# guess_tracker

**src/rtl/guess_pkg.sv**
```systemverilog
`default_nettype none
// ============================================================================
//  Module      : guess_pkg
//  Description : Shared types and constants for the guess_tracker datapath:
//                BCD digit types, secret-generator LFSR taps and seed,
//                default seconds per level and counter widths.
//  Revision    : 1.0 - initial release
// ============================================================================
package guess_pkg;

    typedef logic [3:0]       bcd_digit_t;
    typedef bcd_digit_t [2:0] bcd3_t;

    // Fibonacci taps 16,14,13,11 expressed as a mask over bits [15:0]
    localparam logic [15:0] LFSR_TAPS         = 16'hB400;
    localparam logic [15:0] DEFAULT_SEED      = 16'hACE1;
    localparam int          SEC_PER_LEVEL_DEF = 30;
    localparam int          TIMER_W           = 7;
    localparam int          CNT_W             = 3;

    // Fold a raw nibble into a decimal digit (10..15 -> 0..5)
    function automatic bcd_digit_t nibble_mod10(input logic [3:0] n);
        return (n > 4'd9) ? (n - 4'd10) : n;
    endfunction

endpackage
`default_nettype wire

```
**src/rtl/secret_gen.sv**
```systemverilog
`default_nettype none
// ============================================================================
//  Module      : secret_gen
//  Description : Free-running 16-bit Fibonacci LFSR that supplies candidate
//                secrets. Each nibble is folded mod 10 and digits at or above
//                max_digit are forced to zero.
//  Ports       : clk, reset      - clock, synchronous active-high reset
//                max_digit [1:0] - number of active digits (1..3)
//                secret          - candidate secret, three BCD digits
//  Revision    : 1.0 - initial release
// ============================================================================
module secret_gen
    import guess_pkg::*;
#(
    parameter logic [15:0] LFSR_SEED = DEFAULT_SEED
) (
    input  logic       clk,
    input  logic       reset,
    input  logic [1:0] max_digit,
    output bcd3_t      secret
);

    logic [15:0] lfsr_q;
    logic [15:0] lfsr_d;

    always_comb begin
        lfsr_d = {lfsr_q[14:0], ^(lfsr_q & LFSR_TAPS)};
    end

    always_ff @(posedge clk) begin
        if (reset) begin
            lfsr_q <= LFSR_SEED;
        end else begin
            lfsr_q <= lfsr_d;
        end
    end

    for (genvar i = 0; i < 3; i++) begin : g_digit
        assign secret[i] = (max_digit > 2'(i)) ? nibble_mod10(lfsr_q[4*i +: 4])
                                               : 4'd0;
    end

endmodule
`default_nettype wire

```
**src/rtl/guess_tracker.sv**
```systemverilog
`default_nettype none
// ============================================================================
//  Module      : guess_tracker
//  Description : Per-game datapath ahead of the difficulty FSM. Holds the
//                secret, judges confirmed guesses, counts correct rounds and
//                wrong guesses, and runs the per-level countdown timer.
//  Ports       : clk, reset             - clock, sync active-high reset
//                confirm                - single-cycle confirm pulse
//                guess_bcd [11:0]       - player guess, [3:0] least significant
//                level [1:0]            - 0 idle, 1..3 playing
//                max_digit [1:0]        - active digit count
//                max_incorrect_guesses  - limit used for the locked flag
//                incorrect_guesses, round, timer, secret_bcd - state outputs
//                guess_ok, guess_bad    - one-cycle judge pulses
//                locked                 - guesses currently have no effect
//  Revision    : 1.0 - initial release
// ============================================================================
module guess_tracker
    import guess_pkg::*;
#(
    parameter int          CLK_HZ        = 50_000_000,
    parameter int          SEC_PER_LEVEL = SEC_PER_LEVEL_DEF,
    parameter logic [15:0] LFSR_SEED     = DEFAULT_SEED
) (
    input  logic                clk,
    input  logic                reset,
    input  logic                confirm,
    input  logic [11:0]         guess_bcd,
    input  logic [1:0]          level,
    input  logic [1:0]          max_digit,
    input  logic [2:0]          max_incorrect_guesses,
    output logic [CNT_W-1:0]    incorrect_guesses,
    output logic [CNT_W-1:0]    round,
    output logic [TIMER_W-1:0]  timer,
    output logic [11:0]         secret_bcd,
    output logic                guess_ok,
    output logic                guess_bad,
    output logic                locked
);

    localparam int                 PRESC_W   = (CLK_HZ > 1) ? $clog2(CLK_HZ) : 1;
    localparam logic [PRESC_W-1:0] PRESC_MAX = PRESC_W'(CLK_HZ - 1);
    localparam logic [CNT_W-1:0]   CNT_MAX   = '1;

    logic [1:0]         level_q,   level_d;
    logic [CNT_W-1:0]   round_q,   round_d;
    logic [CNT_W-1:0]   inc_q,     inc_d;
    logic [TIMER_W-1:0] timer_q,   timer_d;
    logic [PRESC_W-1:0] presc_q,   presc_d;
    bcd3_t              secret_q,  secret_d;
    logic               ok_q,      ok_d;
    logic               bad_q,     bad_d;

    bcd3_t              gen_secret;
    logic               reload;
    logic               active;
    logic               accept;
    logic               match;
    logic [TIMER_W-1:0] reload_val;

    secret_gen #(
        .LFSR_SEED (LFSR_SEED)
    ) u_secret_gen (
        .clk       (clk),
        .reset     (reset),
        .max_digit (max_digit),
        .secret    (gen_secret)
    );

    always_comb begin
        reload     = (level != level_q) && (level != 2'd0);
        // Acceptance and ticking both look at pre-update values, so a confirm
        // in the same cycle the timer hits 0 is still judged.
        active     = (level != 2'd0) && (timer_q != '0);
        accept     = confirm && active && !reload;
        reload_val = TIMER_W'(SEC_PER_LEVEL) * {{(TIMER_W-2){1'b0}}, level};

        match = 1'b1;
        for (int i = 0; i < 3; i++) begin
            if (max_digit > 2'(i)) begin
                if ((guess_bcd[4*i +: 4] > 4'd9) ||
                    (guess_bcd[4*i +: 4] != secret_q[i])) begin
                    match = 1'b0;
                end
            end
        end

        level_d  = level;
        round_d  = round_q;
        inc_d    = inc_q;
        timer_d  = timer_q;
        presc_d  = presc_q;
        secret_d = secret_q;
        ok_d     = 1'b0;
        bad_d    = 1'b0;

        if (reload) begin
            // A confirm coinciding with a reload is dropped.
            round_d  = '0;
            inc_d    = '0;
            timer_d  = reload_val;
            presc_d  = '0;
            secret_d = gen_secret;
        end else begin
            if (active) begin
                if (presc_q == PRESC_MAX) begin
                    presc_d = '0;
                    timer_d = timer_q - 1'b1;
                end else begin
                    presc_d = presc_q + 1'b1;
                end
            end
            if (accept) begin
                if (match) begin
                    ok_d     = 1'b1;
                    secret_d = gen_secret;
                    if (round_q != CNT_MAX) begin
                        round_d = round_q + 1'b1;
                    end
                end else begin
                    bad_d = 1'b1;
                    if (inc_q != CNT_MAX) begin
                        inc_d = inc_q + 1'b1;
                    end
                end
            end
        end
    end

    always_ff @(posedge clk) begin
        if (reset) begin
            level_q  <= 2'd0;
            round_q  <= '0;
            inc_q    <= '0;
            timer_q  <= '0;
            presc_q  <= '0;
            secret_q <= '0;
            ok_q     <= 1'b0;
            bad_q    <= 1'b0;
        end else begin
            level_q  <= level_d;
            round_q  <= round_d;
            inc_q    <= inc_d;
            timer_q  <= timer_d;
            presc_q  <= presc_d;
            secret_q <= secret_d;
            ok_q     <= ok_d;
            bad_q    <= bad_d;
        end
    end

    assign incorrect_guesses = inc_q;
    assign round             = round_q;
    assign timer             = timer_q;
    assign secret_bcd        = secret_q;
    assign guess_ok          = ok_q;
    assign guess_bad         = bad_q;
    assign locked            = (level == 2'd0) || (timer_q == '0) ||
                               (inc_q >= max_incorrect_guesses);

endmodule
`default_nettype wire

```
**config.mk**
```make
export PLATFORM = sky130hd
export DESIGN_NAME = guess_tracker
export DESIGN_NICKNAME = d
export VERILOG_FILES = /design/src/rtl/guess_pkg.sv /design/src/rtl/secret_gen.sv /design/src/rtl/guess_tracker.sv
export SDC_FILE = /design/constraint.sdc
export NUM_CORES = 1
export LEC_CHECK = 0
export CAP_MARGIN = 30
export CORE_MARGIN = 2
export CORE_UTILIZATION = 45
export CTS_BUF_LIST = sky130_fd_sc_hd__clkbuf_8
export DETAILED_ROUTE_END_ITERATION = 8
export PLACE_DENSITY = 0.8
export SYNTH_ARGS = -nofsm -noshare
export SYNTH_HDL_FRONTEND = slang
export SYNTH_SLANG_ARGS = --single-unit
```
**constraint.sdc**
```tcl
create_clock -name clk -period 2.25 [get_ports clk]
set_input_delay 0.5625 -clock clk [delete_from_list [all_inputs] [get_ports clk]]
set_output_delay 0.5625 -clock clk [all_outputs]
set_load 0.01 [all_outputs]
```
guess_tracker/clock_nets.png
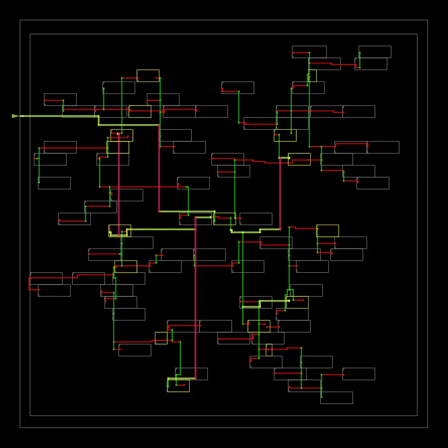
Clock Sinks: 71
total CTS buffers: 9
num sequential: 71

guess_tracker/m2.png
Scale: 4 px per um.
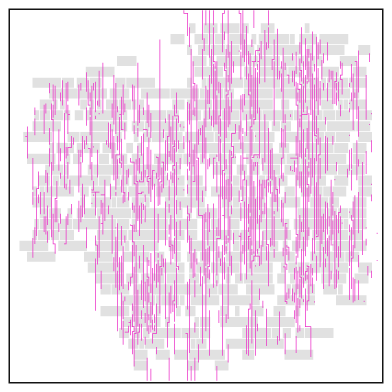
longest straight run	40.8 um
wire length on this layer	4410 um
main direction	vertical

cell usage in the layout (no fill, tap or decap), drive strengths merged, types with 10 or more instances in the layout:
cell / count
inv: 18
nor2: 44
clkbuf: 15
a21oi: 10
nand2: 35
dfxtp: 71
buf: 49
nor3: 18
ha: 16
xor2: 29
nand3: 22
clkdlybuf4s50: 38
metrics by stage:
stage	util, %	setup TNS [ns]
floorplan	-	0
global route	62.8	-0.0569
global placement	58.0	-15.54
finish	62.8	0
CTS	61.6	0
detailed placement	58.0	-18.30
layer usage:
metal / wire length (um) / vias to the layer above / GRT usage [%]
met5: 0 / - / 0
met4: 158 / 0 / 8.82
met3: 414 / 15 / 4.67
met2: 4410 / 74 / 37.4
met1: 3440 / 1515 / 22.5
li1: - / 1580 / -
report_power, final:
group          leakage (nW)  internal, W  switching [W]
combinational          1.20     0.000272       0.000264
clock                 0.103     0.000515       0.000460
sequential            0.580      0.00131      0.0000500
total                  1.89      0.00209       0.000774
kinds of logic (layout without fill, tap and decap cells):
kind of cell	after synthesis	after routing
DFF	71	71
muxes	7	7
AOI/OAI and AO/OA	57	57
adders and majority gates	16	16
buffers and inverters	29	130
xor gates and xnor gates	38	38
and+or+nand+nor	174	174
==> impl_metrics.json <==
{
  "drv_slew": 0,
  "fp_nets": 430,
  "cts_resized": 20,
  "regToRegSetupSlack_ns": 0.12,
  "crit_fanout": 5,
  "hold_viol_final": 0,
  "reg2reg_to": "incorrect_guesses[2]$_SDFFE_PP0P_",
  "hold_start": "u_secret_gen.lfsr_q[14]$_SDFF_PP0_",
  "warnings": 29,
  "largest_register_ffs": 26,
  "track_usage_pct": 20.4,
  "post-route-period-util_pct": 97.1,
  "critPathMaxStageDelay_ns": 0.45,
  "outcome": "finished clean",
  "top_cell": "dfxtp_1"
}

# button_pulse_gen_flat

## config.mk

```make
export PLATFORM = sky130hd
export DESIGN_NAME = button_pulse_gen_flat
export DESIGN_NICKNAME = d
export VERILOG_FILES = /design/src/rtl/button_pkg.sv /design/src/rtl/button_pulse_gen_if.sv /design/src/rtl/button_channel.sv /design/src/rtl/button_pulse_gen.sv /design/src/flat_wrapper.sv
export SDC_FILE = /design/constraint.sdc
export NUM_CORES = 1
export LEC_CHECK = 0
export ABC_AREA = 1
export CORE_ASPECT_RATIO = 1.4
export CORE_MARGIN = 3
export CORE_UTILIZATION = 50
export CTS_CLUSTER_DIAMETER = 60
export DETAILED_ROUTE_END_ITERATION = 8
export PLACE_DENSITY = 0.62
export SLEW_MARGIN = 10
export SYNTH_ARGS = -nofsm -noshare
export SYNTH_HDL_FRONTEND = slang
export SYNTH_HIERARCHICAL = 1
export SYNTH_SLANG_ARGS = --single-unit
```

## constraint.sdc

```tcl
create_clock -name clk_i -period 1.6 [get_ports clk_i]
set_input_delay 0.24 -clock clk_i [delete_from_list [all_inputs] [get_ports clk_i]]
set_output_delay 0.24 -clock clk_i [all_outputs]
set_load 0.02 [all_outputs]
```

## src/rtl/button_pkg.sv

```systemverilog
// Shared types and constants for the button front end.
// Channel FSM states and bit positions of the mode-hub buttons.
package button_pkg;

    typedef enum logic [1:0] {
        LOCKED = 2'd0,
        IDLE   = 2'd1,
        HELD   = 2'd2,
        REPEAT = 2'd3
    } btn_state_t;

    localparam int BTN_MODE  = 0;
    localparam int BTN_MINUS = 1;
    localparam int BTN_PLUS  = 2;
    localparam int BTN_4     = 3;

    function automatic int max3(input int a, input int b, input int c);
        int m;
        m = (a > b) ? a : b;
        return (m > c) ? m : c;
    endfunction

endpackage

```

## src/rtl/button_pulse_gen_if.sv

```systemverilog
// Button bank bus: raw pins and enable in, press pulses and levels out.
// Master drives the pins; slave is the pulse generator.
interface button_pulse_gen_if #(
    parameter int N_BUTTONS = 4
);
    logic                 enable_i;
    logic [N_BUTTONS-1:0] button_i;
    logic [N_BUTTONS-1:0] press_o;
    logic [N_BUTTONS-1:0] level_o;

    modport master (
        output enable_i, button_i,
        input  press_o, level_o
    );

    modport slave (
        input  enable_i, button_i,
        output press_o, level_o
    );
endinterface

```

## src/rtl/button_channel.sv

```systemverilog
// One button channel: sync, debounce, power-up lockout, press FSM.
// Hold auto-repeat is built only with BUTTON_AUTOREPEAT_EN defined.
module button_channel
    import button_pkg::*;
#(
    parameter bit ACTIVE_LOW           = 1'b1,
    parameter int DEBOUNCE_CYCLES      = 500000,
    parameter int REPEAT_DELAY_CYCLES  = 25000000,
    parameter int REPEAT_PERIOD_CYCLES = 5000000,
    parameter bit REPEAT_EN            = 1'b0
) (
    input  logic clk_i,
    input  logic nReset_i,
    input  logic enable_i,
    input  logic pin_i,
    output logic press_o,
    output logic level_o
);

    localparam int CW = $clog2(max3(DEBOUNCE_CYCLES,
        REPEAT_DELAY_CYCLES, REPEAT_PERIOD_CYCLES) + 1);
    localparam logic [CW-1:0] DEB_LAST = CW'(DEBOUNCE_CYCLES - 1);

    logic          s1, s2;
    logic          deb, deb_q;
    logic [CW-1:0] dcnt;
    logic [1:0]    settle;
    logic          pulse_q;
    btn_state_t    state;

`ifdef BUTTON_AUTOREPEAT_EN
    localparam logic [CW-1:0] RD_LAST = CW'(REPEAT_DELAY_CYCLES - 1);
    localparam logic [CW-1:0] RP_LAST = CW'(REPEAT_PERIOD_CYCLES - 1);
    logic [CW-1:0] hcnt;
`else
    logic unused_cfg;
    assign unused_cfg = REPEAT_EN;
`endif

    always_ff @(posedge clk_i or negedge nReset_i) begin
        if (!nReset_i) begin
            s1     <= 1'b0;
            s2     <= 1'b0;
            deb    <= 1'b0;
            deb_q  <= 1'b0;
            dcnt   <= '0;
            settle <= 2'd0;
        end else begin
            s1    <= pin_i ^ ACTIVE_LOW;
            s2    <= s1;
            deb_q <= deb;
            if (settle != 2'd2)
                settle <= settle + 2'd1;
            if (s2 == deb) begin
                dcnt <= '0;
            end else if (dcnt == DEB_LAST) begin
                deb  <= s2;
                dcnt <= '0;
            end else begin
                dcnt <= dcnt + 1'b1;
            end
        end
    end

    // Lockout ends only once the synced pin has been seen released
    always_ff @(posedge clk_i or negedge nReset_i) begin
        if (!nReset_i) begin
            state   <= LOCKED;
            pulse_q <= 1'b0;
            level_o <= 1'b0;
`ifdef BUTTON_AUTOREPEAT_EN
            hcnt    <= '0;
`endif
        end else begin
            pulse_q <= 1'b0;
            level_o <= deb_q;
            unique case (1'b1)
                state == LOCKED: begin
                    if (settle == 2'd2 && !deb_q && !deb && !s2)
                        state <= IDLE;
                end
                state == IDLE: begin
                    if (deb_q) begin
                        state   <= HELD;
                        pulse_q <= 1'b1;
`ifdef BUTTON_AUTOREPEAT_EN
                        hcnt    <= '0;
`endif
                    end
                end
                state == HELD: begin
                    if (!deb_q) begin
                        state <= IDLE;
                    end
`ifdef BUTTON_AUTOREPEAT_EN
                    else if (REPEAT_EN) begin
                        if (hcnt == RD_LAST) begin
                            state   <= REPEAT;
                            hcnt    <= '0;
                            pulse_q <= 1'b1;
                        end else begin
                            hcnt <= hcnt + 1'b1;
                        end
                    end
`endif
                end
                default: begin
                    if (!deb_q) begin
                        state <= IDLE;
                    end
`ifdef BUTTON_AUTOREPEAT_EN
                    else if (hcnt == RP_LAST) begin
                        hcnt    <= '0;
                        pulse_q <= 1'b1;
                    end else begin
                        hcnt <= hcnt + 1'b1;
                    end
`endif
                end
            endcase
        end
    end

    assign press_o = pulse_q & enable_i;

endmodule

```

## src/rtl/button_pulse_gen.sv

```systemverilog
// N-channel button front end producing one-clk press pulses.
// Define BUTTON_AUTOREPEAT_EN to enable hold auto-repeat on REPEAT_MASK channels.
module button_pulse_gen
    import button_pkg::*;
#(
    parameter int N_BUTTONS            = 4,
    parameter bit BUTTON_ACTIVE_LOW    = 1'b1,
    parameter int DEBOUNCE_CYCLES      = 500000,
    parameter int REPEAT_DELAY_CYCLES  = 25000000,
    parameter int REPEAT_PERIOD_CYCLES = 5000000,
    parameter logic [N_BUTTONS-1:0] REPEAT_MASK =
        N_BUTTONS'((1 << BTN_MINUS) | (1 << BTN_PLUS))
) (
    input logic clk_i,
    input logic nReset_i,
    button_pulse_gen_if.slave bus
);

    for (genvar i = 0; i < N_BUTTONS; i++) begin : g_ch
        button_channel #(
            .ACTIVE_LOW          (BUTTON_ACTIVE_LOW),
            .DEBOUNCE_CYCLES     (DEBOUNCE_CYCLES),
            .REPEAT_DELAY_CYCLES (REPEAT_DELAY_CYCLES),
            .REPEAT_PERIOD_CYCLES(REPEAT_PERIOD_CYCLES),
            .REPEAT_EN           (REPEAT_MASK[i])
        ) u_ch (
            .clk_i   (clk_i),
            .nReset_i(nReset_i),
            .enable_i(bus.enable_i),
            .pin_i   (bus.button_i[i]),
            .press_o (bus.press_o[i]),
            .level_o (bus.level_o[i])
        );
    end

endmodule

```

## src/flat_wrapper.sv

```systemverilog
// flat-port wrapper written by rule: the top's interface ports become plain ports
module button_pulse_gen_flat import button_pkg::*;
#(
    parameter int N_BUTTONS            = 4,
    parameter bit BUTTON_ACTIVE_LOW    = 1'b1,
    parameter int DEBOUNCE_CYCLES      = 500000,
    parameter int REPEAT_DELAY_CYCLES  = 25000000,
    parameter int REPEAT_PERIOD_CYCLES = 5000000,
    parameter logic [N_BUTTONS-1:0] REPEAT_MASK =
        N_BUTTONS'((1 << BTN_MINUS) | (1 << BTN_PLUS))
)
  (clk_i, nReset_i, bus_enable_i, bus_button_i, bus_press_o, bus_level_o);
  button_pulse_gen_if #(.N_BUTTONS(N_BUTTONS)) bus_i ();
  input logic clk_i;
  input logic nReset_i;
  input wire logic [$bits(bus_i.enable_i)-1:0] bus_enable_i;
  input wire logic [$bits(bus_i.button_i)-1:0] bus_button_i;
  output wire logic [$bits(bus_i.press_o)-1:0] bus_press_o;
  output wire logic [$bits(bus_i.level_o)-1:0] bus_level_o;
  assign bus_i.enable_i = bus_enable_i;
  assign bus_i.button_i = bus_button_i;
  assign bus_press_o = bus_i.press_o;
  assign bus_level_o = bus_i.level_o;
  button_pulse_gen #(.N_BUTTONS(N_BUTTONS), .BUTTON_ACTIVE_LOW(BUTTON_ACTIVE_LOW), .DEBOUNCE_CYCLES(DEBOUNCE_CYCLES), .REPEAT_DELAY_CYCLES(REPEAT_DELAY_CYCLES), .REPEAT_PERIOD_CYCLES(REPEAT_PERIOD_CYCLES), .REPEAT_MASK(REPEAT_MASK)) u_core (.clk_i(clk_i), .nReset_i(nReset_i), .bus(bus_i));
endmodule
```

button_pulse_gen_flat/m2.png
Scale: 2 px per um.
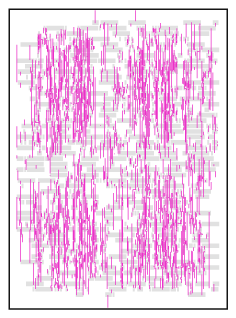
nets with wire on the layer	784
wire length on this layer	7990 um
met2 Resource Use GR: 36.1%
routed vias: 5955
DRT Wirelength: 15300 um

==> impl_metrics.json <==
{
  "antenna_cells": 0,
  "tightest_slew_ns": 0.330,
  "post-route-period-util_pct": 90.3,
  "synth_flops": 140,
  "h-tree-depth": 4,
  "max_clock_freq_mhz": 692,
  "reg_top3": "u_core/g_ch.u_ch/dcnt: 100 flops, u_core/g_ch.u_ch/settle: 8 flops, u_core/g_ch.u_ch/state: 8 flops",
  "internal_power_w": 0.00659,
  "grt_setup_unrepaired": "yes",
  "nNetsFinal": 1040,
  "drt_iter0_drc": 256,
  "crit_family": "buffers and inverters",
  "outcome": "finished clean",
  "top_cell": "nor2_1",
  "fp.dieW_um": 108,
  "ys_seq_share_pct": 47.9,
  "hold_class": "primary input to asynchronous set/reset pin"
}
button_pulse_gen_flat/port_trees.png
Scale: 2 px per um.
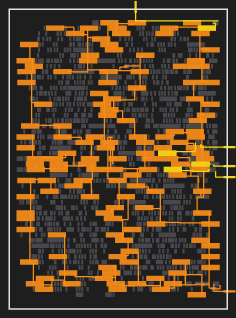
colour	port	bits	direction	edge	end cells	buffers	wire
yellow	`bus_level_o`	4	output	3 right, 1 top	4	4	109 um
orange	`nReset_i`	1	input	right	140	7	1120 um

## per-layer routing
metal	wire length, um	part of all wire [%]	track usage, %	vias to the layer above
li1	-	-	-	3085
met1	6710	44	26.1	2776
met2	7990	52	36.1	77
met3	413	2.7	3.81	17
met4	195	1.3	7.14	0
met5	0	0	0	-
## logic make-up after synthesis
kind of cell / synth area share [%]
compound gates: 2.29
simple gates: 37.0
flops: 47.9
buf+inv: 5.20
xor+xnor: 6.22
fa+ha+maj: 1.37
## path summary, 6_finish.rpt
kind	start	to	slack, ns	cells after the start
worst max-delay path	bus_enable_i	bus_press_o[2]	0.15	4
worst min-delay path	nReset_i	u_core/g_ch[0].u_ch/dcnt[13]$_DFF_PN0_	0.26	2
worst max register to register	u_core/g_ch[0].u_ch/dcnt[0]$_DFF_PN0_	u_core/g_ch[0].u_ch/dcnt[20]$_DFF_PN0_	0.15	9
worst min register to register	u_core/g_ch[2].u_ch/s1$_DFF_PN0_	u_core/g_ch[2].u_ch/s2$_DFF_PN0_	0.35	0
max in group asynchronous	nReset_i	u_core/g_ch[2].u_ch/dcnt[7]$_DFF_PN0_	0.79	3
min in group clk_i	bus_button_i[3]	u_core/g_ch[3].u_ch/s1$_DFF_PN0_	0.29	2

# cam_config_sequencer

cam_config_sequencer/closeup.png
Window x 65 to 85, y 65 to 85 um. Cells in grey, sequential cells in the stronger grey; small squares are vias.
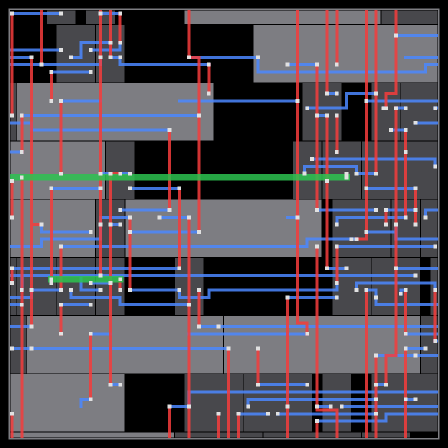
cam_config_sequencer/clock_nets.png
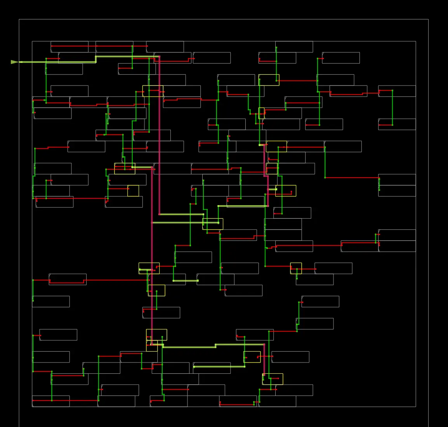
cam_config_sequencer/layers.png
Scale: 6 px per um. Two of the layers only.
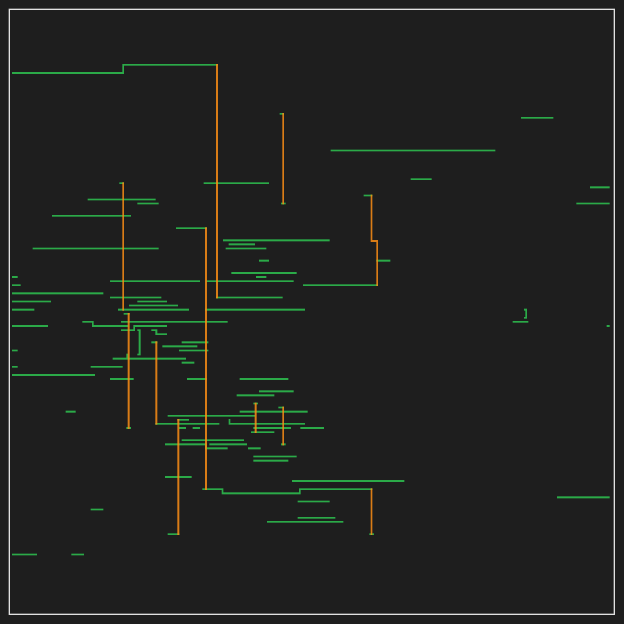
==> src/rtl/cam_cfg_pkg.sv <==
// Shared types, constants and the register table for the camera configuration
// sequencer. Build option: CAM_CFG_TEST_PATTERN_EN adds the colour-bar test
// pattern writes just ahead of the end-of-table entry.
package cam_cfg_pkg;

  typedef enum logic [2:0] {
    ST_IDLE  = 3'd0,
    ST_FETCH = 3'd1,
    ST_WRITE = 3'd2,
    ST_GAP   = 3'd3,
    ST_DELAY = 3'd4,
    ST_DONE  = 3'd5
  } cam_cfg_state_e;

  // {reg_addr[15:8], reg_data[7:0]}
  typedef logic [15:0] cam_cfg_entry_t;

  localparam logic [7:0]     SCCB_DEV_ID = 8'h42;
  localparam cam_cfg_entry_t ENTRY_END   = 16'hFFFF;
  localparam cam_cfg_entry_t ENTRY_DELAY = 16'hFFF0;
  localparam int unsigned    ROM_DEPTH   = 16;

  // Table contents; unused slots read as end-of-table.
  function automatic cam_cfg_entry_t cam_cfg_rom(input logic [7:0] idx);
    cam_cfg_entry_t e;
    case (idx)
      8'd0:    e = 16'h1280;   // COM7: soft reset
      8'd1:    e = ENTRY_DELAY; // let the sensor settle after reset
      8'd2:    e = 16'h1204;   // COM7: RGB output
      8'd3:    e = 16'h1100;   // CLKRC: internal clock prescaler
      8'd4:    e = 16'h0C00;   // COM3: defaults
      8'd5:    e = 16'h3E00;   // COM14: no scaling
      8'd6:    e = 16'h4010;   // COM15: RGB565
`ifdef CAM_CFG_TEST_PATTERN_EN
      8'd7:    e = 16'h70BA;   // colour bar test pattern, x
      8'd8:    e = 16'h71B5;   // colour bar test pattern, y
`endif
      default: e = ENTRY_END;
    endcase
    return e;
  endfunction

endpackage

==> src/rtl/sccb_write_master.sv <==
// Bit-level SCCB 3-phase write: START, device ID / address / data phases
// (8 bits MSB first plus one released don't-care bit each), STOP.
// The line is open-drain: a logical 1 is signalled by releasing SIOD.
module sccb_write_master
  import cam_cfg_pkg::*;
#(
  parameter int unsigned QTR = 1
) (
  input  logic       clk_i,
  input  logic       reset_i,
  input  logic       req,
  input  logic [7:0] addr,
  input  logic [7:0] data,
  output logic       ack,
  output logic       sioc,
  output logic       siod_oe
);

  localparam int unsigned    QW        = (QTR > 1) ? $clog2(QTR) : 1;
  localparam logic [QW-1:0]  QLAST     = QW'(QTR - 1);
  localparam logic [4:0]     SLOT_STOP = 5'd28;  // slot 0 = START, 1..27 = bits

  logic          active;
  logic [QW-1:0] qcnt;
  logic [1:0]    qtr;
  logic [4:0]    slot;
  logic [26:0]   frame;
  logic          qtr_end;
  logic          slot_end;

  // Quarter/slot boundary detection and end-of-STOP acknowledge
  always_comb begin
    qtr_end  = (qcnt == QLAST);
    slot_end = qtr_end && (qtr == 2'd3);
    ack      = active && (slot == SLOT_STOP) && slot_end;
  end

  // Transaction timing: cycles within a quarter, quarters within a slot, slots
  always_ff @(posedge clk_i or posedge reset_i) begin
    if (reset_i) begin
      active <= 1'b0;
      qcnt   <= '0;
      qtr    <= '0;
      slot   <= '0;
      frame  <= '0;
    end else if (!active) begin
      if (req) begin
        active <= 1'b1;
        frame  <= {SCCB_DEV_ID, 1'b1, addr, 1'b1, data, 1'b1};
        qcnt   <= '0;
        qtr    <= '0;
        slot   <= '0;
      end
    end else begin
      qcnt <= qtr_end ? '0 : qcnt + QW'(1);
      if (qtr_end) qtr <= qtr + 2'd1;
      if (slot_end) begin
        if (slot == SLOT_STOP) active <= 1'b0;
        else                   slot   <= slot + 5'd1;
        if (slot != 5'd0) frame <= {frame[25:0], 1'b1};
      end
    end
  end

  // Bus levels for the current slot/quarter; idle bus is SIOC high, SIOD released
  always_comb begin
    sioc    = 1'b1;
    siod_oe = 1'b0;
    if (active) begin
      if (slot == 5'd0) begin
        sioc    = (qtr < 2'd2);
        siod_oe = 1'b1;
      end else if (slot == SLOT_STOP) begin
        sioc    = (qtr != 2'd0);
        siod_oe = (qtr < 2'd2);
      end else begin
        sioc    = (qtr == 2'd1) || (qtr == 2'd2);
        siod_oe = ~frame[26];
      end
    end
  end

endmodule

==> src/rtl/cam_config_sequencer.sv <==
// Walks the configuration table after a start pulse, issuing one SCCB write
// per entry, waiting on delay entries, and parking in DONE at the table end.
// Build option: CAM_CFG_TEST_PATTERN_EN (see cam_cfg_pkg).
module cam_config_sequencer
  import cam_cfg_pkg::*;
#(
  parameter int unsigned CLK_HZ   = 100_000_000,
  parameter int unsigned SCCB_HZ  = 100_000,
  parameter int unsigned DELAY_MS = 10
) (
  input  logic       clk_i,
  input  logic       reset_i,
  input  logic       start_i,
  output logic       sioc_o,
  output logic       siod_o,
  output logic       siod_oe_o,
  output logic       busy_o,
  output logic       done_o,
  output logic [7:0] index_o
);

  localparam int unsigned QTR        = CLK_HZ / (4 * SCCB_HZ);
  localparam logic [63:0] DELAY_RAW  = 64'(DELAY_MS) * 64'(CLK_HZ) / 64'd1000;
  localparam logic [31:0] DELAY_CYC  = (DELAY_RAW == 64'd0) ? 32'd1 : DELAY_RAW[31:0];
  localparam logic [31:0] DELAY_LOAD = DELAY_CYC - 32'd1;
  localparam logic [31:0] GAP_LOAD   = 32'(4 * QTR) - 32'd1;

  if (QTR < 1) begin : g_qtr_check
    $error("cam_config_sequencer: CLK_HZ/(4*SCCB_HZ) must be at least 1");
  end

  cam_cfg_state_e state, state_d;
  logic [7:0]     index, index_d;
  logic [31:0]    wait_cnt, wait_cnt_d;
  cam_cfg_entry_t entry_q;
  logic           is_end, is_delay, wr_req, wr_ack;

  // Next-state logic; the table word for index_d is registered on the same
  // edge so it is valid throughout the single FETCH cycle.
  always_comb begin
    state_d    = state;
    index_d    = index;
    wait_cnt_d = wait_cnt;
    is_end     = (32'(index) >= ROM_DEPTH) || (entry_q == ENTRY_END);
    is_delay   = (entry_q == ENTRY_DELAY);
    wr_req     = (state == ST_FETCH) && !is_end && !is_delay;
    case (state)
      ST_IDLE, ST_DONE: begin
        if (start_i) begin
          state_d = ST_FETCH;
          index_d = '0;
        end
      end
      ST_FETCH: begin
        if (is_end) begin
          state_d = ST_DONE;
        end else if (is_delay) begin
          state_d    = ST_DELAY;
          wait_cnt_d = DELAY_LOAD;
        end else begin
          state_d = ST_WRITE;
        end
      end
      ST_WRITE: begin
        if (wr_ack) begin
          state_d    = ST_GAP;
          wait_cnt_d = GAP_LOAD;
        end
      end
      ST_GAP, ST_DELAY: begin
        if (wait_cnt == '0) begin
          state_d = ST_FETCH;
          index_d = index + 8'd1;
        end else begin
          wait_cnt_d = wait_cnt - 32'd1;
        end
      end
      default: state_d = ST_IDLE;
    endcase
  end

  // Sequencer state, table index, wait counter and table read register
  always_ff @(posedge clk_i or posedge reset_i) begin
    if (reset_i) begin
      state    <= ST_IDLE;
      index    <= '0;
      wait_cnt <= '0;
      entry_q  <= '0;
    end else begin
      state    <= state_d;
      index    <= index_d;
      wait_cnt <= wait_cnt_d;
      entry_q  <= cam_cfg_rom(index_d);
    end
  end

  sccb_write_master #(
    .QTR(QTR)
  ) u_sccb (
    .clk_i   (clk_i),
    .reset_i (reset_i),
    .req     (wr_req),
    .addr    (entry_q[15:8]),
    .data    (entry_q[7:0]),
    .ack     (wr_ack),
    .sioc    (sioc_o),
    .siod_oe (siod_oe_o)
  );

  // Status outputs decoded from the sequencer state
  always_comb begin
    busy_o  = (state == ST_FETCH) || (state == ST_WRITE) ||
              (state == ST_GAP)   || (state == ST_DELAY);
    done_o  = (state == ST_DONE);
    index_o = index;
    siod_o  = 1'b0;
  end

endmodule

==> config.mk <==
export PLATFORM = sky130hd
export DESIGN_NAME = cam_config_sequencer
export DESIGN_NICKNAME = d
export VERILOG_FILES = /design/src/rtl/cam_cfg_pkg.sv /design/src/rtl/sccb_write_master.sv /design/src/rtl/cam_config_sequencer.sv
export SDC_FILE = /design/constraint.sdc
export NUM_CORES = 1
export LEC_CHECK = 0
export ABC_AREA = 0
export ABC_CLOCK_PERIOD_IN_PS = 2900
export CAP_MARGIN = 20
export CORE_MARGIN = 3
export CORE_UTILIZATION = 58
export CTS_BUF_LIST = sky130_fd_sc_hd__clkbuf_8
export CTS_CLUSTER_SIZE = 14
export DETAILED_ROUTE_END_ITERATION = 16
export PLACE_DENSITY = 0.84
export SYNTH_ARGS = -nofsm -noshare
export SYNTH_HDL_FRONTEND = slang
export SYNTH_SLANG_ARGS = --single-unit
==> constraint.sdc <==
create_clock -name clk_i -period 2.9 [get_ports clk_i]
set_clock_uncertainty 0.1 [all_clocks]
set_input_delay 0.58 -clock clk_i [delete_from_list [all_inputs] [get_ports clk_i]]
set_output_delay 0.58 -clock clk_i [all_outputs]
set_load 0.02 [all_outputs]
==> impl_metrics.json <==
{
  "relSlewSlack_pct": 52.4,
  "clock_path_buffers": 2,
  "drv_cap": 0,
  "fp_util_pct": 61.3,
  "switching_share_pct": 40.5,
  "yosys-mux-area-fraction_pct": 1.76,
  "nonClkBufAreaFrac_pct": 7.18,
  "crit_fanout": 43,
  "whs_endpoint": "wait_cnt[31]$_DFFE_PP0P_",
  "worstPathArrival_ns": 2.97,
  "ff_count": 96,
  "worst-r2r-cell-count": 8,
  "whs_path_depth": 1,
  "outcome": "finished clean",
  "p_clk_share_pct": 18.0,
  "seq_power_w": 0.00195,
  "die-area_um2": 10100,
  "cp_data_required_time_ns": 3.11,
  "synth_stat.cells": 592,
  "aoi_share_pct": 20.2,
  "final_antenna_net_count": 0,
  "totalNegativeSetupSlack_ns": 0
}
About cam_config_sequencer/closeup.png:
colour	layer
blue	M1
red	M2
green	M3
netlist names of flops here include	`u_sccb.frame` (3), `u_sccb.qtr` (2)
cells with their middle in the window	28
sequential cells in the window	6
most frequent	nand2_1 (6), dfrtp_1 (6)

About cam_config_sequencer/clock_nets.png:
total CTS buffers: 9
clk latency late pin: 0.37 ns

About cam_config_sequencer/layers.png:
colour	layer	wire length
orange	M4	204 um
green	M3	644 um
GRT Util Overall: 24.3%
Avg WL per Cell: 16.0 um
routed vias: 4541

## sequential cells by signal (all words and copies together), names as in the netlist
| register | count |
|---|---|
| wait_cnt | 32 |
| u_sccb.frame | 27 |
| entry_q | 10 |
| index_o | 8 |
| u_sccb.qcnt | 8 |
| u_sccb.slot | 5 |
| state | 3 |
| u_sccb.qtr | 2 |
| u_sccb.active | 1 |
## metal layers
metal / wire length [um] / part of all wire (%) / vias to the layer above / GRT usage (%)
met5: 0 / 0 / - / 0
met4: 204 / 1.8 / 0 / 9.84
met3: 644 / 5.6 / 25 / 3.04
met2: 5480 / 47 / 163 / 37.5
met1: 5270 / 45 / 2192 / 34.8
li1: - / - / 2161 / -
## stage by stage
step           setup WS (ns)  cell area, um2  hold WS, ns
3_5_place_dp          0.0812            5600        0.370
4_1_cts               0.0661            5780        0.383
5_1_grt              0.00875            5800        0.423
6_report               0.146            5800        0.383
2_1_floorplan          0.170            5190        0.339
3_3_place_gp           0.163            5600        0.355
## worst max-delay path, stage by stage, from the launching register on
cell	delay, ns
dfrtp_1	0.39
or4_1	0.56
or3_4	0.37
or4b_1	0.52
a21oi_2	0.16
o21ai_2	0.08
buf_12	0.18
a211o_1	0.28
nand2_1	0.05

# clock_bcd_counter

## config.mk

```make
export PLATFORM = sky130hd
export DESIGN_NAME = clock_bcd_counter
export DESIGN_NICKNAME = d
export VERILOG_FILES = /design/src/rtl/clock_bcd_counter.sv
export SDC_FILE = /design/constraint.sdc
export NUM_CORES = 1
export LEC_CHECK = 0
export CAP_MARGIN = 20
export CORE_MARGIN = 2
export CORE_UTILIZATION = 40
export DETAILED_ROUTE_END_ITERATION = 12
export GPL_TIMING_DRIVEN = 0
export SYNTH_ARGS = -nofsm -noshare
export SYNTH_HDL_FRONTEND = slang
export SYNTH_SLANG_ARGS = --single-unit
```

## constraint.sdc

```tcl
create_clock -name clk -period 2.31 [get_ports clk]
set_input_delay 0.693 -clock clk [delete_from_list [all_inputs] [get_ports clk]]
set_output_delay 0.693 -clock clk [all_outputs]
set_load 0.02 [all_outputs]
```

## src/rtl/clock_bcd_counter.sv

```systemverilog
// ============================================================================
//  Module      : clock_bcd_counter
//  Description : 24-hour BCD time-of-day counter with a 1 Hz prescaler,
//                hour/minute set buttons, colon blink and a seconds pulse.
//  Revision    : 1.0 - initial release
// ============================================================================
`default_nettype none

module clock_bcd_counter #(
    parameter int DIV = 32768,
    parameter int PW  = 15
) (
    input  logic       clk,
    input  logic       rst,
    input  logic       btn_hour,
    input  logic       btn_min,
    output logic [3:0] hh_t,
    output logic [3:0] hh_u,
    output logic [3:0] mm_t,
    output logic [3:0] mm_u,
    output logic [3:0] ss_t,
    output logic [3:0] ss_u,
    output logic       colon,
    output logic       sec_tick
);

    localparam logic [PW-1:0] C_LAST = PW'(DIV - 1);
    localparam logic [PW-1:0] C_HALF = PW'(DIV / 2);

    logic [PW-1:0] presc_q, presc_d;
    logic [3:0]    hh_t_q, hh_t_d, hh_u_q, hh_u_d;
    logic [3:0]    mm_t_q, mm_t_d, mm_u_q, mm_u_d;
    logic [3:0]    ss_t_q, ss_t_d, ss_u_q, ss_u_d;
    logic          sec_tick_q, sec_tick_d;
    logic          hist_hour_q, hist_min_q;

    logic w_tick, w_min_press, w_hour_press, w_sec_carry, w_min_carry;

    function automatic logic [7:0] inc_base60(input logic [3:0] t, input logic [3:0] u);
        if (u == 4'd9) begin
            return (t == 4'd5) ? 8'h00 : {t + 4'd1, 4'd0};
        end
        return {t, u + 4'd1};
    endfunction

    function automatic logic [7:0] inc_hours(input logic [3:0] t, input logic [3:0] u);
        if (t == 4'd2 && u == 4'd3) begin
            return 8'h00;
        end
        if (u == 4'd9) begin
            return {t + 4'd1, 4'd0};
        end
        return {t, u + 4'd1};
    endfunction

    always_comb begin
        w_tick       = (presc_q == C_LAST);
        w_min_press  = btn_min  & ~hist_min_q;
        w_hour_press = btn_hour & ~hist_hour_q;
        w_sec_carry  = w_tick & (ss_t_q == 4'd5) & (ss_u_q == 4'd9);
        // A minute press replaces the tick, so no seconds carry may reach minutes or hours.
        w_min_carry  = w_sec_carry & ~w_min_press & (mm_t_q == 4'd5) & (mm_u_q == 4'd9);

        presc_d    = (w_tick | w_min_press) ? '0 : presc_q + 1'b1;
        sec_tick_d = w_tick & ~w_min_press;

        {ss_t_d, ss_u_d} = {ss_t_q, ss_u_q};
        {mm_t_d, mm_u_d} = {mm_t_q, mm_u_q};
        {hh_t_d, hh_u_d} = {hh_t_q, hh_u_q};

        if (w_min_press) begin
            {ss_t_d, ss_u_d} = 8'h00;
            {mm_t_d, mm_u_d} = inc_base60(mm_t_q, mm_u_q);
        end else if (w_tick) begin
            {ss_t_d, ss_u_d} = inc_base60(ss_t_q, ss_u_q);
            if (w_sec_carry) begin
                {mm_t_d, mm_u_d} = inc_base60(mm_t_q, mm_u_q);
            end
        end

        // The hour press and a carry into hours merge into a single increment.
        if (w_hour_press | w_min_carry) begin
            {hh_t_d, hh_u_d} = inc_hours(hh_t_q, hh_u_q);
        end
    end

    always_ff @(posedge clk) begin
        if (rst) begin
            presc_q     <= '0;
            hh_t_q      <= 4'd0;
            hh_u_q      <= 4'd0;
            mm_t_q      <= 4'd0;
            mm_u_q      <= 4'd0;
            ss_t_q      <= 4'd0;
            ss_u_q      <= 4'd0;
            sec_tick_q  <= 1'b0;
            hist_hour_q <= 1'b1;
            hist_min_q  <= 1'b1;
        end else begin
            presc_q     <= presc_d;
            hh_t_q      <= hh_t_d;
            hh_u_q      <= hh_u_d;
            mm_t_q      <= mm_t_d;
            mm_u_q      <= mm_u_d;
            ss_t_q      <= ss_t_d;
            ss_u_q      <= ss_u_d;
            sec_tick_q  <= sec_tick_d;
            hist_hour_q <= btn_hour;
            hist_min_q  <= btn_min;
        end
    end

    assign hh_t     = hh_t_q;
    assign hh_u     = hh_u_q;
    assign mm_t     = mm_t_q;
    assign mm_u     = mm_u_q;
    assign ss_t     = ss_t_q;
    assign ss_u     = ss_u_q;
    assign sec_tick = sec_tick_q;
    assign colon    = (presc_q < C_HALF);

endmodule

`default_nettype wire

```

clock_bcd_counter/port_trees.png
Scale: 4 px per um.
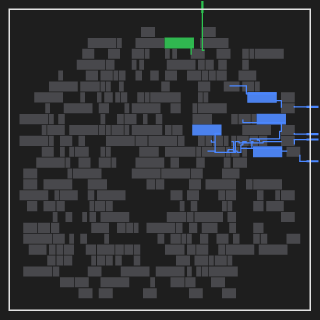
colour	port	bits	direction	edge	end cells	buffers	wire
green	`sec_tick`	1	output	top	1	1	12.7 um
blue	`ss_t`	4	output	right	4	4	112 um
PortBufs: 28
boundary pin count: 30

clock_bcd_counter/clock_nets.png
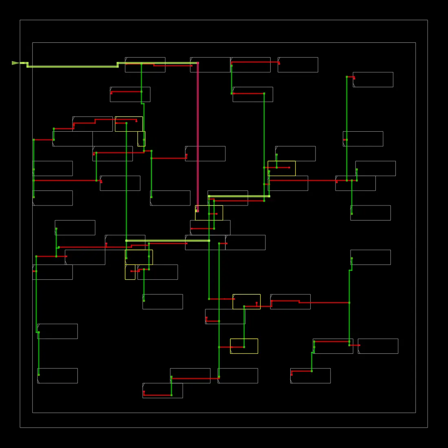
Clock Sinks: 42
total CTS buffers: 5

==> impl_metrics.json <==
{
  "antenna_cells": 0,
  "well_tap_count": 67,
  "flop_area_um2": 841,
  "ys_area_um2": 2010,
  "outcome": "finished clean",
  "post-route-period-util_pct": 96.4,
  "final_core_util_pct": 52.1,
  "die_h_um": 74.9,
  "comb_power_w": 0.0000593,
  "top_cell": "dfxtp_1",
  "nNetsFinal": 277,
  "placed_cell_area_um2": 2370,
  "cp_slowest_cell": "or4_1",
  "via_per_inst": 5.03,
  "yosys.cell_types.count": 44,
  "use_met2_pct": 22.6,
  "rows": 25,
  "aoi_share_pct": 13.3,
  "finalCriticalPeriod_ns": 2.23,
  "post-cts-setup-buffer-count": 0,
  "area_leaders": "dfxtp_1 (42%), nor2_1 (5.6%), xnor2_1 (4.8%), ha_1 (4.4%), o21ai_0 (4.0%)",
  "r2r_start": "presc_q[0]$_SDFF_PP0_",
  "path_cells": "clkdlybuf4s50_1, nor2b_2, nor4_4, a31oi_4, or4_1, a21oi_1",
  "seq_power_w": 0.000739,
  "simple_gate_share_pct": 29.8,
  "clkCellAreaFrac_pct": 3.66,
  "synth_stat.cells": 231
}
clock_bcd_counter/closeup.png
Window x 46 to 66, y 46 to 66 um. Cells in grey, sequential cells in the stronger grey; small squares are vias.
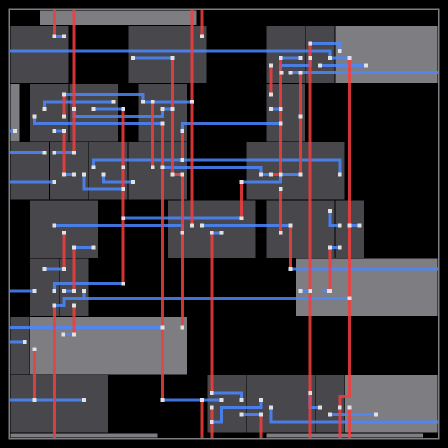
colour	layer
red	M2
blue	M1
sequential cells in the window	4
netlist names of flops here include	`ss_t` (2), `ss_u` (2)
cells with their middle in the window	28
most frequent	nor2_1 (4), dfxtp_1 (4), clkdlybuf4s50_1 (3)

==> worst max path at each step <==
stage	slack, ns	endpoint	depth (start not counted)	startpoint
after floorplan	0.22	hh_u[2]$_SDFFE_PP0P_	5	btn_min
after global placement	-0.44	hh_u[2]$_SDFFE_PP0P_	6	btn_min
after CTS	-0.005	hh_u[2]$_SDFFE_PP0P_	6	btn_min
final	0.08	hh_u[2]$_SDFFE_PP0P_	6	btn_min
after global routing	0.006	hh_u[2]$_SDFFE_PP0P_	6	btn_min
after detailed placement	-0.40	hh_u[2]$_SDFFE_PP0P_	6	btn_min
==> layout by cell type (no fill, tap or decap), types with 3 or more instances in the layout <==
cell type,instances
a21oi_1,15
and3_1,4
clkbuf_1,5
clkbuf_8,6
clkdlybuf4s50_1,28
dfxtp_1,42
ha_1,7
inv_1,10
nand2_1,16
nand2b_1,3
nand3_1,8
nand4_1,3
nor2_1,30
nor2b_1,7
nor3_1,4
o21ai_0,16
or2_2,3
or3_1,4
or4_1,7
xnor2_1,11
xor2_1,6
==> registers in the layout, indices dropped and copies added, names as in the netlist <==
name         cells
hist_hour_q      1
hist_min_q       1
presc_q         15
ss_t             4
hh_u             4
sec_tick         1
ss_u             4
hh_t             4
mm_t             4
mm_u             4

# pipe_ctrl_flat

<file path="src/rtl/pipe_ctrl_if.sv">
// Pipeline-control bundle between the RV32 datapath and pipe_ctrl.
// Latency: none, plain wires.
// Backpressure: none; stalls/flushes are the pipeline's only flow control.
//
// Ports:
//   ID/EX/MEM status from the datapath: id_rs*_addr_i, id_rs*_re_i, ex_rd_addr_i,
//   ex_is_load_i, ex_redirect_i, ex_target_i, mem_req_i, mem_ack_i.
//   Outputs to the datapath: per-stage stall/flush enables, pc_redirect_o,
//   pc_target_o and mem_err_o.
// The master modport is the datapath side and the slave modport is the controller side.
`ifndef XLEN
`define XLEN 32
`endif

interface pipe_ctrl_if #(
    parameter int XLEN = `XLEN
);
    logic [4:0]      id_rs1_addr_i;
    logic [4:0]      id_rs2_addr_i;
    logic            id_rs1_re_i;
    logic            id_rs2_re_i;
    logic [4:0]      ex_rd_addr_i;
    logic            ex_is_load_i;
    logic            ex_redirect_i;
    logic [XLEN-1:0] ex_target_i;
    logic            mem_req_i;
    logic            mem_ack_i;

    logic            pc_stall_o;
    logic            ifid_stall_o;
    logic            idex_stall_o;
    logic            exmem_stall_o;
    logic            ifid_flush_o;
    logic            idex_flush_o;
    logic            exmem_flush_o;
    logic            memwb_flush_o;
    logic            pc_redirect_o;
    logic [XLEN-1:0] pc_target_o;
    logic            mem_err_o;

    modport master (
        output id_rs1_addr_i, id_rs2_addr_i, id_rs1_re_i, id_rs2_re_i,
               ex_rd_addr_i, ex_is_load_i, ex_redirect_i, ex_target_i,
               mem_req_i, mem_ack_i,
        input  pc_stall_o, ifid_stall_o, idex_stall_o, exmem_stall_o,
               ifid_flush_o, idex_flush_o, exmem_flush_o, memwb_flush_o,
               pc_redirect_o, pc_target_o, mem_err_o
    );

    modport slave (
        input  id_rs1_addr_i, id_rs2_addr_i, id_rs1_re_i, id_rs2_re_i,
               ex_rd_addr_i, ex_is_load_i, ex_redirect_i, ex_target_i,
               mem_req_i, mem_ack_i,
        output pc_stall_o, ifid_stall_o, idex_stall_o, exmem_stall_o,
               ifid_flush_o, idex_flush_o, exmem_flush_o, memwb_flush_o,
               pc_redirect_o, pc_target_o, mem_err_o
    );
endinterface

</file>
<file path="src/rtl/pipe_ctrl.sv">
// Five-stage RV32 sequencing controller: stall/flush enables, EX redirect, load-use, memory-wait with timeout trap.
// Latency: all responses are combinational in the same cycle as the triggering input.
// Backpressure: a pending data access (mem_req_i && !mem_ack_i) freezes PC..EX/MEM and bubbles MEM/WB until ack or timeout.
//
// Ports: clk_i (rising edge), rst_i (async active-low), bus (pipe_ctrl_if.slave).
// Optional macro PIPE_CTRL_PERF_EN adds stall_cnt_o / flush_cnt_o performance counters.
`ifndef XLEN
`define XLEN 32
`endif

module pipe_ctrl #(
    parameter int              XLEN          = `XLEN,
    parameter int              REFILL_CYCLES = 1,
    parameter int              MEM_TIMEOUT   = 255,
    parameter logic [XLEN-1:0] TRAP_VEC      = XLEN'(32'h0000_0100)
) (
    input  logic        clk_i,
    input  logic        rst_i,
    pipe_ctrl_if.slave  bus
`ifdef PIPE_CTRL_PERF_EN
    ,
    output logic [31:0] stall_cnt_o,
    output logic [31:0] flush_cnt_o
`endif
);

    typedef enum logic [1:0] {
        ST_RUN      = 2'd0,
        ST_REFILL   = 2'd1,
        ST_MEM_WAIT = 2'd2
    } state_t;

    localparam logic [2:0] REFILL_CNT = 3'(REFILL_CYCLES);
    localparam logic [9:0] TO_LIMIT   = 10'(MEM_TIMEOUT);

    state_t     state_q, state_d;
    logic [2:0] refill_cnt_q, refill_cnt_d;
    logic [9:0] to_cnt_q, to_cnt_d;
    logic       resume_q, resume_d;

    // Raw controls before the reset override and the flush-beats-stall rule.
    logic            pc_stall, ifid_stall, idex_stall, exmem_stall;
    logic            ifid_flush, idex_flush, exmem_flush, memwb_flush;
    logic            pc_redirect, mem_err;
    logic [XLEN-1:0] pc_target;

    logic mem_wait;
    logic load_use;

    assign mem_wait = bus.mem_req_i && !bus.mem_ack_i;

    // x0 is never a real producer, so a load into x0 cannot create a hazard.
    assign load_use = bus.ex_is_load_i && (bus.ex_rd_addr_i != 5'd0) &&
                      ((bus.id_rs1_re_i && (bus.id_rs1_addr_i == bus.ex_rd_addr_i)) ||
                       (bus.id_rs2_re_i && (bus.id_rs2_addr_i == bus.ex_rd_addr_i)));

    always_comb begin
        state_d      = state_q;
        refill_cnt_d = refill_cnt_q;
        to_cnt_d     = to_cnt_q;
        resume_d     = resume_q;
        pc_stall     = 1'b0;
        ifid_stall   = 1'b0;
        idex_stall   = 1'b0;
        exmem_stall  = 1'b0;
        ifid_flush   = 1'b0;
        idex_flush   = 1'b0;
        exmem_flush  = 1'b0;
        memwb_flush  = 1'b0;
        pc_redirect  = 1'b0;
        pc_target    = '0;
        mem_err      = 1'b0;

        case (state_q)
            ST_RUN, ST_REFILL: begin
                if (mem_wait) begin
                    // EX is frozen, so any redirect/hazard seen now is re-presented after the wait.
                    // refill_cnt is kept so an interrupted refill can finish afterwards.
                    pc_stall    = 1'b1;
                    ifid_stall  = 1'b1;
                    idex_stall  = 1'b1;
                    exmem_stall = 1'b1;
                    memwb_flush = 1'b1;
                    resume_d    = (state_q == ST_REFILL);
                    to_cnt_d    = 10'd1;
                    state_d     = ST_MEM_WAIT;
                end else if (bus.ex_redirect_i) begin
                    pc_redirect = 1'b1;
                    pc_target   = bus.ex_target_i;
                    ifid_flush  = 1'b1;
                    idex_flush  = 1'b1;
                    if (REFILL_CYCLES > 0) begin
                        state_d      = ST_REFILL;
                        refill_cnt_d = REFILL_CNT;
                    end else begin
                        state_d = ST_RUN;
                    end
                end else if (state_q == ST_RUN) begin
                    if (load_use) begin
                        pc_stall   = 1'b1;
                        ifid_stall = 1'b1;
                        idex_flush = 1'b1;
                    end
                end else begin
                    // Squash the fetch the ROM returns one cycle late; ID holds a
                    // bubble so the load-use check is skipped here.
                    ifid_flush = 1'b1;
                    if (refill_cnt_q <= 3'd1) begin
                        refill_cnt_d = 3'd0;
                        state_d      = ST_RUN;
                    end else begin
                        refill_cnt_d = refill_cnt_q - 3'd1;
                    end
                end
            end

            ST_MEM_WAIT: begin
                if (bus.mem_ack_i) begin
                    // Ack wins over a same-cycle timeout; everything is released.
                    to_cnt_d = 10'd0;
                    resume_d = 1'b0;
                    if (resume_q && (refill_cnt_q != 3'd0)) begin
                        state_d = ST_REFILL;
                    end else begin
                        state_d = ST_RUN;
                    end
                end else if (to_cnt_q == TO_LIMIT) begin
                    mem_err      = 1'b1;
                    pc_redirect  = 1'b1;
                    pc_target    = TRAP_VEC;
                    ifid_flush   = 1'b1;
                    idex_flush   = 1'b1;
                    exmem_flush  = 1'b1;
                    memwb_flush  = 1'b1;
                    to_cnt_d     = 10'd0;
                    resume_d     = 1'b0;
                    refill_cnt_d = REFILL_CNT;
                    state_d      = (REFILL_CYCLES > 0) ? ST_REFILL : ST_RUN;
                end else begin
                    pc_stall    = 1'b1;
                    ifid_stall  = 1'b1;
                    idex_stall  = 1'b1;
                    exmem_stall = 1'b1;
                    memwb_flush = 1'b1;
                    to_cnt_d    = to_cnt_q + 10'd1;
                end
            end

            default: begin
                state_d = ST_RUN;
            end
        endcase
    end

    always_ff @(posedge clk_i or negedge rst_i) begin
        if (!rst_i) begin
            state_q      <= ST_RUN;
            refill_cnt_q <= 3'd0;
            to_cnt_q     <= 10'd0;
            resume_q     <= 1'b0;
        end else begin
            state_q      <= state_d;
            refill_cnt_q <= refill_cnt_d;
            to_cnt_q     <= to_cnt_d;
            resume_q     <= resume_d;
        end
    end

    // Reset bubbles every stage register straight away, without waiting for a clock.
    always_comb begin
        if (!rst_i) begin
            bus.pc_stall_o    = 1'b0;
            bus.ifid_stall_o  = 1'b0;
            bus.idex_stall_o  = 1'b0;
            bus.exmem_stall_o = 1'b0;
            bus.ifid_flush_o  = 1'b1;
            bus.idex_flush_o  = 1'b1;
            bus.exmem_flush_o = 1'b1;
            bus.memwb_flush_o = 1'b1;
            bus.pc_redirect_o = 1'b0;
            bus.pc_target_o   = '0;
            bus.mem_err_o     = 1'b0;
        end else begin
            bus.pc_stall_o    = pc_stall;
            bus.ifid_stall_o  = ifid_stall  && !ifid_flush;
            bus.idex_stall_o  = idex_stall  && !idex_flush;
            bus.exmem_stall_o = exmem_stall && !exmem_flush;
            bus.ifid_flush_o  = ifid_flush;
            bus.idex_flush_o  = idex_flush;
            bus.exmem_flush_o = exmem_flush;
            bus.memwb_flush_o = memwb_flush;
            bus.pc_redirect_o = pc_redirect;
            bus.pc_target_o   = pc_target;
            bus.mem_err_o     = mem_err;
        end
    end

`ifdef PIPE_CTRL_PERF_EN
    logic [31:0] stall_cnt_q, stall_cnt_d;
    logic [31:0] flush_cnt_q, flush_cnt_d;

    always_comb begin
        stall_cnt_d = stall_cnt_q + {31'd0, bus.pc_stall_o};
        flush_cnt_d = flush_cnt_q + {31'd0, bus.idex_flush_o};
    end

    always_ff @(posedge clk_i or negedge rst_i) begin
        if (!rst_i) begin
            stall_cnt_q <= 32'd0;
            flush_cnt_q <= 32'd0;
        end else begin
            stall_cnt_q <= stall_cnt_d;
            flush_cnt_q <= flush_cnt_d;
        end
    end

    assign stall_cnt_o = stall_cnt_q;
    assign flush_cnt_o = flush_cnt_q;
`endif

    // The priority chain never asks for a hold and a bubble on the same register.
    a_ifid_clash: assert property (@(posedge clk_i) disable iff (!rst_i) !(ifid_stall && ifid_flush));
    a_idex_clash: assert property (@(posedge clk_i) disable iff (!rst_i) !(idex_stall && idex_flush));
    a_exmem_clash: assert property (@(posedge clk_i) disable iff (!rst_i) !(exmem_stall && exmem_flush));
    a_err_pulse: assert property (@(posedge clk_i) disable iff (!rst_i) mem_err |=> !mem_err);

endmodule

</file>
<file path="src/flat_wrapper.sv">
// flat-port wrapper written by rule: the top's interface ports become plain ports
module pipe_ctrl_flat 
#(
    parameter int              XLEN          = `XLEN,
    parameter int              REFILL_CYCLES = 1,
    parameter int              MEM_TIMEOUT   = 255,
    parameter logic [XLEN-1:0] TRAP_VEC      = XLEN'(32'h0000_0100)
)
  (clk_i, rst_i, bus_id_rs1_addr_i, bus_id_rs2_addr_i, bus_id_rs1_re_i, bus_id_rs2_re_i, bus_ex_rd_addr_i, bus_ex_is_load_i, bus_ex_redirect_i, bus_ex_target_i, bus_mem_req_i, bus_mem_ack_i, bus_pc_stall_o, bus_ifid_stall_o, bus_idex_stall_o, bus_exmem_stall_o, bus_ifid_flush_o, bus_idex_flush_o, bus_exmem_flush_o, bus_memwb_flush_o, bus_pc_redirect_o, bus_pc_target_o, bus_mem_err_o);
  pipe_ctrl_if #(.XLEN(XLEN)) bus_i ();
  input  logic clk_i;
  input  logic rst_i;
  input wire logic [$bits(bus_i.id_rs1_addr_i)-1:0] bus_id_rs1_addr_i;
  input wire logic [$bits(bus_i.id_rs2_addr_i)-1:0] bus_id_rs2_addr_i;
  input wire logic [$bits(bus_i.id_rs1_re_i)-1:0] bus_id_rs1_re_i;
  input wire logic [$bits(bus_i.id_rs2_re_i)-1:0] bus_id_rs2_re_i;
  input wire logic [$bits(bus_i.ex_rd_addr_i)-1:0] bus_ex_rd_addr_i;
  input wire logic [$bits(bus_i.ex_is_load_i)-1:0] bus_ex_is_load_i;
  input wire logic [$bits(bus_i.ex_redirect_i)-1:0] bus_ex_redirect_i;
  input wire logic [$bits(bus_i.ex_target_i)-1:0] bus_ex_target_i;
  input wire logic [$bits(bus_i.mem_req_i)-1:0] bus_mem_req_i;
  input wire logic [$bits(bus_i.mem_ack_i)-1:0] bus_mem_ack_i;
  output wire logic [$bits(bus_i.pc_stall_o)-1:0] bus_pc_stall_o;
  output wire logic [$bits(bus_i.ifid_stall_o)-1:0] bus_ifid_stall_o;
  output wire logic [$bits(bus_i.idex_stall_o)-1:0] bus_idex_stall_o;
  output wire logic [$bits(bus_i.exmem_stall_o)-1:0] bus_exmem_stall_o;
  output wire logic [$bits(bus_i.ifid_flush_o)-1:0] bus_ifid_flush_o;
  output wire logic [$bits(bus_i.idex_flush_o)-1:0] bus_idex_flush_o;
  output wire logic [$bits(bus_i.exmem_flush_o)-1:0] bus_exmem_flush_o;
  output wire logic [$bits(bus_i.memwb_flush_o)-1:0] bus_memwb_flush_o;
  output wire logic [$bits(bus_i.pc_redirect_o)-1:0] bus_pc_redirect_o;
  output wire logic [$bits(bus_i.pc_target_o)-1:0] bus_pc_target_o;
  output wire logic [$bits(bus_i.mem_err_o)-1:0] bus_mem_err_o;
  assign bus_i.id_rs1_addr_i = bus_id_rs1_addr_i;
  assign bus_i.id_rs2_addr_i = bus_id_rs2_addr_i;
  assign bus_i.id_rs1_re_i = bus_id_rs1_re_i;
  assign bus_i.id_rs2_re_i = bus_id_rs2_re_i;
  assign bus_i.ex_rd_addr_i = bus_ex_rd_addr_i;
  assign bus_i.ex_is_load_i = bus_ex_is_load_i;
  assign bus_i.ex_redirect_i = bus_ex_redirect_i;
  assign bus_i.ex_target_i = bus_ex_target_i;
  assign bus_i.mem_req_i = bus_mem_req_i;
  assign bus_i.mem_ack_i = bus_mem_ack_i;
  assign bus_pc_stall_o = bus_i.pc_stall_o;
  assign bus_ifid_stall_o = bus_i.ifid_stall_o;
  assign bus_idex_stall_o = bus_i.idex_stall_o;
  assign bus_exmem_stall_o = bus_i.exmem_stall_o;
  assign bus_ifid_flush_o = bus_i.ifid_flush_o;
  assign bus_idex_flush_o = bus_i.idex_flush_o;
  assign bus_exmem_flush_o = bus_i.exmem_flush_o;
  assign bus_memwb_flush_o = bus_i.memwb_flush_o;
  assign bus_pc_redirect_o = bus_i.pc_redirect_o;
  assign bus_pc_target_o = bus_i.pc_target_o;
  assign bus_mem_err_o = bus_i.mem_err_o;
  pipe_ctrl #(.XLEN(XLEN), .REFILL_CYCLES(REFILL_CYCLES), .MEM_TIMEOUT(MEM_TIMEOUT), .TRAP_VEC(TRAP_VEC)) u_core (.clk_i(clk_i), .rst_i(rst_i), .bus(bus_i));
endmodule
</file>
<file path="config.mk">
export PLATFORM = sky130hd
export DESIGN_NAME = pipe_ctrl_flat
export DESIGN_NICKNAME = d
export VERILOG_FILES = /design/src/rtl/pipe_ctrl_if.sv /design/src/rtl/pipe_ctrl.sv /design/src/flat_wrapper.sv
export SDC_FILE = /design/constraint.sdc
export NUM_CORES = 1
export LEC_CHECK = 0
export ABC_CLOCK_PERIOD_IN_PS = 6000
export CORE_UTILIZATION = 38
export DETAILED_ROUTE_END_ITERATION = 7
export MAX_ROUTING_LAYER = met4
export PLACE_DENSITY = 0.84
export SYNTH_ARGS = -nofsm -noshare
export SYNTH_HDL_FRONTEND = slang
export SYNTH_SLANG_ARGS = --single-unit
export TNS_END_PERCENT = 30
</file>
<file path="constraint.sdc">
create_clock -name clk_i -period 6 [get_ports clk_i]
set_clock_uncertainty 0.2 [all_clocks]
set_input_delay 1.2 -clock clk_i [delete_from_list [all_inputs] [get_ports clk_i]]
set_output_delay 1.2 -clock clk_i [all_outputs]
set_load 0.02 [all_outputs]
</file>
pipe_ctrl_flat/port_trees.png
Scale: 6 px per um.
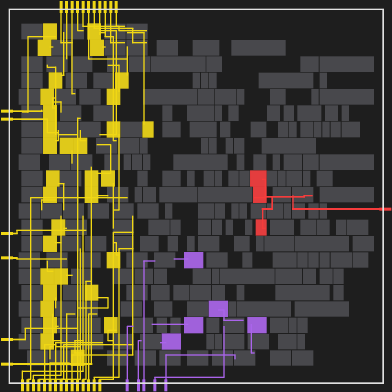
colour	port	bits	direction	edge	end cells	buffers	wire
purple	`bus_id_rs2_addr_i`	5	input	bottom	5	5	96.0 um
red	`bus_mem_req_i`	1	input	right	3	1	37.4 um
yellow	`bus_pc_target_o`	32	output	15 bottom, 11 top, 6 left	32	32	773 um

pipe_ctrl_flat/closeup.png
Window x 37 to 57, y 37 to 57 um. Cells in grey, sequential cells in the stronger grey; small squares are vias.
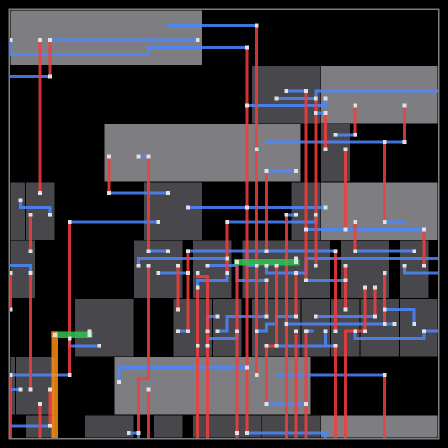
colour	layer
green	M3
red	M2
orange	M4
blue	M1
sequential cells in the window	5
netlist names of flops here include	`u_core.to_cnt_q` (4), `u_core.refill_cnt_q` (1)
cells with their middle in the window	25
most frequent	dfrtp_1 (5), nor2_1 (4)

==> impl_metrics.json <==
{
  "place_hpwl_um": 3650,
  "num-multi-input-gates": 147,
  "cp_data_required_time_ns": 4.60,
  "post-cts-setup-buffer-count": 0,
  "synth_flops": 16,
  "clkCellAreaFrac_pct": 1.51,
  "finalNonFillerCells": 317,
  "peakVddDrop_uv": 68.2,
  "path_class": "primary input to output pin",
  "top_area_share_pct": 29.2,
  "cts_tree": "done",
  "final_antenna_net_count": 0,
  "clock_buffer_count": 4,
  "common_cells": "and2_1 (32), nand2_1 (17), nor2_1 (17), dfrtp_1 (16), o21ai_0 (13)",
  "wl_per_cell_um": 13.7,
  "synth_stat.cells": 177,
  "cp-startpoint": "bus_mem_ack_i",
  "outcome": "finished clean",
  "grt_use_met3_pct": 6.42,
  "worstPathArrival_ns": 3.77,
  "yosys-mux-area-fraction_pct": 0,
  "xor_area_share_pct": 7.66,
  "cts_hold_buf": 0,
  "warnings": 28,
  "setup.worst_path.start_class": "primary input",
  "largest_register_ffs": 10
}
-- routing by layer --
layer | wire length [um] | up-vias | share of wire [%]
met4 | 23 | 0 | 0.53
met1 | 1640 | 755 | 38
li1 | - | 805 | -
met5 | 0 | - | 0
met3 | 354 | 4 | 8.1
met2 | 2330 | 83 | 54
-- worst reg2reg max path, stage by stage, from the launching register on --
cell and delay [ns]:
dfrtp_1 0.55, or3b_4 0.45, or4_4 0.60, o31a_4 0.16, or4b_1 0.50, nand2_1 0.07
-- stage by stage --
step / instance area, um2 / util, % / power [W] / worst slack, ns
3_5_place_dp: 2370 / 69.8 / 0.000373 / 0.816
6_report: 2400 / 70.9 / 0.000444 / 0.828
2_1_floorplan: 1370 / - / 0.000275 / 1.73
4_1_cts: 2400 / 70.9 / 0.000445 / 0.807
5_1_grt: 2400 / 70.9 / 0.000475 / 0.740
3_3_place_gp: 2370 / 69.8 / 0.000365 / 0.845
-- where the power goes --
group          total (W)  switching (W)  internal [W]  leakage, nW
clock          0.0000744      0.0000374     0.0000370       0.0210
sequential      0.000156      0.0000273      0.000129        0.212
combinational   0.000213       0.000105      0.000109        0.712

# mul_cell_arbiter

`src/rtl/mul_cell_arbiter.sv`:
```
// Round-robin front end for a shared pipelined 32x32 multiply cell.
// Grants one requester per cycle (credit permitting), registers operands
// into the cell, tracks requester IDs through the cell latency and
// returns in-order results through a response FIFO.
module mul_cell_arbiter #(
  parameter int unsigned NUM_REQ     = 2,
  parameter int unsigned ID_W        = 1,
  parameter int unsigned MUL_LATENCY = 1,
  parameter int unsigned FIFO_DEPTH  = 4
) (
  input  logic                  clk,
  input  logic                  reset,
  input  logic [NUM_REQ-1:0]    req_valid,
  output logic [NUM_REQ-1:0]    req_ready,
  input  logic [32*NUM_REQ-1:0] req_src1,
  input  logic [32*NUM_REQ-1:0] req_src2,
  output logic [31:0]           mul_src1,
  output logic [31:0]           mul_src2,
  input  logic [31:0]           mul_result,
  output logic                  resp_valid,
  input  logic                  resp_ready,
  output logic [ID_W-1:0]       resp_id,
  output logic [31:0]           resp_data,
  output logic                  busy
);

  localparam int unsigned AW   = $clog2(FIFO_DEPTH);
  localparam int unsigned OW   = $clog2(FIFO_DEPTH + 1);
  localparam int unsigned NSTG = MUL_LATENCY + 1;

  logic [ID_W-1:0]            rr_ptr;
  logic [ID_W-1:0]            gnt_idx;
  logic                       gnt_found;
  logic                       credit_ok;
  logic [31:0]                gnt_src1;
  logic [31:0]                gnt_src2;
  logic                       issue;
  logic                       pop;
  logic                       push;
  logic [OW-1:0]              outstanding;
  logic [NSTG-1:0]            tag_vld;
  logic [NSTG-1:0][ID_W-1:0]  tag_id;
  logic [31:0]                fifo_data [FIFO_DEPTH];
  logic [ID_W-1:0]            fifo_id   [FIFO_DEPTH];
  logic [AW:0]                wr_ptr;
  logic [AW:0]                rd_ptr;

  // No issue while the FIFO could not absorb every outstanding result;
  // req_ready is also held low during reset so it reads 0 immediately.
  assign credit_ok = !reset && (outstanding < OW'(FIFO_DEPTH));

  // Round-robin search starting just after the last granted requester.
  always_comb begin
    gnt_found = 1'b0;
    gnt_idx   = '0;
    req_ready = '0;
    gnt_src1  = '0;
    gnt_src2  = '0;
    for (int unsigned k = 1; k <= NUM_REQ; k++) begin
      for (int unsigned i = 0; i < NUM_REQ; i++) begin
        if (!gnt_found && req_valid[i] && ((32'(rr_ptr) + k) % NUM_REQ) == i) begin
          gnt_found = 1'b1;
          gnt_idx   = ID_W'(i);
        end
      end
    end
    for (int unsigned i = 0; i < NUM_REQ; i++) begin
      if (gnt_idx == ID_W'(i)) begin
        gnt_src1 = req_src1[32*i +: 32];
        gnt_src2 = req_src2[32*i +: 32];
        req_ready[i] = gnt_found && credit_ok;
      end
    end
  end

  assign issue = |req_ready;
  assign push  = tag_vld[NSTG-1];
  assign pop   = resp_valid && resp_ready;

  // Operand registers, round-robin pointer and the ID tag pipeline.
  always_ff @(posedge clk or posedge reset) begin
    if (reset) begin
      mul_src1 <= '0;
      mul_src2 <= '0;
      rr_ptr   <= ID_W'(NUM_REQ - 1);
      tag_vld  <= '0;
      tag_id   <= '0;
    end else begin
      if (issue) begin
        mul_src1 <= gnt_src1;
        mul_src2 <= gnt_src2;
        rr_ptr   <= gnt_idx;
      end
      tag_vld <= {tag_vld[NSTG-2:0], issue};
      tag_id  <= {tag_id[NSTG-2:0], gnt_idx};
    end
  end

  // Response FIFO storage; contents are don't-care until written.
  always_ff @(posedge clk) begin
    if (push) begin
      fifo_data[wr_ptr[AW-1:0]] <= mul_result;
      fifo_id[wr_ptr[AW-1:0]]   <= tag_id[NSTG-1];
    end
  end

  // FIFO pointers (extra wrap bit separates full from empty) and credit count.
  always_ff @(posedge clk or posedge reset) begin
    if (reset) begin
      wr_ptr      <= '0;
      rd_ptr      <= '0;
      outstanding <= '0;
    end else begin
      if (push) wr_ptr <= wr_ptr + 1'b1;
      if (pop)  rd_ptr <= rd_ptr + 1'b1;
      if (issue && !pop)      outstanding <= outstanding + 1'b1;
      else if (!issue && pop) outstanding <= outstanding - 1'b1;
    end
  end

  // Head entry is presented only while valid so outputs read 0 when empty.
  always_comb begin
    resp_valid = (wr_ptr != rd_ptr);
    resp_data  = '0;
    resp_id    = '0;
    if (resp_valid) begin
      resp_data = fifo_data[rd_ptr[AW-1:0]];
      resp_id   = fifo_id[rd_ptr[AW-1:0]];
    end
  end

  assign busy = (outstanding != '0);

endmodule

```
`config.mk`:
```
export PLATFORM = sky130hd
export DESIGN_NAME = mul_cell_arbiter
export DESIGN_NICKNAME = d
export VERILOG_FILES = /design/src/rtl/mul_cell_arbiter.sv
export SDC_FILE = /design/constraint.sdc
export NUM_CORES = 1
export LEC_CHECK = 0
export CORE_MARGIN = 5
export CORE_UTILIZATION = 49
export CTS_BUF_LIST = sky130_fd_sc_hd__clkbuf_8
export DETAILED_ROUTE_END_ITERATION = 8
export PLACE_DENSITY = 0.87
export SYNTH_ARGS = -nofsm -noshare
export SYNTH_HDL_FRONTEND = slang
export SYNTH_SLANG_ARGS = --single-unit
```
`constraint.sdc`:
```
create_clock -name clk -period 3.53 [get_ports clk]
set_input_delay 0.8825 -clock clk [delete_from_list [all_inputs] [get_ports clk]]
set_output_delay 0.8825 -clock clk [all_outputs]
set_load 0.02 [all_outputs]
```
mul_cell_arbiter/clock_nets.png
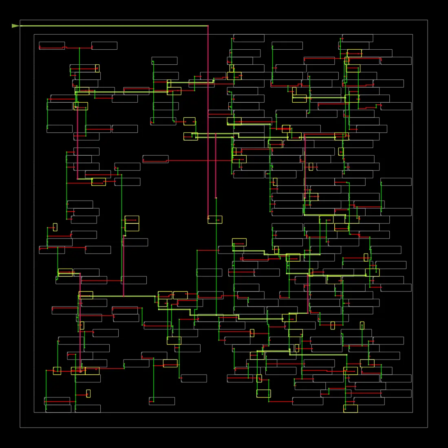
clk latency late pin: 0.52 ns
num sequential: 210
CLK BUF: 41
Clk. pwr: 0.00202 W
Worst Skew: 0.0160 ns

==> impl_metrics.json <==
{
  "outcome": "finished clean",
  "critPathMaxStageDelay_ns": 0.64,
  "clkCellAreaFrac_pct": 5.29,
  "layout_top_cells": "clkdlybuf4s50_1 (265), edfxtp_1 (132), mux2_4 (76), dfrtp_1 (76), mux2_2 (53)",
  "wl_per_cell_um": 20.6,
  "hold_start": "tag_id[0]$_DFF_PP0_",
  "setup_violations": 0,
  "clock_path_buffers": 3,
  "p_clk_share_pct": 18.8,
  "wl_um": 21300,
  "hold_viol_final": 0,
  "drive_gt1_share_pct": 29.6,
  "cp_data_required_time_ns": 2.65,
  "peakVddDrop_uv": 506,
  "finalCriticalPeriod_ns": 3.41,
  "powerDensity_nw_per_um2": 840,
  "final_antenna_net_count": 0,
  "cts_tree": "done",
  "warnings": 29,
  "tightest_slew_ns": 1.07
}
[layer usage]
layer | up-vias | GRT usage, % | wire, um
met2 | 241 | 34.2 | 10900
met5 | - | 0 | 0
met1 | 2685 | 23.0 | 7960
met3 | 21 | 7.67 | 2080
met4 | 0 | 5.79 | 310
li1 | 2417 | - | -
[registers in the layout, summed over array words and instances (netlist names)]
signal / count
wr_ptr: 3
rr_ptr: 1
tag_vld: 2
fifo_data: 128
tag_id: 2
mul_src2: 32
outstanding: 3
rd_ptr: 3
mul_src1: 32
fifo_id: 4
[cells by family after synthesis]
group | Yosys count | share of synthesized area, %
compound gates | 11 | 0.766
xor+xnor | 10 | 0.958
flops | 210 | 64.7
simple gates | 47 | 3.34
fa+ha+maj | 7 | 1.04
mux | 162 | 27.1
buf+inv | 32 | 2.05
[power by group through the flow]
stage	sequential [W]	clock (W)	combinational [W]
after global routing	0.00369	0.00221	0.00543
after floorplan	0.00403	0	0.00242
after CTS	0.00362	0.00208	0.00518
after detailed placement	0.00363	0	0.00504
final	0.00361	0.00202	0.00512
after global placement	0.00359	0	0.00493

# adxl345_i2c_sequencer

adxl345_i2c_sequencer/clock_nets.png
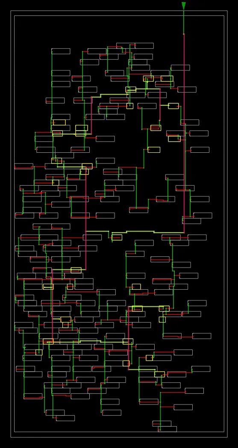
File: src/rtl/adxl345_i2c_sequencer.sv
// Drives the single-byte I2C engine for the ADXL345: runs the register-init table,
// then polls DATAX0..DATAZ1 at a fixed rate and publishes X/Y/Z samples.
module adxl345_i2c_sequencer #(
  parameter logic [6:0] DEV_ADDR    = 7'h1D,
  parameter int         POLL_DIV    = 500000,
  parameter int         TIMEOUT_CYC = 2000000,
  parameter int         MAX_RETRY   = 3
) (
  input  logic        CLOCK_50,
  input  logic        reset_n,
  input  logic        enable,
  output logic        cmd_valid,
  input  logic        cmd_ready,
  output logic        cmd_rw,
  output logic [6:0]  cmd_dev_addr,
  output logic [7:0]  cmd_reg_addr,
  output logic [7:0]  cmd_wdata,
  input  logic        rsp_valid,
  input  logic        rsp_nack,
  input  logic [7:0]  rsp_rdata,
  output logic [15:0] accel_x,
  output logic [15:0] accel_y,
  output logic [15:0] accel_z,
  output logic        sample_valid,
  output logic        init_done,
  output logic        fault
);

  localparam logic [31:0] DIV_LAST  = 32'(POLL_DIV - 1);
  localparam logic [31:0] TO_LAST   = 32'(TIMEOUT_CYC - 1);
  localparam logic [7:0]  RETRY_MAX = 8'(MAX_RETRY);
  localparam logic [7:0]  DATA_REG0 = 8'h32;

  typedef enum logic [2:0] {
    IDLE, INIT_ISSUE, INIT_WAIT, POLL_TIMER, RD_ISSUE, RD_WAIT, PUBLISH, FAULT
  } state_t;

  state_t      r_state;
  logic [2:0]  r_index;
  logic [7:0]  r_retry;
  logic [31:0] r_toCnt;
  logic [31:0] r_divCnt;
  logic [7:0]  r_shadow [0:4];
  logic        r_cmdValid;
  logic        r_cmdRw;
  logic [6:0]  r_cmdDevAddr;
  logic [7:0]  r_cmdRegAddr;
  logic [7:0]  r_cmdWdata;
  logic [15:0] r_accelX;
  logic [15:0] r_accelY;
  logic [15:0] r_accelZ;
  logic        r_sampleValid;
  logic        r_initDone;
  logic        r_fault;

  logic        w_accept;
  logic        w_rspOk;
  logic        w_rspFail;
  logic        w_inPoll;
  logic        w_divWrap;
  logic [2:0]  w_nextIndex;

  function automatic logic [7:0] initReg(input logic [2:0] idx);
    case (idx)
      3'd0:    return 8'h2D;
      3'd1:    return 8'h31;
      3'd2:    return 8'h2C;
      default: return 8'h2D;
    endcase
  endfunction

  function automatic logic [7:0] initData(input logic [2:0] idx);
    case (idx)
      3'd0:    return 8'h00;
      3'd1:    return 8'h04;
      3'd2:    return 8'h0F;
      default: return 8'h08;
    endcase
  endfunction

  assign w_accept    = r_cmdValid & cmd_ready;
  assign w_rspOk     = rsp_valid & ~rsp_nack;
  assign w_rspFail   = (rsp_valid & rsp_nack) | (~rsp_valid & (r_toCnt == TO_LAST));
  assign w_inPoll    = (r_state == POLL_TIMER) || (r_state == RD_ISSUE) ||
                       (r_state == RD_WAIT) || (r_state == PUBLISH);
  assign w_divWrap   = (r_divCnt == DIV_LAST);
  assign w_nextIndex = r_index + 3'd1;

  always_ff @(posedge CLOCK_50 or negedge reset_n) begin
    if (!reset_n) begin
      r_state       <= IDLE;
      r_index       <= '0;
      r_retry       <= '0;
      r_toCnt       <= '0;
      r_divCnt      <= '0;
      for (int i = 0; i < 5; i++) r_shadow[i] <= '0;
      r_cmdValid    <= 1'b0;
      r_cmdRw       <= 1'b0;
      r_cmdDevAddr  <= '0;
      r_cmdRegAddr  <= '0;
      r_cmdWdata    <= '0;
      r_accelX      <= '0;
      r_accelY      <= '0;
      r_accelZ      <= '0;
      r_sampleValid <= 1'b0;
      r_initDone    <= 1'b0;
      r_fault       <= 1'b0;
    end else begin
      r_sampleValid <= 1'b0;
      // Divider free-runs from init_done so a slow burst never stretches the poll period.
      if (w_inPoll) r_divCnt <= w_divWrap ? '0 : r_divCnt + 32'd1;
      else          r_divCnt <= '0;

      case (r_state)
        IDLE: begin
          r_retry <= '0;
          if (enable) begin
            r_state      <= INIT_ISSUE;
            r_index      <= '0;
            r_initDone   <= 1'b0;
            r_cmdValid   <= 1'b1;
            r_cmdRw      <= 1'b0;
            r_cmdDevAddr <= DEV_ADDR;
            r_cmdRegAddr <= initReg(3'd0);
            r_cmdWdata   <= initData(3'd0);
          end
        end

        INIT_ISSUE, RD_ISSUE: begin
          if (w_accept) begin
            r_cmdValid <= 1'b0;
            r_toCnt    <= '0;
            r_state    <= (r_state == INIT_ISSUE) ? INIT_WAIT : RD_WAIT;
          end else if (!enable) begin
            r_cmdValid <= 1'b0;
            r_initDone <= 1'b0;
            r_state    <= IDLE;
          end
        end

        INIT_WAIT, RD_WAIT: begin
          r_toCnt <= r_toCnt + 32'd1;
          if (w_rspOk) begin
            r_retry <= '0;
            if (!enable) begin
              r_initDone <= 1'b0;
              r_state    <= IDLE;
            end else if (r_state == INIT_WAIT) begin
              if (r_index == 3'd3) begin
                r_initDone <= 1'b1;
                r_index    <= '0;
                r_state    <= POLL_TIMER;
              end else begin
                r_index      <= w_nextIndex;
                r_cmdValid   <= 1'b1;
                r_cmdRegAddr <= initReg(w_nextIndex);
                r_cmdWdata   <= initData(w_nextIndex);
                r_state      <= INIT_ISSUE;
              end
            end else if (r_index == 3'd5) begin
              // Last byte goes straight from the response so all three axes change together.
              r_accelX      <= {r_shadow[1], r_shadow[0]};
              r_accelY      <= {r_shadow[3], r_shadow[2]};
              r_accelZ      <= {rsp_rdata, r_shadow[4]};
              r_sampleValid <= 1'b1;
              r_state       <= PUBLISH;
            end else begin
              r_shadow[r_index] <= rsp_rdata;
              r_index           <= w_nextIndex;
              r_cmdValid        <= 1'b1;
              r_cmdRegAddr      <= DATA_REG0 + {5'd0, w_nextIndex};
              r_state           <= RD_ISSUE;
            end
          end else if (w_rspFail) begin
            if (!enable) begin
              r_initDone <= 1'b0;
              r_state    <= IDLE;
            end else if (r_retry == RETRY_MAX) begin
              r_fault    <= 1'b1;
              r_initDone <= 1'b0;
              r_state    <= FAULT;
            end else begin
              r_retry    <= r_retry + 8'd1;
              r_cmdValid <= 1'b1;
              r_state    <= (r_state == INIT_WAIT) ? INIT_ISSUE : RD_ISSUE;
            end
          end
        end

        POLL_TIMER: begin
          if (!enable) begin
            r_initDone <= 1'b0;
            r_state    <= IDLE;
          end else if (w_divWrap) begin
            r_index      <= '0;
            r_cmdValid   <= 1'b1;
            r_cmdRw      <= 1'b1;
            r_cmdRegAddr <= DATA_REG0;
            r_cmdWdata   <= 8'h00;
            r_state      <= RD_ISSUE;
          end
        end

        PUBLISH: begin
          if (!enable) begin
            r_initDone <= 1'b0;
            r_state    <= IDLE;
          end else begin
            r_state <= POLL_TIMER;
          end
        end

        FAULT: begin
          r_cmdValid <= 1'b0;
          r_initDone <= 1'b0;
          if (!enable) begin
            r_fault <= 1'b0;
            r_state <= IDLE;
          end
        end

        default: r_state <= IDLE;
      endcase
    end
  end

  assign cmd_valid    = r_cmdValid;
  assign cmd_rw       = r_cmdRw;
  assign cmd_dev_addr = r_cmdDevAddr;
  assign cmd_reg_addr = r_cmdRegAddr;
  assign cmd_wdata    = r_cmdWdata;
  assign accel_x      = r_accelX;
  assign accel_y      = r_accelY;
  assign accel_z      = r_accelZ;
  assign sample_valid = r_sampleValid;
  assign init_done    = r_initDone;
  assign fault        = r_fault;

endmodule

File: config.mk
export PLATFORM = sky130hd
export DESIGN_NAME = adxl345_i2c_sequencer
export DESIGN_NICKNAME = d
export VERILOG_FILES = /design/src/rtl/adxl345_i2c_sequencer.sv
export SDC_FILE = /design/constraint.sdc
export NUM_CORES = 1
export LEC_CHECK = 0
export CAP_MARGIN = 20
export CORE_ASPECT_RATIO = 2
export CORE_MARGIN = 1.5
export CORE_UTILIZATION = 39
export CTS_BUF_LIST = sky130_fd_sc_hd__clkbuf_2 sky130_fd_sc_hd__clkbuf_4 sky130_fd_sc_hd__clkbuf_8
export DETAILED_ROUTE_END_ITERATION = 10
export HOLD_SLACK_MARGIN = 0.08
export PLACE_DENSITY = 0.66
export SYNTH_ARGS = -nofsm -noshare
export SYNTH_HDL_FRONTEND = slang
export SYNTH_SLANG_ARGS = --single-unit
export TNS_END_PERCENT = 30
File: constraint.sdc
create_clock -name CLOCK_50 -period 2.9 [get_ports CLOCK_50]
set_clock_uncertainty 0.05 [all_clocks]
set_input_delay 0.58 -clock CLOCK_50 [delete_from_list [all_inputs] [get_ports CLOCK_50]]
set_output_delay 0.58 -clock CLOCK_50 [all_outputs]
set_load 0.05 [all_outputs]
==> impl_metrics.json <==
{
  "yosys.cell_types.count": 59,
  "finalNonFillerCells": 1149,
  "outcome": "finished clean",
  "max_clock_freq_mhz": 385,
  "grt_use_met3_pct": 3.51,
  "cts_hold_buf": 1,
  "wl_per_cell_um": 17.2,
  "top_area_share_pct": 53.2,
  "met1_length_um": 7470,
  "totalNegativeSetupSlack_ns": 0,
  "io_pins": 90,
  "p_clk_share_pct": 27.8,
  "post-cts-setup-buffer-count": 0,
  "final_cell_area_um2": 10100,
  "fin_total_pwr_w": 0.00619,
  "ys.flop_type": "dfrtp_1",
  "n_all_buffers": 107,
  "clkCellAreaFrac_pct": 4.00,
  "grt_pass1_wl_um": 32500,
  "met1_usage_pct": 19.8,
  "peakVddDrop_uv": 373,
  "drive_gt1_share_pct": 19.1,
  "synth_adder_area_share_pct": 1.47,
  "top_layer_used": "met4",
  "cts_root_buf": "clkbuf_8",
  "nNetsFinal": 886,
  "port-buffer-count": 80
}
Notes on adxl345_i2c_sequencer/clock_nets.png above:
Clock Sinks: 181
clk latency late pin: 0.48 ns
total CTS buffers: 17
CLK BUF: 18
num sequential: 181

worst paths after layout:
kind / to / slack [ns] / cells after the start
worst max-delay path: cmd_reg_addr[1]$_DFFE_PN0P_ / 0.31 / 6
worst min-delay path: r_toCnt[6]$_DFFE_PN0P_ / 0.42 / 1
worst max register to register: cmd_reg_addr[1]$_DFFE_PN0P_ / 0.31 / 6
worst min register to register: r_toCnt[6]$_DFFE_PN0P_ / 0.42 / 1
max in group asynchronous: accel_y[1]$_DFFE_PN0P_ / 1.55 / 3
min in group asynchronous: cmd_rw$_DFFE_PN0P_ / 0.52 / 2
power by group through the flow:
| stage | logic (W) | registers (W) | clock network, W |
|---|---|---|---|
| final | 0.00162 | 0.00285 | 0.00172 |
| after floorplan | 0.00101 | 0.00298 | 0 |
| after CTS | 0.00163 | 0.00284 | 0.00178 |
| after detailed placement | 0.00163 | 0.00289 | 0 |
| after global placement | 0.00160 | 0.00289 | 0 |
| after global routing | 0.00177 | 0.00287 | 0.00188 |
flip-flops by register name, indices dropped and copies added (netlist names), 3 cells and up:
signal and count:
cmd_wdata 3, accel_z 16, r_shadow 40, r_index 3, r_toCnt 32, accel_y 16
r_divCnt 32, r_state 3, accel_x 16, cmd_reg_addr 6, r_retry 8

# ram_port_arbiter

ram_port_arbiter/closeup.png
Window x 78 to 98, y 80 to 100 um. Cells in grey, sequential cells in the stronger grey; small squares are vias.
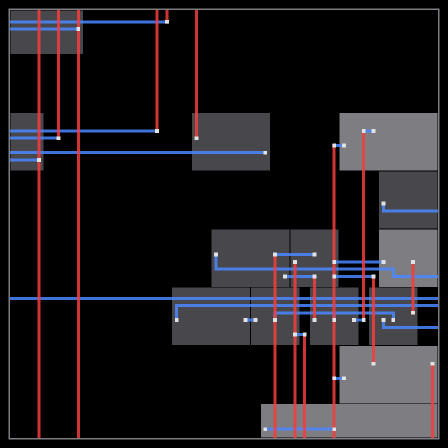
ram_port_arbiter/layers.png
Scale: 4 px per um. Two of the layers only.
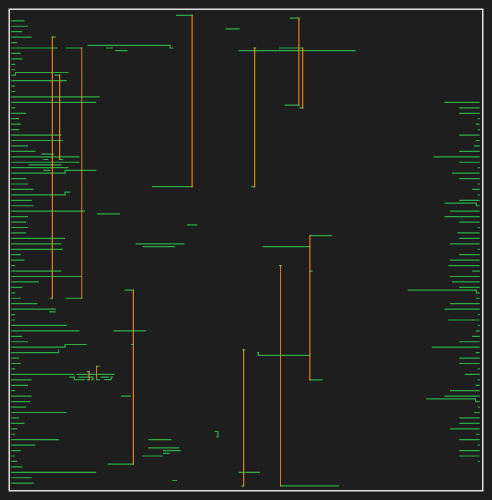
<file path="src/rtl/ram_port_arbiter_pkg.sv">
// Shared types and constants for the two-master RAM port A arbiter.
package ram_port_arbiter_pkg;

  typedef logic [1:0] arb_state_t;

  localparam arb_state_t IDLE    = 2'd0;
  localparam arb_state_t LOCK_M0 = 2'd1;
  localparam arb_state_t LOCK_M1 = 2'd2;

  // Master indices into grant/valid vectors.
  localparam logic M0 = 1'b0;
  localparam logic M1 = 1'b1;

endpackage

</file>
<file path="src/rtl/ram_port_arbiter_arb_rr2.sv">
// Two-way grant logic: fixed priority to M0 or round-robin against the last served master.
module arb_rr2
  import ram_port_arbiter_pkg::*;
#(
  parameter int PRIORITY_M0 = 0
) (
  input  logic [1:0] valid,
  input  logic       last,
  output logic [1:0] grant
);

  always_comb begin
    grant     = '0;
    grant[M0] = valid[M0] & (~valid[M1] | (PRIORITY_M0 != 0) | (last == M1));
    grant[M1] = valid[M1] & ~grant[M0];
  end

endmodule

</file>
<file path="src/rtl/ram_port_arbiter.sv">
// Shares RAM port A between two valid/ready requesters with optional locked bursts
// and a registered one-cycle response per accepted beat.
module ram_port_arbiter
  import ram_port_arbiter_pkg::*;
#(
  parameter int ADDR_WIDTH  = 32,
  parameter int DATA_WIDTH  = 32,
  parameter int DEPTH       = 256,
  parameter int PRIORITY_M0 = 0,
  parameter int LOCK_MAX    = 8
) (
  input  logic                  clk,
  input  logic                  rst_n,
  input  logic                  m0_valid,
  output logic                  m0_ready,
  input  logic                  m0_we,
  input  logic                  m0_lock,
  input  logic [ADDR_WIDTH-1:0] m0_addr,
  input  logic [DATA_WIDTH-1:0] m0_wdata,
  output logic                  m0_rsp_valid,
  output logic                  m0_rsp_err,
  output logic [DATA_WIDTH-1:0] m0_rsp_rdata,
  input  logic                  m1_valid,
  output logic                  m1_ready,
  input  logic                  m1_we,
  input  logic                  m1_lock,
  input  logic [ADDR_WIDTH-1:0] m1_addr,
  input  logic [DATA_WIDTH-1:0] m1_wdata,
  output logic                  m1_rsp_valid,
  output logic                  m1_rsp_err,
  output logic [DATA_WIDTH-1:0] m1_rsp_rdata,
  output logic                  ram_we,
  output logic [ADDR_WIDTH-1:0] ram_addr,
  output logic [DATA_WIDTH-1:0] ram_wdata,
  input  logic [DATA_WIDTH-1:0] ram_rdata
);

  localparam int CntW = $clog2(LOCK_MAX + 1);
  localparam logic [ADDR_WIDTH:0] AddrLimit = (ADDR_WIDTH + 1)'(DEPTH);

  arb_state_t            state_q, state_d;
  logic                  last_q, last_d;
  logic [CntW-1:0]       cnt_q, cnt_d;
  logic [1:0]            rsp_valid_q, rsp_valid_d;
  logic                  rsp_err_q, rsp_err_d;
  logic [DATA_WIDTH-1:0] rsp_rdata_q, rsp_rdata_d;

  logic [1:0]            arb_grant, grant;
  logic                  accept, sel, we_sel, lock_sel, in_range;
  logic [ADDR_WIDTH-1:0] addr_sel;
  logic [DATA_WIDTH-1:0] wdata_sel;

  arb_rr2 #(
    .PRIORITY_M0(PRIORITY_M0)
  ) u_arb (
    .valid({m1_valid, m0_valid}),
    .last (last_q),
    .grant(arb_grant)
  );

  // A held lock excludes the other master regardless of its valid.
  always_comb begin
    grant = '0;
    case (state_q)
      IDLE:    grant = arb_grant;
      LOCK_M0: grant[M0] = m0_valid;
      LOCK_M1: grant[M1] = m1_valid;
      default: grant = '0;
    endcase
  end

  assign m0_ready  = grant[M0];
  assign m1_ready  = grant[M1];
  assign accept    = |grant;
  assign sel       = grant[M1];
  assign addr_sel  = sel ? m1_addr : m0_addr;
  assign wdata_sel = sel ? m1_wdata : m0_wdata;
  assign we_sel    = sel ? m1_we : m0_we;
  assign lock_sel  = sel ? m1_lock : m0_lock;
  assign in_range  = {1'b0, addr_sel} < AddrLimit;

  assign ram_we    = accept & we_sel & in_range;
  assign ram_addr  = accept ? addr_sel : '0;
  assign ram_wdata = accept ? wdata_sel : '0;

  always_comb begin
    state_d = state_q;
    last_d  = last_q;
    cnt_d   = cnt_q;
    if (accept) begin
      last_d = sel;
      if (state_q == IDLE) begin
        if (lock_sel && LOCK_MAX > 1) begin
          state_d = sel ? LOCK_M1 : LOCK_M0;
          cnt_d   = CntW'(1);
        end
      end else if (lock_sel && (int'(cnt_q) + 1 < LOCK_MAX)) begin
        cnt_d = cnt_q + 1'b1;
      end else begin
        // Lock released by the master, or forced after LOCK_MAX consecutive beats.
        state_d = IDLE;
        cnt_d   = '0;
      end
    end
  end

  always_comb begin
    rsp_valid_d = grant;
    rsp_err_d   = accept & ~in_range;
    rsp_rdata_d = (accept && !we_sel && in_range) ? ram_rdata : '0;
  end

  always_ff @(posedge clk or negedge rst_n) begin
    if (!rst_n) begin
      state_q     <= IDLE;
      last_q      <= M1;
      cnt_q       <= '0;
      rsp_valid_q <= '0;
      rsp_err_q   <= 1'b0;
      rsp_rdata_q <= '0;
    end else begin
      state_q     <= state_d;
      last_q      <= last_d;
      cnt_q       <= cnt_d;
      rsp_valid_q <= rsp_valid_d;
      rsp_err_q   <= rsp_err_d;
      rsp_rdata_q <= rsp_rdata_d;
    end
  end

  assign m0_rsp_valid = rsp_valid_q[M0];
  assign m0_rsp_err   = rsp_valid_q[M0] & rsp_err_q;
  assign m0_rsp_rdata = rsp_valid_q[M0] ? rsp_rdata_q : '0;
  assign m1_rsp_valid = rsp_valid_q[M1];
  assign m1_rsp_err   = rsp_valid_q[M1] & rsp_err_q;
  assign m1_rsp_rdata = rsp_valid_q[M1] ? rsp_rdata_q : '0;

endmodule

</file>
<file path="config.mk">
export PLATFORM = sky130hd
export DESIGN_NAME = ram_port_arbiter
export DESIGN_NICKNAME = d
export VERILOG_FILES = /design/src/rtl/ram_port_arbiter_pkg.sv /design/src/rtl/ram_port_arbiter_arb_rr2.sv /design/src/rtl/ram_port_arbiter.sv
export SDC_FILE = /design/constraint.sdc
export NUM_CORES = 1
export LEC_CHECK = 0
export CORE_AREA = 2 2 116 118
export DETAILED_ROUTE_END_ITERATION = 8
export DIE_AREA = 0 0 118 120
export PLACE_DENSITY = 0.65
export SYNTH_ARGS = -nofsm -noshare
export SYNTH_HDL_FRONTEND = slang
export SYNTH_SLANG_ARGS = --single-unit
</file>
<file path="constraint.sdc">
create_clock -name clk -period 4.2 [get_ports clk]
set_clock_uncertainty 0.1 [all_clocks]
set_input_delay 0.84 -clock clk [delete_from_list [all_inputs] [get_ports clk]]
set_output_delay 0.84 -clock clk [all_outputs]
set_load 0.02 [all_outputs]
</file>
==> impl_metrics.json <==
{
  "wl_per_cell_um": 15.7,
  "clock_path_buffers": 2,
  "synth_adder_area_share_pct": 0.412,
  "reg2reg_to": "rsp_rdata_q[22]$_DFF_PN0_",
  "async_flop_share_pct": 100,
  "worstPathArrival_ns": 3.02,
  "wl_met2_um": 7240,
  "wl_um": 14100,
  "hold_class": "register to register",
  "comb_area_um2": 1850,
  "ys_area_um2": 3040,
  "drc": 0,
  "cts.sinks": 42,
  "num-fill-cells": 1256,
  "worst_setup_path_end_kind": "output pin",
  "flop_area_um2": 1050,
  "cp-startpoint": "m0_addr[19]",
  "top_register": "rsp_rdata_q",
  "core_um2": 13000,
  "grt_setup_unrepaired": "no",
  "crit_fanout": 2,
  "grt_antenna_before_repair": 0,
  "peakVddDrop_uv": 191,
  "post-cts-setup-buffer-count": 0,
  "outcome": "finished clean",
  "placed_cell_area_um2": 6230,
  "cts_hold_buf": 0,
  "drt_iter0_drc": 204,
  "fp_nets": 604,
  "max_clock_freq_mhz": 252
}
About ram_port_arbiter/closeup.png:
colour	layer
blue	M1
red	M2
cells with their middle in the window	12
netlist names of flops here include	`rsp_rdata_q` (3)
most frequent	clkdlybuf4s50_1 (5), and2_1 (4), dfrtp_1 (3)
sequential cells in the window	3

About ram_port_arbiter/layers.png:
colour	layer	wire length
green	M3	1130 um
orange	M4	437 um
routed vias: 4138
GRT Util Overall: 18.8%

## layer usage
metal	vias to the layer above	track usage [%]
li1	1978	-
met1	1888	20.3
met2	242	35.2
met3	30	4.61
met4	0	7.30
met5	-	0
## critical path, delay by kind of cell
family                 cells  cell delay, ns
AND/OR/NAND/NOR            5            1.10
buffers and inverters      2            1.08
## cell type report
class / instances / area share (%)
multi-input combinational: 361 / 29.0
inverter: 1 / 0.0589
sequential: 42 / 16.5
timing repair buffer: 310 / 48.7
clock buffer: 5 / 1.96
clock inverter: 3 / 0.373
tap: 176 / 3.45
## per-stage QoR
stage	util, %	setup slack, ns	cells
final	49.1	0.237	898
after global routing	49.1	0.0220	898
after CTS	49.1	0.176	898
after detailed placement	48.0	0.181	890
after global placement	48.0	0.193	890
after floorplan	-	1.27	435
## power groups by stage
stage | Sequential [W] | Combinational, W | Clock, W
detailed placement | 0.000520 | 0.00145 | 0
global route | 0.000524 | 0.00154 | 0.000413
floorplan | 0.000483 | 0.000734 | 0
global placement | 0.000516 | 0.00143 | 0
CTS | 0.000514 | 0.00145 | 0.000398
finish | 0.000512 | 0.00145 | 0.000383

# present_key_scheduler

`src/rtl/present_pkg.sv`:
```
// Shared PRESENT constants, the 4-bit S-box and the key-scheduler state encoding.
// The cipher round logic imports the same S-box so both sides stay in lockstep.
package present_pkg;

    localparam int KEY_W   = 32;
    localparam int BLK_W   = 16;
    localparam int N_RKEYS = 8;
    localparam int ROT     = 13;
    localparam int CNT_W   = 3;
    localparam int RC_W    = 4;

    typedef enum logic [1:0] {
        ST_IDLE = 2'd0,
        ST_GEN  = 2'd1,
        ST_DONE = 2'd2
    } ks_state_e;

    function automatic logic [3:0] present_sbox(input logic [3:0] x);
        logic [3:0] y;
        case (x)
            4'h0: y = 4'hC;
            4'h1: y = 4'h5;
            4'h2: y = 4'h6;
            4'h3: y = 4'hB;
            4'h4: y = 4'h9;
            4'h5: y = 4'h0;
            4'h6: y = 4'hA;
            4'h7: y = 4'hD;
            4'h8: y = 4'h3;
            4'h9: y = 4'hE;
            4'hA: y = 4'hF;
            4'hB: y = 4'h8;
            4'hC: y = 4'h4;
            4'hD: y = 4'h7;
            4'hE: y = 4'h1;
            default: y = 4'h2;
        endcase
        return y;
    endfunction

endpackage

```
`src/rtl/present_key_update.sv`:
```
// One key-register update step: rotate left, S-box the top nibble, fold in the round counter.
// Purely combinational so the encipher side can reuse it unchanged.
module present_key_update
    import present_pkg::*;
(
    input  logic [KEY_W-1:0] key_i,
    input  logic [RC_W-1:0]  rc_i,
    output logic [KEY_W-1:0] key_o
);

    logic [KEY_W-1:0] rot_w;
    logic [KEY_W-1:0] upd_w;

    assign rot_w = {key_i[KEY_W-1-ROT:0], key_i[KEY_W-1 -: ROT]};

    always_comb begin
        upd_w                  = rot_w;
        upd_w[KEY_W-1 -: 4]    = present_sbox(rot_w[KEY_W-1 -: 4]);
        upd_w[6:3]             = rot_w[6:3] ^ rc_i;
    end

    assign key_o = upd_w;

endmodule

```
`src/rtl/present_key_scheduler.sv`:
```
// Iterative key scheduler: expands a master key into the round keys, one per clock,
// stored in reverse order (slot0 = last key) so the decipher can walk them upward.
//
//  state | meaning
//  ------+--------------------------------------------------------------
//  IDLE  | waiting for a master key; in_ready high
//  GEN   | one round key per edge, cnt = index of the key being produced
//  DONE  | rkeys_rev complete and frozen until out_ready
module present_key_scheduler
    import present_pkg::*;
(
    input  logic                     clk,
    input  logic                     rst_n,
    input  logic [KEY_W-1:0]         key_in,
    input  logic                     in_valid,
    output logic                     in_ready,
    output logic [N_RKEYS*BLK_W-1:0] rkeys_rev,
    output logic                     out_valid,
    input  logic                     out_ready
);

    localparam logic [CNT_W-1:0] CNT_LAST = CNT_W'(N_RKEYS - 1);

    ks_state_e                state_q;
    logic [CNT_W-1:0]         cnt_q;
    logic [KEY_W-1:0]         key_q;
    logic [N_RKEYS*BLK_W-1:0] rkeys_q;
    logic                     out_valid_q;

    logic [KEY_W-1:0]         key_d;
    logic [CNT_W-1:0]         slot_idx;

    present_key_update u_key_update (
        .key_i (key_q),
        .rc_i  ({{(RC_W-CNT_W){1'b0}}, cnt_q}),
        .key_o (key_d)
    );

    // Key K(cnt+1) lands in slot N_RKEYS-1-cnt, giving reverse order in the buffer.
    assign slot_idx = CNT_LAST - cnt_q;

    always_ff @(posedge clk) begin
        if (!rst_n) begin
            state_q     <= ST_IDLE;
            cnt_q       <= '0;
            key_q       <= '0;
            rkeys_q     <= '0;
            out_valid_q <= 1'b0;
        end else begin
            case (state_q)
                ST_IDLE: begin
                    if (in_valid) begin
                        key_q                              <= key_in;
                        rkeys_q[(N_RKEYS-1)*BLK_W +: BLK_W] <= key_in[KEY_W-1 -: BLK_W];
                        cnt_q                              <= CNT_W'(1);
                        state_q                            <= ST_GEN;
                    end
                end
                ST_GEN: begin
                    key_q                             <= key_d;
                    rkeys_q[slot_idx*BLK_W +: BLK_W]  <= key_d[KEY_W-1 -: BLK_W];
                    if (cnt_q == CNT_LAST) begin
                        state_q     <= ST_DONE;
                        out_valid_q <= 1'b1;
                    end else begin
                        cnt_q <= cnt_q + CNT_W'(1);
                    end
                end
                ST_DONE: begin
                    if (out_ready) begin
                        state_q     <= ST_IDLE;
                        out_valid_q <= 1'b0;
                    end
                end
                default: begin
                    state_q     <= ST_IDLE;
                    out_valid_q <= 1'b0;
                end
            endcase
        end
    end

    assign in_ready  = (state_q == ST_IDLE);
    assign out_valid = out_valid_q;
    assign rkeys_rev = rkeys_q;

endmodule
```
`config.mk`:
```
export PLATFORM = sky130hd
export DESIGN_NAME = present_key_scheduler
export DESIGN_NICKNAME = d
export VERILOG_FILES = /design/src/rtl/present_pkg.sv /design/src/rtl/present_key_update.sv /design/src/rtl/present_key_scheduler.sv
export SDC_FILE = /design/constraint.sdc
export NUM_CORES = 1
export LEC_CHECK = 0
export CAP_MARGIN = 20
export CELL_PAD_IN_SITES_DETAIL_PLACEMENT = 1
export CELL_PAD_IN_SITES_GLOBAL_PLACEMENT = 1
export CORE_ASPECT_RATIO = 1.4
export CORE_MARGIN = 2
export CORE_UTILIZATION = 36
export CTS_CLUSTER_SIZE = 28
export DETAILED_ROUTE_END_ITERATION = 10
export PLACE_DENSITY = 0.85
export SLEW_MARGIN = 5
export SYNTH_ARGS = -nofsm -noshare
export SYNTH_HDL_FRONTEND = slang
export SYNTH_SLANG_ARGS = --single-unit
```
`constraint.sdc`:
```
create_clock -name clk -period 2.5 [get_ports clk]
set_clock_uncertainty 0.1 [all_clocks]
set_input_delay 0.25 -clock clk [delete_from_list [all_inputs] [get_ports clk]]
set_output_delay 0.25 -clock clk [all_outputs]
set_load 0.005 [all_outputs]
```
present_key_scheduler/closeup.png
Window x 81 to 101, y 117 to 137 um. Cells in grey, sequential cells in the stronger grey; small squares are vias.
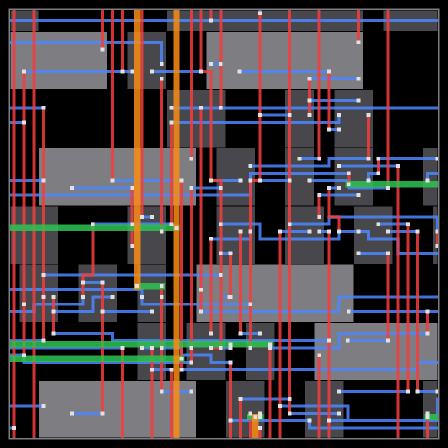
colour	layer
orange	M4
blue	M1
red	M2
green	M3
cells with their middle in the window	27
sequential cells in the window	6
netlist names of flops here include	`rkeys_rev` (6)
most frequent	nand3_1 (7), nand2_1 (7)

==> impl_metrics.json <==
{
  "totalNegativeSetupSlack_ns": 0,
  "outcome": "finished clean",
  "simple_gate_share_pct": 22.9,
  "inverters_excl_clock": 9,
  "grt_max_degree": 71,
  "path_clk_slew_ns": 0.06,
  "ys_area_um2": 6980,
  "edf_count": 0,
  "fp_nets": 886,
  "max_clock_freq_mhz": 421,
  "yosys.area.top_type": "dfxtp_1",
  "relSlewSlack_pct": 45.5,
  "grt_antenna_before_repair": 0,
  "setup.worst_path.start_class": "register",
  "wl_met2_um": 12900,
  "drc": 0,
  "via_per_inst": 5.37,
  "ys.flop_type": "dfxtp_1"
}
present_key_scheduler/m2.png
Scale: 2 px per um.
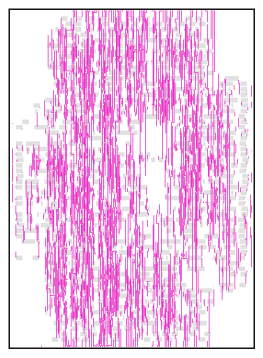
longest straight run	63.4 um
nets with wire on the layer	897
wire length on this layer	12900 um
share of all routed wire	53%

[worst paths after layout]
path                          startpoint                           to  slack (ns)  cells past startpoint
min                           key_in[20]  rkeys_rev[116]$_SDFFE_PN0P_        0.30                      3
max                cnt_q[1]$_SDFFE_PN0P_   rkeys_rev[52]$_SDFFE_PN0P_        0.13                      6
max reg2reg        cnt_q[1]$_SDFFE_PN0P_   rkeys_rev[52]$_SDFFE_PN0P_        0.13                      6
min reg2reg  rkeys_rev[104]$_SDFFE_PN0P_  rkeys_rev[104]$_SDFFE_PN0P_        0.35                      2
[logic make-up (layout without fill, tap and decap cells)]
group,after synthesis,after routing
buffers and inverters,94,247
muxes,22,22
AOI/OAI and AO/OA,183,183
adders and majority gates,11,11
xor gates and xnor gates,3,3
and+or+nand+nor,356,356
DFF,170,170
[metrics by stage]
stage | total power, W | cell area (um2)
2_1_floorplan | 0.00330 | 6980
3_3_place_gp | 0.00363 | 8880
3_5_place_dp | 0.00365 | 8880
4_1_cts | 0.00616 | 9440
5_1_grt | 0.00630 | 9440
6_report | 0.00614 | 9440

# lsu

lsu/clock_nets.png
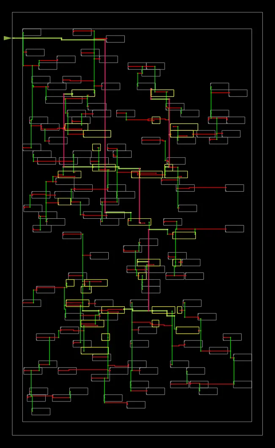
===== src/rtl/lsu_pkg.sv =====
// Shared encodings for the load/store unit: access ops, response codes, FSM states.
package lsu_pkg;

    localparam int unsigned XLEN   = 32;
    localparam int unsigned BE_W   = 4;
    localparam int unsigned OP_W   = 3;
    localparam int unsigned ERR_W  = 2;

    // Access size/sign encodings carried on req_op
    localparam logic [OP_W-1:0] OP_W32 = 3'b000;
    localparam logic [OP_W-1:0] OP_B   = 3'b001;
    localparam logic [OP_W-1:0] OP_H   = 3'b010;
    localparam logic [OP_W-1:0] OP_BU  = 3'b101;
    localparam logic [OP_W-1:0] OP_HU  = 3'b110;

    // Response status codes on rsp_err
    localparam logic [ERR_W-1:0] ERR_OK      = 2'b00;
    localparam logic [ERR_W-1:0] ERR_ALIGN   = 2'b01;
    localparam logic [ERR_W-1:0] ERR_TIMEOUT = 2'b10;

    typedef enum logic [1:0] {
        S_IDLE  = 2'b00,
        S_ISSUE = 2'b01,
        S_WAIT  = 2'b10,
        S_RESP  = 2'b11
    } state_t;

    // True for the five defined access encodings
    function automatic logic op_legal(input logic [OP_W-1:0] op);
        return (op == OP_W32) || (op == OP_B) || (op == OP_H) ||
               (op == OP_BU)  || (op == OP_HU);
    endfunction

endpackage


===== src/rtl/lsu_align.sv =====
// Lane steering for the LSU: byte enables, store replication, alignment check
// on the request side, and lane select plus extension on the load side.
module lsu_align
    import lsu_pkg::*;
(
    input  logic [OP_W-1:0] op,
    input  logic [1:0]      addr,
    input  logic [XLEN-1:0] wdata,
    output logic [BE_W-1:0] be,
    output logic [XLEN-1:0] wdata_rep,
    output logic            bad,
    input  logic [OP_W-1:0] ld_op,
    input  logic [1:0]      ld_addr,
    input  logic [XLEN-1:0] rdata,
    output logic [XLEN-1:0] ld_data
);

    logic [7:0]  byte_lane;
    logic [15:0] half_lane;

    // Request side: enables, replicated store data and misalignment/illegal-op flag
    always_comb begin
        be        = 4'b0000;
        wdata_rep = wdata;
        bad       = !op_legal(op);
        case (op)
            OP_W32: begin
                be  = 4'b1111;
                bad = (addr != 2'b00);
            end
            OP_B, OP_BU: begin
                be        = 4'b0001 << addr;
                wdata_rep = {4{wdata[7:0]}};
            end
            OP_H, OP_HU: begin
                be        = 4'b0011 << {addr[1], 1'b0};
                wdata_rep = {2{wdata[15:0]}};
                bad       = addr[0];
            end
            default: begin
                be        = 4'b0000;
                wdata_rep = wdata;
            end
        endcase
    end

    // Load side: pick the addressed lane and sign/zero extend it
    always_comb begin
        byte_lane = rdata[{ld_addr, 3'b000} +: 8];
        half_lane = rdata[{ld_addr[1], 4'b0000} +: 16];
        case (ld_op)
            OP_B:    ld_data = {{24{byte_lane[7]}}, byte_lane};
            OP_BU:   ld_data = {24'h000000, byte_lane};
            OP_H:    ld_data = {{16{half_lane[15]}}, half_lane};
            OP_HU:   ld_data = {16'h0000, half_lane};
            default: ld_data = rdata;
        endcase
    end

endmodule


===== src/rtl/lsu.sv =====
// Load/store unit: accepts one CPU access at a time, checks alignment, runs a
// single request/grant/response bus transfer with a timeout, and returns one
// registered response pulse.
module lsu
    import lsu_pkg::*;
#(
    parameter int unsigned TIMEOUT_CYC = 256
) (
    input  logic        clk,
    input  logic        reset,
    input  logic        req_valid,
    output logic        req_ready,
    input  logic        req_we,
    input  logic [2:0]  req_op,
    input  logic [31:0] req_addr,
    input  logic [31:0] req_wdata,
    output logic        rsp_valid,
    output logic [31:0] rsp_rdata,
    output logic [1:0]  rsp_err,
    output logic        bus_req,
    output logic        bus_we,
    output logic [31:0] bus_addr,
    output logic [3:0]  bus_be,
    output logic [31:0] bus_wdata,
    input  logic        bus_gnt,
    input  logic        bus_rvalid,
    input  logic [31:0] bus_rdata
);

    localparam int unsigned CNT_W = $clog2(TIMEOUT_CYC + 1);

    state_t            state;
    logic [OP_W-1:0]   op_q;
    logic [1:0]        addr_q;
    logic              we_q;
    logic [CNT_W-1:0]  cnt;
    logic [CNT_W-1:0]  cnt_inc;
    logic              timeout_hit;

    logic [BE_W-1:0]   al_be;
    logic [XLEN-1:0]   al_wdata;
    logic              al_bad;
    logic [XLEN-1:0]   al_ld_data;

    // Request fields are steered straight from the port; load data uses the captured access
    lsu_align u_align (
        .op        (req_op),
        .addr      (req_addr[1:0]),
        .wdata     (req_wdata),
        .be        (al_be),
        .wdata_rep (al_wdata),
        .bad       (al_bad),
        .ld_op     (op_q),
        .ld_addr   (addr_q),
        .rdata     (bus_rdata),
        .ld_data   (al_ld_data)
    );

    // This cycle would be the TIMEOUT_CYC-th spent in ISSUE+WAIT
    assign cnt_inc     = cnt + CNT_W'(1);
    assign timeout_hit = (cnt_inc == CNT_W'(TIMEOUT_CYC));

    // Transaction FSM with all outputs registered
    always_ff @(posedge clk) begin
        if (reset) begin
            state     <= S_IDLE;
            req_ready <= 1'b1;
            rsp_valid <= 1'b0;
            rsp_err   <= ERR_OK;
            rsp_rdata <= '0;
            bus_req   <= 1'b0;
            bus_we    <= 1'b0;
            bus_addr  <= '0;
            bus_be    <= '0;
            bus_wdata <= '0;
            cnt       <= '0;
            op_q      <= '0;
            addr_q    <= '0;
            we_q      <= 1'b0;
        end else begin
            rsp_valid <= 1'b0;
            case (state)
                S_IDLE: begin
                    if (req_valid && req_ready) begin
                        op_q      <= req_op;
                        addr_q    <= req_addr[1:0];
                        we_q      <= req_we;
                        cnt       <= '0;
                        req_ready <= 1'b0;
                        if (al_bad) begin
                            state     <= S_RESP;
                            rsp_valid <= 1'b1;
                            rsp_err   <= ERR_ALIGN;
                            rsp_rdata <= '0;
                        end else begin
                            state     <= S_ISSUE;
                            bus_req   <= 1'b1;
                            bus_we    <= req_we;
                            bus_addr  <= {req_addr[31:2], 2'b00};
                            bus_be    <= al_be;
                            bus_wdata <= al_wdata;
                        end
                    end
                end
                S_ISSUE: begin
                    if (timeout_hit) begin
                        state     <= S_RESP;
                        bus_req   <= 1'b0;
                        rsp_valid <= 1'b1;
                        rsp_err   <= ERR_TIMEOUT;
                        rsp_rdata <= '0;
                    end else begin
                        cnt <= cnt_inc;
                        if (bus_gnt) begin
                            state   <= S_WAIT;
                            bus_req <= 1'b0;
                        end
                    end
                end
                S_WAIT: begin
                    // A response arriving on the timeout cycle still completes normally
                    if (bus_rvalid) begin
                        state     <= S_RESP;
                        rsp_valid <= 1'b1;
                        rsp_err   <= ERR_OK;
                        rsp_rdata <= we_q ? '0 : al_ld_data;
                    end else if (timeout_hit) begin
                        state     <= S_RESP;
                        rsp_valid <= 1'b1;
                        rsp_err   <= ERR_TIMEOUT;
                        rsp_rdata <= '0;
                    end else begin
                        cnt <= cnt_inc;
                    end
                end
                S_RESP: begin
                    state     <= S_IDLE;
                    req_ready <= 1'b1;
                end
                default: begin
                    state     <= S_IDLE;
                    req_ready <= 1'b1;
                    bus_req   <= 1'b0;
                end
            endcase
        end
    end

endmodule

===== config.mk =====
export PLATFORM = sky130hd
export DESIGN_NAME = lsu
export DESIGN_NICKNAME = d
export VERILOG_FILES = /design/src/rtl/lsu_pkg.sv /design/src/rtl/lsu_align.sv /design/src/rtl/lsu.sv
export SDC_FILE = /design/constraint.sdc
export NUM_CORES = 1
export LEC_CHECK = 0
export CORE_ASPECT_RATIO = 1.75
export CORE_MARGIN = 4
export CORE_UTILIZATION = 40
export CTS_BUF_LIST = sky130_fd_sc_hd__clkbuf_8 sky130_fd_sc_hd__clkbuf_16
export DETAILED_ROUTE_END_ITERATION = 8
export PLACE_DENSITY = 0.7
export SYNTH_ARGS = -nofsm -noshare
export SYNTH_HDL_FRONTEND = slang
export SYNTH_SLANG_ARGS = --single-unit
export TNS_END_PERCENT = 100

===== constraint.sdc =====
create_clock -name clk -period 4.4 [get_ports clk]
set_input_delay 0.88 -clock clk [delete_from_list [all_inputs] [get_ports clk]]
set_output_delay 0.88 -clock clk [all_outputs]
set_load 0.01 [all_outputs]

==> impl_metrics.json <==
{
  "grt_pass1_vias": 5824,
  "track_usage_pct": 21.8,
  "final_antenna_net_count": 0,
  "powerDensity_nw_per_um2": 461,
  "whs_endpoint": "bus_addr[16]$_SDFFE_PP0P_",
  "outcome": "finished clean",
  "cp_slowest_cell": "clkdlybuf4s50_1",
  "hold_class": "register to register",
  "drc": 0,
  "die-area_um2": 17100,
  "core_um2": 14500,
  "clock_skew_ns": 0.00827,
  "warnings": 30,
  "ys_area_um2": 5990,
  "ys_warn_count": 0,
  "yosys.cell_types.count": 63,
  "cts_tree": "done",
  "clock_path_buffers": 2,
  "r2r_start": "state[0]$_SDFFE_PP0P_",
  "cp-startpoint": "req_op[0]",
  "ys.flop_type": "dfxtp_1",
  "syn_inst": 746,
  "lay_top_count": "clkdlybuf4s50_1",
  "regToRegSetupSlack_ns": 1.37
}
## Picture notes: lsu/clock_nets.png
num sequential: 121
Clock Sinks: 121

-- flip-flops by register name, summed over array words and instances (netlist names) --
name       cells
addr_q         2
bus_addr      30
bus_be         4
bus_req        1
bus_wdata     32
bus_we         1
cnt            9
op_q           3
req_ready      1
rsp_err        2
rsp_rdata     32
rsp_valid      1
state          2
we_q           1
-- logic make-up after synthesis --
logic type,after synthesis,share of synthesized area (%)
AND-OR/OR-AND,222,24.0
multiplexers,33,5.77
adder cells (fa/ha/maj),7,1.46
other,1,0.0626
buffers and inverters,73,5.45
flip-flops,121,40.5
AND/OR/NAND/NOR,289,22.8
-- power by group --
group / switching (W) / total [W] / internal, W
clock: 0.000551 / 0.00147 / 0.000922
combinational: 0.000750 / 0.00128 / 0.000526
sequential: 0.0000766 / 0.00128 / 0.00120
-- cell type report --
type / count / area share (%)
clock inverter: 14 / 2.10
sequential: 121 / 27.7
timing repair buffer: 220 / 24.9
clock buffer: 18 / 5.02
inverter: 10 / 0.429
multi-input combinational: 553 / 37.2
tap: 180 / 2.58
antenna: 1 / 0.0286
-- tightest hold or removal path, stage by stage, from the launching register on --
cell     delay, ns
dfxtp_1       0.31
nand2_1       0.05
a21oi_1       0.05

# data_memory_arbiter

data_memory_arbiter/port_trees.png
Scale: 3 px per um.
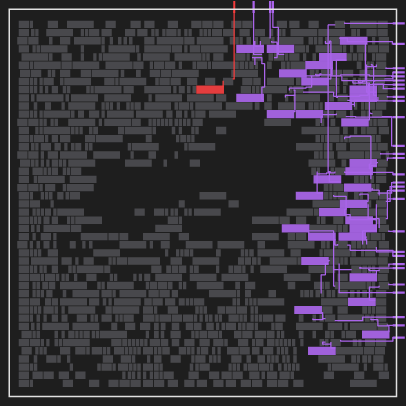
data_memory_arbiter/layers.png
Scale: 4 px per um. Two of the layers only.
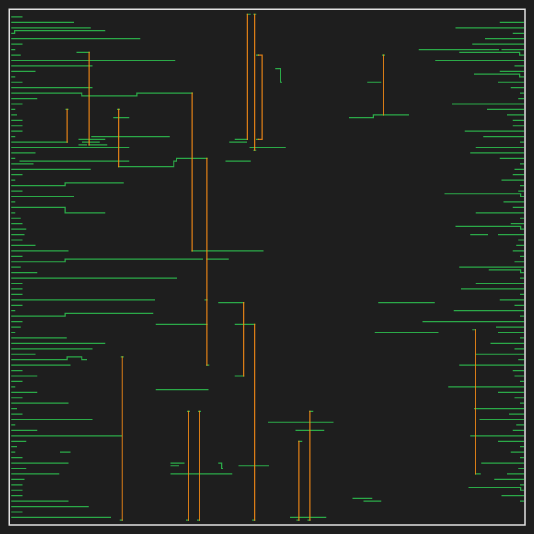
data_memory_arbiter/m2.png
Scale: 3 px per um.
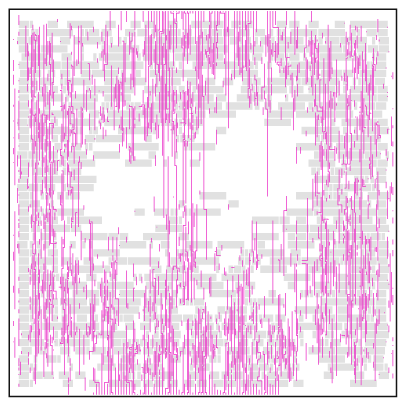
`src/rtl/data_memory_arbiter.sv`:
```
// rtl/data_memory_arbiter.sv - two-port round-robin arbiter sequencing single-port data memory accesses
module data_memory_arbiter #(
  parameter int DATA_W    = 32,
  parameter int MEM_DEPTH = 32
) (
  input  logic              clk,
  input  logic              reset,
  input  logic              req0,
  input  logic              we0,
  input  logic [DATA_W-1:0] addr0,
  input  logic [DATA_W-1:0] wdata0,
  output logic              ready0,
  output logic [DATA_W-1:0] rdata0,
  output logic              err0,
  input  logic              req1,
  input  logic              we1,
  input  logic [DATA_W-1:0] addr1,
  input  logic [DATA_W-1:0] wdata1,
  output logic              ready1,
  output logic [DATA_W-1:0] rdata1,
  output logic              err1,
  output logic              busy,
  output logic [DATA_W-1:0] Mem_address,
  output logic              Mem_read,
  output logic              Mem_write,
  output logic [DATA_W-1:0] Write_data,
  input  logic [DATA_W-1:0] Read_Data
);

  typedef enum logic [1:0] {
    IDLE   = 2'd0,
    ACCESS = 2'd1,
    DONE   = 2'd2
  } state_t;

  // Upper bound for the unsigned address check, sized to the full address width.
  localparam logic [DATA_W-1:0] DEPTH_W = DATA_W'(MEM_DEPTH);

  state_t            state;
  logic              gnt;
  logic              prio;
  logic              lat_we;
  logic              lat_err;

  logic              elig0;
  logic              elig1;
  logic              grant_any;
  logic              grant_port;
  logic              sel_we;
  logic [DATA_W-1:0] sel_addr;
  logic [DATA_W-1:0] sel_wdata;
  logic              sel_in_range;

  // Round-robin grant decision; the port finishing in DONE sits out one cycle.
  always_comb begin
    elig0      = req0 && !((state == DONE) && (gnt == 1'b0));
    elig1      = req1 && !((state == DONE) && (gnt == 1'b1));
    grant_any  = 1'b0;
    grant_port = 1'b0;
    if (state != ACCESS) begin
      if (elig0 && elig1) begin
        grant_any  = 1'b1;
        grant_port = prio;
      end else if (elig0) begin
        grant_any  = 1'b1;
        grant_port = 1'b0;
      end else if (elig1) begin
        grant_any  = 1'b1;
        grant_port = 1'b1;
      end
    end
    sel_we       = grant_port ? we1    : we0;
    sel_addr     = grant_port ? addr1  : addr0;
    sel_wdata    = grant_port ? wdata1 : wdata0;
    sel_in_range = (sel_addr < DEPTH_W);
  end

  // Sequencer: arbitrate in IDLE/DONE, drive one memory cycle in ACCESS, report in DONE.
  always_ff @(posedge clk or posedge reset) begin
    if (reset) begin
      state       <= IDLE;
      gnt         <= 1'b0;
      prio        <= 1'b0;
      lat_we      <= 1'b0;
      lat_err     <= 1'b0;
      ready0      <= 1'b0;
      ready1      <= 1'b0;
      err0        <= 1'b0;
      err1        <= 1'b0;
      rdata0      <= '0;
      rdata1      <= '0;
      busy        <= 1'b0;
      Mem_address <= '0;
      Mem_read    <= 1'b0;
      Mem_write   <= 1'b0;
      Write_data  <= '0;
    end else begin
      ready0 <= 1'b0;
      ready1 <= 1'b0;
      err0   <= 1'b0;
      err1   <= 1'b0;
      case (state)
        ACCESS: begin
          // Close the memory cycle and present the completion for the served port.
          Mem_read  <= 1'b0;
          Mem_write <= 1'b0;
          state     <= DONE;
          busy      <= 1'b1;
          if (gnt) begin
            ready1 <= 1'b1;
            err1   <= lat_err;
            if (!lat_err && !lat_we) begin
              rdata1 <= Read_Data;
            end
          end else begin
            ready0 <= 1'b1;
            err0   <= lat_err;
            if (!lat_err && !lat_we) begin
              rdata0 <= Read_Data;
            end
          end
        end
        default: begin
          // IDLE and DONE both arbitrate; an out-of-range grant leaves the memory port untouched.
          if (grant_any) begin
            state     <= ACCESS;
            busy      <= 1'b1;
            gnt       <= grant_port;
            prio      <= ~grant_port;
            lat_we    <= sel_we;
            lat_err   <= ~sel_in_range;
            Mem_read  <= sel_in_range && !sel_we;
            Mem_write <= sel_in_range && sel_we;
            if (sel_in_range) begin
              Mem_address <= sel_addr;
              if (sel_we) begin
                Write_data <= sel_wdata;
              end
            end
          end else begin
            state     <= IDLE;
            busy      <= 1'b0;
            Mem_read  <= 1'b0;
            Mem_write <= 1'b0;
          end
        end
      endcase
    end
  end

endmodule

```
`config.mk`:
```
export PLATFORM = sky130hd
export DESIGN_NAME = data_memory_arbiter
export DESIGN_NICKNAME = d
export VERILOG_FILES = /design/src/rtl/data_memory_arbiter.sv
export SDC_FILE = /design/constraint.sdc
export NUM_CORES = 1
export LEC_CHECK = 0
export ABC_AREA = 1
export CAP_MARGIN = 20
export CORE_MARGIN = 2
export CORE_UTILIZATION = 41
export DETAILED_ROUTE_END_ITERATION = 8
export HOLD_SLACK_MARGIN = 0.02
export PLACE_DENSITY = 0.86
export SLEW_MARGIN = 20
export SYNTH_ARGS = -nofsm -noshare
export SYNTH_HDL_FRONTEND = slang
export SYNTH_SLANG_ARGS = --single-unit
```
`constraint.sdc`:
```
create_clock -name clk -period 6.23 [get_ports clk]
set_input_delay 1.869 -clock clk [delete_from_list [all_inputs] [get_ports clk]]
set_output_delay 1.869 -clock clk [all_outputs]
set_load 0.03 [all_outputs]
```
==> impl_metrics.json <==
{
  "wl_per_cell_um": 14.9,
  "fp_nets": 956,
  "comb_power_share_pct": 43.2,
  "setup.worst_path.start_class": "primary input",
  "final_antenna_net_count": 0,
  "powerDensity_nw_per_um2": 397,
  "well_tap_count": 188,
  "critPathMaxStageDelay_ns": 0.64,
  "path_class": "primary input to register",
  "use_met2_pct": 39.0,
  "outcome": "finished clean",
  "relSlewSlack_pct": 32.5,
  "ff_count": 141,
  "inverters_excl_clock": 97,
  "p_leak_nw": 5.15,
  "cts_root_buf": "clkbuf_16",
  "power.switching_w": 0.00157,
  "cts.sinks": 141
}
About data_memory_arbiter/port_trees.png:
colour	port	bits	direction	edge	end cells	buffers	wire
purple	`rdata0`	32	output	29 right, 3 top	32	32	863 um
red	`Mem_write`	1	output	top	1	1	25.1 um

About data_memory_arbiter/layers.png:
colour	layer	wire length
green	M3	1850 um
orange	M4	485 um

About data_memory_arbiter/m2.png:
longest straight run	97.9 um
wire length on this layer	9130 um

## Yosys cell counts
| master | instances |
|---|---|
| nor3_1 | 2 |
| inv_2 | 10 |
| buf_1 | 1 |
| nor2_2 | 1 |
| inv_1 | 87 |
| nand3_1 | 3 |
| dfrtp_1 | 141 |
| nand3b_1 | 20 |
| buf_4 | 7 |
| o21ai_0 | 69 |
| clkbuf_1 | 20 |
| nand3_2 | 4 |
| buf_2 | 14 |
| nand2_1 | 347 |
| buf_6 | 3 |
| or2_1 | 2 |
| nor2_4 | 3 |
| o21ai_1 | 5 |
| a21oi_1 | 1 |
| nor2_1 | 12 |
| nand4_1 | 37 |
| nand2_4 | 1 |
## per-stage QoR
step / instances / power (W) / hold WS [ns] / utilization, %
after CTS: 1272 / 0.00400 / 0.467 / 65.8
after detailed placement: 1240 / 0.00303 / 0.451 / 62.1
after global routing: 1272 / 0.00421 / 0.485 / 65.8
after global placement: 1240 / 0.00298 / 0.448 / 62.1
final: 1272 / 0.00397 / 0.464 / 65.8
after floorplan: 790 / 0.00230 / 0.454 / -
## cells by family after synthesis
kind of cell	share of synthesized area (%)
AND-OR/OR-AND	5.90
buffers and inverters	9.42
flip-flops	55.5
AND/OR/NAND/NOR	29.2

# beam_thresh_loader_flat

beam_thresh_loader_flat/clock_nets.png
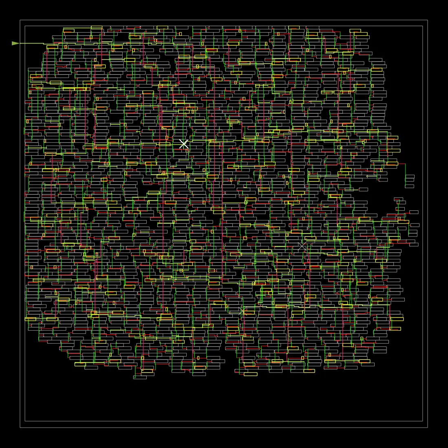
File: src/rtl/beam_thresh_pkg.sv
// Shared types and constants for the beam threshold loader: threshold width, number of
// threshold sets and the load sequencer state encoding.
package beam_thresh_pkg;

  localparam int THRESH_BITS = 18;
  localparam int NTHRESH     = 2;

  typedef enum logic [1:0] {
    IDLE     = 2'd0,
    PREFETCH = 2'd1,
    SHIFT    = 2'd2,
    COMMIT   = 2'd3
  } ldr_state_t;

endpackage

File: src/rtl/beam_thresh_loader_if.sv
// Control-side bus of the beam threshold loader: table writes, load requests and the
// threshold-chain strobes heading to the beamformer slices.
interface beam_thresh_loader_if
  import beam_thresh_pkg::*;
#(
  parameter int BA_BITS = 6
);

  logic                           cfg_wr_i;
  logic                           cfg_sel_i;
  logic [BA_BITS-1:0]             cfg_beam_i;
  logic [THRESH_BITS-1:0]         cfg_dat_i;
  logic                           cfg_err_o;
  logic                           start_i;
  logic [NTHRESH-1:0]             start_mask_i;
  logic                           busy_o;
  logic                           done_o;
  logic [NTHRESH*THRESH_BITS-1:0] thresh_o;
  logic [NTHRESH-1:0]             thresh_wr_o;
  logic [NTHRESH-1:0]             thresh_update_o;

  modport master (
    output cfg_wr_i, cfg_sel_i, cfg_beam_i, cfg_dat_i, start_i, start_mask_i,
    input  cfg_err_o, busy_o, done_o, thresh_o, thresh_wr_o, thresh_update_o
  );

  modport slave (
    input  cfg_wr_i, cfg_sel_i, cfg_beam_i, cfg_dat_i, start_i, start_mask_i,
    output cfg_err_o, busy_o, done_o, thresh_o, thresh_wr_o, thresh_update_o
  );

endinterface

File: src/rtl/beam_thresh_loader_thresh_table_ram.sv
// Two threshold sets of NBEAMS entries each; one synchronous write port and one registered
// read port returning both sets of the same beam in parallel. Contents survive reset.
module thresh_table_ram
  import beam_thresh_pkg::*;
#(
  parameter int                     NBEAMS         = 48,
  parameter logic [THRESH_BITS-1:0] DEFAULT_THRESH = 18'd4000,
  parameter int                     AW             = 6
) (
  input  logic                           clk_i,
  input  logic                           rst_i,
  input  logic                           we_i,
  input  logic                           wsel_i,
  input  logic [AW-1:0]                  waddr_i,
  input  logic [THRESH_BITS-1:0]         wdat_i,
  input  logic                           re_i,
  input  logic [AW-1:0]                  raddr_i,
  output logic [NTHRESH*THRESH_BITS-1:0] rdat_o
);

  logic [THRESH_BITS-1:0] mem0 [NBEAMS] = '{default: DEFAULT_THRESH};
  logic [THRESH_BITS-1:0] mem1 [NBEAMS] = '{default: DEFAULT_THRESH};

  logic [NTHRESH*THRESH_BITS-1:0] rdat_q, rdat_d;

  // Table storage writes; the address is range-checked by the caller.
  always_ff @(posedge clk_i) begin
    if (we_i && !wsel_i) begin
      mem0[waddr_i] <= wdat_i;
    end
    if (we_i && wsel_i) begin
      mem1[waddr_i] <= wdat_i;
    end
  end

  always_comb begin
    rdat_d = rdat_q;
    if (re_i) begin
      rdat_d = {mem1[raddr_i], mem0[raddr_i]};
    end else begin
      rdat_d = rdat_q;
    end
  end

  // Read register doubles as the chain data output, so it is cleared on reset.
  always_ff @(posedge clk_i) begin
    if (rst_i) begin
      rdat_q <= {(NTHRESH*THRESH_BITS){1'b0}};
    end else begin
      rdat_q <= rdat_d;
    end
  end

  assign rdat_o = rdat_q;

endmodule

File: src/rtl/beam_thresh_loader.sv
// Holds the per-beam trigger threshold table and shifts it into the beamformer's cascaded
// threshold chains on request, then commits all beams in the same cycle.
module beam_thresh_loader
  import beam_thresh_pkg::*;
#(
  parameter int                     NBEAMS         = 48,
  parameter logic [THRESH_BITS-1:0] DEFAULT_THRESH = 18'd4000
) (
  input  logic                 clk_i,
  input  logic                 rst_i,
  beam_thresh_loader_if.slave  bus
);

  localparam int                 BA_BITS   = $clog2(NBEAMS);
  localparam logic [BA_BITS-1:0] LAST_ADDR = BA_BITS'(NBEAMS - 1);
  localparam logic [BA_BITS:0]   NBEAMS_W  = (BA_BITS + 1)'(NBEAMS);

  ldr_state_t          state_q, state_d;
  logic [BA_BITS-1:0]  cnt_q, cnt_d;
  logic [NTHRESH-1:0]  active_q, active_d;
  logic [NTHRESH-1:0]  pending_q, pending_d;
  logic [NTHRESH-1:0]  wr_q, wr_d;
  logic [NTHRESH-1:0]  upd_q, upd_d;
  logic                busy_q, busy_d;
  logic                done_q, done_d;
  logic                err_q, err_d;

  logic [NTHRESH-1:0]  merged_s;
  logic                start_idle_s;
  logic                wr_ok_s;
  logic                wr_drop_s;
  logic                rd_en_s;
  logic [BA_BITS-1:0]  rd_addr_s;

  // Sequencer: next state, read address and registered strobe values.
  always_comb begin
    state_d      = state_q;
    cnt_d        = cnt_q;
    active_d     = active_q;
    rd_en_s      = 1'b0;
    rd_addr_s    = cnt_q;
    merged_s     = pending_q | (bus.start_i ? bus.start_mask_i : {NTHRESH{1'b0}});
    start_idle_s = bus.start_i && (state_q == IDLE);
    wr_ok_s      = bus.cfg_wr_i && !busy_q && ({1'b0, bus.cfg_beam_i} < NBEAMS_W);
    wr_drop_s    = bus.cfg_wr_i && !wr_ok_s;

    if (bus.start_i && (state_q != IDLE)) begin
      pending_d = merged_s;
    end else begin
      pending_d = pending_q;
    end

    case (state_q)
      IDLE: begin
        if (start_idle_s && (bus.start_mask_i != {NTHRESH{1'b0}})) begin
          active_d = bus.start_mask_i;
          state_d  = PREFETCH;
        end else begin
          state_d  = IDLE;
        end
      end
      PREFETCH: begin
        rd_en_s   = 1'b1;
        rd_addr_s = LAST_ADDR;
        cnt_d     = LAST_ADDR;
        state_d   = SHIFT;
      end
      SHIFT: begin
        // cnt_q is the beam currently on thresh_o; the read for the next beam is issued now.
        if (cnt_q == {BA_BITS{1'b0}}) begin
          state_d = COMMIT;
        end else begin
          cnt_d     = cnt_q - BA_BITS'(1);
          rd_en_s   = 1'b1;
          rd_addr_s = cnt_q - BA_BITS'(1);
        end
      end
      COMMIT: begin
        pending_d = {NTHRESH{1'b0}};
        if (merged_s != {NTHRESH{1'b0}}) begin
          active_d = merged_s;
          state_d  = PREFETCH;
        end else begin
          state_d  = IDLE;
        end
      end
      default: begin
        state_d = IDLE;
      end
    endcase

    busy_d = (state_d != IDLE);
    wr_d   = (state_d == SHIFT)  ? active_q : {NTHRESH{1'b0}};
    upd_d  = (state_d == COMMIT) ? active_q : {NTHRESH{1'b0}};
    done_d = (state_d == COMMIT) ||
             (start_idle_s && (bus.start_mask_i == {NTHRESH{1'b0}}));

    if (wr_drop_s) begin
      err_d = 1'b1;
    end else if (start_idle_s) begin
      err_d = 1'b0;
    end else begin
      err_d = err_q;
    end
  end

  // Sequencer and output registers.
  always_ff @(posedge clk_i) begin
    if (rst_i) begin
      state_q   <= IDLE;
      cnt_q     <= {BA_BITS{1'b0}};
      active_q  <= {NTHRESH{1'b0}};
      pending_q <= {NTHRESH{1'b0}};
      wr_q      <= {NTHRESH{1'b0}};
      upd_q     <= {NTHRESH{1'b0}};
      busy_q    <= 1'b0;
      done_q    <= 1'b0;
      err_q     <= 1'b0;
    end else begin
      state_q   <= state_d;
      cnt_q     <= cnt_d;
      active_q  <= active_d;
      pending_q <= pending_d;
      wr_q      <= wr_d;
      upd_q     <= upd_d;
      busy_q    <= busy_d;
      done_q    <= done_d;
      err_q     <= err_d;
    end
  end

  thresh_table_ram #(
    .NBEAMS         (NBEAMS),
    .DEFAULT_THRESH (DEFAULT_THRESH),
    .AW             (BA_BITS)
  ) u_table (
    .clk_i   (clk_i),
    .rst_i   (rst_i),
    .we_i    (wr_ok_s),
    .wsel_i  (bus.cfg_sel_i),
    .waddr_i (bus.cfg_beam_i),
    .wdat_i  (bus.cfg_dat_i),
    .re_i    (rd_en_s),
    .raddr_i (rd_addr_s),
    .rdat_o  (bus.thresh_o)
  );

  assign bus.busy_o          = busy_q;
  assign bus.done_o          = done_q;
  assign bus.cfg_err_o       = err_q;
  assign bus.thresh_wr_o     = wr_q;
  assign bus.thresh_update_o = upd_q;

endmodule

File: src/flat_wrapper.sv
// flat-port wrapper written by rule: the top's interface ports become plain ports
module beam_thresh_loader_flat import beam_thresh_pkg::*;
#(
  parameter int                     NBEAMS         = 48,
  parameter logic [THRESH_BITS-1:0] DEFAULT_THRESH = 18'd4000
)
  (clk_i, rst_i, bus_cfg_wr_i, bus_cfg_sel_i, bus_cfg_beam_i, bus_cfg_dat_i, bus_start_i, bus_start_mask_i, bus_cfg_err_o, bus_busy_o, bus_done_o, bus_thresh_o, bus_thresh_wr_o, bus_thresh_update_o);
  beam_thresh_loader_if #(.BA_BITS(6)) bus_i ();
  input  logic clk_i;
  input  logic rst_i;
  input wire logic [$bits(bus_i.cfg_wr_i)-1:0] bus_cfg_wr_i;
  input wire logic [$bits(bus_i.cfg_sel_i)-1:0] bus_cfg_sel_i;
  input wire logic [$bits(bus_i.cfg_beam_i)-1:0] bus_cfg_beam_i;
  input wire logic [$bits(bus_i.cfg_dat_i)-1:0] bus_cfg_dat_i;
  input wire logic [$bits(bus_i.start_i)-1:0] bus_start_i;
  input wire logic [$bits(bus_i.start_mask_i)-1:0] bus_start_mask_i;
  output wire logic [$bits(bus_i.cfg_err_o)-1:0] bus_cfg_err_o;
  output wire logic [$bits(bus_i.busy_o)-1:0] bus_busy_o;
  output wire logic [$bits(bus_i.done_o)-1:0] bus_done_o;
  output wire logic [$bits(bus_i.thresh_o)-1:0] bus_thresh_o;
  output wire logic [$bits(bus_i.thresh_wr_o)-1:0] bus_thresh_wr_o;
  output wire logic [$bits(bus_i.thresh_update_o)-1:0] bus_thresh_update_o;
  assign bus_i.cfg_wr_i = bus_cfg_wr_i;
  assign bus_i.cfg_sel_i = bus_cfg_sel_i;
  assign bus_i.cfg_beam_i = bus_cfg_beam_i;
  assign bus_i.cfg_dat_i = bus_cfg_dat_i;
  assign bus_i.start_i = bus_start_i;
  assign bus_i.start_mask_i = bus_start_mask_i;
  assign bus_cfg_err_o = bus_i.cfg_err_o;
  assign bus_busy_o = bus_i.busy_o;
  assign bus_done_o = bus_i.done_o;
  assign bus_thresh_o = bus_i.thresh_o;
  assign bus_thresh_wr_o = bus_i.thresh_wr_o;
  assign bus_thresh_update_o = bus_i.thresh_update_o;
  beam_thresh_loader #(.NBEAMS(NBEAMS), .DEFAULT_THRESH(DEFAULT_THRESH)) u_core (.clk_i(clk_i), .rst_i(rst_i), .bus(bus_i));
endmodule
File: config.mk
export PLATFORM = sky130hd
export DESIGN_NAME = beam_thresh_loader_flat
export DESIGN_NICKNAME = d
export VERILOG_FILES = /design/src/rtl/beam_thresh_pkg.sv /design/src/rtl/beam_thresh_loader_if.sv /design/src/rtl/beam_thresh_loader_thresh_table_ram.sv /design/src/rtl/beam_thresh_loader.sv /design/src/flat_wrapper.sv
export SDC_FILE = /design/constraint.sdc
export NUM_CORES = 2
export LEC_CHECK = 0
export CORE_MARGIN = 4
export CORE_UTILIZATION = 63
export DETAILED_ROUTE_END_ITERATION = 6
export PLACE_DENSITY = 0.88
export SYNTH_ARGS = -nofsm -noshare
export SYNTH_HDL_FRONTEND = slang
export SYNTH_SLANG_ARGS = --single-unit
export TNS_END_PERCENT = 50
File: constraint.sdc
create_clock -name clk_i -period 9.2 [get_ports clk_i]
set_input_delay 1.38 -clock clk_i [delete_from_list [all_inputs] [get_ports clk_i]]
set_output_delay 1.38 -clock clk_i [all_outputs]
set_load 0.01 [all_outputs]
==> impl_metrics.json <==
{
  "outcome": "finished, violations left",
  "violations": "DRC, capacitance limit",
  "critPathBufInv": 3,
  "largest_cell_class": "sequential cells",
  "final_core_util_pct": 70.3,
  "drt_iter0_drc": 9404,
  "syn_inst": 5129,
  "lay_top_count": "edfxtp_1",
  "cts_root_buf": "clkbuf_16",
  "warnings": 58,
  "vias": 47200,
  "tightest_slew_ns": 1.46,
  "nonClkBufAreaFrac_pct": 2.25,
  "drv_cap": 1,
  "synth_stat.cells": 5129,
  "drc": 9,
  "place_inst": 6493,
  "cts_resized": 0,
  "h-tree-depth": 4,
  "logic_family": "simple AND/OR/NAND/NOR gates",
  "post-cts-setup-buffer-count": 0,
  "setup_ws_ns": 3.55
}
About beam_thresh_loader_flat/clock_nets.png:
Worst Skew: 0.0354 ns
num sequential: 1783
Clk. pwr: 0.00655 W

[how the worst max path moves through the flow]
stage,start,endpoint,cells after the start
5_1_grt,u_core.cnt_q[1]$_SDFF_PP0_,u_core.u_table.rdat_o[8]$_SDFFE_PP0P_,12
4_1_cts,u_core.cnt_q[1]$_SDFF_PP0_,u_core.u_table.rdat_o[16]$_SDFFE_PP0P_,12
6_report,u_core.cnt_q[1]$_SDFF_PP0_,u_core.u_table.rdat_o[16]$_SDFFE_PP0P_,12
2_1_floorplan,bus_cfg_beam_i[4],u_core.u_table.mem1[0][0]$_DFFE_PP_,7
3_5_place_dp,u_core.cnt_q[1]$_SDFF_PP0_,u_core.u_table.rdat_o[16]$_SDFFE_PP0P_,12
3_3_place_gp,u_core.cnt_q[1]$_SDFF_PP0_,u_core.u_table.rdat_o[16]$_SDFFE_PP0P_,12
[where the power goes]
group          internal (W)  switching (W)  leakage, nW
combinational      0.000352       0.000984         7.94
clock               0.00361        0.00294         2.49
sequential          0.00893      0.0000254         16.0
total                0.0129        0.00395         26.4
[worst min-delay path, delay by kind of cell, from the launching register on]
family	cells	cell delay [ns]
DFF	1	0.31
and+or+nand+nor	1	0.05
AOI/OAI and AO/OA	1	0.05

# div_sequencer_flat

--- config.mk ---
export PLATFORM = sky130hd
export DESIGN_NAME = div_sequencer_flat
export DESIGN_NICKNAME = d
export VERILOG_FILES = /design/src/rtl/div_sequencer_if.sv /design/src/rtl/div_sequencer.sv /design/src/flat_wrapper.sv
export SDC_FILE = /design/constraint.sdc
export NUM_CORES = 1
export LEC_CHECK = 0
export ABC_AREA = 1
export CAP_MARGIN = 10
export CORE_MARGIN = 2
export CORE_UTILIZATION = 31
export DETAILED_ROUTE_END_ITERATION = 10
export GPL_ROUTABILITY_DRIVEN = 0
export HOLD_SLACK_MARGIN = 0.1
export PLACE_DENSITY = 0.53
export SYNTH_ARGS = -nofsm -noshare
export SYNTH_HDL_FRONTEND = slang
export SYNTH_SLANG_ARGS = --single-unit
export TNS_END_PERCENT = 30
--- constraint.sdc ---
create_clock -name clk -period 6.2 [get_ports clk]
set_clock_uncertainty 0.1 [all_clocks]
set_input_delay 1.24 -clock clk [delete_from_list [all_inputs] [get_ports clk]]
set_output_delay 1.24 -clock clk [all_outputs]
set_load 0.005 [all_outputs]
--- src/rtl/div_sequencer_if.sv ---
`default_nettype none
// ============================================================================
// Module   : div_sequencer_if
// Brief    : Request/result bundle between the execute stage and the divider.
// Revision : 1.0
// ============================================================================
interface div_sequencer_if #(
    parameter int WIDTH = 32
);
    logic             start;
    logic             is_signed;
    logic [WIDTH-1:0] dividend;
    logic [WIDTH-1:0] divisor;
    logic             flush;
    logic             busy;
    logic             done;
    logic [WIDTH-1:0] quotient;
    logic [WIDTH-1:0] remainder;
    logic             stall;

    // Execute stage side: issues divides, consumes results and stall.
    modport master (
        output start, is_signed, dividend, divisor, flush,
        input  busy, done, quotient, remainder, stall
    );

    // Divider side.
    modport slave (
        input  start, is_signed, dividend, divisor, flush,
        output busy, done, quotient, remainder, stall
    );
endinterface
`default_nettype wire

--- src/rtl/div_sequencer.sv ---
`default_nettype none
// ============================================================================
// Module   : div_sequencer
// Brief    : Radix-2 restoring divider for UDIV/SDIV, one quotient bit/cycle.
// Revision : 1.0
// ============================================================================
module div_sequencer #(
    parameter int WIDTH = 32
) (
    input  wire logic       clk,
    input  wire logic       reset,
    div_sequencer_if.slave  bus
);
    localparam int CW = $clog2(WIDTH);
    localparam logic [CW-1:0] c_LAST_COUNT = CW'(WIDTH - 1);

    typedef enum logic [2:0] {
        c_IDLE = 3'd0,
        c_PREP = 3'd1,
        c_ITER = 3'd2,
        c_FIX  = 3'd3,
        c_DONE = 3'd4
    } divState_e;

    divState_e        r_state;
    logic [CW-1:0]    r_count;
    logic             r_isSigned;
    logic [WIDTH-1:0] r_dividend;
    logic [WIDTH-1:0] r_divisor;
    logic [WIDTH-1:0] r_magDividend;
    logic [WIDTH-1:0] r_magDivisor;
    logic [WIDTH-1:0] r_partRem;
    logic             r_negQ;
    logic             r_negR;
    logic             r_busy;
    logic             r_done;
    logic [WIDTH-1:0] r_quotient;
    logic [WIDTH-1:0] r_remainder;

    logic [WIDTH:0]   w_remShift;
    logic [WIDTH:0]   w_trial;
    logic             w_divNeg;
    logic             w_dsrNeg;

    // Shifted partial remainder can exceed WIDTH bits, so the trial is WIDTH+1.
    assign w_remShift = {r_partRem, r_magDividend[WIDTH-1]};
    assign w_trial    = w_remShift - {1'b0, r_magDivisor};
    assign w_divNeg   = r_isSigned & r_dividend[WIDTH-1];
    assign w_dsrNeg   = r_isSigned & r_divisor[WIDTH-1];

    always_ff @(posedge clk or negedge reset) begin
        if (!reset) begin
            r_state       <= c_IDLE;
            r_count       <= '0;
            r_isSigned    <= 1'b0;
            r_dividend    <= '0;
            r_divisor     <= '0;
            r_magDividend <= '0;
            r_magDivisor  <= '0;
            r_partRem     <= '0;
            r_negQ        <= 1'b0;
            r_negR        <= 1'b0;
            r_busy        <= 1'b0;
            r_done        <= 1'b0;
            r_quotient    <= '0;
            r_remainder   <= '0;
        end else if (bus.flush) begin
            r_state <= c_IDLE;
            r_busy  <= 1'b0;
            r_done  <= 1'b0;
            r_count <= '0;
        end else begin
            r_done <= 1'b0;
            case (r_state)
                c_IDLE: begin
                    if (bus.start) begin
                        r_dividend <= bus.dividend;
                        r_divisor  <= bus.divisor;
                        r_isSigned <= bus.is_signed;
                        r_busy     <= 1'b1;
                        r_state    <= c_PREP;
                    end
                end
                c_PREP: begin
                    r_magDividend <= w_divNeg ? -r_dividend : r_dividend;
                    r_magDivisor  <= w_dsrNeg ? -r_divisor : r_divisor;
                    r_negQ        <= w_divNeg ^ w_dsrNeg;
                    r_negR        <= w_divNeg;
                    r_partRem     <= '0;
                    r_count       <= '0;
                    if (r_divisor == '0) begin
                        r_quotient  <= '0;
                        r_remainder <= r_dividend;
                        r_busy      <= 1'b0;
                        r_done      <= 1'b1;
                        r_state     <= c_DONE;
                    end else begin
                        r_state <= c_ITER;
                    end
                end
                c_ITER: begin
                    // Quotient bits shift into the vacated low end of the dividend.
                    r_magDividend <= {r_magDividend[WIDTH-2:0], ~w_trial[WIDTH]};
                    r_partRem     <= w_trial[WIDTH] ? w_remShift[WIDTH-1:0]
                                                    : w_trial[WIDTH-1:0];
                    if (r_count == c_LAST_COUNT) begin
                        r_count <= '0;
                        r_state <= c_FIX;
                    end else begin
                        r_count <= r_count + CW'(1);
                    end
                end
                c_FIX: begin
                    r_quotient  <= r_negQ ? -r_magDividend : r_magDividend;
                    r_remainder <= r_negR ? -r_partRem : r_partRem;
                    r_busy      <= 1'b0;
                    r_done      <= 1'b1;
                    r_state     <= c_DONE;
                end
                c_DONE: begin
                    r_state <= c_IDLE;
                end
                default: begin
                    r_state <= c_IDLE;
                    r_busy  <= 1'b0;
                end
            endcase
        end
    end

    assign bus.busy      = r_busy;
    assign bus.done      = r_done;
    assign bus.quotient  = r_quotient;
    assign bus.remainder = r_remainder;
    // Stall must cover the issue cycle itself, before busy has risen.
    assign bus.stall     = (bus.start & (r_state == c_IDLE)) | r_busy;
endmodule
`default_nettype wire

--- src/flat_wrapper.sv ---
// flat-port wrapper written by rule: the top's interface ports become plain ports
module div_sequencer_flat 
#(
    parameter int WIDTH = 32
)
  (clk, reset, bus_start, bus_is_signed, bus_dividend, bus_divisor, bus_flush, bus_busy, bus_done, bus_quotient, bus_remainder, bus_stall);
  div_sequencer_if #(.WIDTH(WIDTH)) bus_i ();
  input  wire logic clk;
  input  wire logic reset;
  input wire logic [$bits(bus_i.start)-1:0] bus_start;
  input wire logic [$bits(bus_i.is_signed)-1:0] bus_is_signed;
  input wire logic [$bits(bus_i.dividend)-1:0] bus_dividend;
  input wire logic [$bits(bus_i.divisor)-1:0] bus_divisor;
  input wire logic [$bits(bus_i.flush)-1:0] bus_flush;
  output wire logic [$bits(bus_i.busy)-1:0] bus_busy;
  output wire logic [$bits(bus_i.done)-1:0] bus_done;
  output wire logic [$bits(bus_i.quotient)-1:0] bus_quotient;
  output wire logic [$bits(bus_i.remainder)-1:0] bus_remainder;
  output wire logic [$bits(bus_i.stall)-1:0] bus_stall;
  assign bus_i.start = bus_start;
  assign bus_i.is_signed = bus_is_signed;
  assign bus_i.dividend = bus_dividend;
  assign bus_i.divisor = bus_divisor;
  assign bus_i.flush = bus_flush;
  assign bus_busy = bus_i.busy;
  assign bus_done = bus_i.done;
  assign bus_quotient = bus_i.quotient;
  assign bus_remainder = bus_i.remainder;
  assign bus_stall = bus_i.stall;
  div_sequencer #(.WIDTH(WIDTH)) u_core (.clk(clk), .reset(reset), .bus(bus_i));
endmodule
div_sequencer_flat/layers.png
Scale: 2 px per um. Two of the layers only.
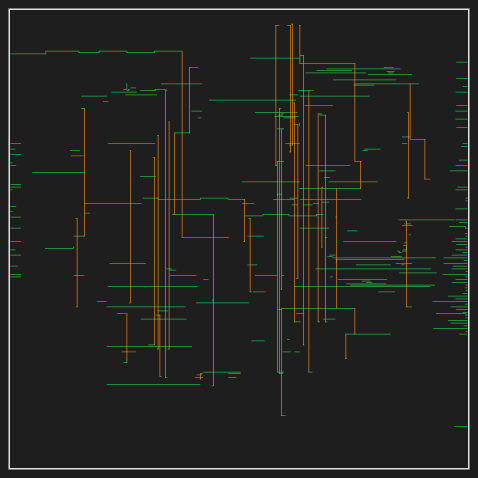
colour	layer	wire length
orange	M4	2580 um
green	M3	2400 um
Avg WL per Cell: 16.5 um
DRT Wirelength: 51300 um
routed vias: 15100
GRT Util Overall: 19.2%

div_sequencer_flat/m2.png
Scale: 1.5 px per um.
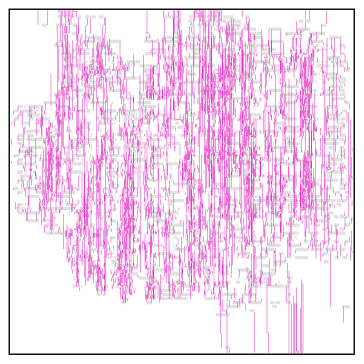
longest straight run	113 um
share of all routed wire	44%
nets with wire on the layer	1911
met2 Resource Use GR: 30.4%

==> impl_metrics.json <==
{
  "cts.sinks": 237,
  "max_clock_freq_mhz": 260,
  "cts_tree": "done",
  "drt_pass1_iterations": 6,
  "grt_antenna_before_repair": 0,
  "path_clk_slew_ns": 0.06,
  "cts_resized": 0,
  "hold_start": "u_core.bus.quotient[14]$_DFFE_PN0P_",
  "fp_util_pct": 31.4,
  "comb_power_share_pct": 42.6,
  "xor_area_share_pct": 3.18,
  "syn_inst": 2325,
  "yosys.cell_types.count": 55,
  "setup_violations": 0,
  "hold_viol_final": 0,
  "final_antenna_net_count": 0,
  "port-buffer-count": 135,
  "grt-ovfl-total": 0,
  "setup_ws_ns": 2.36,
  "top_cell": "nand2_1",
  "drt_iter0_drc": 1249,
  "outcome": "finished clean",
  "fin_total_pwr_w": 0.00764
}
[critical path: stages]
cell and delay, ns:
clkdlybuf4s50_1 0.58, a31o_2 0.18, clkdlybuf4s50_1 0.49
[per-layer routing]
| layer | part of all wire [%] | GRT usage [%] | wire length, um |
|---|---|---|---|
| met1 | 46 | 26.4 | 23700 |
| met2 | 44 | 30.4 | 22700 |
| met3 | 4.7 | 2.19 | 2400 |
| met4 | 5.0 | 8.56 | 2580 |
| met5 | 0 | 0 | 0 |
[power groups by stage]
| stage | sequential [W] | combinational [W] | clock [W] |
|---|---|---|---|
| CTS | 0.00259 | 0.00328 | 0.00183 |
| global placement | 0.00261 | 0.00323 | 0 |
| finish | 0.00260 | 0.00326 | 0.00178 |
| detailed placement | 0.00262 | 0.00327 | 0 |
| floorplan | 0.00241 | 0.00217 | 0 |
| global route | 0.00267 | 0.00368 | 0.00188 |
[area by class of cell]
| type | instances | area (um2) |
|---|---|---|
| timing repair buffer | 144 | 1420 |
| tap | 672 | 841 |
| multi-input combinational | 1708 | 8290 |
| clock inverter | 13 | 165 |
| inverter | 302 | 1130 |
| fill | 5431 | 31500 |
| sequential | 237 | 5930 |
| clock buffer | 39 | 833 |

# intc_mmio_flat

intc_mmio_flat/clock_nets.png
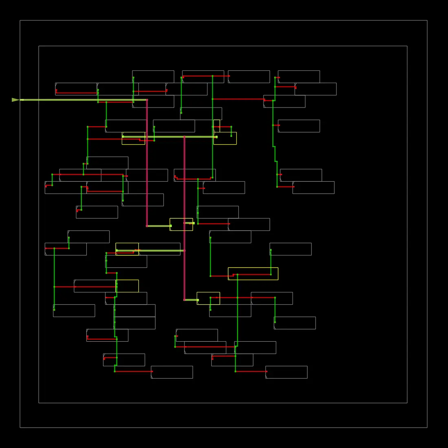
intc_mmio_flat/closeup.png
Window x 57 to 77, y 57 to 77 um. Cells in grey, sequential cells in the stronger grey; small squares are vias.
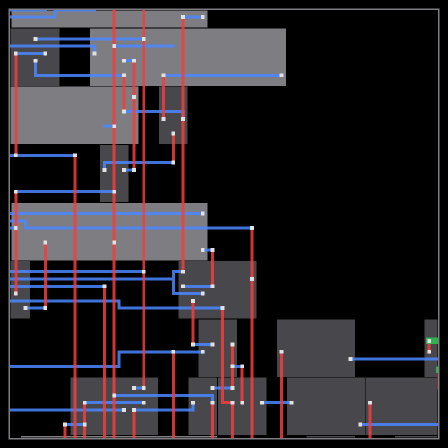
intc_mmio_flat/m2.png
Scale: 4 px per um.
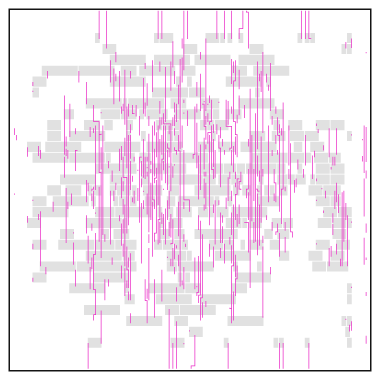
[src/rtl/intc_mmio_pkg.sv]
// Shared types and constants for the memory-mapped interrupt controller.
//   intc_reg_e : register offsets within the 8-word window
//   cause_t    : layout of the CAUSE register
//   MODE_EDGE / MODE_LEVEL : per-bit MODE register encodings
package intc_pkg;

  typedef enum logic [2:0] {
    INTC_PENDING = 3'd0,
    INTC_ENABLE  = 3'd1,
    INTC_MODE    = 3'd2,
    INTC_CAUSE   = 3'd3,
    INTC_ACK     = 3'd4
  } intc_reg_e;

  typedef struct packed {
    logic        valid;
    logic [25:0] reserved;
    logic [4:0]  index;
  } cause_t;

  localparam logic MODE_EDGE  = 1'b1;
  localparam logic MODE_LEVEL = 1'b0;

endpackage

[src/rtl/intc_mmio_if.sv]
// CU-side memory bus as seen by the interrupt controller.
//   addr/wdata/mem_rd/mem_wr : driven by the CU (master)
//   rdata/oe_rdata           : driven by the responder (slave); rdata is 0 when not driving
interface intc_mmio_if;

  logic [15:0] addr;
  logic [31:0] wdata;
  logic        mem_rd;
  logic        mem_wr;
  logic [31:0] rdata;
  logic        oe_rdata;

  modport master (
    output addr, wdata, mem_rd, mem_wr,
    input  rdata, oe_rdata
  );

  modport slave (
    input  addr, wdata, mem_rd, mem_wr,
    output rdata, oe_rdata
  );

endinterface

[src/rtl/intc_mmio_sync_bits.sv]
// Multi-bit flop-chain synchronizer for independent asynchronous request lines.
//   clk : destination clock
//   rst : asynchronous active-low clear of every stage
//   d   : asynchronous inputs
//   q   : inputs after STAGES flops
module sync_bits #(
  parameter int unsigned WIDTH  = 1,
  parameter int unsigned STAGES = 2
) (
  input  logic             clk,
  input  logic             rst,
  input  logic [WIDTH-1:0] d,
  output logic [WIDTH-1:0] q
);

  logic [STAGES-1:0][WIDTH-1:0] stage_q;

  always_ff @(posedge clk or negedge rst) begin
    if (!rst) begin
      stage_q <= '0;
    end else begin
      stage_q <= {stage_q[STAGES-2:0], d};
    end
  end

  assign q = stage_q[STAGES-1];

endmodule

[src/rtl/intc_mmio.sv]
// Memory-mapped interrupt controller sitting beside main memory on the CU bus.
// Latches peripheral requests (edge or level per bit), masks them with ENABLE and raises
// a registered hwint to the CU. Software inspects CAUSE and clears via W1C or ACK.
//   clk   : single clock
//   rst   : asynchronous active-low reset
//   irq   : asynchronous request lines
//   bus   : CU bus responder (addr, wdata, mem_rd, mem_wr -> rdata, oe_rdata)
//   hwint : registered interrupt request to the CU
// Register window (word offsets from BASE_ADDR):
//   0 PENDING R/W1C, 1 ENABLE RW, 2 MODE RW (1=edge), 3 CAUSE RO, 4 ACK WO, 5-7 read 0.
module intc_mmio
  import intc_pkg::*;
#(
  parameter int unsigned NUM_IRQ     = 8,
  parameter logic [15:0] BASE_ADDR   = 16'hff00,
  parameter int unsigned SYNC_STAGES = 2
) (
  input  logic               clk,
  input  logic               rst,
  input  logic [NUM_IRQ-1:0] irq,
  intc_mmio_if.slave         bus,
  output logic               hwint
);

  logic [NUM_IRQ-1:0] irq_s, irq_q;
  logic [NUM_IRQ-1:0] pending_q, pending_d;
  logic [NUM_IRQ-1:0] enable_q, enable_d;
  logic [NUM_IRQ-1:0] mode_q, mode_d;
  logic [NUM_IRQ-1:0] edge_set, w1c_clr, ack_clr, active;
  logic               hwint_q;
  logic               sel, wr;
  logic [2:0]         off;
  cause_t             cause;
  logic [31:0]        rdata_mux;
  logic               unused_wdata;

  // Lowest active index wins.
  function automatic cause_t encode_cause(input logic [NUM_IRQ-1:0] act);
    cause_t c;
    c = '0;
    for (int i = NUM_IRQ - 1; i >= 0; i--) begin
      if (act[i]) begin
        c.valid = 1'b1;
        c.index = 5'(i);
      end
    end
    return c;
  endfunction

  sync_bits #(
    .WIDTH  (NUM_IRQ),
    .STAGES (SYNC_STAGES)
  ) u_sync (
    .clk (clk),
    .rst (rst),
    .d   (irq),
    .q   (irq_s)
  );

  // Decode
  assign sel = (bus.mem_rd | bus.mem_wr) && (bus.addr[15:3] == BASE_ADDR[15:3]);
  assign off = bus.addr[2:0];
  assign wr  = sel & bus.mem_wr;

  assign edge_set = irq_s & ~irq_q;
  assign active   = pending_q & enable_q;
  assign cause    = encode_cause(active);

  // Only the low NUM_IRQ data bits (and [4:0] for ACK) carry meaning.
  assign unused_wdata = ^bus.wdata;

  always_comb begin
    w1c_clr  = '0;
    ack_clr  = '0;
    enable_d = enable_q;
    mode_d   = mode_q;
    if (wr) begin
      case (off)
        INTC_PENDING: w1c_clr  = bus.wdata[NUM_IRQ-1:0];
        INTC_ENABLE:  enable_d = bus.wdata[NUM_IRQ-1:0];
        INTC_MODE:    mode_d   = bus.wdata[NUM_IRQ-1:0];
        INTC_ACK: begin
          // Indices >= NUM_IRQ match no bit and are thereby ignored.
          for (int i = 0; i < NUM_IRQ; i++) begin
            ack_clr[i] = (bus.wdata[4:0] == 5'(i));
          end
        end
        default: ;
      endcase
    end
  end

  always_comb begin
    pending_d = pending_q;
    for (int i = 0; i < NUM_IRQ; i++) begin
      if (mode_q[i] == MODE_EDGE) begin
        // A new edge beats a same-cycle clear so no request is lost.
        pending_d[i] = edge_set[i] | (pending_q[i] & ~(w1c_clr[i] | ack_clr[i]));
      end else begin
        pending_d[i] = irq_s[i];
      end
    end
  end

  always_ff @(posedge clk or negedge rst) begin
    if (!rst) begin
      irq_q     <= '0;
      pending_q <= '0;
      enable_q  <= '0;
      mode_q    <= '0;
      hwint_q   <= 1'b0;
    end else begin
      irq_q     <= irq_s;
      pending_q <= pending_d;
      enable_q  <= enable_d;
      mode_q    <= mode_d;
      hwint_q   <= |active;
    end
  end

  assign hwint = hwint_q;

  // Read path: combinational, side-effect free.
  always_comb begin
    rdata_mux = '0;
    case (off)
      INTC_PENDING: rdata_mux = 32'(pending_q);
      INTC_ENABLE:  rdata_mux = 32'(enable_q);
      INTC_MODE:    rdata_mux = 32'(mode_q);
      INTC_CAUSE:   rdata_mux = cause;
      default:      rdata_mux = '0;
    endcase
  end

  // Keep the bus released while in reset.
  assign bus.oe_rdata = sel & bus.mem_rd & rst;
  assign bus.rdata    = bus.oe_rdata ? rdata_mux : '0;

endmodule

[src/flat_wrapper.sv]
// flat-port wrapper written by rule: the top's interface ports become plain ports
module intc_mmio_flat import intc_pkg::*;
#(
  parameter int unsigned NUM_IRQ     = 8,
  parameter logic [15:0] BASE_ADDR   = 16'hff00,
  parameter int unsigned SYNC_STAGES = 2
)
  (clk, rst, irq, hwint, bus_addr, bus_wdata, bus_mem_rd, bus_mem_wr, bus_rdata, bus_oe_rdata);
  intc_mmio_if bus_i ();
  input  logic clk;
  input  logic rst;
  input  logic [NUM_IRQ-1:0] irq;
  output logic hwint;
  input wire logic [$bits(bus_i.addr)-1:0] bus_addr;
  input wire logic [$bits(bus_i.wdata)-1:0] bus_wdata;
  input wire logic [$bits(bus_i.mem_rd)-1:0] bus_mem_rd;
  input wire logic [$bits(bus_i.mem_wr)-1:0] bus_mem_wr;
  output wire logic [$bits(bus_i.rdata)-1:0] bus_rdata;
  output wire logic [$bits(bus_i.oe_rdata)-1:0] bus_oe_rdata;
  assign bus_i.addr = bus_addr;
  assign bus_i.wdata = bus_wdata;
  assign bus_i.mem_rd = bus_mem_rd;
  assign bus_i.mem_wr = bus_mem_wr;
  assign bus_rdata = bus_i.rdata;
  assign bus_oe_rdata = bus_i.oe_rdata;
  intc_mmio #(.NUM_IRQ(NUM_IRQ), .BASE_ADDR(BASE_ADDR), .SYNC_STAGES(SYNC_STAGES)) u_core (.clk(clk), .rst(rst), .irq(irq), .bus(bus_i), .hwint(hwint));
endmodule
[config.mk]
export PLATFORM = sky130hd
export DESIGN_NAME = intc_mmio_flat
export DESIGN_NICKNAME = d
export VERILOG_FILES = /design/src/rtl/intc_mmio_pkg.sv /design/src/rtl/intc_mmio_if.sv /design/src/rtl/intc_mmio_sync_bits.sv /design/src/rtl/intc_mmio.sv /design/src/flat_wrapper.sv
export SDC_FILE = /design/constraint.sdc
export NUM_CORES = 1
export LEC_CHECK = 0
export CAP_MARGIN = 20
export CORE_MARGIN = 4
export CORE_UTILIZATION = 35
export CTS_CLUSTER_DIAMETER = 30
export CTS_CLUSTER_SIZE = 20
export DETAILED_ROUTE_END_ITERATION = 16
export HOLD_SLACK_MARGIN = 0.06
export PLACE_DENSITY = 0.67
export SKIP_CTS_REPAIR_TIMING = 1
export SLEW_MARGIN = 0
export SYNTH_ARGS = -nofsm -noshare
export SYNTH_HDL_FRONTEND = slang
export SYNTH_SLANG_ARGS = --single-unit
[constraint.sdc]
create_clock -name clk -period 3.8 [get_ports clk]
set_input_delay 0.76 -clock clk [delete_from_list [all_inputs] [get_ports clk]]
set_output_delay 0.76 -clock clk [all_outputs]
set_load 0.005 [all_outputs]
==> impl_metrics.json <==
{
  "outcome": "finished clean",
  "num-fill-cells": 631,
  "edf_count": 0,
  "drt_pass1_iterations": 4,
  "final_antenna_net_count": 0,
  "area_leaders": "dfrtp_1 (52%), buf_4 (7.7%), mux2_2 (7.7%), nand2_1 (6.2%), mux2i_1 (3.4%)",
  "async_flop_share_pct": 100,
  "worstPathArrival_ns": 2.69,
  "clkCellAreaFrac_pct": 3.92,
  "regToRegSetupSlack_ns": 2.61,
  "path_class": "primary input to output pin",
  "comb_power_share_pct": 9.0,
  "yosys-mux-area-fraction_pct": 11.1,
  "top_area_share_pct": 52.1,
  "synth_adder_area_share_pct": 0,
  "largest_cell_class": "sequential cells",
  "met1_usage_pct": 18.4,
  "area_growth_pct": 26.1,
  "cp_data_required_time_ns": 3.04,
  "r2r_start": "u_core.pending_q[7]$_DFF_PN0_",
  "worst_setup_path_end_kind": "output pin",
  "h-tree-depth": 2,
  "setup_violations": 0,
  "met1_length_um": 2520,
  "clock_path_buffers": 2,
  "wl_met2_um": 2460,
  "seq_share_pct": 41.3
}
About intc_mmio_flat/clock_nets.png:
Clock Sinks: 49
num sequential: 49

About intc_mmio_flat/closeup.png:
colour	layer
blue	M1
red	M2
green	M3
most frequent	nand2_1 (3), clkdlybuf4s50_1 (3), dfrtp_1 (3)
sequential cells in the window	3
cells with their middle in the window	14

About intc_mmio_flat/m2.png:
longest straight run	49.6 um
main direction	vertical
nets with wire on the layer	267
DRT Wirelength: 5460 um
met2 Resource Use GR: 22.1%
routed vias: 1789

critical path, stage by stage:
cell             delay, ns
clkdlybuf4s50_1       0.41
nor4b_2               0.33
nand4_2               0.15
nor3_1                0.19
buf_4                 0.19
o21a_1                0.16
clkdlybuf4s50_1       0.50
cells in the final DEF (no fill, tap or decap), drive strengths merged, types with 3 or more instances in the layout:
cell type	n
conb	23
a21oi	8
clkbuf	7
buf	9
nand2	39
dfrtp	49
nor3	4
nand4	3
o211ai	7
and2	7
inv	3
o31ai	5
mux2	16
mux2i	8
o21ai	8
clkdlybuf4s50	45
nor2	4
worst max-delay path by stage:
stage	end	slack (ns)	startpoint
after floorplan	bus_rdata[1]	1.16	bus_addr[6]
after global placement	bus_rdata[0]	0.37	bus_addr[6]
after detailed placement	bus_rdata[0]	0.34	bus_addr[6]
after CTS	bus_rdata[0]	0.32	bus_addr[6]
after global routing	bus_rdata[6]	0.21	bus_addr[6]
final	bus_rdata[0]	0.35	bus_addr[6]
metrics by stage:
stage	power [W]	instance area, um2	hold WS [ns]
after global routing	0.00106	2970	0.362
after CTS	0.00103	2970	0.355
after global placement	0.000647	2850	0.331
final	0.00102	2970	0.352
after detailed placement	0.000650	2850	0.335
after floorplan	0.000603	2430	0.331

# serial_add_ctrl

`src/rtl/serial_add_pkg.sv`:
```
// serial_add_pkg
//   Shared definitions for the bit-serial adder/subtractor sequencer.
//   state_t : sequencer state encoding (IDLE / RUN / DONE). The fourth code
//             (2'd3) has no name and is steered back to IDLE by the sequencer.
package serial_add_pkg;

    typedef enum logic [1:0] {
        ST_IDLE = 2'd0,
        ST_RUN  = 2'd1,
        ST_DONE = 2'd2
    } state_t;

endpackage

```
`src/rtl/full_adder_cell.sv`:
```
// full_adder_cell
//   Single-bit full adder shared across every bit position of a serial
//   operation.
//   Ports:
//     a, b, ci : operand bits and carry in
//     s        : sum bit (a ^ b ^ ci)
//     co       : carry out (majority of a, b, ci)
module full_adder_cell (
    input  logic a,
    input  logic b,
    input  logic ci,
    output logic s,
    output logic co
);

    assign s  = a ^ b ^ ci;
    assign co = (a & b) | (a & ci) | (b & ci);

endmodule

```
`src/rtl/serial_add_ctrl.sv`:
```
// serial_add_ctrl
//   Bit-serial adder/subtractor sequencer. Operands are latched on start,
//   then one bit per clock (LSB first) is pushed through a single
//   full_adder_cell. The finished result is presented with a one-cycle done
//   pulse and held until the next completion.
//   Ports:
//     clk, rst_n : clock (rising edge), asynchronous active-low reset
//     start      : request an operation; only sampled in IDLE
//     sub        : 0 = a + b + cin, 1 = a - b
//     a, b, cin  : operands and carry-in, sampled with start
//     busy       : high in RUN and DONE
//     done       : one-cycle pulse when sum/cout/ovf are updated
//     sum        : registered result (modulo 2^WIDTH)
//     cout       : carry out of MSB (for subtract: 1 = no borrow)
//     ovf        : signed overflow
module serial_add_ctrl
    import serial_add_pkg::*;
#(
    parameter  int WIDTH = 8,
    localparam int CNT_W = $clog2(WIDTH)
) (
    input  logic             clk,
    input  logic             rst_n,
    input  logic             start,
    input  logic             sub,
    input  logic [WIDTH-1:0] a,
    input  logic [WIDTH-1:0] b,
    input  logic             cin,
    output logic             busy,
    output logic             done,
    output logic [WIDTH-1:0] sum,
    output logic             cout,
    output logic             ovf
);

    state_t             state;
    state_t             state_nxt;
    logic [CNT_W-1:0]   cnt;
    logic [WIDTH-1:0]   a_sr;
    logic [WIDTH-1:0]   b_sr;
    logic [WIDTH-1:0]   res_sr;
    logic [WIDTH-1:0]   res_nxt;
    logic               carry;
    logic               c_msb_in;
    logic               fa_s;
    logic               fa_co;
    logic               last_bit;
    logic               msb_next;

    full_adder_cell u_fa (
        .a  (a_sr[0]),
        .b  (b_sr[0]),
        .ci (carry),
        .s  (fa_s),
        .co (fa_co)
    );

    assign last_bit = (cnt == CNT_W'(WIDTH - 1));
    // The cell's carry out while processing bit WIDTH-2 is the carry into the MSB.
    assign msb_next = (cnt == CNT_W'(WIDTH - 2));
    // Result bits enter at the top so that after WIDTH shifts bit 0 sits at the LSB.
    assign res_nxt  = {fa_s, res_sr[WIDTH-1:1]};

    assign busy = (state == ST_RUN) || (state == ST_DONE);
    assign done = (state == ST_DONE);

    always_ff @(posedge clk or negedge rst_n) begin
        if (!rst_n) begin
            state <= ST_IDLE;
        end else begin
            state <= state_nxt;
        end
    end

    always_comb begin
        state_nxt = state;
        case (state)
            ST_IDLE: if (start) state_nxt = ST_RUN;
            ST_RUN:  if (last_bit) state_nxt = ST_DONE;
            ST_DONE: state_nxt = ST_IDLE;
            default: state_nxt = ST_IDLE;
        endcase
    end

    always_ff @(posedge clk or negedge rst_n) begin
        if (!rst_n) begin
            cnt      <= '0;
            a_sr     <= '0;
            b_sr     <= '0;
            res_sr   <= '0;
            carry    <= 1'b0;
            c_msb_in <= 1'b0;
            sum      <= '0;
            cout     <= 1'b0;
            ovf      <= 1'b0;
        end else begin
            case (state)
                ST_IDLE: begin
                    if (start) begin
                        a_sr  <= a;
                        // Subtract as a + ~b + 1.
                        b_sr  <= sub ? ~b : b;
                        carry <= sub ? 1'b1 : cin;
                        cnt   <= '0;
                    end
                end
                ST_RUN: begin
                    res_sr <= res_nxt;
                    a_sr   <= a_sr >> 1;
                    b_sr   <= b_sr >> 1;
                    carry  <= fa_co;
                    cnt    <= cnt + 1'b1;
                    if (msb_next) begin
                        c_msb_in <= fa_co;
                    end
                    if (last_bit) begin
                        sum  <= res_nxt;
                        cout <= fa_co;
                        ovf  <= c_msb_in ^ fa_co;
                    end
                end
                default: ;
            endcase
        end
    end

endmodule
```
`config.mk`:
```
export PLATFORM = sky130hd
export DESIGN_NAME = serial_add_ctrl
export DESIGN_NICKNAME = d
export VERILOG_FILES = /design/src/rtl/serial_add_pkg.sv /design/src/rtl/full_adder_cell.sv /design/src/rtl/serial_add_ctrl.sv
export SDC_FILE = /design/constraint.sdc
export NUM_CORES = 1
export LEC_CHECK = 0
export ABC_AREA = 1
export CELL_PAD_IN_SITES_DETAIL_PLACEMENT = 1
export CELL_PAD_IN_SITES_GLOBAL_PLACEMENT = 2
export CORE_MARGIN = 2
export CORE_UTILIZATION = 30
export DETAILED_ROUTE_END_ITERATION = 10
export PLACE_DENSITY_LB_ADDON = 0.1
export SETUP_SLACK_MARGIN = 0.2
export SLEW_MARGIN = 25
export SYNTH_ARGS = -nofsm -noshare
export SYNTH_HDL_FRONTEND = slang
export SYNTH_SLANG_ARGS = --single-unit
```
`constraint.sdc`:
```
create_clock -name clk -period 1.45 [get_ports clk]
set_input_delay 0.29 -clock clk [delete_from_list [all_inputs] [get_ports clk]]
set_output_delay 0.29 -clock clk [all_outputs]
set_load 0.05 [all_outputs]
```
serial_add_ctrl/closeup.png
Window x 54 to 74, y 54 to 74 um. Cells in grey, sequential cells in the stronger grey; small squares are vias.
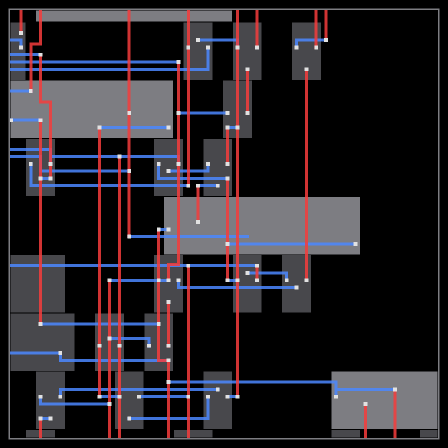
colour	layer
blue	M1
red	M2
most frequent	nand2_1 (16), dfrtp_1 (3), clkbuf_8 (2)
cells with their middle in the window	21
netlist names of flops here include	`a_sr` (2), `sum` (1)
sequential cells in the window	3

==> impl_metrics.json <==
{
  "outcome": "finished, violations left",
  "violations": "setup timing",
  "clock_skew_ns": 0.00591,
  "area_leaders": "dfrtp_1 (51%), nand2_1 (21%), inv_1 (4.0%), ha_1 (3.8%), nand3_1 (3.6%)",
  "grt_antenna_before_repair": 0,
  "async_flop_share_pct": 100,
  "p_leak_nw": 1.32,
  "internal_power_w": 0.00301,
  "met1_length_um": 2080,
  "inverters_excl_clock": 23,
  "lay_top_count": "nand2_1",
  "cts_tree": "done",
  "setup_violations": 1,
  "largest_cell_class": "sequential cells",
  "worst_setup_path_end_kind": "output pin",
  "ys.flop_type": "dfrtp_1",
  "cp_data_required_time_ns": 1.16,
  "comb-cell-share_pct": 32.3,
  "comb_power_share_pct": 51.0,
  "switching_share_pct": 41.7,
  "peakVddDrop_uv": 1470,
  "h-tree-depth": 2,
  "pwr-share-seq_pct": 34.4,
  "post-cts-setup-buffer-count": 0,
  "tightest_slew_ns": 0.231,
  "final_core_util_pct": 42.3,
  "whs_path_depth": 2,
  "place_hpwl_um": 2960,
  "setup_ws_ns": -0.000433,
  "ys_warn_count": 0
}
serial_add_ctrl/layers.png
Scale: 6 px per um. Two of the layers only.
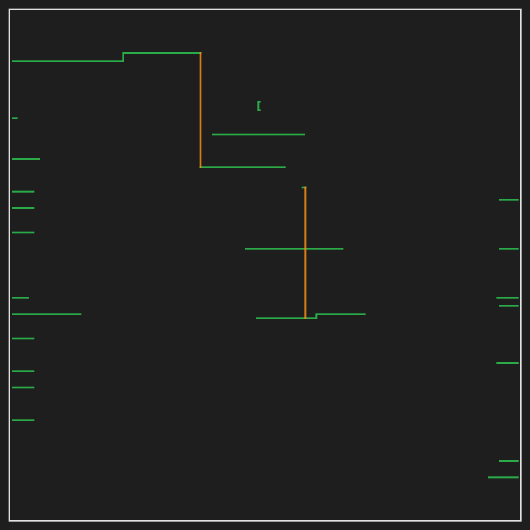
colour	layer	wire length
green	M3	165 um
orange	M4	40.8 um
DRT Wirelength: 4360 um
Avg WL per Cell: 12.0 um
routed vias: 1622
GRT Util Overall: 13.0%

sequential cells by signal, indices dropped and copies added, names as in the netlist:
name / flops
a_sr: 8
b_sr: 8
sum: 8
res_sr: 7
cnt: 3
state: 2
c_msb_in: 1
carry: 1
cout: 1
ovf: 1
critical path: stages, from the launching register on:
cell	delay, ns
dfrtp_1	0.40
inv_2	0.08
ha_4	0.27
buf_12	0.13
power by group through the flow:
stage	clock network (W)	registers (W)	logic, W
6_report	0.000758	0.00178	0.00263
5_1_grt	0.000857	0.00183	0.00295
4_1_cts	0.000797	0.00177	0.00262
3_5_place_dp	0	0.00178	0.00250
3_3_place_gp	0	0.00178	0.00245
2_1_floorplan	0	0.00181	0.00165
through the flow:
step | area [um2] | setup slack, ns | cells | total power [W] | hold WS, ns
final | 2690 | -0.000433 | 363 | 0.00517 | 0.485
after detailed placement | 2520 | -0.0263 | 354 | 0.00428 | 0.286
after CTS | 2650 | -0.00717 | 363 | 0.00518 | 0.487
after global routing | 2690 | -0.0602 | 363 | 0.00564 | 0.511
after floorplan | 1970 | 0.211 | 248 | 0.00346 | -0.00559
after global placement | 2520 | 0.0331 | 354 | 0.00422 | 0.283

# gnt_sched_flat

==> config.mk <==
export PLATFORM = sky130hd
export DESIGN_NAME = gnt_sched_flat
export DESIGN_NICKNAME = d
export VERILOG_FILES = /design/src/rtl/gnt_sched_if.sv /design/src/rtl/gnt_sched.sv /design/src/flat_wrapper.sv
export SDC_FILE = /design/constraint.sdc
export NUM_CORES = 1
export LEC_CHECK = 0
export CORE_MARGIN = 10
export CORE_UTILIZATION = 49
export CTS_BUF_LIST = sky130_fd_sc_hd__clkbuf_8
export DETAILED_ROUTE_END_ITERATION = 8
export GPL_TIMING_DRIVEN = 0
export PLACE_DENSITY = 0.79
export SLEW_MARGIN = 20
export SYNTH_ARGS = -nofsm -noshare
export SYNTH_HDL_FRONTEND = slang
export SYNTH_SLANG_ARGS = --single-unit
==> constraint.sdc <==
create_clock -name clk -period 4.1 [get_ports clk]
set_input_delay 0.82 -clock clk [delete_from_list [all_inputs] [get_ports clk]]
set_output_delay 0.82 -clock clk [all_outputs]
set_load 0.005 [all_outputs]
==> src/rtl/gnt_sched_if.sv <==
// Request/grant bundle between requesters (master) and the grant scheduler (slave).
interface gnt_sched_if #(
    parameter int N = 4
);
    localparam int ID_W = (N > 1) ? $clog2(N) : 1;

    logic [N-1:0]    req;
    logic [N-1:0]    gnt;
    logic [ID_W-1:0] gnt_id;
    logic            busy;
    logic [N-1:0]    starve;

    modport master (output req, input gnt, gnt_id, busy, starve);
    modport slave  (input req, output gnt, gnt_id, busy, starve);
endinterface

==> src/rtl/gnt_sched.sv <==
// Round-robin N-channel grant scheduler issuing fixed-width one-hot pulses with a low gap.
// Optional per-channel starvation watchdog enabled by defining GNT_SCHED_WDOG_EN.
module gnt_sched #(
    parameter int N       = 4,
    parameter int GNT_LEN = 8,
    parameter int GAP     = 1,
    parameter int TIMEOUT = 64
) (
    input  logic        clk,
    input  logic        reset,
    gnt_sched_if.slave  bus
);
    localparam int ID_W  = (N > 1) ? $clog2(N) : 1;
    localparam int LEN_W = (GNT_LEN > 0) ? $clog2(GNT_LEN + 1) : 1;
    localparam int GAP_W = (GAP > 0) ? $clog2(GAP + 1) : 1;

    typedef enum logic [1:0] {
        S_IDLE,
        S_GRANT,
        S_GAP
    } state_t;

    state_t          state_q, state_d;
    logic [LEN_W-1:0] len_q, len_d;
    logic [GAP_W-1:0] gap_q, gap_d;
    logic [ID_W-1:0]  ptr_q, ptr_d;
    logic [N-1:0]     gnt_q, gnt_d;
    logic [ID_W-1:0]  id_q, id_d;
    logic             busy_q, busy_d;
    logic [ID_W-1:0]  winner;
    logic             arb;

    // First set request strictly after ptr, wrapping; ptr itself is checked last.
    function automatic logic [ID_W-1:0] rr_pick(input logic [N-1:0] r, input logic [ID_W-1:0] ptr);
        logic [ID_W-1:0] pick;
        int              idx;
        pick = ptr;
        for (int k = N; k >= 1; k--) begin
            idx = (int'(ptr) + k) % N;
            if (r[idx]) pick = idx[ID_W-1:0];
        end
        return pick;
    endfunction

    always_comb begin
        // NOTE: every signal gets a default first so no path leaves it unassigned (no latches).
        state_d = state_q;
        len_d   = len_q;
        gap_d   = gap_q;
        ptr_d   = ptr_q;
        gnt_d   = gnt_q;
        id_d    = id_q;
        arb     = 1'b0;
        winner  = rr_pick(bus.req, ptr_q);

        case (state_q)
            S_IDLE: begin
                if (|bus.req) arb = 1'b1;
            end
            S_GRANT: begin
                if (len_q == '0) begin
                    state_d = S_GAP;
                    gnt_d   = '0;
                    id_d    = '0;
                    gap_d   = GAP_W'(GAP - 1);
                end else begin
                    len_d = len_q - 1'b1;
                end
            end
            S_GAP: begin
                if (gap_q == '0) begin
                    if (|bus.req) arb = 1'b1;
                    else          state_d = S_IDLE;
                end else begin
                    gap_d = gap_q - 1'b1;
                end
            end
            default: state_d = S_IDLE;
        endcase

        if (arb) begin
            state_d       = S_GRANT;
            gnt_d         = '0;
            gnt_d[winner] = 1'b1;
            id_d          = winner;
            ptr_d         = winner;
            len_d         = LEN_W'(GNT_LEN - 1);
        end

        busy_d = (state_d != S_IDLE);
    end

    always_ff @(posedge clk) begin
        // NOTE: sequential state uses non-blocking assignments so all registers update together.
        if (!reset) begin
            state_q <= S_IDLE;
            len_q   <= '0;
            gap_q   <= '0;
            ptr_q   <= ID_W'(N - 1);
            gnt_q   <= '0;
            id_q    <= '0;
            busy_q  <= 1'b0;
        end else begin
            state_q <= state_d;
            len_q   <= len_d;
            gap_q   <= gap_d;
            ptr_q   <= ptr_d;
            gnt_q   <= gnt_d;
            id_q    <= id_d;
            busy_q  <= busy_d;
        end
    end

    assign bus.gnt    = gnt_q;
    assign bus.gnt_id = id_q;
    assign bus.busy   = busy_q;

`ifdef GNT_SCHED_WDOG_EN
    localparam int WAIT_W = $clog2(TIMEOUT + 1);

    logic [N-1:0][WAIT_W-1:0] wait_q, wait_d;
    logic [N-1:0]             starve_q, starve_d;

    // A saturated counter only raises starve while the channel is still unserved,
    // so the flag stays cleared through the grant that serves it.
    always_comb begin
        for (int i = 0; i < N; i++) begin
            wait_d[i]   = wait_q[i];
            starve_d[i] = starve_q[i];
            if (!bus.req[i] || gnt_q[i])                wait_d[i] = '0;
            else if (wait_q[i] != WAIT_W'(TIMEOUT))     wait_d[i] = wait_q[i] + 1'b1;
            if (gnt_d[i] && !gnt_q[i])                  starve_d[i] = 1'b0;
            else if (!gnt_q[i] && wait_q[i] == WAIT_W'(TIMEOUT)) starve_d[i] = 1'b1;
        end
    end

    always_ff @(posedge clk) begin
        if (!reset) begin
            wait_q   <= '0;
            starve_q <= '0;
        end else begin
            wait_q   <= wait_d;
            starve_q <= starve_d;
        end
    end

    assign bus.starve = starve_q;
`else
    assign bus.starve = '0;
`endif

endmodule

==> src/flat_wrapper.sv <==
// flat-port wrapper written by rule: the top's interface ports become plain ports
module gnt_sched_flat 
#(
    parameter int N       = 4,
    parameter int GNT_LEN = 8,
    parameter int GAP     = 1,
    parameter int TIMEOUT = 64
)
  (clk, reset, bus_req, bus_gnt, bus_gnt_id, bus_busy, bus_starve);
  gnt_sched_if #(.N(N)) bus_i ();
  input  logic clk;
  input  logic reset;
  input wire logic [$bits(bus_i.req)-1:0] bus_req;
  output wire logic [$bits(bus_i.gnt)-1:0] bus_gnt;
  output wire logic [$bits(bus_i.gnt_id)-1:0] bus_gnt_id;
  output wire logic [$bits(bus_i.busy)-1:0] bus_busy;
  output wire logic [$bits(bus_i.starve)-1:0] bus_starve;
  assign bus_i.req = bus_req;
  assign bus_gnt = bus_i.gnt;
  assign bus_gnt_id = bus_i.gnt_id;
  assign bus_busy = bus_i.busy;
  assign bus_starve = bus_i.starve;
  gnt_sched #(.N(N), .GNT_LEN(GNT_LEN), .GAP(GAP), .TIMEOUT(TIMEOUT)) u_core (.clk(clk), .reset(reset), .bus(bus_i));
endmodule
gnt_sched_flat/m2.png
Scale: 6 px per um.
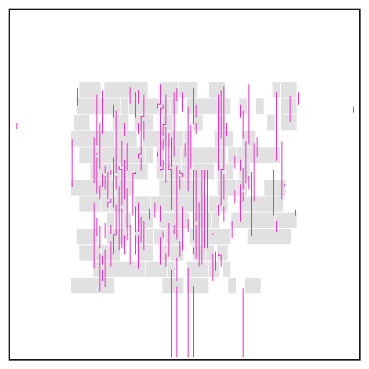
main direction	vertical
longest straight run	15.6 um
share of all routed wire	44%
nets with wire on the layer	93
wire length on this layer	716 um
met2 Resource Use GR: 16.0%
routed vias: 652
DRT Wirelength: 1640 um

gnt_sched_flat/port_trees.png
Scale: 6 px per um.
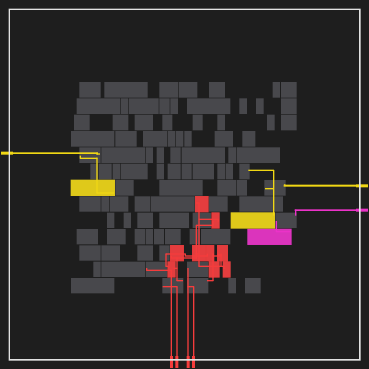
colour	port	bits	direction	edge	end cells	buffers	wire
yellow	`bus_gnt_id`	2	output	1 left, 1 right	2	2	51.2 um
magenta	`bus_busy`	1	output	right	1	1	14.7 um
red	`bus_req`	4	input	bottom	9	4	118 um
PortBufs: 11
boundary pin count: 17

## sequential cells by signal, indices dropped and copies added, names as in the netlist
| name | count |
|---|---|
| u_core.bus.gnt | 4 |
| u_core.bus.busy | 1 |
| u_core.bus.gnt_id | 2 |
| u_core.state_q | 2 |
| u_core.ptr_q | 2 |
| u_core.len_q | 4 |
## routing by layer
layer	up-vias	part of all wire, %	global-route usage [%]
li1	326	-	-
met1	302	43	10.7
met2	18	44	16.0
met3	6	9.9	6.32
met4	0	2.9	6.71
met5	-	0	0
## kinds of logic after synthesis
group                    synth area share [%]
AND-OR/OR-AND                            24.9
XOR/XNOR                                 2.45
adder cells (fa/ha/maj)                  1.75
buffers and inverters                    8.41
flip-flops                               42.0
multiplexers                             1.40
other                                   0.525
AND/OR/NAND/NOR                          18.6
## tightest hold or removal path: cells and delay by family, from the launching register on
kind             cells  cell delay (ns)
AND/OR/NAND/NOR      1             0.06
AND-OR/OR-AND        1             0.06
flip-flops           1             0.31
## metrics by stage
stage | hold WS (ns) | utilization, %
floorplan | 0.464 | -
finish | 0.475 | 67.5
global route | 0.504 | 67.5
CTS | 0.479 | 67.5
detailed placement | 0.464 | 64.1
global placement | 0.457 | 64.1
==> impl_metrics.json <==
{
  "whs_endpoint": "u_core.bus.gnt_id[1]$_SDFFE_PN0P_",
  "final_antenna_net_count": 0,
  "n_all_buffers": 16,
  "drv_slew": 0,
  "grt-ovfl-total": 0,
  "cp.depth": 5,
  "num-multi-input-gates": 61,
  "drt_pass1_iterations": 4,
  "flop_area_um2": 300,
  "outcome": "finished clean",
  "whs_path_depth": 2,
  "edf_count": 0,
  "cts_hold_buf": 0,
  "grt_antenna_before_repair": 0,
  "place_hpwl_um": 1220,
  "finalNonFillerCells": 117,
  "tightest_slew_ns": 0.553,
  "top_area_share_pct": 42.0,
  "post-cts-setup-buffer-count": 0,
  "fin_total_pwr_w": 0.000385,
  "well_tap_count": 15
}

# alu_issue_stage

==> config.mk <==
export PLATFORM = sky130hd
export DESIGN_NAME = alu_issue_stage
export DESIGN_NICKNAME = d
export VERILOG_FILES = /design/src/rtl/alu_pkg.sv /design/src/rtl/issue_regfile.sv /design/src/rtl/alu_issue_stage.sv
export SDC_FILE = /design/constraint.sdc
export NUM_CORES = 1
export LEC_CHECK = 0
export ABC_AREA = 1
export CAP_MARGIN = 20
export CORE_ASPECT_RATIO = 1.25
export CORE_MARGIN = 1
export CORE_UTILIZATION = 60
export DETAILED_ROUTE_END_ITERATION = 7
export MAX_ROUTING_LAYER = met4
export PLACE_DENSITY_LB_ADDON = 0.12
export SETUP_SLACK_MARGIN = 0.3
export SYNTH_ARGS = -nofsm -noshare
export SYNTH_HDL_FRONTEND = slang
export SYNTH_SLANG_ARGS = --single-unit
==> constraint.sdc <==
create_clock -name clk -period 9.46 [get_ports clk]
set_clock_uncertainty 0.1 [all_clocks]
set_input_delay 1.892 -clock clk [delete_from_list [all_inputs] [get_ports clk]]
set_output_delay 1.892 -clock clk [all_outputs]
set_load 0.01 [all_outputs]
==> src/rtl/alu_pkg.sv <==
// Shared definitions for the ALU, the issue stage and the execute/write-back stage:
// function encodings, instruction field positions and datapath widths.
package alu_pkg;

  localparam int DATA_W   = 16;
  localparam int RF_DEPTH = 8;
  localparam int REG_AW   = 3;
  localparam int IMM_W    = 7;

  localparam int FUNC_HI     = 15;
  localparam int FUNC_LO     = 14;
  localparam int IMM_SEL_BIT = 13;
  localparam int RD_HI       = 12;
  localparam int RD_LO       = 10;
  localparam int RS1_HI      = 9;
  localparam int RS1_LO      = 7;
  localparam int RS2_HI      = 6;
  localparam int RS2_LO      = 4;
  localparam int IMM_HI      = 6;
  localparam int IMM_LO      = 0;

  typedef enum logic [1:0] {
    ALU_ADD = 2'b00,
    ALU_SUB = 2'b01,
    ALU_MUL = 2'b10,
    ALU_SLT = 2'b11
  } alu_func_e;

endpackage

==> src/rtl/issue_regfile.sv <==
// 8-entry architectural register file: r0 reads as zero, two combinational read
// ports that forward a same-cycle write-back, one synchronous write port.
module issue_regfile
  import alu_pkg::*;
(
  input  logic              clk,
  input  logic              rst,
  input  logic [REG_AW-1:0] rs1,
  input  logic [REG_AW-1:0] rs2,
  output logic [DATA_W-1:0] rd1,
  output logic [DATA_W-1:0] rd2,
  input  logic              wb_en,
  input  logic [REG_AW-1:0] wb_addr,
  input  logic [DATA_W-1:0] wb_data
);

  logic [DATA_W-1:0] mem [RF_DEPTH];
  logic              wb_live;

  assign wb_live = wb_en && (wb_addr != '0);

  always_ff @(posedge clk or posedge rst) begin
    if (rst) begin
      for (int i = 0; i < RF_DEPTH; i++) mem[i] <= '0;
    end else if (wb_live) begin
      mem[wb_addr] <= wb_data;
    end
  end

  always_comb begin
    rd1 = mem[rs1];
    if (rs1 == '0) rd1 = '0;
    else if (wb_live && (wb_addr == rs1)) rd1 = wb_data;
  end

  always_comb begin
    rd2 = mem[rs2];
    if (rs2 == '0) rd2 = '0;
    else if (wb_live && (wb_addr == rs2)) rd2 = wb_data;
  end

endmodule

==> src/rtl/alu_issue_stage.sv <==
// Issue stage ahead of the 16-bit ALU: decode, operand read, RAW/WAW scoreboard
// and a single registered output bundle with valid/ready flow control.
module alu_issue_stage
  import alu_pkg::*;
(
  input  logic                clk,
  input  logic                rst,
  input  logic                in_valid,
  output logic                in_ready,
  input  logic [15:0]         in_instr,
  output logic                out_valid,
  input  logic                out_ready,
  output logic [1:0]          out_func,
  output logic [DATA_W-1:0]   out_src1,
  output logic [DATA_W-1:0]   out_src2,
  output logic [REG_AW-1:0]   out_rd,
  input  logic                wb_en,
  input  logic [REG_AW-1:0]   wb_addr,
  input  logic [DATA_W-1:0]   wb_data,
  output logic [RF_DEPTH-1:0] busy_mask
);

  function automatic logic signed [DATA_W-1:0] sext_imm(input logic [IMM_W-1:0] imm);
    logic signed [IMM_W-1:0] imm_s;
    imm_s = imm;
    return DATA_W'(imm_s);
  endfunction

  alu_func_e         func_p0;
  logic              imm_sel_p0;
  logic [REG_AW-1:0] rd_p0, rs1_p0, rs2_p0;
  logic [IMM_W-1:0]  imm_p0;
  logic [DATA_W-1:0] rd1_p0, rd2_p0, src2_p0;

  assign func_p0    = alu_func_e'(in_instr[FUNC_HI:FUNC_LO]);
  assign imm_sel_p0 = in_instr[IMM_SEL_BIT];
  assign rd_p0      = in_instr[RD_HI:RD_LO];
  assign rs1_p0     = in_instr[RS1_HI:RS1_LO];
  assign rs2_p0     = in_instr[RS2_HI:RS2_LO];
  assign imm_p0     = in_instr[IMM_HI:IMM_LO];

  issue_regfile u_rf (
    .clk     (clk),
    .rst     (rst),
    .rs1     (rs1_p0),
    .rs2     (rs2_p0),
    .rd1     (rd1_p0),
    .rd2     (rd2_p0),
    .wb_en   (wb_en),
    .wb_addr (wb_addr),
    .wb_data (wb_data)
  );

  assign src2_p0 = imm_sel_p0 ? sext_imm(imm_p0) : rd2_p0;

  logic [RF_DEPTH-1:0] busy_p1, wb_clr, busy_eff, acc_set;
  logic                hazard, accept, vld_p1;

  always_comb begin
    wb_clr = '0;
    if (wb_en && (wb_addr != '0)) wb_clr[wb_addr] = 1'b1;
  end

  // A same-cycle write-back already retires its producer, so it cannot stall.
  assign busy_eff = busy_p1 & ~wb_clr;
  assign hazard   = busy_eff[rs1_p0] | (!imm_sel_p0 & busy_eff[rs2_p0]) | busy_eff[rd_p0];
  assign in_ready = !hazard && (!vld_p1 || out_ready);
  assign accept   = in_valid && in_ready;

  always_comb begin
    acc_set = '0;
    if (accept && (rd_p0 != '0)) acc_set[rd_p0] = 1'b1;
  end

  alu_func_e         func_p1;
  logic [DATA_W-1:0] src1_p1, src2_p1;
  logic [REG_AW-1:0] rd_p1;

  // Stage boundary p0 -> p1: registered bundle and scoreboard (set wins over clear).
  always_ff @(posedge clk or posedge rst) begin
    if (rst) begin
      vld_p1  <= 1'b0;
      func_p1 <= ALU_ADD;
      src1_p1 <= '0;
      src2_p1 <= '0;
      rd_p1   <= '0;
      busy_p1 <= '0;
    end else begin
      busy_p1 <= busy_eff | acc_set;
      if (accept) begin
        vld_p1  <= 1'b1;
        func_p1 <= func_p0;
        src1_p1 <= rd1_p0;
        src2_p1 <= src2_p0;
        rd_p1   <= rd_p0;
      end else if (out_ready) begin
        vld_p1 <= 1'b0;
      end
    end
  end

  assign out_valid = vld_p1;
  assign out_func  = func_p1;
  assign out_src1  = src1_p1;
  assign out_src2  = src2_p1;
  assign out_rd    = rd_p1;
  assign busy_mask = busy_p1;

endmodule

==> impl_metrics.json <==
{
  "outcome": "finished clean",
  "lay_top_count": "nand2_1",
  "regToRegSetupSlack_ns": 6.86,
  "critPathMaxStageDelay_ns": 0.62,
  "area_leaders": "dfrtp_1 (48%), nand2_1 (11%), o21ai_0 (10%), a21oi_1 (6.1%), inv_1 (4.2%)",
  "cts_root_buf": "clkbuf_16",
  "drv_slew": 0,
  "num-fill-cells": 1215,
  "whs_path_depth": 0,
  "placed_cell_area_um2": 9860,
  "peakVddDrop_uv": 133,
  "ys.flop_type": "dfrtp_1",
  "cp-startpoint": "in_instr[5]",
  "grt_pass1_wl_um": 44600,
  "wl_um": 28400,
  "top_area_share_pct": 47.7,
  "syn-mean-instance-area_um2": 7.87,
  "via_per_inst": 6.18,
  "setup_ws_ns": 2.07,
  "comb_power_share_pct": 26.6,
  "path_class": "primary input to output pin"
}
## area by class of cell
cell class / count / area share (%)
Tap cell: 182 / 2.18
Timing Repair Buffer: 95 / 8.98
Clock buffer: 19 / 4.14
Clock inverter: 13 / 1.23
Multi-Input combinational cell: 781 / 37.8
Sequential cell: 174 / 41.7
Inverter: 110 / 4.01
## sequential cells by signal (all words and copies together) (netlist names)
| name | count |
|---|---|
| out_func | 2 |
| out_valid | 1 |
| out_src1 | 16 |
| u_rf.mem | 128 |
| out_rd | 3 |
| out_src2 | 16 |
| busy_mask | 8 |
## cells by family after synthesis
kind of cell    after synthesis
compound gates              417
simple gates                359
buf+inv                     206
flops                       174
xor+xnor                      5
## routing by layer
metal / track usage, % / part of all wire (%) / vias to the layer above
met4: 12.6 / 2.9 / 0
met1: 54.5 / 43 / 4033
met3: 5.67 / 8.2 / 68
li1: - / - / 3951
met5: - / 0 / -
met2: 58.6 / 46 / 444
## through the flow
stage          power, W  hold slack [ns]
2_1_floorplan   0.00135            0.329
3_3_place_gp    0.00162            0.265
3_5_place_dp    0.00163            0.266
4_1_cts         0.00231            0.281
5_1_grt         0.00243            0.291
6_report        0.00231            0.281
alu_issue_stage/m2.png
Scale: 3 px per um.
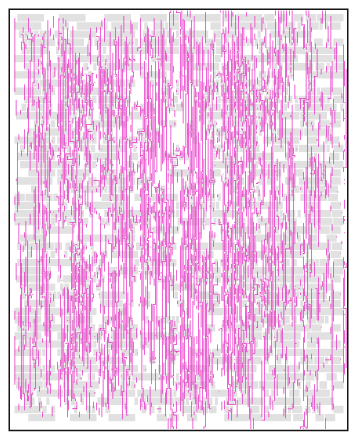
nets with wire on the layer	947
longest straight run	69.7 um
wire length on this layer	13100 um

alu_issue_stage/closeup.png
Window x 74 to 94, y 95 to 115 um. Cells in grey, sequential cells in the stronger grey; small squares are vias.
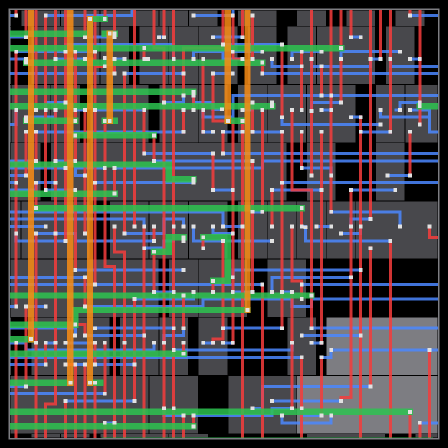
colour	layer
blue	M1
green	M3
orange	M4
red	M2
most frequent	nand2_1 (10), nand3_1 (8), nor2_1 (6)
sequential cells in the window	2
cells with their middle in the window	48
netlist names of flops here include	`busy_mask` (2)

alu_issue_stage/clock_nets.png
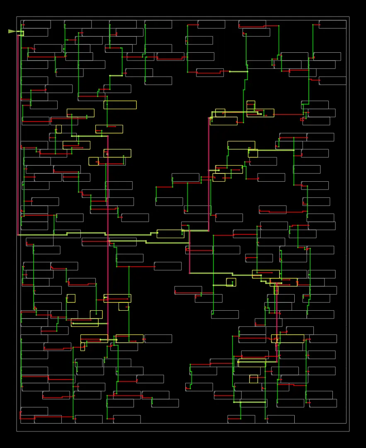
Clock Sinks: 174
clk latency late pin: 0.43 ns
CLK BUF: 19
total CTS buffers: 17
Clk. pwr: 0.000681 W


# pulse_to_pipeline

pulse_to_pipeline/m2.png
Scale: 6 px per um.
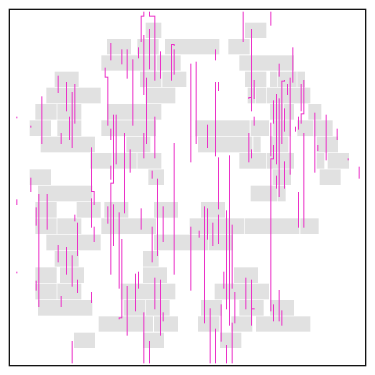
pulse_to_pipeline/port_trees.png
Scale: 6 px per um.
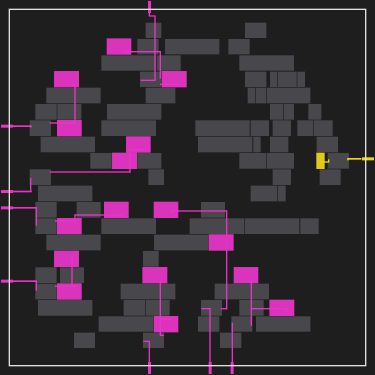
### config.mk
export PLATFORM = sky130hd
export DESIGN_NAME = pulse_to_pipeline
export DESIGN_NICKNAME = d
export VERILOG_FILES = /design/src/rtl/two_entry_buffer.sv /design/src/rtl/pulse_to_pipeline.sv
export SDC_FILE = /design/constraint.sdc
export NUM_CORES = 1
export LEC_CHECK = 0
export CORE_MARGIN = 1
export CORE_UTILIZATION = 30
export CTS_CLUSTER_DIAMETER = 150
export CTS_CLUSTER_SIZE = 40
export DETAILED_ROUTE_END_ITERATION = 7
export PLACE_DENSITY = 0.5
export SYNTH_ARGS = -nofsm -noshare
export SYNTH_HDL_FRONTEND = slang
export SYNTH_SLANG_ARGS = --single-unit
export TNS_END_PERCENT = 10
### constraint.sdc
create_clock -name clock -period 5 [get_ports clock]
set_clock_uncertainty 0.2 [all_clocks]
set_input_delay 0.75 -clock clock [delete_from_list [all_inputs] [get_ports clock]]
set_output_delay 0.75 -clock clock [all_outputs]
set_load 0.1 [all_outputs]
### src/rtl/two_entry_buffer.sv
// two_entry_buffer
//   Two-word circular buffer with a 1-bit head pointer and a 2-bit occupancy
//   count (0..2). The caller qualifies writes and reads; this block only
//   stores, orders and reports occupancy.
//
// Ports
//   clock       : rising-edge clock
//   clear_n     : asynchronous active-low reset (clears count, head, entries)
//   write_valid : write write_data into the tail entry on the next edge
//   write_data  : word to store
//   read_taken  : head entry consumed this cycle; head advances on the next edge
//   read_valid  : at least one entry is held
//   read_data   : head entry
//   full        : both entries are held
module two_entry_buffer #(
    parameter int WORD_WIDTH = 8
) (
    input  logic                  clock,
    input  logic                  clear_n,
    input  logic                  write_valid,
    input  logic [WORD_WIDTH-1:0] write_data,
    input  logic                  read_taken,
    output logic                  read_valid,
    output logic [WORD_WIDTH-1:0] read_data,
    output logic                  full
);

    localparam logic [1:0]            COUNT_EMPTY = 2'd0;
    localparam logic [1:0]            COUNT_ONE   = 2'd1;
    localparam logic [1:0]            COUNT_FULL  = 2'd2;
    localparam logic [WORD_WIDTH-1:0] WORD_ZERO   = '0;

    logic       head_reg;
    logic [1:0] count_reg;
    logic [1:0] count_next;
    logic       tail;

    // With one entry held the tail is the other slot; with zero or two held it
    // is the head slot (when full, a write is only issued alongside a read, so
    // the slot being vacated is the one refilled).
    assign tail = head_reg ^ (count_reg == COUNT_ONE);

    generate
        for (genvar gi = 0; gi < 2; gi++) begin : g_entry
            logic [WORD_WIDTH-1:0] entry_reg;

            always_ff @(posedge clock or negedge clear_n) begin
                if (!clear_n) begin
                    entry_reg <= WORD_ZERO;
                end else if (write_valid && (tail == 1'(gi))) begin
                    entry_reg <= write_data;
                end
            end
        end
    endgenerate

    always_comb begin
        count_next = count_reg;
        case ({write_valid, read_taken})
            2'b10:   count_next = count_reg + 2'd1;
            2'b01:   count_next = count_reg - 2'd1;
            default: count_next = count_reg;
        endcase
    end

    always_ff @(posedge clock or negedge clear_n) begin
        if (!clear_n) begin
            count_reg <= COUNT_EMPTY;
            head_reg  <= 1'b0;
        end else begin
            count_reg <= count_next;
            if (read_taken) begin
                head_reg <= ~head_reg;
            end
        end
    end

    assign read_valid = (count_reg != COUNT_EMPTY);
    assign full       = (count_reg == COUNT_FULL);
    assign read_data  = head_reg ? g_entry[1].entry_reg : g_entry[0].entry_reg;

endmodule

### src/rtl/pulse_to_pipeline.sv
// pulse_to_pipeline
//   Captures single-cycle result pulses from a non-pipelined module into a
//   two-entry buffer and presents them on a ready/valid output. Each consumed
//   result emits a module_ready pulse so the upstream input wrapper can hand
//   the module its next input.
//
// Ports
//   clock                 : rising-edge clock
//   clear_n               : asynchronous active-low reset
//   module_data_out       : result word, sampled when module_data_out_valid=1
//   module_data_out_valid : one-cycle pulse marking a new result
//   module_ready          : one-cycle pulse, high when an output handshake completes
//   valid_out / ready_out / data_out : output handshake (head entry)
//   overflow              : sticky; a result arrived while full with no dequeue
//
// WORD_WIDTH must be 1 or more.
module pulse_to_pipeline #(
    parameter int WORD_WIDTH = 8
) (
    input  logic                  clock,
    input  logic                  clear_n,
    input  logic [WORD_WIDTH-1:0] module_data_out,
    input  logic                  module_data_out_valid,
    output logic                  module_ready,
    output logic                  valid_out,
    input  logic                  ready_out,
    output logic [WORD_WIDTH-1:0] data_out,
    output logic                  overflow
);

    logic full;
    logic enqueue;
    logic dequeue;
    logic overflow_reg;

    // valid_out comes straight from the registered count, so module_ready
    // has no path back through the connected module.
    assign dequeue      = valid_out & ready_out;
    assign enqueue      = module_data_out_valid & (~full | dequeue);
    assign module_ready = dequeue;

    two_entry_buffer #(
        .WORD_WIDTH (WORD_WIDTH)
    ) u_buffer (
        .clock       (clock),
        .clear_n     (clear_n),
        .write_valid (enqueue),
        .write_data  (module_data_out),
        .read_taken  (dequeue),
        .read_valid  (valid_out),
        .read_data   (data_out),
        .full        (full)
    );

    always_ff @(posedge clock or negedge clear_n) begin
        if (!clear_n) begin
            overflow_reg <= 1'b0;
        end else if (module_data_out_valid && full && !dequeue) begin
            overflow_reg <= 1'b1;
        end
    end

    assign overflow = overflow_reg;

endmodule

==> impl_metrics.json <==
{
  "outcome": "finished clean",
  "flop_area_um2": 500,
  "die-area_um2": 3500,
  "cts_tree": "done",
  "synth_adder_area_share_pct": 3.83,
  "xor_area_share_pct": 2.68,
  "antenna_cells": 0,
  "drt_pass1_iterations": 2,
  "cts_root_buf": "clkbuf_4",
  "gp_congestion": 0.746,
  "top_area_share_pct": 51.1,
  "top_layer_used": "met4",
  "met1_length_um": 840,
  "regToRegSetupSlack_ns": 2.76,
  "setup.worst_path.start_class": "primary input",
  "fp_nets": 85,
  "worst_setup_path_end_kind": "output pin",
  "final_antenna_net_count": 0,
  "critPathMaxStageDelay_ns": 1.15,
  "drc": 0,
  "lay_top_count": "mux2_2",
  "clk_latency_ns": 0.30,
  "drv_cap": 0,
  "logic_family": "multiplexers",
  "clock_path_buffers": 2,
  "setup_violations": 0,
  "wl_um": 1760,
  "area_leaders": "dfrtp_1 (51%), mux2_2 (28%), ha_1 (3.8%), xnor2_1 (2.7%), buf_6 (2.3%)"
}
## Picture notes: pulse_to_pipeline/m2.png
main direction	vertical
nets with wire on the layer	93

## Picture notes: pulse_to_pipeline/port_trees.png
colour	port	bits	direction	edge	end cells	buffers	wire
magenta	`module_data_out`	8	input	4 left, 3 bottom, 1 top	16	8	173 um
yellow	`valid_out`	1	output	right	1	1	3.70 um

## cells in the mapped netlist
master / n
buf_6: 2
dfrtp_1: 20
nor2b_1: 1
clkbuf_2: 1
mux2_2: 24
a211oi_4: 1
or3b_2: 1
xnor2_1: 3
nand2b_1: 1
o211a_1: 1
inv_1: 6
a221oi_1: 1
ha_1: 3
a21boi_0: 1
o21ai_0: 2
a31o_2: 2
## through the flow
step	hold slack (ns)	setup WS [ns]	instances
finish	0.287	1.32	137
global placement	0.275	1.35	133
floorplan	0.254	2.41	70
detailed placement	0.270	1.33	133
global route	0.326	1.27	137
CTS	0.302	1.33	137
## area by class of cell
| cell class | count | area share [%] |
|---|---|---|
| inverter | 6 | 1.78 |
| tap | 44 | 4.36 |
| clock buffer | 4 | 2.87 |
| timing repair buffer | 22 | 17.4 |
| multi-input combinational | 41 | 34.0 |
| sequential | 20 | 39.6 |
## metal layers
| layer | track usage, % | vias to the layer above |
|---|---|---|
| met5 | 0 | - |
| met4 | 7.14 | 0 |
| met3 | 2.40 | 4 |
| met2 | 18.7 | 14 |
| met1 | 15.2 | 287 |
| li1 | - | 286 |

# axil_protocol_monitor

axil_protocol_monitor/clock_nets.png
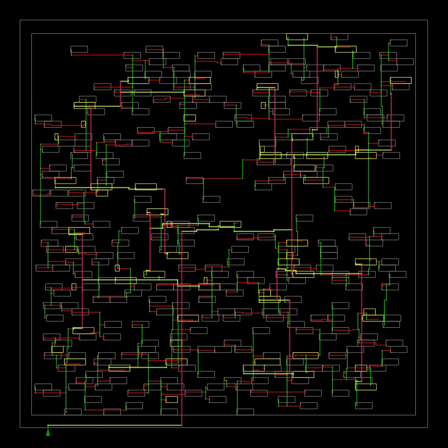
--- src/rtl/axil_protocol_monitor.sv ---
// axil_protocol_monitor: passive AXI-Lite checker with sticky error flags, first-error capture and done counters
module axil_protocol_monitor #(
  parameter int ADDR_WIDTH      = 32,
  parameter int DATA_WIDTH      = 32,
  parameter int STRB_WIDTH      = DATA_WIDTH / 8,
  parameter int MAX_OUTSTANDING = 4,
  parameter int TIMEOUT         = 256,
  parameter int CNT_WIDTH       = 16
) (
  input  logic                  clk,
  input  logic                  rst,
  input  logic [ADDR_WIDTH-1:0] axil_awaddr,
  input  logic [2:0]            axil_awprot,
  input  logic                  axil_awvalid,
  input  logic                  axil_awready,
  input  logic [DATA_WIDTH-1:0] axil_wdata,
  input  logic [STRB_WIDTH-1:0] axil_wstrb,
  input  logic                  axil_wvalid,
  input  logic                  axil_wready,
  input  logic [1:0]            axil_bresp,
  input  logic                  axil_bvalid,
  input  logic                  axil_bready,
  input  logic [ADDR_WIDTH-1:0] axil_araddr,
  input  logic [2:0]            axil_arprot,
  input  logic                  axil_arvalid,
  input  logic                  axil_arready,
  input  logic [DATA_WIDTH-1:0] axil_rdata,
  input  logic [1:0]            axil_rresp,
  input  logic                  axil_rvalid,
  input  logic                  axil_rready,
  input  logic                  clr_err,
  output logic [11:0]           err_flags,
  output logic [3:0]            first_err_idx,
  output logic                  first_err_vld,
  output logic                  err_irq,
  output logic [CNT_WIDTH-1:0]  wr_done_cnt,
  output logic [CNT_WIDTH-1:0]  rd_done_cnt
);
  localparam int PA = ADDR_WIDTH + 3;
  localparam int PD = DATA_WIDTH + STRB_WIDTH;
  localparam int PR = DATA_WIDTH + 2;
  localparam int PW = (PA > PD) ? ((PA > PR) ? PA : PR) : ((PD > PR) ? PD : PR);
  localparam int TW = (TIMEOUT > 1) ? $clog2(TIMEOUT + 1) : 1;
  localparam bit TEN = TIMEOUT != 0;
  localparam logic [TW-1:0] TLIM = TW'(TIMEOUT);
  localparam logic [TW-1:0] TM1 = TW'(TIMEOUT - 1);
  localparam logic [7:0] MAXO = 8'(MAX_OUTSTANDING);
  logic [4:0]           w_vld, w_rdy, w_hs, w_stl, w_unst, w_sreach;
  logic [PW-1:0]        w_pl [5];
  logic [PW-1:0]        r_pl [5];
  logic [4:0]           r_stl;
  logic [TW-1:0]        r_sc [5];
  logic [TW-1:0]        w_sc [5];
  logic [TW-1:0]        r_wt, r_rt, w_wt, w_rt;
  logic [7:0]           r_aw, r_w, r_ar;
  logic [8:0]           w_aw, w_w, w_ar;
  logic [11:0]          w_new, r_flags;
  logic [3:0]           w_idx, r_idx;
  logic                 r_fvld, r_irq;
  logic [CNT_WIDTH-1:0] r_wc, r_rc;
  // channel order: 0 AW, 1 W, 2 AR, 3 B, 4 R (matches error bits 0-4)
  assign w_vld = {axil_rvalid, axil_bvalid, axil_arvalid, axil_wvalid, axil_awvalid};
  assign w_rdy = {axil_rready, axil_bready, axil_arready, axil_wready, axil_awready};
  assign w_hs  = w_vld & w_rdy;
  assign w_stl = w_vld & ~w_rdy;
  assign w_pl[0] = PW'({axil_awprot, axil_awaddr});
  assign w_pl[1] = PW'({axil_wstrb, axil_wdata});
  assign w_pl[2] = PW'({axil_arprot, axil_araddr});
  assign w_pl[3] = PW'(axil_bresp);
  assign w_pl[4] = PW'({axil_rresp, axil_rdata});
  // {overflow, next}: an increment past the limit flags and holds
  function automatic logic [8:0] pend(input logic [7:0] p, input logic inc, input logic dec);
    return (inc && !dec && p >= MAXO) ? {1'b1, p} : {1'b0, p + 8'(inc) - 8'(dec)};
  endfunction
  function automatic logic [TW-1:0] tinc(input logic [TW-1:0] c);
    return (c == TLIM) ? c : c + TW'(1);
  endfunction
  always_comb begin
    for (int i = 0; i < 5; i++) begin
      w_unst[i]   = r_stl[i] & (~w_vld[i] | (w_pl[i] != r_pl[i]));
      w_sreach[i] = TEN & w_stl[i] & (r_sc[i] == TM1);
      w_sc[i]     = (TEN && w_stl[i]) ? tinc(r_sc[i]) : '0;
    end
    w_aw = pend(r_aw, w_hs[0], w_hs[3] && r_aw != 0);
    w_w  = pend(r_w,  w_hs[1], w_hs[3] && r_w != 0);
    w_ar = pend(r_ar, w_hs[2], w_hs[4] && r_ar != 0);
    w_wt = (TEN && r_aw != 0 && !w_hs[3]) ? tinc(r_wt) : '0;
    w_rt = (TEN && r_ar != 0 && !w_hs[4]) ? tinc(r_rt) : '0;
    w_new = {TEN && r_ar != 0 && !w_hs[4] && r_rt == TM1,
             TEN && r_aw != 0 && !w_hs[3] && r_wt == TM1,
             |w_sreach, w_ar[8], w_aw[8] | w_w[8],
             w_hs[4] && r_ar == 0,
             w_hs[3] && (r_aw == 0 || r_w == 0),
             w_unst};
    w_idx = '0;
    for (int i = 11; i >= 0; i--) if (w_new[i]) w_idx = 4'(i);
  end
  always_ff @(posedge clk) begin
    if (rst) begin
      r_stl   <= '0;
      r_aw    <= '0;
      r_w     <= '0;
      r_ar    <= '0;
      r_wt    <= '0;
      r_rt    <= '0;
      r_flags <= '0;
      r_idx   <= '0;
      r_fvld  <= 1'b0;
      r_irq   <= 1'b0;
      r_wc    <= '0;
      r_rc    <= '0;
      for (int i = 0; i < 5; i++) begin
        r_pl[i] <= '0;
        r_sc[i] <= '0;
      end
    end else begin
      r_stl <= w_stl;
      for (int i = 0; i < 5; i++) begin
        r_pl[i] <= w_pl[i];
        r_sc[i] <= w_sc[i];
      end
      r_aw    <= w_aw[7:0];
      r_w     <= w_w[7:0];
      r_ar    <= w_ar[7:0];
      r_wt    <= w_wt;
      r_rt    <= w_rt;
      r_flags <= (clr_err ? '0 : r_flags) | w_new;
      r_irq   <= |r_flags & ~clr_err;
      if (w_new != 0 && (clr_err || !r_fvld)) begin
        r_idx  <= w_idx;
        r_fvld <= 1'b1;
      end else if (clr_err) begin
        r_idx  <= '0;
        r_fvld <= 1'b0;
      end
      r_wc <= r_wc + CNT_WIDTH'(w_hs[3] && !(&r_wc));
      r_rc <= r_rc + CNT_WIDTH'(w_hs[4] && !(&r_rc));
    end
  end
  assign err_flags     = r_flags;
  assign first_err_idx = r_idx;
  assign first_err_vld = r_fvld;
  assign err_irq       = r_irq;
  assign wr_done_cnt   = r_wc;
  assign rd_done_cnt   = r_rc;
endmodule
--- config.mk ---
export PLATFORM = sky130hd
export DESIGN_NAME = axil_protocol_monitor
export DESIGN_NICKNAME = d
export VERILOG_FILES = /design/src/rtl/axil_protocol_monitor.sv
export SDC_FILE = /design/constraint.sdc
export NUM_CORES = 1
export LEC_CHECK = 0
export CAP_MARGIN = 20
export CORE_MARGIN = 5
export CORE_UTILIZATION = 45
export DETAILED_ROUTE_END_ITERATION = 16
export GPL_ROUTABILITY_DRIVEN = 0
export HOLD_SLACK_MARGIN = 0.12
export PLACE_DENSITY = 0.67
export SLEW_MARGIN = 30
export SYNTH_ARGS = -nofsm -noshare
export SYNTH_HDL_FRONTEND = slang
export SYNTH_SLANG_ARGS = --single-unit
export TNS_END_PERCENT = 1
--- constraint.sdc ---
create_clock -name clk -period 3.75 [get_ports clk]
set_clock_uncertainty 0.1 [all_clocks]
set_input_delay 0.5625 -clock clk [delete_from_list [all_inputs] [get_ports clk]]
set_output_delay 0.5625 -clock clk [all_outputs]
set_load 0.005 [all_outputs]
==> impl_metrics.json <==
{
  "timing.hold.ws_ns": 0.346,
  "flop_area_um2": 5690,
  "yosys-mux-area-fraction_pct": 0.765,
  "tightest_slew_ns": 0.816,
  "die_h_um": 177,
  "area_leaders": "dfxtp_1 (45%), xor2_1 (9.6%), nor2b_1 (7.3%), ha_1 (6.4%), xnor2_1 (4.5%)",
  "setup_ws_ns": 0.465,
  "final_core_util_pct": 58.7,
  "hold_class": "register to register",
  "top_area_share_pct": 45.2,
  "finalCriticalPeriod_ns": 3.28,
  "fp.dieW_um": 177,
  "cts_hold_buf": 0,
  "nNetsFinal": 1797,
  "clk_latency_ns": 0.50,
  "seq_share_pct": 35.0,
  "die-area_um2": 31400,
  "yosys.cell_types.count": 54,
  "comb_power_share_pct": 23.4,
  "ys_warn_count": 0,
  "well_tap_count": 378,
  "final_cell_area_um2": 16300,
  "worstPathArrival_ns": 3.61,
  "comb-cell-share_pct": 39.9,
  "top_power_group": "clock",
  "outcome": "finished clean",
  "drv_slew": 0,
  "simple_gate_share_pct": 22.6
}
## Picture notes: axil_protocol_monitor/clock_nets.png
num sequential: 284
total CTS buffers: 34

-- critical path, stage by stage, from the launching register on --
cell and delay (ns):
dfxtp_1 0.31, inv_1 0.12, ha_1 0.19, nor4bb_1 0.40
a21oi_1 0.17, ha_1 0.29, inv_1 0.06, ha_1 0.16
inv_1 0.05, fa_1 0.39, nand2b_1 0.16, a21oi_1 0.16
o21ai_0 0.12, a21oi_1 0.18, or3_1 0.13, nand3_1 0.08
a21oi_1 0.16
-- cells in the mapped netlist (2+ instances only) --
master    number
clkbuf_1      25
xnor2_1       65
nand3b_1      10
nor4b_1        4
nand3_1       49
a21o_1        10
o21ai_0       26
or3_1         24
ha_1          64
and2_1         4
buf_1          5
nand2_1       76
nand2b_1       6
inv_1         81
fa_1           3
a311oi_1       4
nor2b_1      147
a211oi_1      15
dfxtp_1      284
mux2i_1        4
nand4_1       28
a31oi_1        4
a21oi_1       65
o21bai_1       6
nor4_1        35
nor3_1         7
xor2_1       138
a221o_1        3
a41oi_1        2
nor2_1       119
mux2_2         5
and3_1        15
a221oi_1       3

# icache_responder

icache_responder/clock_nets.png
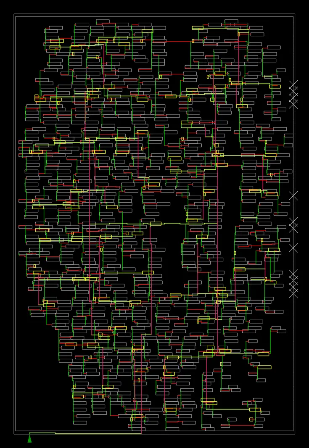
icache_responder/m2.png
Scale: 1 px per um.
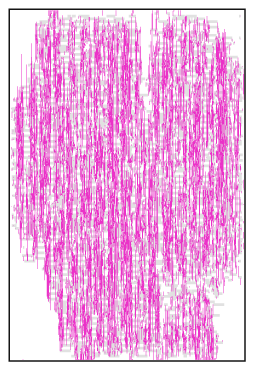
icache_responder/closeup.png
Window x 166 to 186, y 253 to 273 um. Cells in grey, sequential cells in the stronger grey; small squares are vias.
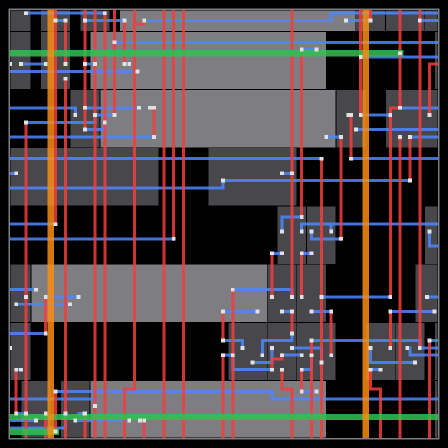
## config.mk

```make
export PLATFORM = sky130hd
export DESIGN_NAME = icache_responder
export DESIGN_NICKNAME = d
export VERILOG_FILES = /design/src/rtl/icache_responder_pkg.sv /design/src/rtl/icache_responder.sv
export SDC_FILE = /design/constraint.sdc
export NUM_CORES = 1
export LEC_CHECK = 0
export ABC_AREA = 1
export CAP_MARGIN = 10
export CORE_ASPECT_RATIO = 1.5
export CORE_UTILIZATION = 45
export DETAILED_ROUTE_END_ITERATION = 10
export HOLD_SLACK_MARGIN = 0.02
export SLEW_MARGIN = 20
export SYNTH_ARGS = -nofsm -noshare
export SYNTH_HDL_FRONTEND = slang
export SYNTH_SLANG_ARGS = --single-unit
```

## constraint.sdc

```tcl
create_clock -name CLK -period 4 [get_ports CLK]
set_input_delay 0.8 -clock CLK [delete_from_list [all_inputs] [get_ports CLK]]
set_output_delay 0.8 -clock CLK [all_outputs]
set_load 0.01 [all_outputs]
```

## src/rtl/icache_responder_pkg.sv

```systemverilog
// Shared types for the direct-mapped instruction cache: address split,
// frame layout and fill-FSM states.
package icache_responder_pkg;

    localparam int unsigned ICACHE_SETS  = 8;
    localparam int unsigned ICACHE_IDX_W = $clog2(ICACHE_SETS);
    localparam int unsigned ICACHE_TAG_W = 32 - ICACHE_IDX_W - 3;

    typedef logic [31:0] word_t;

    typedef struct packed {
        logic [ICACHE_TAG_W-1:0] tag;
        logic [ICACHE_IDX_W-1:0] idx;
        logic                    blkoff;
        logic [1:0]              bytoff;
    } icachef_t;

    typedef struct packed {
        logic                    valid;
        logic [ICACHE_TAG_W-1:0] tag;
        word_t [1:0]             data;
    } icache_frame_t;

    typedef enum logic [1:0] {
        IDLE,
        FILL0,
        FILL1
    } icache_state_t;

endpackage

```

## src/rtl/icache_responder.sv

```systemverilog
// Direct-mapped read-only instruction cache: same-cycle hits, 2-word block
// fill from the memory controller on a miss.
module icache_responder
    import icache_responder_pkg::*;
#(
    parameter int unsigned SETS      = ICACHE_SETS,
    parameter int unsigned BLK_WORDS = 2
) (
    input  logic        CLK,
    input  logic        RST,
    input  logic        imemREN,
    input  logic [31:0] imemaddr,
    input  logic        halt,
    output logic        ihit,
    output logic [31:0] imemload,
    output logic        iREN,
    output logic [31:0] iaddr,
    input  logic        iwait,
    input  logic [31:0] iload,
    output logic [31:0] miss_count
);

    localparam int unsigned IDX_W = ICACHE_IDX_W;

    if (BLK_WORDS != 2 || SETS != ICACHE_SETS) begin : g_bad_cfg
        $error("icache_responder: BLK_WORDS must be 2 and SETS must match the package");
    end

    icache_state_t          r_state;
    icache_frame_t          r_frames [SETS];
    logic [31-3:0]          r_miss_addr;
    logic [31:0]            r_miss_count;

    icachef_t               w_addr;
    icache_frame_t          w_frame;
    logic                   w_hit;
    logic [IDX_W-1:0]       w_fill_idx;
    logic [ICACHE_TAG_W-1:0] w_fill_tag;
    logic                   w_unused;

    assign w_addr     = icachef_t'(imemaddr);
    assign w_frame    = r_frames[w_addr.idx];
    assign w_fill_idx = r_miss_addr[IDX_W-1:0];
    assign w_fill_tag = r_miss_addr[31-3:IDX_W];
    assign w_unused   = ^w_addr.bytoff;

    // Hits are only served from IDLE, which keeps ihit and iREN exclusive.
    assign w_hit = (r_state == IDLE) && imemREN && w_frame.valid
                   && (w_frame.tag == w_addr.tag);

    always_comb begin
        ihit     = w_hit;
        imemload = '0;
        if (w_hit) begin
            imemload = w_frame.data[w_addr.blkoff];
        end
    end

    always_comb begin
        iREN  = 1'b0;
        iaddr = '0;
        case (r_state)
            FILL0: begin
                iREN  = 1'b1;
                iaddr = {r_miss_addr, 1'b0, 2'b00};
            end
            FILL1: begin
                iREN  = 1'b1;
                iaddr = {r_miss_addr, 1'b1, 2'b00};
            end
            default: ;
        endcase
    end

    assign miss_count = r_miss_count;

    always_ff @(posedge CLK) begin
        if (RST) begin
            r_state      <= IDLE;
            r_miss_addr  <= '0;
            r_miss_count <= '0;
            for (int unsigned i = 0; i < SETS; i++) begin
                r_frames[i] <= '0;
            end
        end else begin
            case (r_state)
                IDLE: begin
                    // Invalidate the victim up front so a half-filled frame never hits.
                    if (imemREN && !w_hit && !halt) begin
                        r_miss_addr                 <= {w_addr.tag, w_addr.idx};
                        r_frames[w_addr.idx].valid  <= 1'b0;
                        r_state                     <= FILL0;
                    end
                end
                FILL0: begin
                    if (!iwait) begin
                        r_frames[w_fill_idx].data[0] <= iload;
                        r_state                      <= FILL1;
                    end
                end
                FILL1: begin
                    if (!iwait) begin
                        r_frames[w_fill_idx].data[1] <= iload;
                        r_frames[w_fill_idx].tag     <= w_fill_tag;
                        r_frames[w_fill_idx].valid   <= 1'b1;
                        if (r_miss_count != '1) begin
                            r_miss_count <= r_miss_count + 32'd1;
                        end
                        r_state <= IDLE;
                    end
                end
                default: r_state <= IDLE;
            endcase
        end
    end

endmodule

```

==> impl_metrics.json <==
{
  "tightest_slew_ns": 1.10,
  "drc": 12,
  "grt_antenna_before_repair": 2,
  "antenna_cells": 1,
  "powerDensity_nw_per_um2": 452,
  "drv_slew": 0,
  "drt_iter0_drc": 2743,
  "placed_cell_area_um2": 40400,
  "cp-startpoint": "imemaddr[3]",
  "hold_viol_final": 0,
  "critPathBufInv": 7,
  "cts_hold_buf": 0,
  "violations": "DRC",
  "flop_area_um2": 23100,
  "outcome": "finished, violations left",
  "regToRegSetupSlack_ns": 0.62
}
Notes on icache_responder/clock_nets.png above:
num sequential: 791
CLK BUF: 100
clk latency late pin: 0.65 ns

Notes on icache_responder/m2.png above:
share of all routed wire	51%
wire length on this layer	58.4 mm
DRT Wirelength: 114000 um
routed vias: 28700
met2 Resource Use GR: 49.2%

Notes on icache_responder/closeup.png above:
colour	layer
green	M3
blue	M1
red	M2
orange	M4
cells with their middle in the window	25
most frequent	nor2_1 (7), inv_1 (5)
sequential cells in the window	4
netlist names of flops here include	`r_frames` (4)

## cell usage in the layout (no fill, tap or decap), types with 3 or more instances in the layout
cell             count
o21ai_0            272
a21oi_1             70
nor3b_1              5
ha_1                 5
nand4_1             13
nand2_2             13
nor2_2               3
buf_12              50
nor2_1            1134
nor3_1              45
edfxtp_1           728
clkbuf_2             7
xnor2_1              3
inv_1              235
o22ai_1            106
buf_4              138
nand2_1            642
nand3b_1            11
a32o_1              22
nand2_4             16
dlymetal6s2s_1      25
clkinv_2            12
dfxtp_1             63
a31o_2              22
inv_6                5
clkbuf_1            22
buf_6                5
nand3_1            157
nand3_2              4
clkinv_1            39
clkdlybuf4s50_1    126
bufinv_16            7
buf_16               3
clkbuf_16           82
o21ai_1             10
## report_power, final
part           internal (W)  switching [W]  total [W]
clock               0.00406        0.00318    0.00724
sequential          0.00942       0.000111    0.00954
combinational      0.000828        0.00187    0.00270
## state kept, by name, summed over array words and instances (netlist names)
signal,flops
r_state,2
r_miss_addr,29
r_frames,728
miss_count,32
## what timing repair did
| action | CTS | global route |
|---|---|---|
| pin swaps | 2 | 2 |
| endpoints found under the setup margin | 33 | 33 |
| setup buffers | 1 | 3 |
| resized | 18 | 51 |
| gates cloned | 1 | 4 |

# tdm_mux_arbiter

==> src/rtl/tdm_mux_arbiter.sv <==
// Two-channel TDM arbiter feeding a registered 2:1 mux with a one-entry output buffer.
// Optional per-channel grant counters are enabled by defining TDM_MUX_CNT_EN.
module tdm_mux_arbiter #(
  parameter int WIDTH = 1,
  parameter int CNT_W = 8
) (
  input  logic             clk,
  input  logic             rst_n,
  input  logic             REQ0,
  input  logic [WIDTH-1:0] D0,
  input  logic             REQ1,
  input  logic [WIDTH-1:0] D1,
  output logic             GNT0,
  output logic             GNT1,
  output logic             S0,
  output logic [WIDTH-1:0] Y,
  output logic             VALID,
  input  logic             READY
`ifdef TDM_MUX_CNT_EN
  ,
  output logic [CNT_W-1:0] CNT0,
  output logic [CNT_W-1:0] CNT1
`endif
);

  localparam logic [0:0] ST_EMPTY = 1'b0;
  localparam logic [0:0] ST_FULL  = 1'b1;

  function automatic logic [CNT_W-1:0] sat_inc(input logic [CNT_W-1:0] v);
    if (&v) return v;
    return v + 1'b1;
  endfunction

  logic [0:0]       state_p1;
  logic [WIDTH-1:0] y_p1;
  logic             s0_p1;
  logic             last_p1;
  logic             load_slot;
  logic             gnt0;
  logic             gnt1;

  // Grant decision: data inputs never feed the grant path.
  always_comb begin
    load_slot = (state_p1 == ST_EMPTY) || READY;
    gnt0      = rst_n && load_slot && REQ0 && (!REQ1 || last_p1);
    gnt1      = rst_n && load_slot && REQ1 && (!REQ0 || !last_p1);
  end

  // Stage p1: output buffer and last-served pointer.
  always_ff @(posedge clk) begin
    if (!rst_n) begin
      state_p1 <= ST_EMPTY;
      y_p1     <= '0;
      s0_p1    <= 1'b0;
      last_p1  <= 1'b1;
    end else if (gnt0 || gnt1) begin
      state_p1 <= ST_FULL;
      y_p1     <= gnt1 ? D1 : D0;
      s0_p1    <= gnt1;
      last_p1  <= gnt1;
    end else if (state_p1 == ST_FULL && READY) begin
      state_p1 <= ST_EMPTY;
    end
  end

  assign GNT0  = gnt0;
  assign GNT1  = gnt1;
  assign S0    = s0_p1;
  assign Y     = y_p1;
  assign VALID = (state_p1 == ST_FULL);

`ifdef TDM_MUX_CNT_EN
  logic [CNT_W-1:0] cnt0_p1;
  logic [CNT_W-1:0] cnt1_p1;

  always_ff @(posedge clk) begin
    if (!rst_n) begin
      cnt0_p1 <= '0;
      cnt1_p1 <= '0;
    end else begin
      if (gnt0) cnt0_p1 <= sat_inc(cnt0_p1);
      if (gnt1) cnt1_p1 <= sat_inc(cnt1_p1);
    end
  end

  assign CNT0 = cnt0_p1;
  assign CNT1 = cnt1_p1;
`endif

endmodule

==> config.mk <==
export PLATFORM = sky130hd
export DESIGN_NAME = tdm_mux_arbiter
export DESIGN_NICKNAME = d
export VERILOG_FILES = /design/src/rtl/tdm_mux_arbiter.sv
export SDC_FILE = /design/constraint.sdc
export NUM_CORES = 1
export LEC_CHECK = 0
export CAP_MARGIN = 20
export CELL_PAD_IN_SITES_DETAIL_PLACEMENT = 0
export CELL_PAD_IN_SITES_GLOBAL_PLACEMENT = 1
export CORE_AREA = 4 4 41 43
export DETAILED_ROUTE_END_ITERATION = 8
export DIE_AREA = 0 0 45 47
export GPL_TIMING_DRIVEN = 0
export PLACE_DENSITY = 0.47
export SYNTH_ARGS = -nofsm -noshare
export SYNTH_HDL_FRONTEND = slang
export SYNTH_SLANG_ARGS = --single-unit
==> constraint.sdc <==
create_clock -name clk -period 1.4 [get_ports clk]
set_clock_uncertainty 0.1 [all_clocks]
set_input_delay 0.14 -clock clk [delete_from_list [all_inputs] [get_ports clk]]
set_output_delay 0.14 -clock clk [all_outputs]
set_load 0.1 [all_outputs]
tdm_mux_arbiter/clock_nets.png
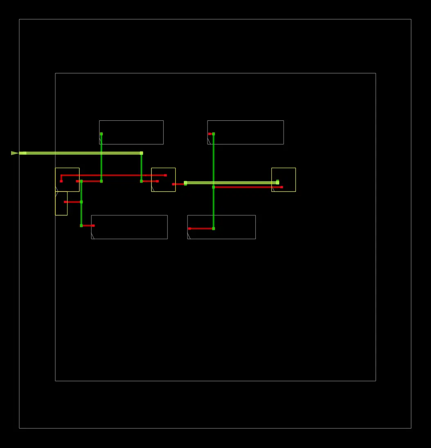
num sequential: 4
total CTS buffers: 3
Clock Sinks: 4
clk latency late pin: 0.24 ns

==> impl_metrics.json <==
{
  "finalCriticalPeriod_ns": 1.66,
  "synth_flops": 4,
  "ys_seq_share_pct": 40.5,
  "via_per_inst": 3.97,
  "final_cell_area_um2": 467,
  "area_growth_pct": 136,
  "warnings": 29,
  "powerDensity_nw_per_um2": 971,
  "hold_start": "READY",
  "violations": "setup timing",
  "well_tap_count": 15,
  "place_hpwl_um": 453,
  "regToRegSetupSlack_ns": -0.11,
  "num-fill-cells": 137,
  "io_pins": 12,
  "setup_violations": 5,
  "outcome": "finished, violations left",
  "num-multi-input-gates": 13,
  "p_leak_nw": 0.202,
  "fp.dieW_um": 45,
  "setup_ws_ns": -0.260,
  "tightest_slew_ns": 0.548,
  "clock_buffer_count": 4,
  "comb-cell-share_pct": 26.5,
  "syn-mean-instance-area_um2": 8.99,
  "setup.worst_path.start_class": "register",
  "max_clock_freq_mhz": 602,
  "cp_data_required_time_ns": 1.16
}
cells in the final DEF, fill, tap and decap left out, types with 2 or more instances in the layout:
master	instances
buf_6	2
clkdlybuf4s50_1	2
clkinvlp_4	2
o211ai_1	2
buf_4	5
dlygate4sd2_1	4
clkdlybuf4s15_2	2
buf_12	2
dfxtp_4	2
inv_1	3
clkbuf_4	3
worst register-to-register path: cells and delay by family, from the launching register on:
kind | cells | cell delay [ns]
AND/OR/NAND/NOR | 1 | 0.42
flip-flops | 1 | 0.34
buffers and inverters | 2 | 0.26
AND-OR/OR-AND | 2 | 0.31
flip-flops by register name, summed over array words and instances, names as in the netlist:
name	flops
last_p1	1
VALID	1
S0	1
Y	1
where the power goes:
group | internal, W | switching, W | total [W]
logic | 0.0000611 | 0.000103 | 0.000164
clock network | 0.000107 | 0.0000531 | 0.000160
registers | 0.000123 | 0.00000610 | 0.000129
logic make-up after synthesis:
| kind of cell | share of synthesized area, % |
|---|---|
| flops | 40.5 |
| buf+inv | 9.49 |
| compound gates | 31.0 |
| simple gates | 19.0 |
layer usage:
metal / vias up / wire (um)
met2: 9 / 313
met3: 0 / 64
li1: 121 / -
met5: - / 0
met1: 104 / 238
met4: 0 / 0

# vga_fb_write_scheduler

vga_fb_write_scheduler/closeup.png
Window x 83 to 103, y 83 to 103 um. Cells in grey, sequential cells in the stronger grey; small squares are vias.
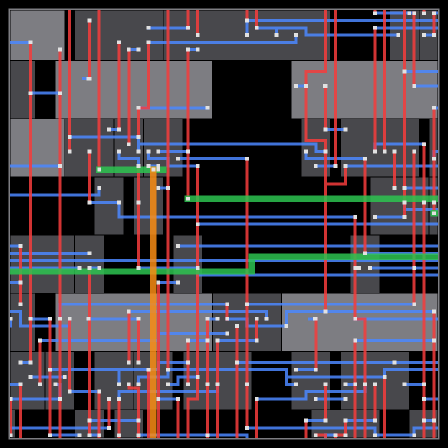
vga_fb_write_scheduler/clock_nets.png
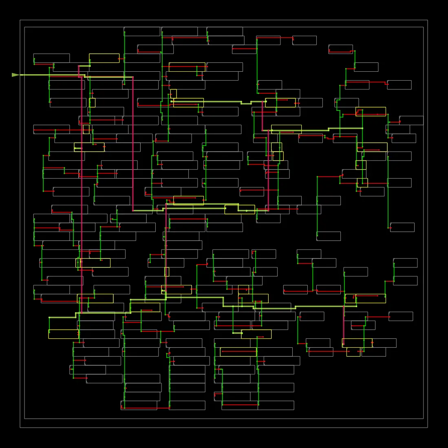
<file path="src/rtl/vga_fb_pkg.sv">
// Shared constants, scheduler state type and address helper for the
// frame buffer write path.
package vga_fb_pkg;

  localparam int unsigned FB_ADDR_W = 15;
  localparam int unsigned FB_X_W    = 8;
  localparam int unsigned FB_Y_W    = 7;

  localparam int unsigned DEF_X_MAX = 159;
  localparam int unsigned DEF_Y_MAX = 119;

  typedef enum logic [1:0] {
    IDLE,
    FLUSH,
    CLEAR
  } sched_state_e;

  // Frame buffer addresses are {Y, X}.
  function automatic logic [FB_ADDR_W-1:0] fb_pack_addr(
    input logic [FB_Y_W-1:0] y,
    input logic [FB_X_W-1:0] x
  );
    return {y, x};
  endfunction

endpackage

</file>
<file path="src/rtl/vga_fb_write_scheduler_fifo.sv">
// Small synchronous FIFO holding bus-side pixel writes as {data, addr}.
module fb_pixel_fifo #(
  parameter int unsigned FIFO_DEPTH = 8
) (
  input  logic                          clk,
  input  logic                          rst,
  input  logic                          push,
  input  logic [15:0]                   wdata,
  input  logic                          pop,
  output logic [15:0]                   rdata,
  output logic                          full,
  output logic                          empty,
  output logic [$clog2(FIFO_DEPTH):0]   count
);

  localparam int unsigned AW = $clog2(FIFO_DEPTH);
  localparam int unsigned CW = AW + 1;

  logic [15:0]   mem_q [FIFO_DEPTH];
  logic [15:0]   mem_d [FIFO_DEPTH];
  logic [AW-1:0] wr_ptr_q, wr_ptr_d;
  logic [AW-1:0] rd_ptr_q, rd_ptr_d;
  logic [CW-1:0] count_q, count_d;
  logic          push_ok;
  logic          pop_ok;

  assign full  = (count_q == CW'(FIFO_DEPTH));
  assign empty = (count_q == '0);
  assign count = count_q;
  assign rdata = mem_q[rd_ptr_q];

  // A full FIFO refuses a push even if it pops in the same cycle.
  assign push_ok = push && !full;
  assign pop_ok  = pop && !empty;

  // Next-state for storage, pointers and occupancy.
  always_comb begin
    mem_d    = mem_q;
    wr_ptr_d = wr_ptr_q;
    rd_ptr_d = rd_ptr_q;
    count_d  = count_q;
    if (push_ok) begin
      mem_d[wr_ptr_q] = wdata;
      wr_ptr_d        = wr_ptr_q + AW'(1);
    end
    if (pop_ok) begin
      rd_ptr_d = rd_ptr_q + AW'(1);
    end
    unique case ({push_ok, pop_ok})
      2'b10:   count_d = count_q + CW'(1);
      2'b01:   count_d = count_q - CW'(1);
      default: count_d = count_q;
    endcase
  end

  // Register FIFO state; reset empties the queue.
  always_ff @(posedge clk) begin
    if (rst) begin
      wr_ptr_q <= '0;
      rd_ptr_q <= '0;
      count_q  <= '0;
    end else begin
      wr_ptr_q <= wr_ptr_d;
      rd_ptr_q <= rd_ptr_d;
      count_q  <= count_d;
    end
    mem_q <= mem_d;
  end

endmodule

</file>
<file path="src/rtl/vga_fb_write_scheduler.sv">
// Arbitrates the frame buffer A-port between queued bus pixel writes and
// the full-screen clear engine, keeping write order across a clear.
module vga_fb_write_scheduler
  import vga_fb_pkg::*;
#(
  parameter int unsigned FIFO_DEPTH = 8,
  parameter int unsigned X_MAX      = DEF_X_MAX,
  parameter int unsigned Y_MAX      = DEF_Y_MAX
) (
  input  logic        CLK,
  input  logic        RESET,
  input  logic        PIX_VALID,
  input  logic [14:0] PIX_ADDR,
  input  logic        PIX_DATA,
  output logic        PIX_READY,
  input  logic        CLR_START,
  input  logic        CLR_VALUE,
  output logic        CLR_BUSY,
  output logic        CLR_DONE,
  output logic [14:0] FB_ADDR,
  output logic        FB_DATA,
  output logic        FB_WE
);

  localparam int unsigned CW = $clog2(FIFO_DEPTH) + 1;
  localparam logic [FB_X_W-1:0] X_LAST = FB_X_W'(X_MAX);
  localparam logic [FB_Y_W-1:0] Y_LAST = FB_Y_W'(Y_MAX);

  sched_state_e           state_q, state_d;
  logic [CW-1:0]          flush_cnt_q, flush_cnt_d;
  logic [FB_X_W-1:0]      x_q, x_d;
  logic [FB_Y_W-1:0]      y_q, y_d;
  logic                   clr_val_q, clr_val_d;
  logic                   sweep_end_q, sweep_end_d;
  logic                   fb_we_q, fb_we_d;
  logic [FB_ADDR_W-1:0]   fb_addr_q, fb_addr_d;
  logic                   fb_data_q, fb_data_d;
  logic                   clr_busy_q, clr_busy_d;
  logic                   clr_done_q, clr_done_d;

  logic                   fifo_pop;
  logic [15:0]            fifo_rdata;
  logic                   fifo_full;
  logic                   fifo_empty;
  logic [CW-1:0]          fifo_count;

  fb_pixel_fifo #(
    .FIFO_DEPTH (FIFO_DEPTH)
  ) u_fifo (
    .clk   (CLK),
    .rst   (RESET),
    .push  (PIX_VALID),
    .wdata ({PIX_DATA, PIX_ADDR}),
    .pop   (fifo_pop),
    .rdata (fifo_rdata),
    .full  (fifo_full),
    .empty (fifo_empty),
    .count (fifo_count)
  );

  assign PIX_READY = !fifo_full;
  assign CLR_BUSY  = clr_busy_q;
  assign CLR_DONE  = clr_done_q;
  assign FB_ADDR   = fb_addr_q;
  assign FB_DATA   = fb_data_q;
  assign FB_WE     = fb_we_q;

  // Scheduling decision: drain queue, flush pre-clear entries, or sweep.
  always_comb begin
    state_d     = state_q;
    flush_cnt_d = flush_cnt_q;
    x_d         = x_q;
    y_d         = y_q;
    clr_val_d   = clr_val_q;
    sweep_end_d = sweep_end_q;
    fb_we_d     = 1'b0;
    fb_addr_d   = fb_addr_q;
    fb_data_d   = fb_data_q;
    clr_busy_d  = clr_busy_q;
    clr_done_d  = 1'b0;
    fifo_pop    = 1'b0;
    unique case (state_q)
      IDLE: begin
        if (CLR_START) begin
          // No pop in the accepting cycle, so the snapshot is exactly the
          // set of pre-clear entries.
          clr_val_d   = CLR_VALUE;
          flush_cnt_d = fifo_count;
          clr_busy_d  = 1'b1;
          x_d         = '0;
          y_d         = '0;
          sweep_end_d = 1'b0;
          state_d     = (fifo_count != '0) ? FLUSH : CLEAR;
        end else if (!fifo_empty) begin
          fifo_pop  = 1'b1;
          fb_we_d   = 1'b1;
          fb_addr_d = fifo_rdata[14:0];
          fb_data_d = fifo_rdata[15];
        end
      end
      FLUSH: begin
        fifo_pop    = 1'b1;
        fb_we_d     = 1'b1;
        fb_addr_d   = fifo_rdata[14:0];
        fb_data_d   = fifo_rdata[15];
        flush_cnt_d = flush_cnt_q - CW'(1);
        if (flush_cnt_q == CW'(1)) begin
          state_d = CLEAR;
        end
      end
      CLEAR: begin
        if (sweep_end_q) begin
          // Extra cycle lets the last sweep write land before DONE/IDLE.
          state_d     = IDLE;
          clr_busy_d  = 1'b0;
          clr_done_d  = 1'b1;
          sweep_end_d = 1'b0;
        end else begin
          fb_we_d   = 1'b1;
          fb_addr_d = fb_pack_addr(y_q, x_q);
          fb_data_d = clr_val_q;
          if (x_q == X_LAST) begin
            x_d = '0;
            if (y_q == Y_LAST) begin
              sweep_end_d = 1'b1;
            end else begin
              y_d = y_q + FB_Y_W'(1);
            end
          end else begin
            x_d = x_q + FB_X_W'(1);
          end
        end
      end
      default: state_d = IDLE;
    endcase
  end

  // Scheduler state and registered frame buffer outputs.
  always_ff @(posedge CLK) begin
    if (RESET) begin
      state_q     <= IDLE;
      flush_cnt_q <= '0;
      x_q         <= '0;
      y_q         <= '0;
      clr_val_q   <= 1'b0;
      sweep_end_q <= 1'b0;
      fb_we_q     <= 1'b0;
      fb_addr_q   <= '0;
      fb_data_q   <= 1'b0;
      clr_busy_q  <= 1'b0;
      clr_done_q  <= 1'b0;
    end else begin
      state_q     <= state_d;
      flush_cnt_q <= flush_cnt_d;
      x_q         <= x_d;
      y_q         <= y_d;
      clr_val_q   <= clr_val_d;
      sweep_end_q <= sweep_end_d;
      fb_we_q     <= fb_we_d;
      fb_addr_q   <= fb_addr_d;
      fb_data_q   <= fb_data_d;
      clr_busy_q  <= clr_busy_d;
      clr_done_q  <= clr_done_d;
    end
  end

endmodule
</file>
<file path="config.mk">
export PLATFORM = sky130hd
export DESIGN_NAME = vga_fb_write_scheduler
export DESIGN_NICKNAME = d
export VERILOG_FILES = /design/src/rtl/vga_fb_pkg.sv /design/src/rtl/vga_fb_write_scheduler_fifo.sv /design/src/rtl/vga_fb_write_scheduler.sv
export SDC_FILE = /design/constraint.sdc
export NUM_CORES = 1
export LEC_CHECK = 0
export CORE_MARGIN = 1
export CORE_UTILIZATION = 50
export CTS_BUF_LIST = sky130_fd_sc_hd__clkbuf_16
export DETAILED_ROUTE_END_ITERATION = 8
export GPL_TIMING_DRIVEN = 0
export PLACE_DENSITY = 0.72
export SKIP_LAST_GASP = 1
export SLEW_MARGIN = 20
export SYNTH_ARGS = -nofsm -noshare
export SYNTH_HDL_FRONTEND = slang
export SYNTH_SLANG_ARGS = --single-unit
export TNS_END_PERCENT = 5
</file>
<file path="constraint.sdc">
create_clock -name CLK -period 7.6 [get_ports CLK]
set_clock_uncertainty 0.05 [all_clocks]
set_input_delay 1.52 -clock CLK [delete_from_list [all_inputs] [get_ports CLK]]
set_output_delay 1.52 -clock CLK [all_outputs]
set_load 0.02 [all_outputs]
</file>
==> impl_metrics.json <==
{
  "rows": 44,
  "post-route-period-util_pct": 54.7,
  "common_cells": "edfxtp_1 (128), mux2i_1 (66), dfxtp_1 (52), nor2_1 (50), a22oi_1 (34)",
  "place_hpwl_um": 11600,
  "whs_path_depth": 2,
  "worst_setup_path_end_kind": "register",
  "cp_slowest_cell": "nor3_1",
  "endpoint": "u_fifo.count[2]$_SDFFE_PP0P_",
  "yosys-mux-area-fraction_pct": 8.95,
  "final_antenna_net_count": 0,
  "gp_congestion": 0.876,
  "seq_power_w": 0.00121,
  "comb_power_share_pct": 28.8,
  "outcome": "finished clean",
  "clock_path_buffers": 2,
  "timing.hold.ws_ns": 0.444,
  "synth_flops": 180,
  "area_growth_pct": 18.2
}
About vga_fb_write_scheduler/closeup.png:
colour	layer
blue	M1
green	M3
red	M2
orange	M4
most frequent	dfxtp_1 (4), inv_1 (3), nor2_1 (3)
sequential cells in the window	4
netlist names of flops here include	`y_q` (2)
cells with their middle in the window	28

About vga_fb_write_scheduler/clock_nets.png:
Clk. pwr: 0.000893 W
clk latency late pin: 0.44 ns
Clock Sinks: 180
num sequential: 180

[routing by layer]
layer	track usage, %	share of wire, %	vias to the layer above
li1	-	-	2319
met1	29.6	42	2437
met2	37.4	50	149
met3	5.58	5.9	30
met4	9.64	2.4	0
met5	0	0	-
[metrics by stage]
stage / instance area, um2 / worst slack [ns]
CTS: 8880 / 3.51
global placement: 8140 / 2.45
finish: 8880 / 3.44
floorplan: 7510 / 4.05
detailed placement: 8270 / 3.07
global route: 8880 / 3.32
[tightest hold or removal path, delay by kind of cell, from the launching register on]
kind	cells	cell delay, ns
DFF	1	0.33
and+or+nand+nor	1	0.06
AOI/OAI and AO/OA	1	0.05
[final cells by class]
type | count | area, um2
fillers | 1129 | 5710
flip-flops and latches | 180 | 4880
multi-input cells | 345 | 2460
repair buffers | 50 | 509
clock buffers | 17 | 425
well taps | 184 | 230
clock inverters | 15 | 176
plain buffers | 33 | 148
inverters | 10 | 37.5
[sequential cells by signal, indices dropped and copies added (netlist names), 2 cells and up]
signal and count:
u_fifo.mem_q 128, FB_ADDR 15, x_q 8, y_q 7, flush_cnt_q 4, u_fifo.count 4, u_fifo.rd_ptr_q 3, u_fifo.wr_ptr_q 3
state_q 2

# cache_req_arbiter

cache_req_arbiter/m2.png
Scale: 4 px per um.
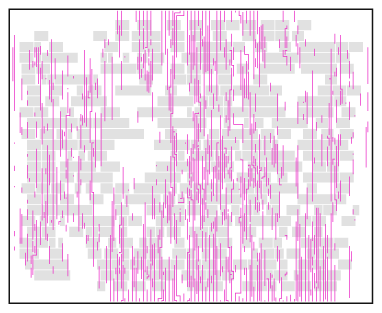
cache_req_arbiter/clock_nets.png
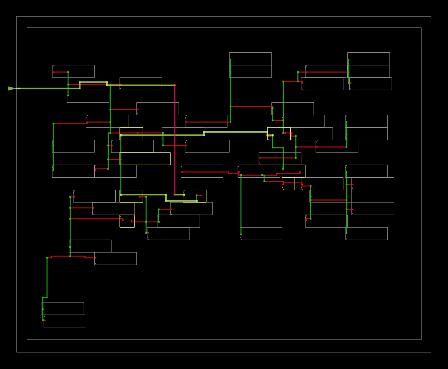
### config.mk
export PLATFORM = sky130hd
export DESIGN_NAME = cache_req_arbiter
export DESIGN_NICKNAME = d
export VERILOG_FILES = /design/src/rtl/cache_req_arbiter.sv
export SDC_FILE = /design/constraint.sdc
export NUM_CORES = 1
export LEC_CHECK = 0
export ABC_AREA = 0
export ABC_CLOCK_PERIOD_IN_PS = 5000
export CAP_MARGIN = 30
export CORE_ASPECT_RATIO = 0.8
export CORE_MARGIN = 2
export CORE_UTILIZATION = 40
export CTS_CLUSTER_DIAMETER = 200
export DETAILED_ROUTE_END_ITERATION = 7
export PLACE_DENSITY = 0.86
export SLEW_MARGIN = 40
export SYNTH_ARGS = -nofsm -noshare
export SYNTH_HDL_FRONTEND = slang
export SYNTH_SLANG_ARGS = --single-unit
### constraint.sdc
create_clock -name clk -period 5 [get_ports clk]
set_input_delay 1 -clock clk [delete_from_list [all_inputs] [get_ports clk]]
set_output_delay 1 -clock clk [all_outputs]
set_load 0.01 [all_outputs]
### src/rtl/cache_req_arbiter.sv
// Round-robin arbiter sharing one cache controller between the fetch and data ports.
// Holds the grant for the whole access and aborts stuck accesses through a watchdog.
module cache_req_arbiter #(
    parameter int TIMEOUT = 64,
    parameter int CNT_W   = 7
) (
    input  logic        clk,
    input  logic        rst_n,
    input  logic [15:0] i_addr,
    input  logic        i_rd,
    output logic [15:0] i_data_out,
    output logic        i_done,
    output logic        i_stall,
    output logic        i_cachehit,
    output logic        i_err,
    input  logic [15:0] d_addr,
    input  logic [15:0] d_data_in,
    input  logic        d_rd,
    input  logic        d_wr,
    output logic [15:0] d_data_out,
    output logic        d_done,
    output logic        d_stall,
    output logic        d_cachehit,
    output logic        d_err,
    output logic [15:0] c_addr,
    output logic [15:0] c_data_in,
    output logic        c_rd,
    output logic        c_wr,
    input  logic [15:0] c_data_out,
    input  logic        c_done,
    input  logic        c_cachehit,
    input  logic        c_err,
    output logic        timeout_flag
);

    typedef enum logic [1:0] {
        IDLE  = 2'd0,
        GNT_I = 2'd1,
        GNT_D = 2'd2
    } state_t;

    localparam logic [CNT_W-1:0] TO_LAST = CNT_W'(TIMEOUT - 1);

    state_t           r_state;
    logic             r_last_d;
    logic [CNT_W-1:0] r_wdog;
    logic [15:0]      r_addr;
    logic [15:0]      r_data;
    logic             r_op_rd;
    logic             r_op_wr;
    logic             r_timeout;

    logic w_req_i, w_req_d, w_illegal, w_idle, w_busy;
    logic w_gnt_i, w_gnt_d, w_expire, w_finish;

    assign w_req_i   = i_rd;
    assign w_req_d   = d_rd ^ d_wr;
    assign w_illegal = d_rd & d_wr;
    assign w_idle    = (r_state == IDLE);
    assign w_busy    = ~w_idle;

    // On a tie the port that did not win last time gets the grant.
    assign w_gnt_i  = w_idle & w_req_i & (~w_req_d | r_last_d);
    assign w_gnt_d  = w_idle & w_req_d & ~w_gnt_i;
    assign w_expire = w_busy & ~c_done & (r_wdog == TO_LAST);
    assign w_finish = w_busy & (c_done | w_expire);

    assign c_rd         = w_busy & r_op_rd;
    assign c_wr         = w_busy & r_op_wr;
    assign c_addr       = r_addr;
    assign c_data_in    = r_data;
    assign timeout_flag = r_timeout;

    always_comb begin
        i_done     = 1'b0;
        i_data_out = 16'h0000;
        i_cachehit = 1'b0;
        i_err      = 1'b0;
        d_done     = 1'b0;
        d_data_out = 16'h0000;
        d_cachehit = 1'b0;
        d_err      = 1'b0;
        if (r_state == GNT_I) begin
            i_done     = w_finish;
            i_data_out = c_done ? c_data_out : 16'h0000;
            i_cachehit = c_done & c_cachehit;
            i_err      = c_done ? c_err : w_expire;
        end
        if (r_state == GNT_D) begin
            d_done     = w_finish;
            d_data_out = c_done ? c_data_out : 16'h0000;
            d_cachehit = c_done & c_cachehit;
            d_err      = c_done ? c_err : w_expire;
        end
        // A load+store request is rejected on the spot without touching the controller.
        if (w_idle & w_illegal & rst_n) begin
            d_done = 1'b1;
            d_err  = 1'b1;
        end
        i_stall = rst_n & w_req_i & ~i_done;
        d_stall = rst_n & w_req_d & ~d_done;
    end

    always_ff @(posedge clk or negedge rst_n) begin
        if (!rst_n) begin
            r_state   <= IDLE;
            r_last_d  <= 1'b1;
            r_wdog    <= '0;
            r_addr    <= 16'h0000;
            r_data    <= 16'h0000;
            r_op_rd   <= 1'b0;
            r_op_wr   <= 1'b0;
            r_timeout <= 1'b0;
        end else begin
            case (r_state)
                IDLE: begin
                    if (w_gnt_i) begin
                        r_state  <= GNT_I;
                        r_last_d <= 1'b0;
                        r_wdog   <= '0;
                        r_addr   <= i_addr;
                        r_data   <= 16'h0000;
                        r_op_rd  <= 1'b1;
                        r_op_wr  <= 1'b0;
                    end else if (w_gnt_d) begin
                        r_state  <= GNT_D;
                        r_last_d <= 1'b1;
                        r_wdog   <= '0;
                        r_addr   <= d_addr;
                        r_data   <= d_data_in;
                        r_op_rd  <= d_rd;
                        r_op_wr  <= d_wr;
                    end
                end
                GNT_I, GNT_D: begin
                    if (w_finish) begin
                        r_state <= IDLE;
                        if (w_expire) r_timeout <= 1'b1;
                    end else begin
                        r_wdog <= r_wdog + 1'b1;
                    end
                end
                default: r_state <= IDLE;
            endcase
        end
    end

endmodule

==> impl_metrics.json <==
{
  "ys_area_um2": 2390,
  "common_cells": "dfrtp_1 (44), and3_1 (34), nand2_1 (22), a22o_1 (18), mux2i_1 (17)",
  "drive_gt1_share_pct": 5.04,
  "pwr-share-seq_pct": 32.0,
  "powerDensity_nw_per_um2": 469,
  "p_clk_share_pct": 14.5,
  "fp.dieW_um": 90.4,
  "simple_gate_share_pct": 18.4,
  "cts_tree": "done",
  "internal_power_w": 0.00119,
  "die_h_um": 73.2,
  "vias": 2374,
  "reg2reg_to": "c_data_in[11]$_DFFE_PN0P_",
  "outcome": "finished clean",
  "place_inst": 450,
  "finalNonFillerCells": 458,
  "path_clk_slew_ns": 0.08,
  "port-buffer-count": 146,
  "grt_pass1_wl_um": 11400,
  "drt_iter0_drc": 98,
  "clock_path_buffers": 2,
  "fp_util_pct": 40.9,
  "fp_nets": 316,
  "drc": 0
}
## Picture notes: cache_req_arbiter/m2.png
main direction	vertical
nets with wire on the layer	397
wire length on this layer	3430 um
longest straight run	38.1 um
share of all routed wire	50%

## Picture notes: cache_req_arbiter/clock_nets.png
num sequential: 45
Worst Skew: 0.00699 ns
Clock Sinks: 45
clk latency late pin: 0.29 ns

[how the worst min path moves through the flow]
stage	end	startpoint
floorplan	r_op_wr$_DFFE_PN0P_	r_op_wr$_DFFE_PN0P_
global placement	timeout_flag$_DFFE_PN0P_	timeout_flag$_DFFE_PN0P_
detailed placement	timeout_flag$_DFFE_PN0P_	timeout_flag$_DFFE_PN0P_
CTS	timeout_flag$_DFFE_PN0P_	timeout_flag$_DFFE_PN0P_
global route	timeout_flag$_DFFE_PN0P_	timeout_flag$_DFFE_PN0P_
finish	timeout_flag$_DFFE_PN0P_	timeout_flag$_DFFE_PN0P_
[per-stage QoR]
stage | cell area, um2 | power [W] | util [%]
3_3_place_gp | 3880 | 0.00158 | 66.3
5_1_grt | 4000 | 0.00201 | 68.3
3_5_place_dp | 3880 | 0.00161 | 66.3
4_1_cts | 4000 | 0.00190 | 68.3
6_report | 4000 | 0.00187 | 68.3
2_1_floorplan | 2390 | 0.00114 | -
[per-layer routing]
metal | vias up | global-route usage [%]
li1 | 1144 | -
met1 | 1139 | 26.3
met2 | 81 | 36.9
met3 | 10 | 5.99
met4 | 0 | 6.84
met5 | - | 0

# rpc2_ctrl_axi_wr_data_router

## config.mk

```make
export PLATFORM = sky130hd
export DESIGN_NAME = rpc2_ctrl_axi_wr_data_router
export DESIGN_NICKNAME = d
export VERILOG_FILES = /design/src/rtl/rpc2_ctrl_axi_wr_data_router.sv
export SDC_FILE = /design/constraint.sdc
export NUM_CORES = 1
export LEC_CHECK = 0
export ABC_AREA = 1
export CELL_PAD_IN_SITES_DETAIL_PLACEMENT = 1
export CELL_PAD_IN_SITES_GLOBAL_PLACEMENT = 1
export CORE_UTILIZATION = 30
export DETAILED_ROUTE_END_ITERATION = 12
export PLACE_DENSITY = 0.76
export SETUP_SLACK_MARGIN = 0.02
export SKIP_LAST_GASP = 1
export SYNTH_ARGS = -nofsm -noshare
export SYNTH_HDL_FRONTEND = slang
export SYNTH_SLANG_ARGS = --single-unit
```

## constraint.sdc

```tcl
create_clock -name clk -period 2.2 [get_ports clk]
set_clock_uncertainty 0.2 [all_clocks]
set_input_delay 0.22 -clock clk [delete_from_list [all_inputs] [get_ports clk]]
set_output_delay 0.22 -clock clk [all_outputs]
set_load 0.005 [all_outputs]
```

## src/rtl/rpc2_ctrl_axi_wr_data_router.sv

```systemverilog
// rpc2_ctrl_axi_wr_data_router: N-channel AXI3 W-channel router into per-channel write-data FIFOs
//   clk, reset_n (async, active low)
//   AXI_W*            : AXI write-data channel, AXI_WREADY registered
//   wready_req/id/len : per-channel arm pulse, packed IDs and beats-1
//   wready_done       : per-channel completion pulse
//   wdat_wr_en/din    : per-channel FIFO write strobe, shared {last, strb, data}
//   wdat_pre_full     : per-channel FIFO has at most one free entry
//   err_unmatched     : pulse when an accepted beat matched no active channel
//   err_wlast         : pulse on WLAST/beat-count mismatch, only with RPC2_WR_ROUTER_WLAST_CHECK_EN
module rpc2_ctrl_axi_wr_data_router #(
  parameter int C_AXI_ID_WIDTH = 4,
  parameter int C_AXI_DATA_WIDTH = 32,
  parameter int NUM_CH = 2,
  parameter int LEN_WIDTH = 4
) (
  input  logic                                  clk,
  input  logic                                  reset_n,
  input  logic [C_AXI_DATA_WIDTH-1:0]           AXI_WDATA,
  input  logic [C_AXI_DATA_WIDTH/8-1:0]         AXI_WSTRB,
  input  logic                                  AXI_WLAST,
  input  logic                                  AXI_WVALID,
  input  logic [C_AXI_ID_WIDTH-1:0]             AXI_WID,
  output logic                                  AXI_WREADY,
  input  logic [NUM_CH-1:0]                     wready_req,
  input  logic [NUM_CH*C_AXI_ID_WIDTH-1:0]      wready_id,
  input  logic [NUM_CH*LEN_WIDTH-1:0]           wready_len,
  output logic [NUM_CH-1:0]                     wready_done,
  output logic [NUM_CH-1:0]                     wdat_wr_en,
  output logic [C_AXI_DATA_WIDTH+C_AXI_DATA_WIDTH/8:0] wdat_din,
  input  logic [NUM_CH-1:0]                     wdat_pre_full,
  output logic                                  err_unmatched,
  output logic                                  err_wlast
);
  localparam int FIFO_W = C_AXI_DATA_WIDTH + C_AXI_DATA_WIDTH/8 + 1;
  typedef enum logic {IDLE, ACTIVE} state_t;
  logic              acc;
  logic              last_bit;
  logic              err_wlast_d;
  logic              wready_d;
  logic [NUM_CH-1:0] act_d;
  logic [NUM_CH-1:0] match;
  logic [NUM_CH-1:0] sel;
  logic [NUM_CH-1:0] zero;
  logic [NUM_CH-1:0] fin;
  logic [FIFO_W-1:0] din_d;
  assign acc = AXI_WVALID & AXI_WREADY;
  // isolate lowest set bit: lowest-index matching channel wins duplicate IDs
  assign sel = match & (~match + NUM_CH'(1));
  // next-state view drops channels finishing this edge and includes ones arming now
  assign wready_d = |act_d & ~|(act_d & wdat_pre_full);
  for (genvar i = 0; i < NUM_CH; i++) begin : g_ch
    state_t                    st_q;
    state_t                    st_d;
    logic [C_AXI_ID_WIDTH-1:0] id_q;
    logic [LEN_WIDTH-1:0]      cnt_q;
    assign match[i] = (st_q == ACTIVE) & (id_q == AXI_WID);
    assign zero[i]  = (cnt_q == '0);
    assign fin[i]   = acc & sel[i] & zero[i];
    assign act_d[i] = (st_d == ACTIVE);
    always_comb begin
      st_d = (st_q == IDLE) ? (wready_req[i] ? ACTIVE : IDLE) : (fin[i] ? IDLE : ACTIVE);
    end
    always_ff @(posedge clk or negedge reset_n) begin
      if (!reset_n) begin
        st_q  <= IDLE;
        id_q  <= '0;
        cnt_q <= '0;
      end else begin
        st_q <= st_d;
        if (st_q == IDLE && wready_req[i]) begin
          id_q  <= wready_id[i*C_AXI_ID_WIDTH +: C_AXI_ID_WIDTH];
          cnt_q <= wready_len[i*LEN_WIDTH +: LEN_WIDTH];
        end else if (acc && sel[i] && !zero[i]) begin
          cnt_q <= cnt_q - LEN_WIDTH'(1);
        end
      end
    end
  end
`ifdef RPC2_WR_ROUTER_WLAST_CHECK_EN
  // the stored last bit follows the beat counter, not the master's WLAST
  assign last_bit    = |(sel & zero);
  assign err_wlast_d = acc & |match & (AXI_WLAST != last_bit);
`else
  assign last_bit    = AXI_WLAST;
  assign err_wlast_d = 1'b0;
`endif
  assign din_d = {last_bit, AXI_WSTRB, AXI_WDATA};
  always_ff @(posedge clk or negedge reset_n) begin
    if (!reset_n) begin
      AXI_WREADY    <= 1'b0;
      wdat_wr_en    <= '0;
      wdat_din      <= '0;
      wready_done   <= '0;
      err_unmatched <= 1'b0;
      err_wlast     <= 1'b0;
    end else begin
      AXI_WREADY    <= wready_d;
      wdat_wr_en    <= acc ? sel : '0;
      wdat_din      <= acc ? din_d : wdat_din;
      wready_done   <= fin;
      err_unmatched <= acc & ~|match;
      err_wlast     <= err_wlast_d;
    end
  end
endmodule
```

rpc2_ctrl_axi_wr_data_router/port_trees.png
Scale: 4 px per um.
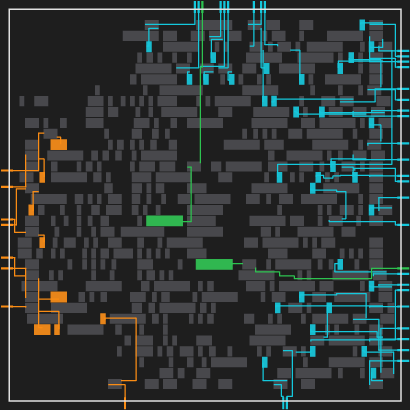
colour	port	bits	direction	edge	end cells	buffers	wire
cyan	`AXI_WDATA`	32	input	22 right, 8 top, 2 bottom	32	32	812 um
green	`wready_done`	2	output	1 right, 1 top	2	2	99.3 um
orange	`wready_id`	8	input	7 left, 1 bottom	8	8	151 um

==> impl_metrics.json <==
{
  "crit_family": "buffers and inverters",
  "outcome": "finished clean",
  "nNetsFinal": 510,
  "path_clk_slew_ns": 0.08,
  "placed_cell_area_um2": 3940,
  "track_usage_pct": 16.8,
  "p_leak_nw": 2.09,
  "max_clock_freq_mhz": 610,
  "grt_busiest_layer": "met2",
  "grt_pass1_wl_um": 12800,
  "peakVddDrop_uv": 349,
  "path_cells": "clkdlybuf4s50_1",
  "power_clock_w": 0.00107,
  "yosys.area.top_type": "dfrtp_1",
  "fp_util_pct": 31.3,
  "ys.flop_type": "dfrtp_1",
  "relSlewSlack_pct": 59.7
}
rpc2_ctrl_axi_wr_data_router/closeup.png
Window x 63 to 83, y 63 to 83 um. Cells in grey, sequential cells in the stronger grey; small squares are vias.
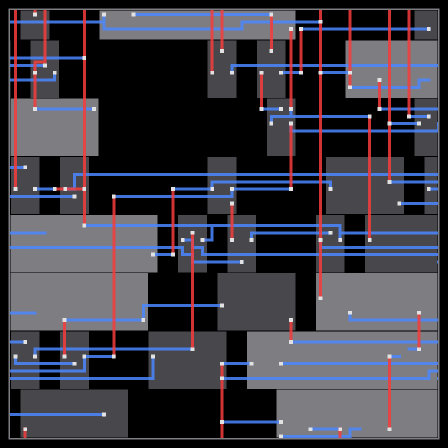
colour	layer
red	M2
blue	M1
netlist names of flops here include	`wdat_din` (6)
cells with their middle in the window	26
sequential cells in the window	6
most frequent	nand2_1 (15), dfrtp_1 (6), clkdlybuf4s50_1 (4)

registers in the layout (all words and copies together) (netlist names):
register,flops
g_ch.id_q,8
wdat_wr_en,2
AXI_WREADY,1
wdat_din,37
err_unmatched,1
g_ch.cnt_q,8
wready_done,2
g_ch.st_q,2
worst min path at each step:
stage	start	end	slack (ns)	cells after the start
2_1_floorplan	reset_n	AXI_WREADY$_DFF_PN0_	-0.28	0
3_3_place_gp	reset_n	wdat_din[19]$_DFFE_PN0P_	0.04	1
3_5_place_dp	reset_n	wdat_din[19]$_DFFE_PN0P_	0.06	1
4_1_cts	AXI_WDATA[16]	wdat_din[16]$_DFFE_PN0P_	0.21	3
5_1_grt	AXI_WDATA[17]	wdat_din[17]$_DFFE_PN0P_	0.22	3
6_report	reset_n	wdat_din[19]$_DFFE_PN0P_	0.22	2
area by class of cell:
cell class / count / area share, %
Multi-Input combinational cell: 230 / 25.5
Clock inverter: 6 / 2.14
Clock buffer: 9 / 2.98
Sequential cell: 61 / 36.7
Timing Repair Buffer: 113 / 27.0
Tap cell: 108 / 3.25
Inverter: 27 / 2.44


## Gallery

Signal wires by layer.
Plate I
Scale: 12 px per um. Two of the layers only.
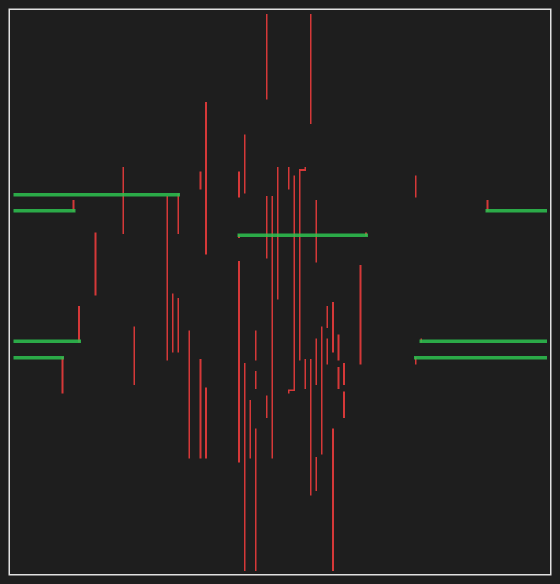
Plate II
Scale: 1.5 px per um. Two of the layers only.
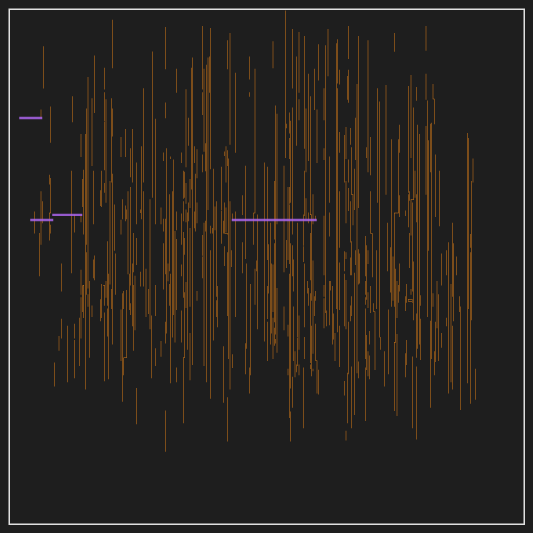
Plate III
Scale: 6 px per um. Two of the layers only.
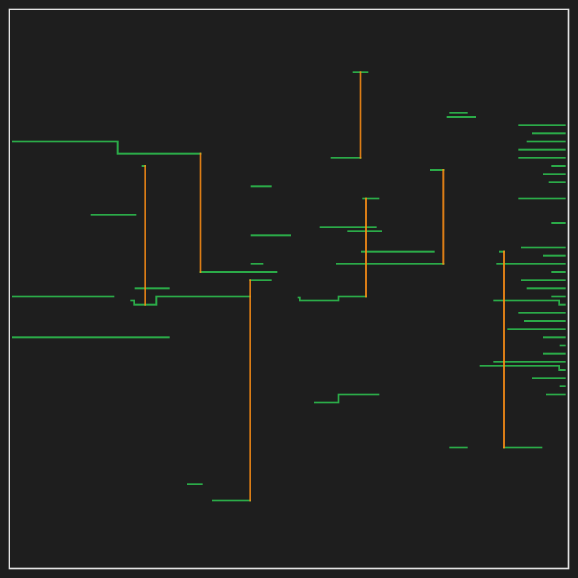
Plate IV
Scale: 10 px per um. Two of the layers only.
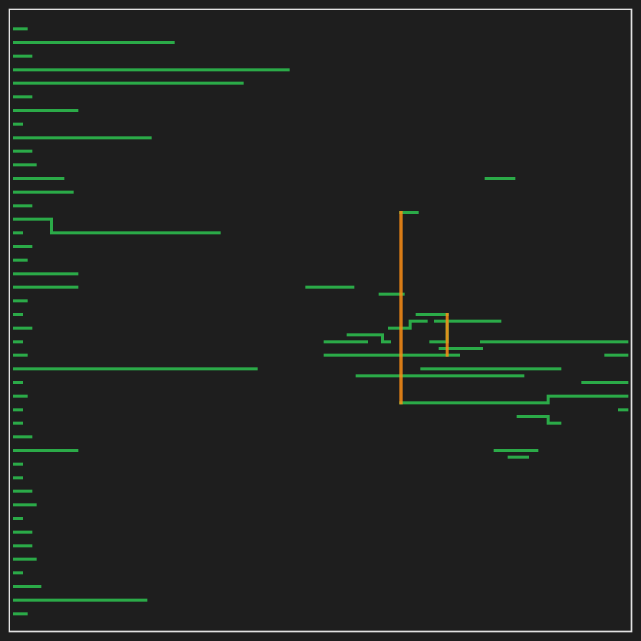
Plate V
Scale: 6 px per um. Two of the layers only.
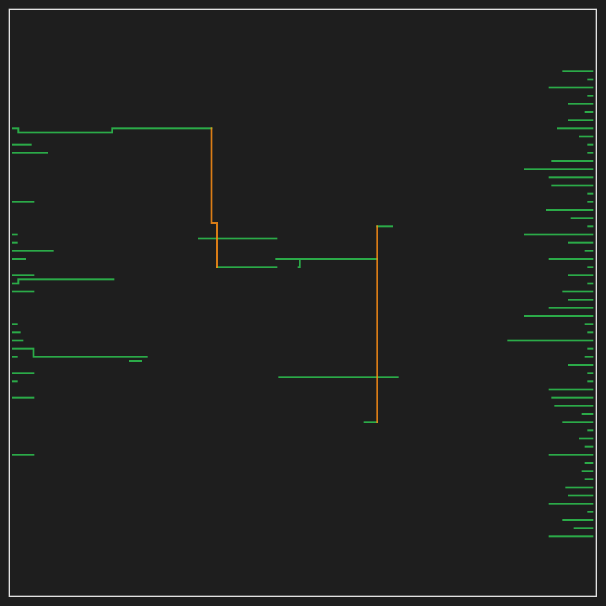
Plate VI
Scale: 4 px per um. Two of the layers only.
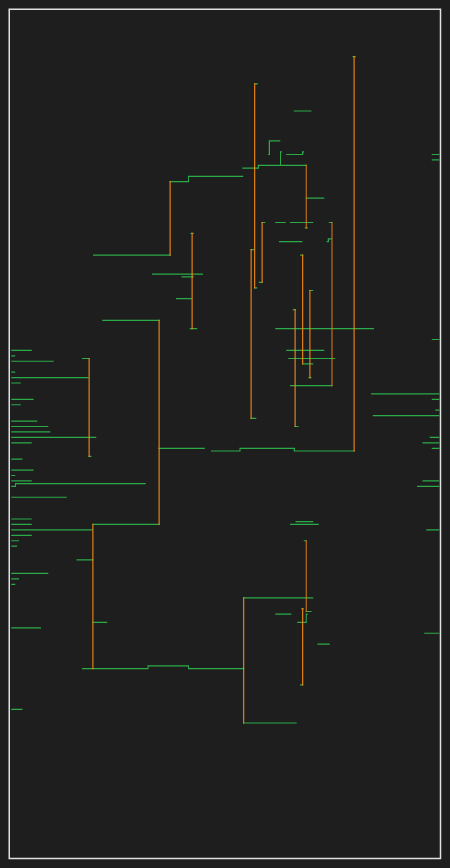
The one with the largest die is Plate II.
The one with the smallest die is Plate I.
For tdm_mux_arbiter, see Plate I.
For pipe_ctrl_flat, see Plate IV.
For adxl345_i2c_sequencer, see Plate VI.
For rpc2_ctrl_axi_wr_data_router, see Plate V.
For beam_thresh_loader_flat, see Plate II.
For guess_tracker, see Plate III.

Key to Plate III:
colour	layer	wire length
orange	M4	158 um
green	M3	415 um


==> notes/layouts.md <==
Pictures saved along the way, in no particular order.

Signal wires by layer.
panel A
Scale: 3 px per um. Two of the layers only.
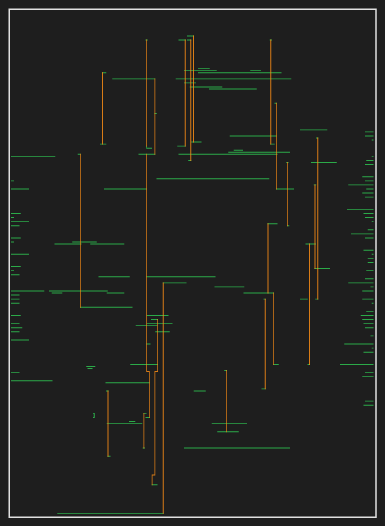
panel B
Scale: 10 px per um. Two of the layers only.
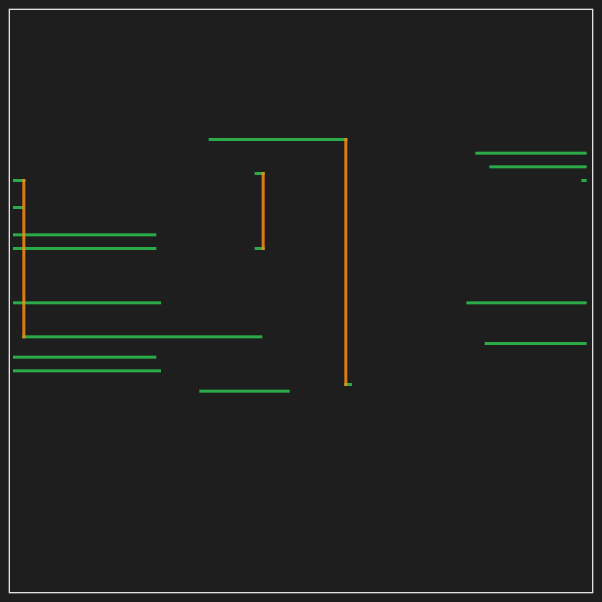
Panel B comes from gnt_sched_flat.
Panel A comes from present_key_scheduler.
Of these, largest die: panel A
Of these, most wire: panel A

Power and IR drop assume default switching activity.
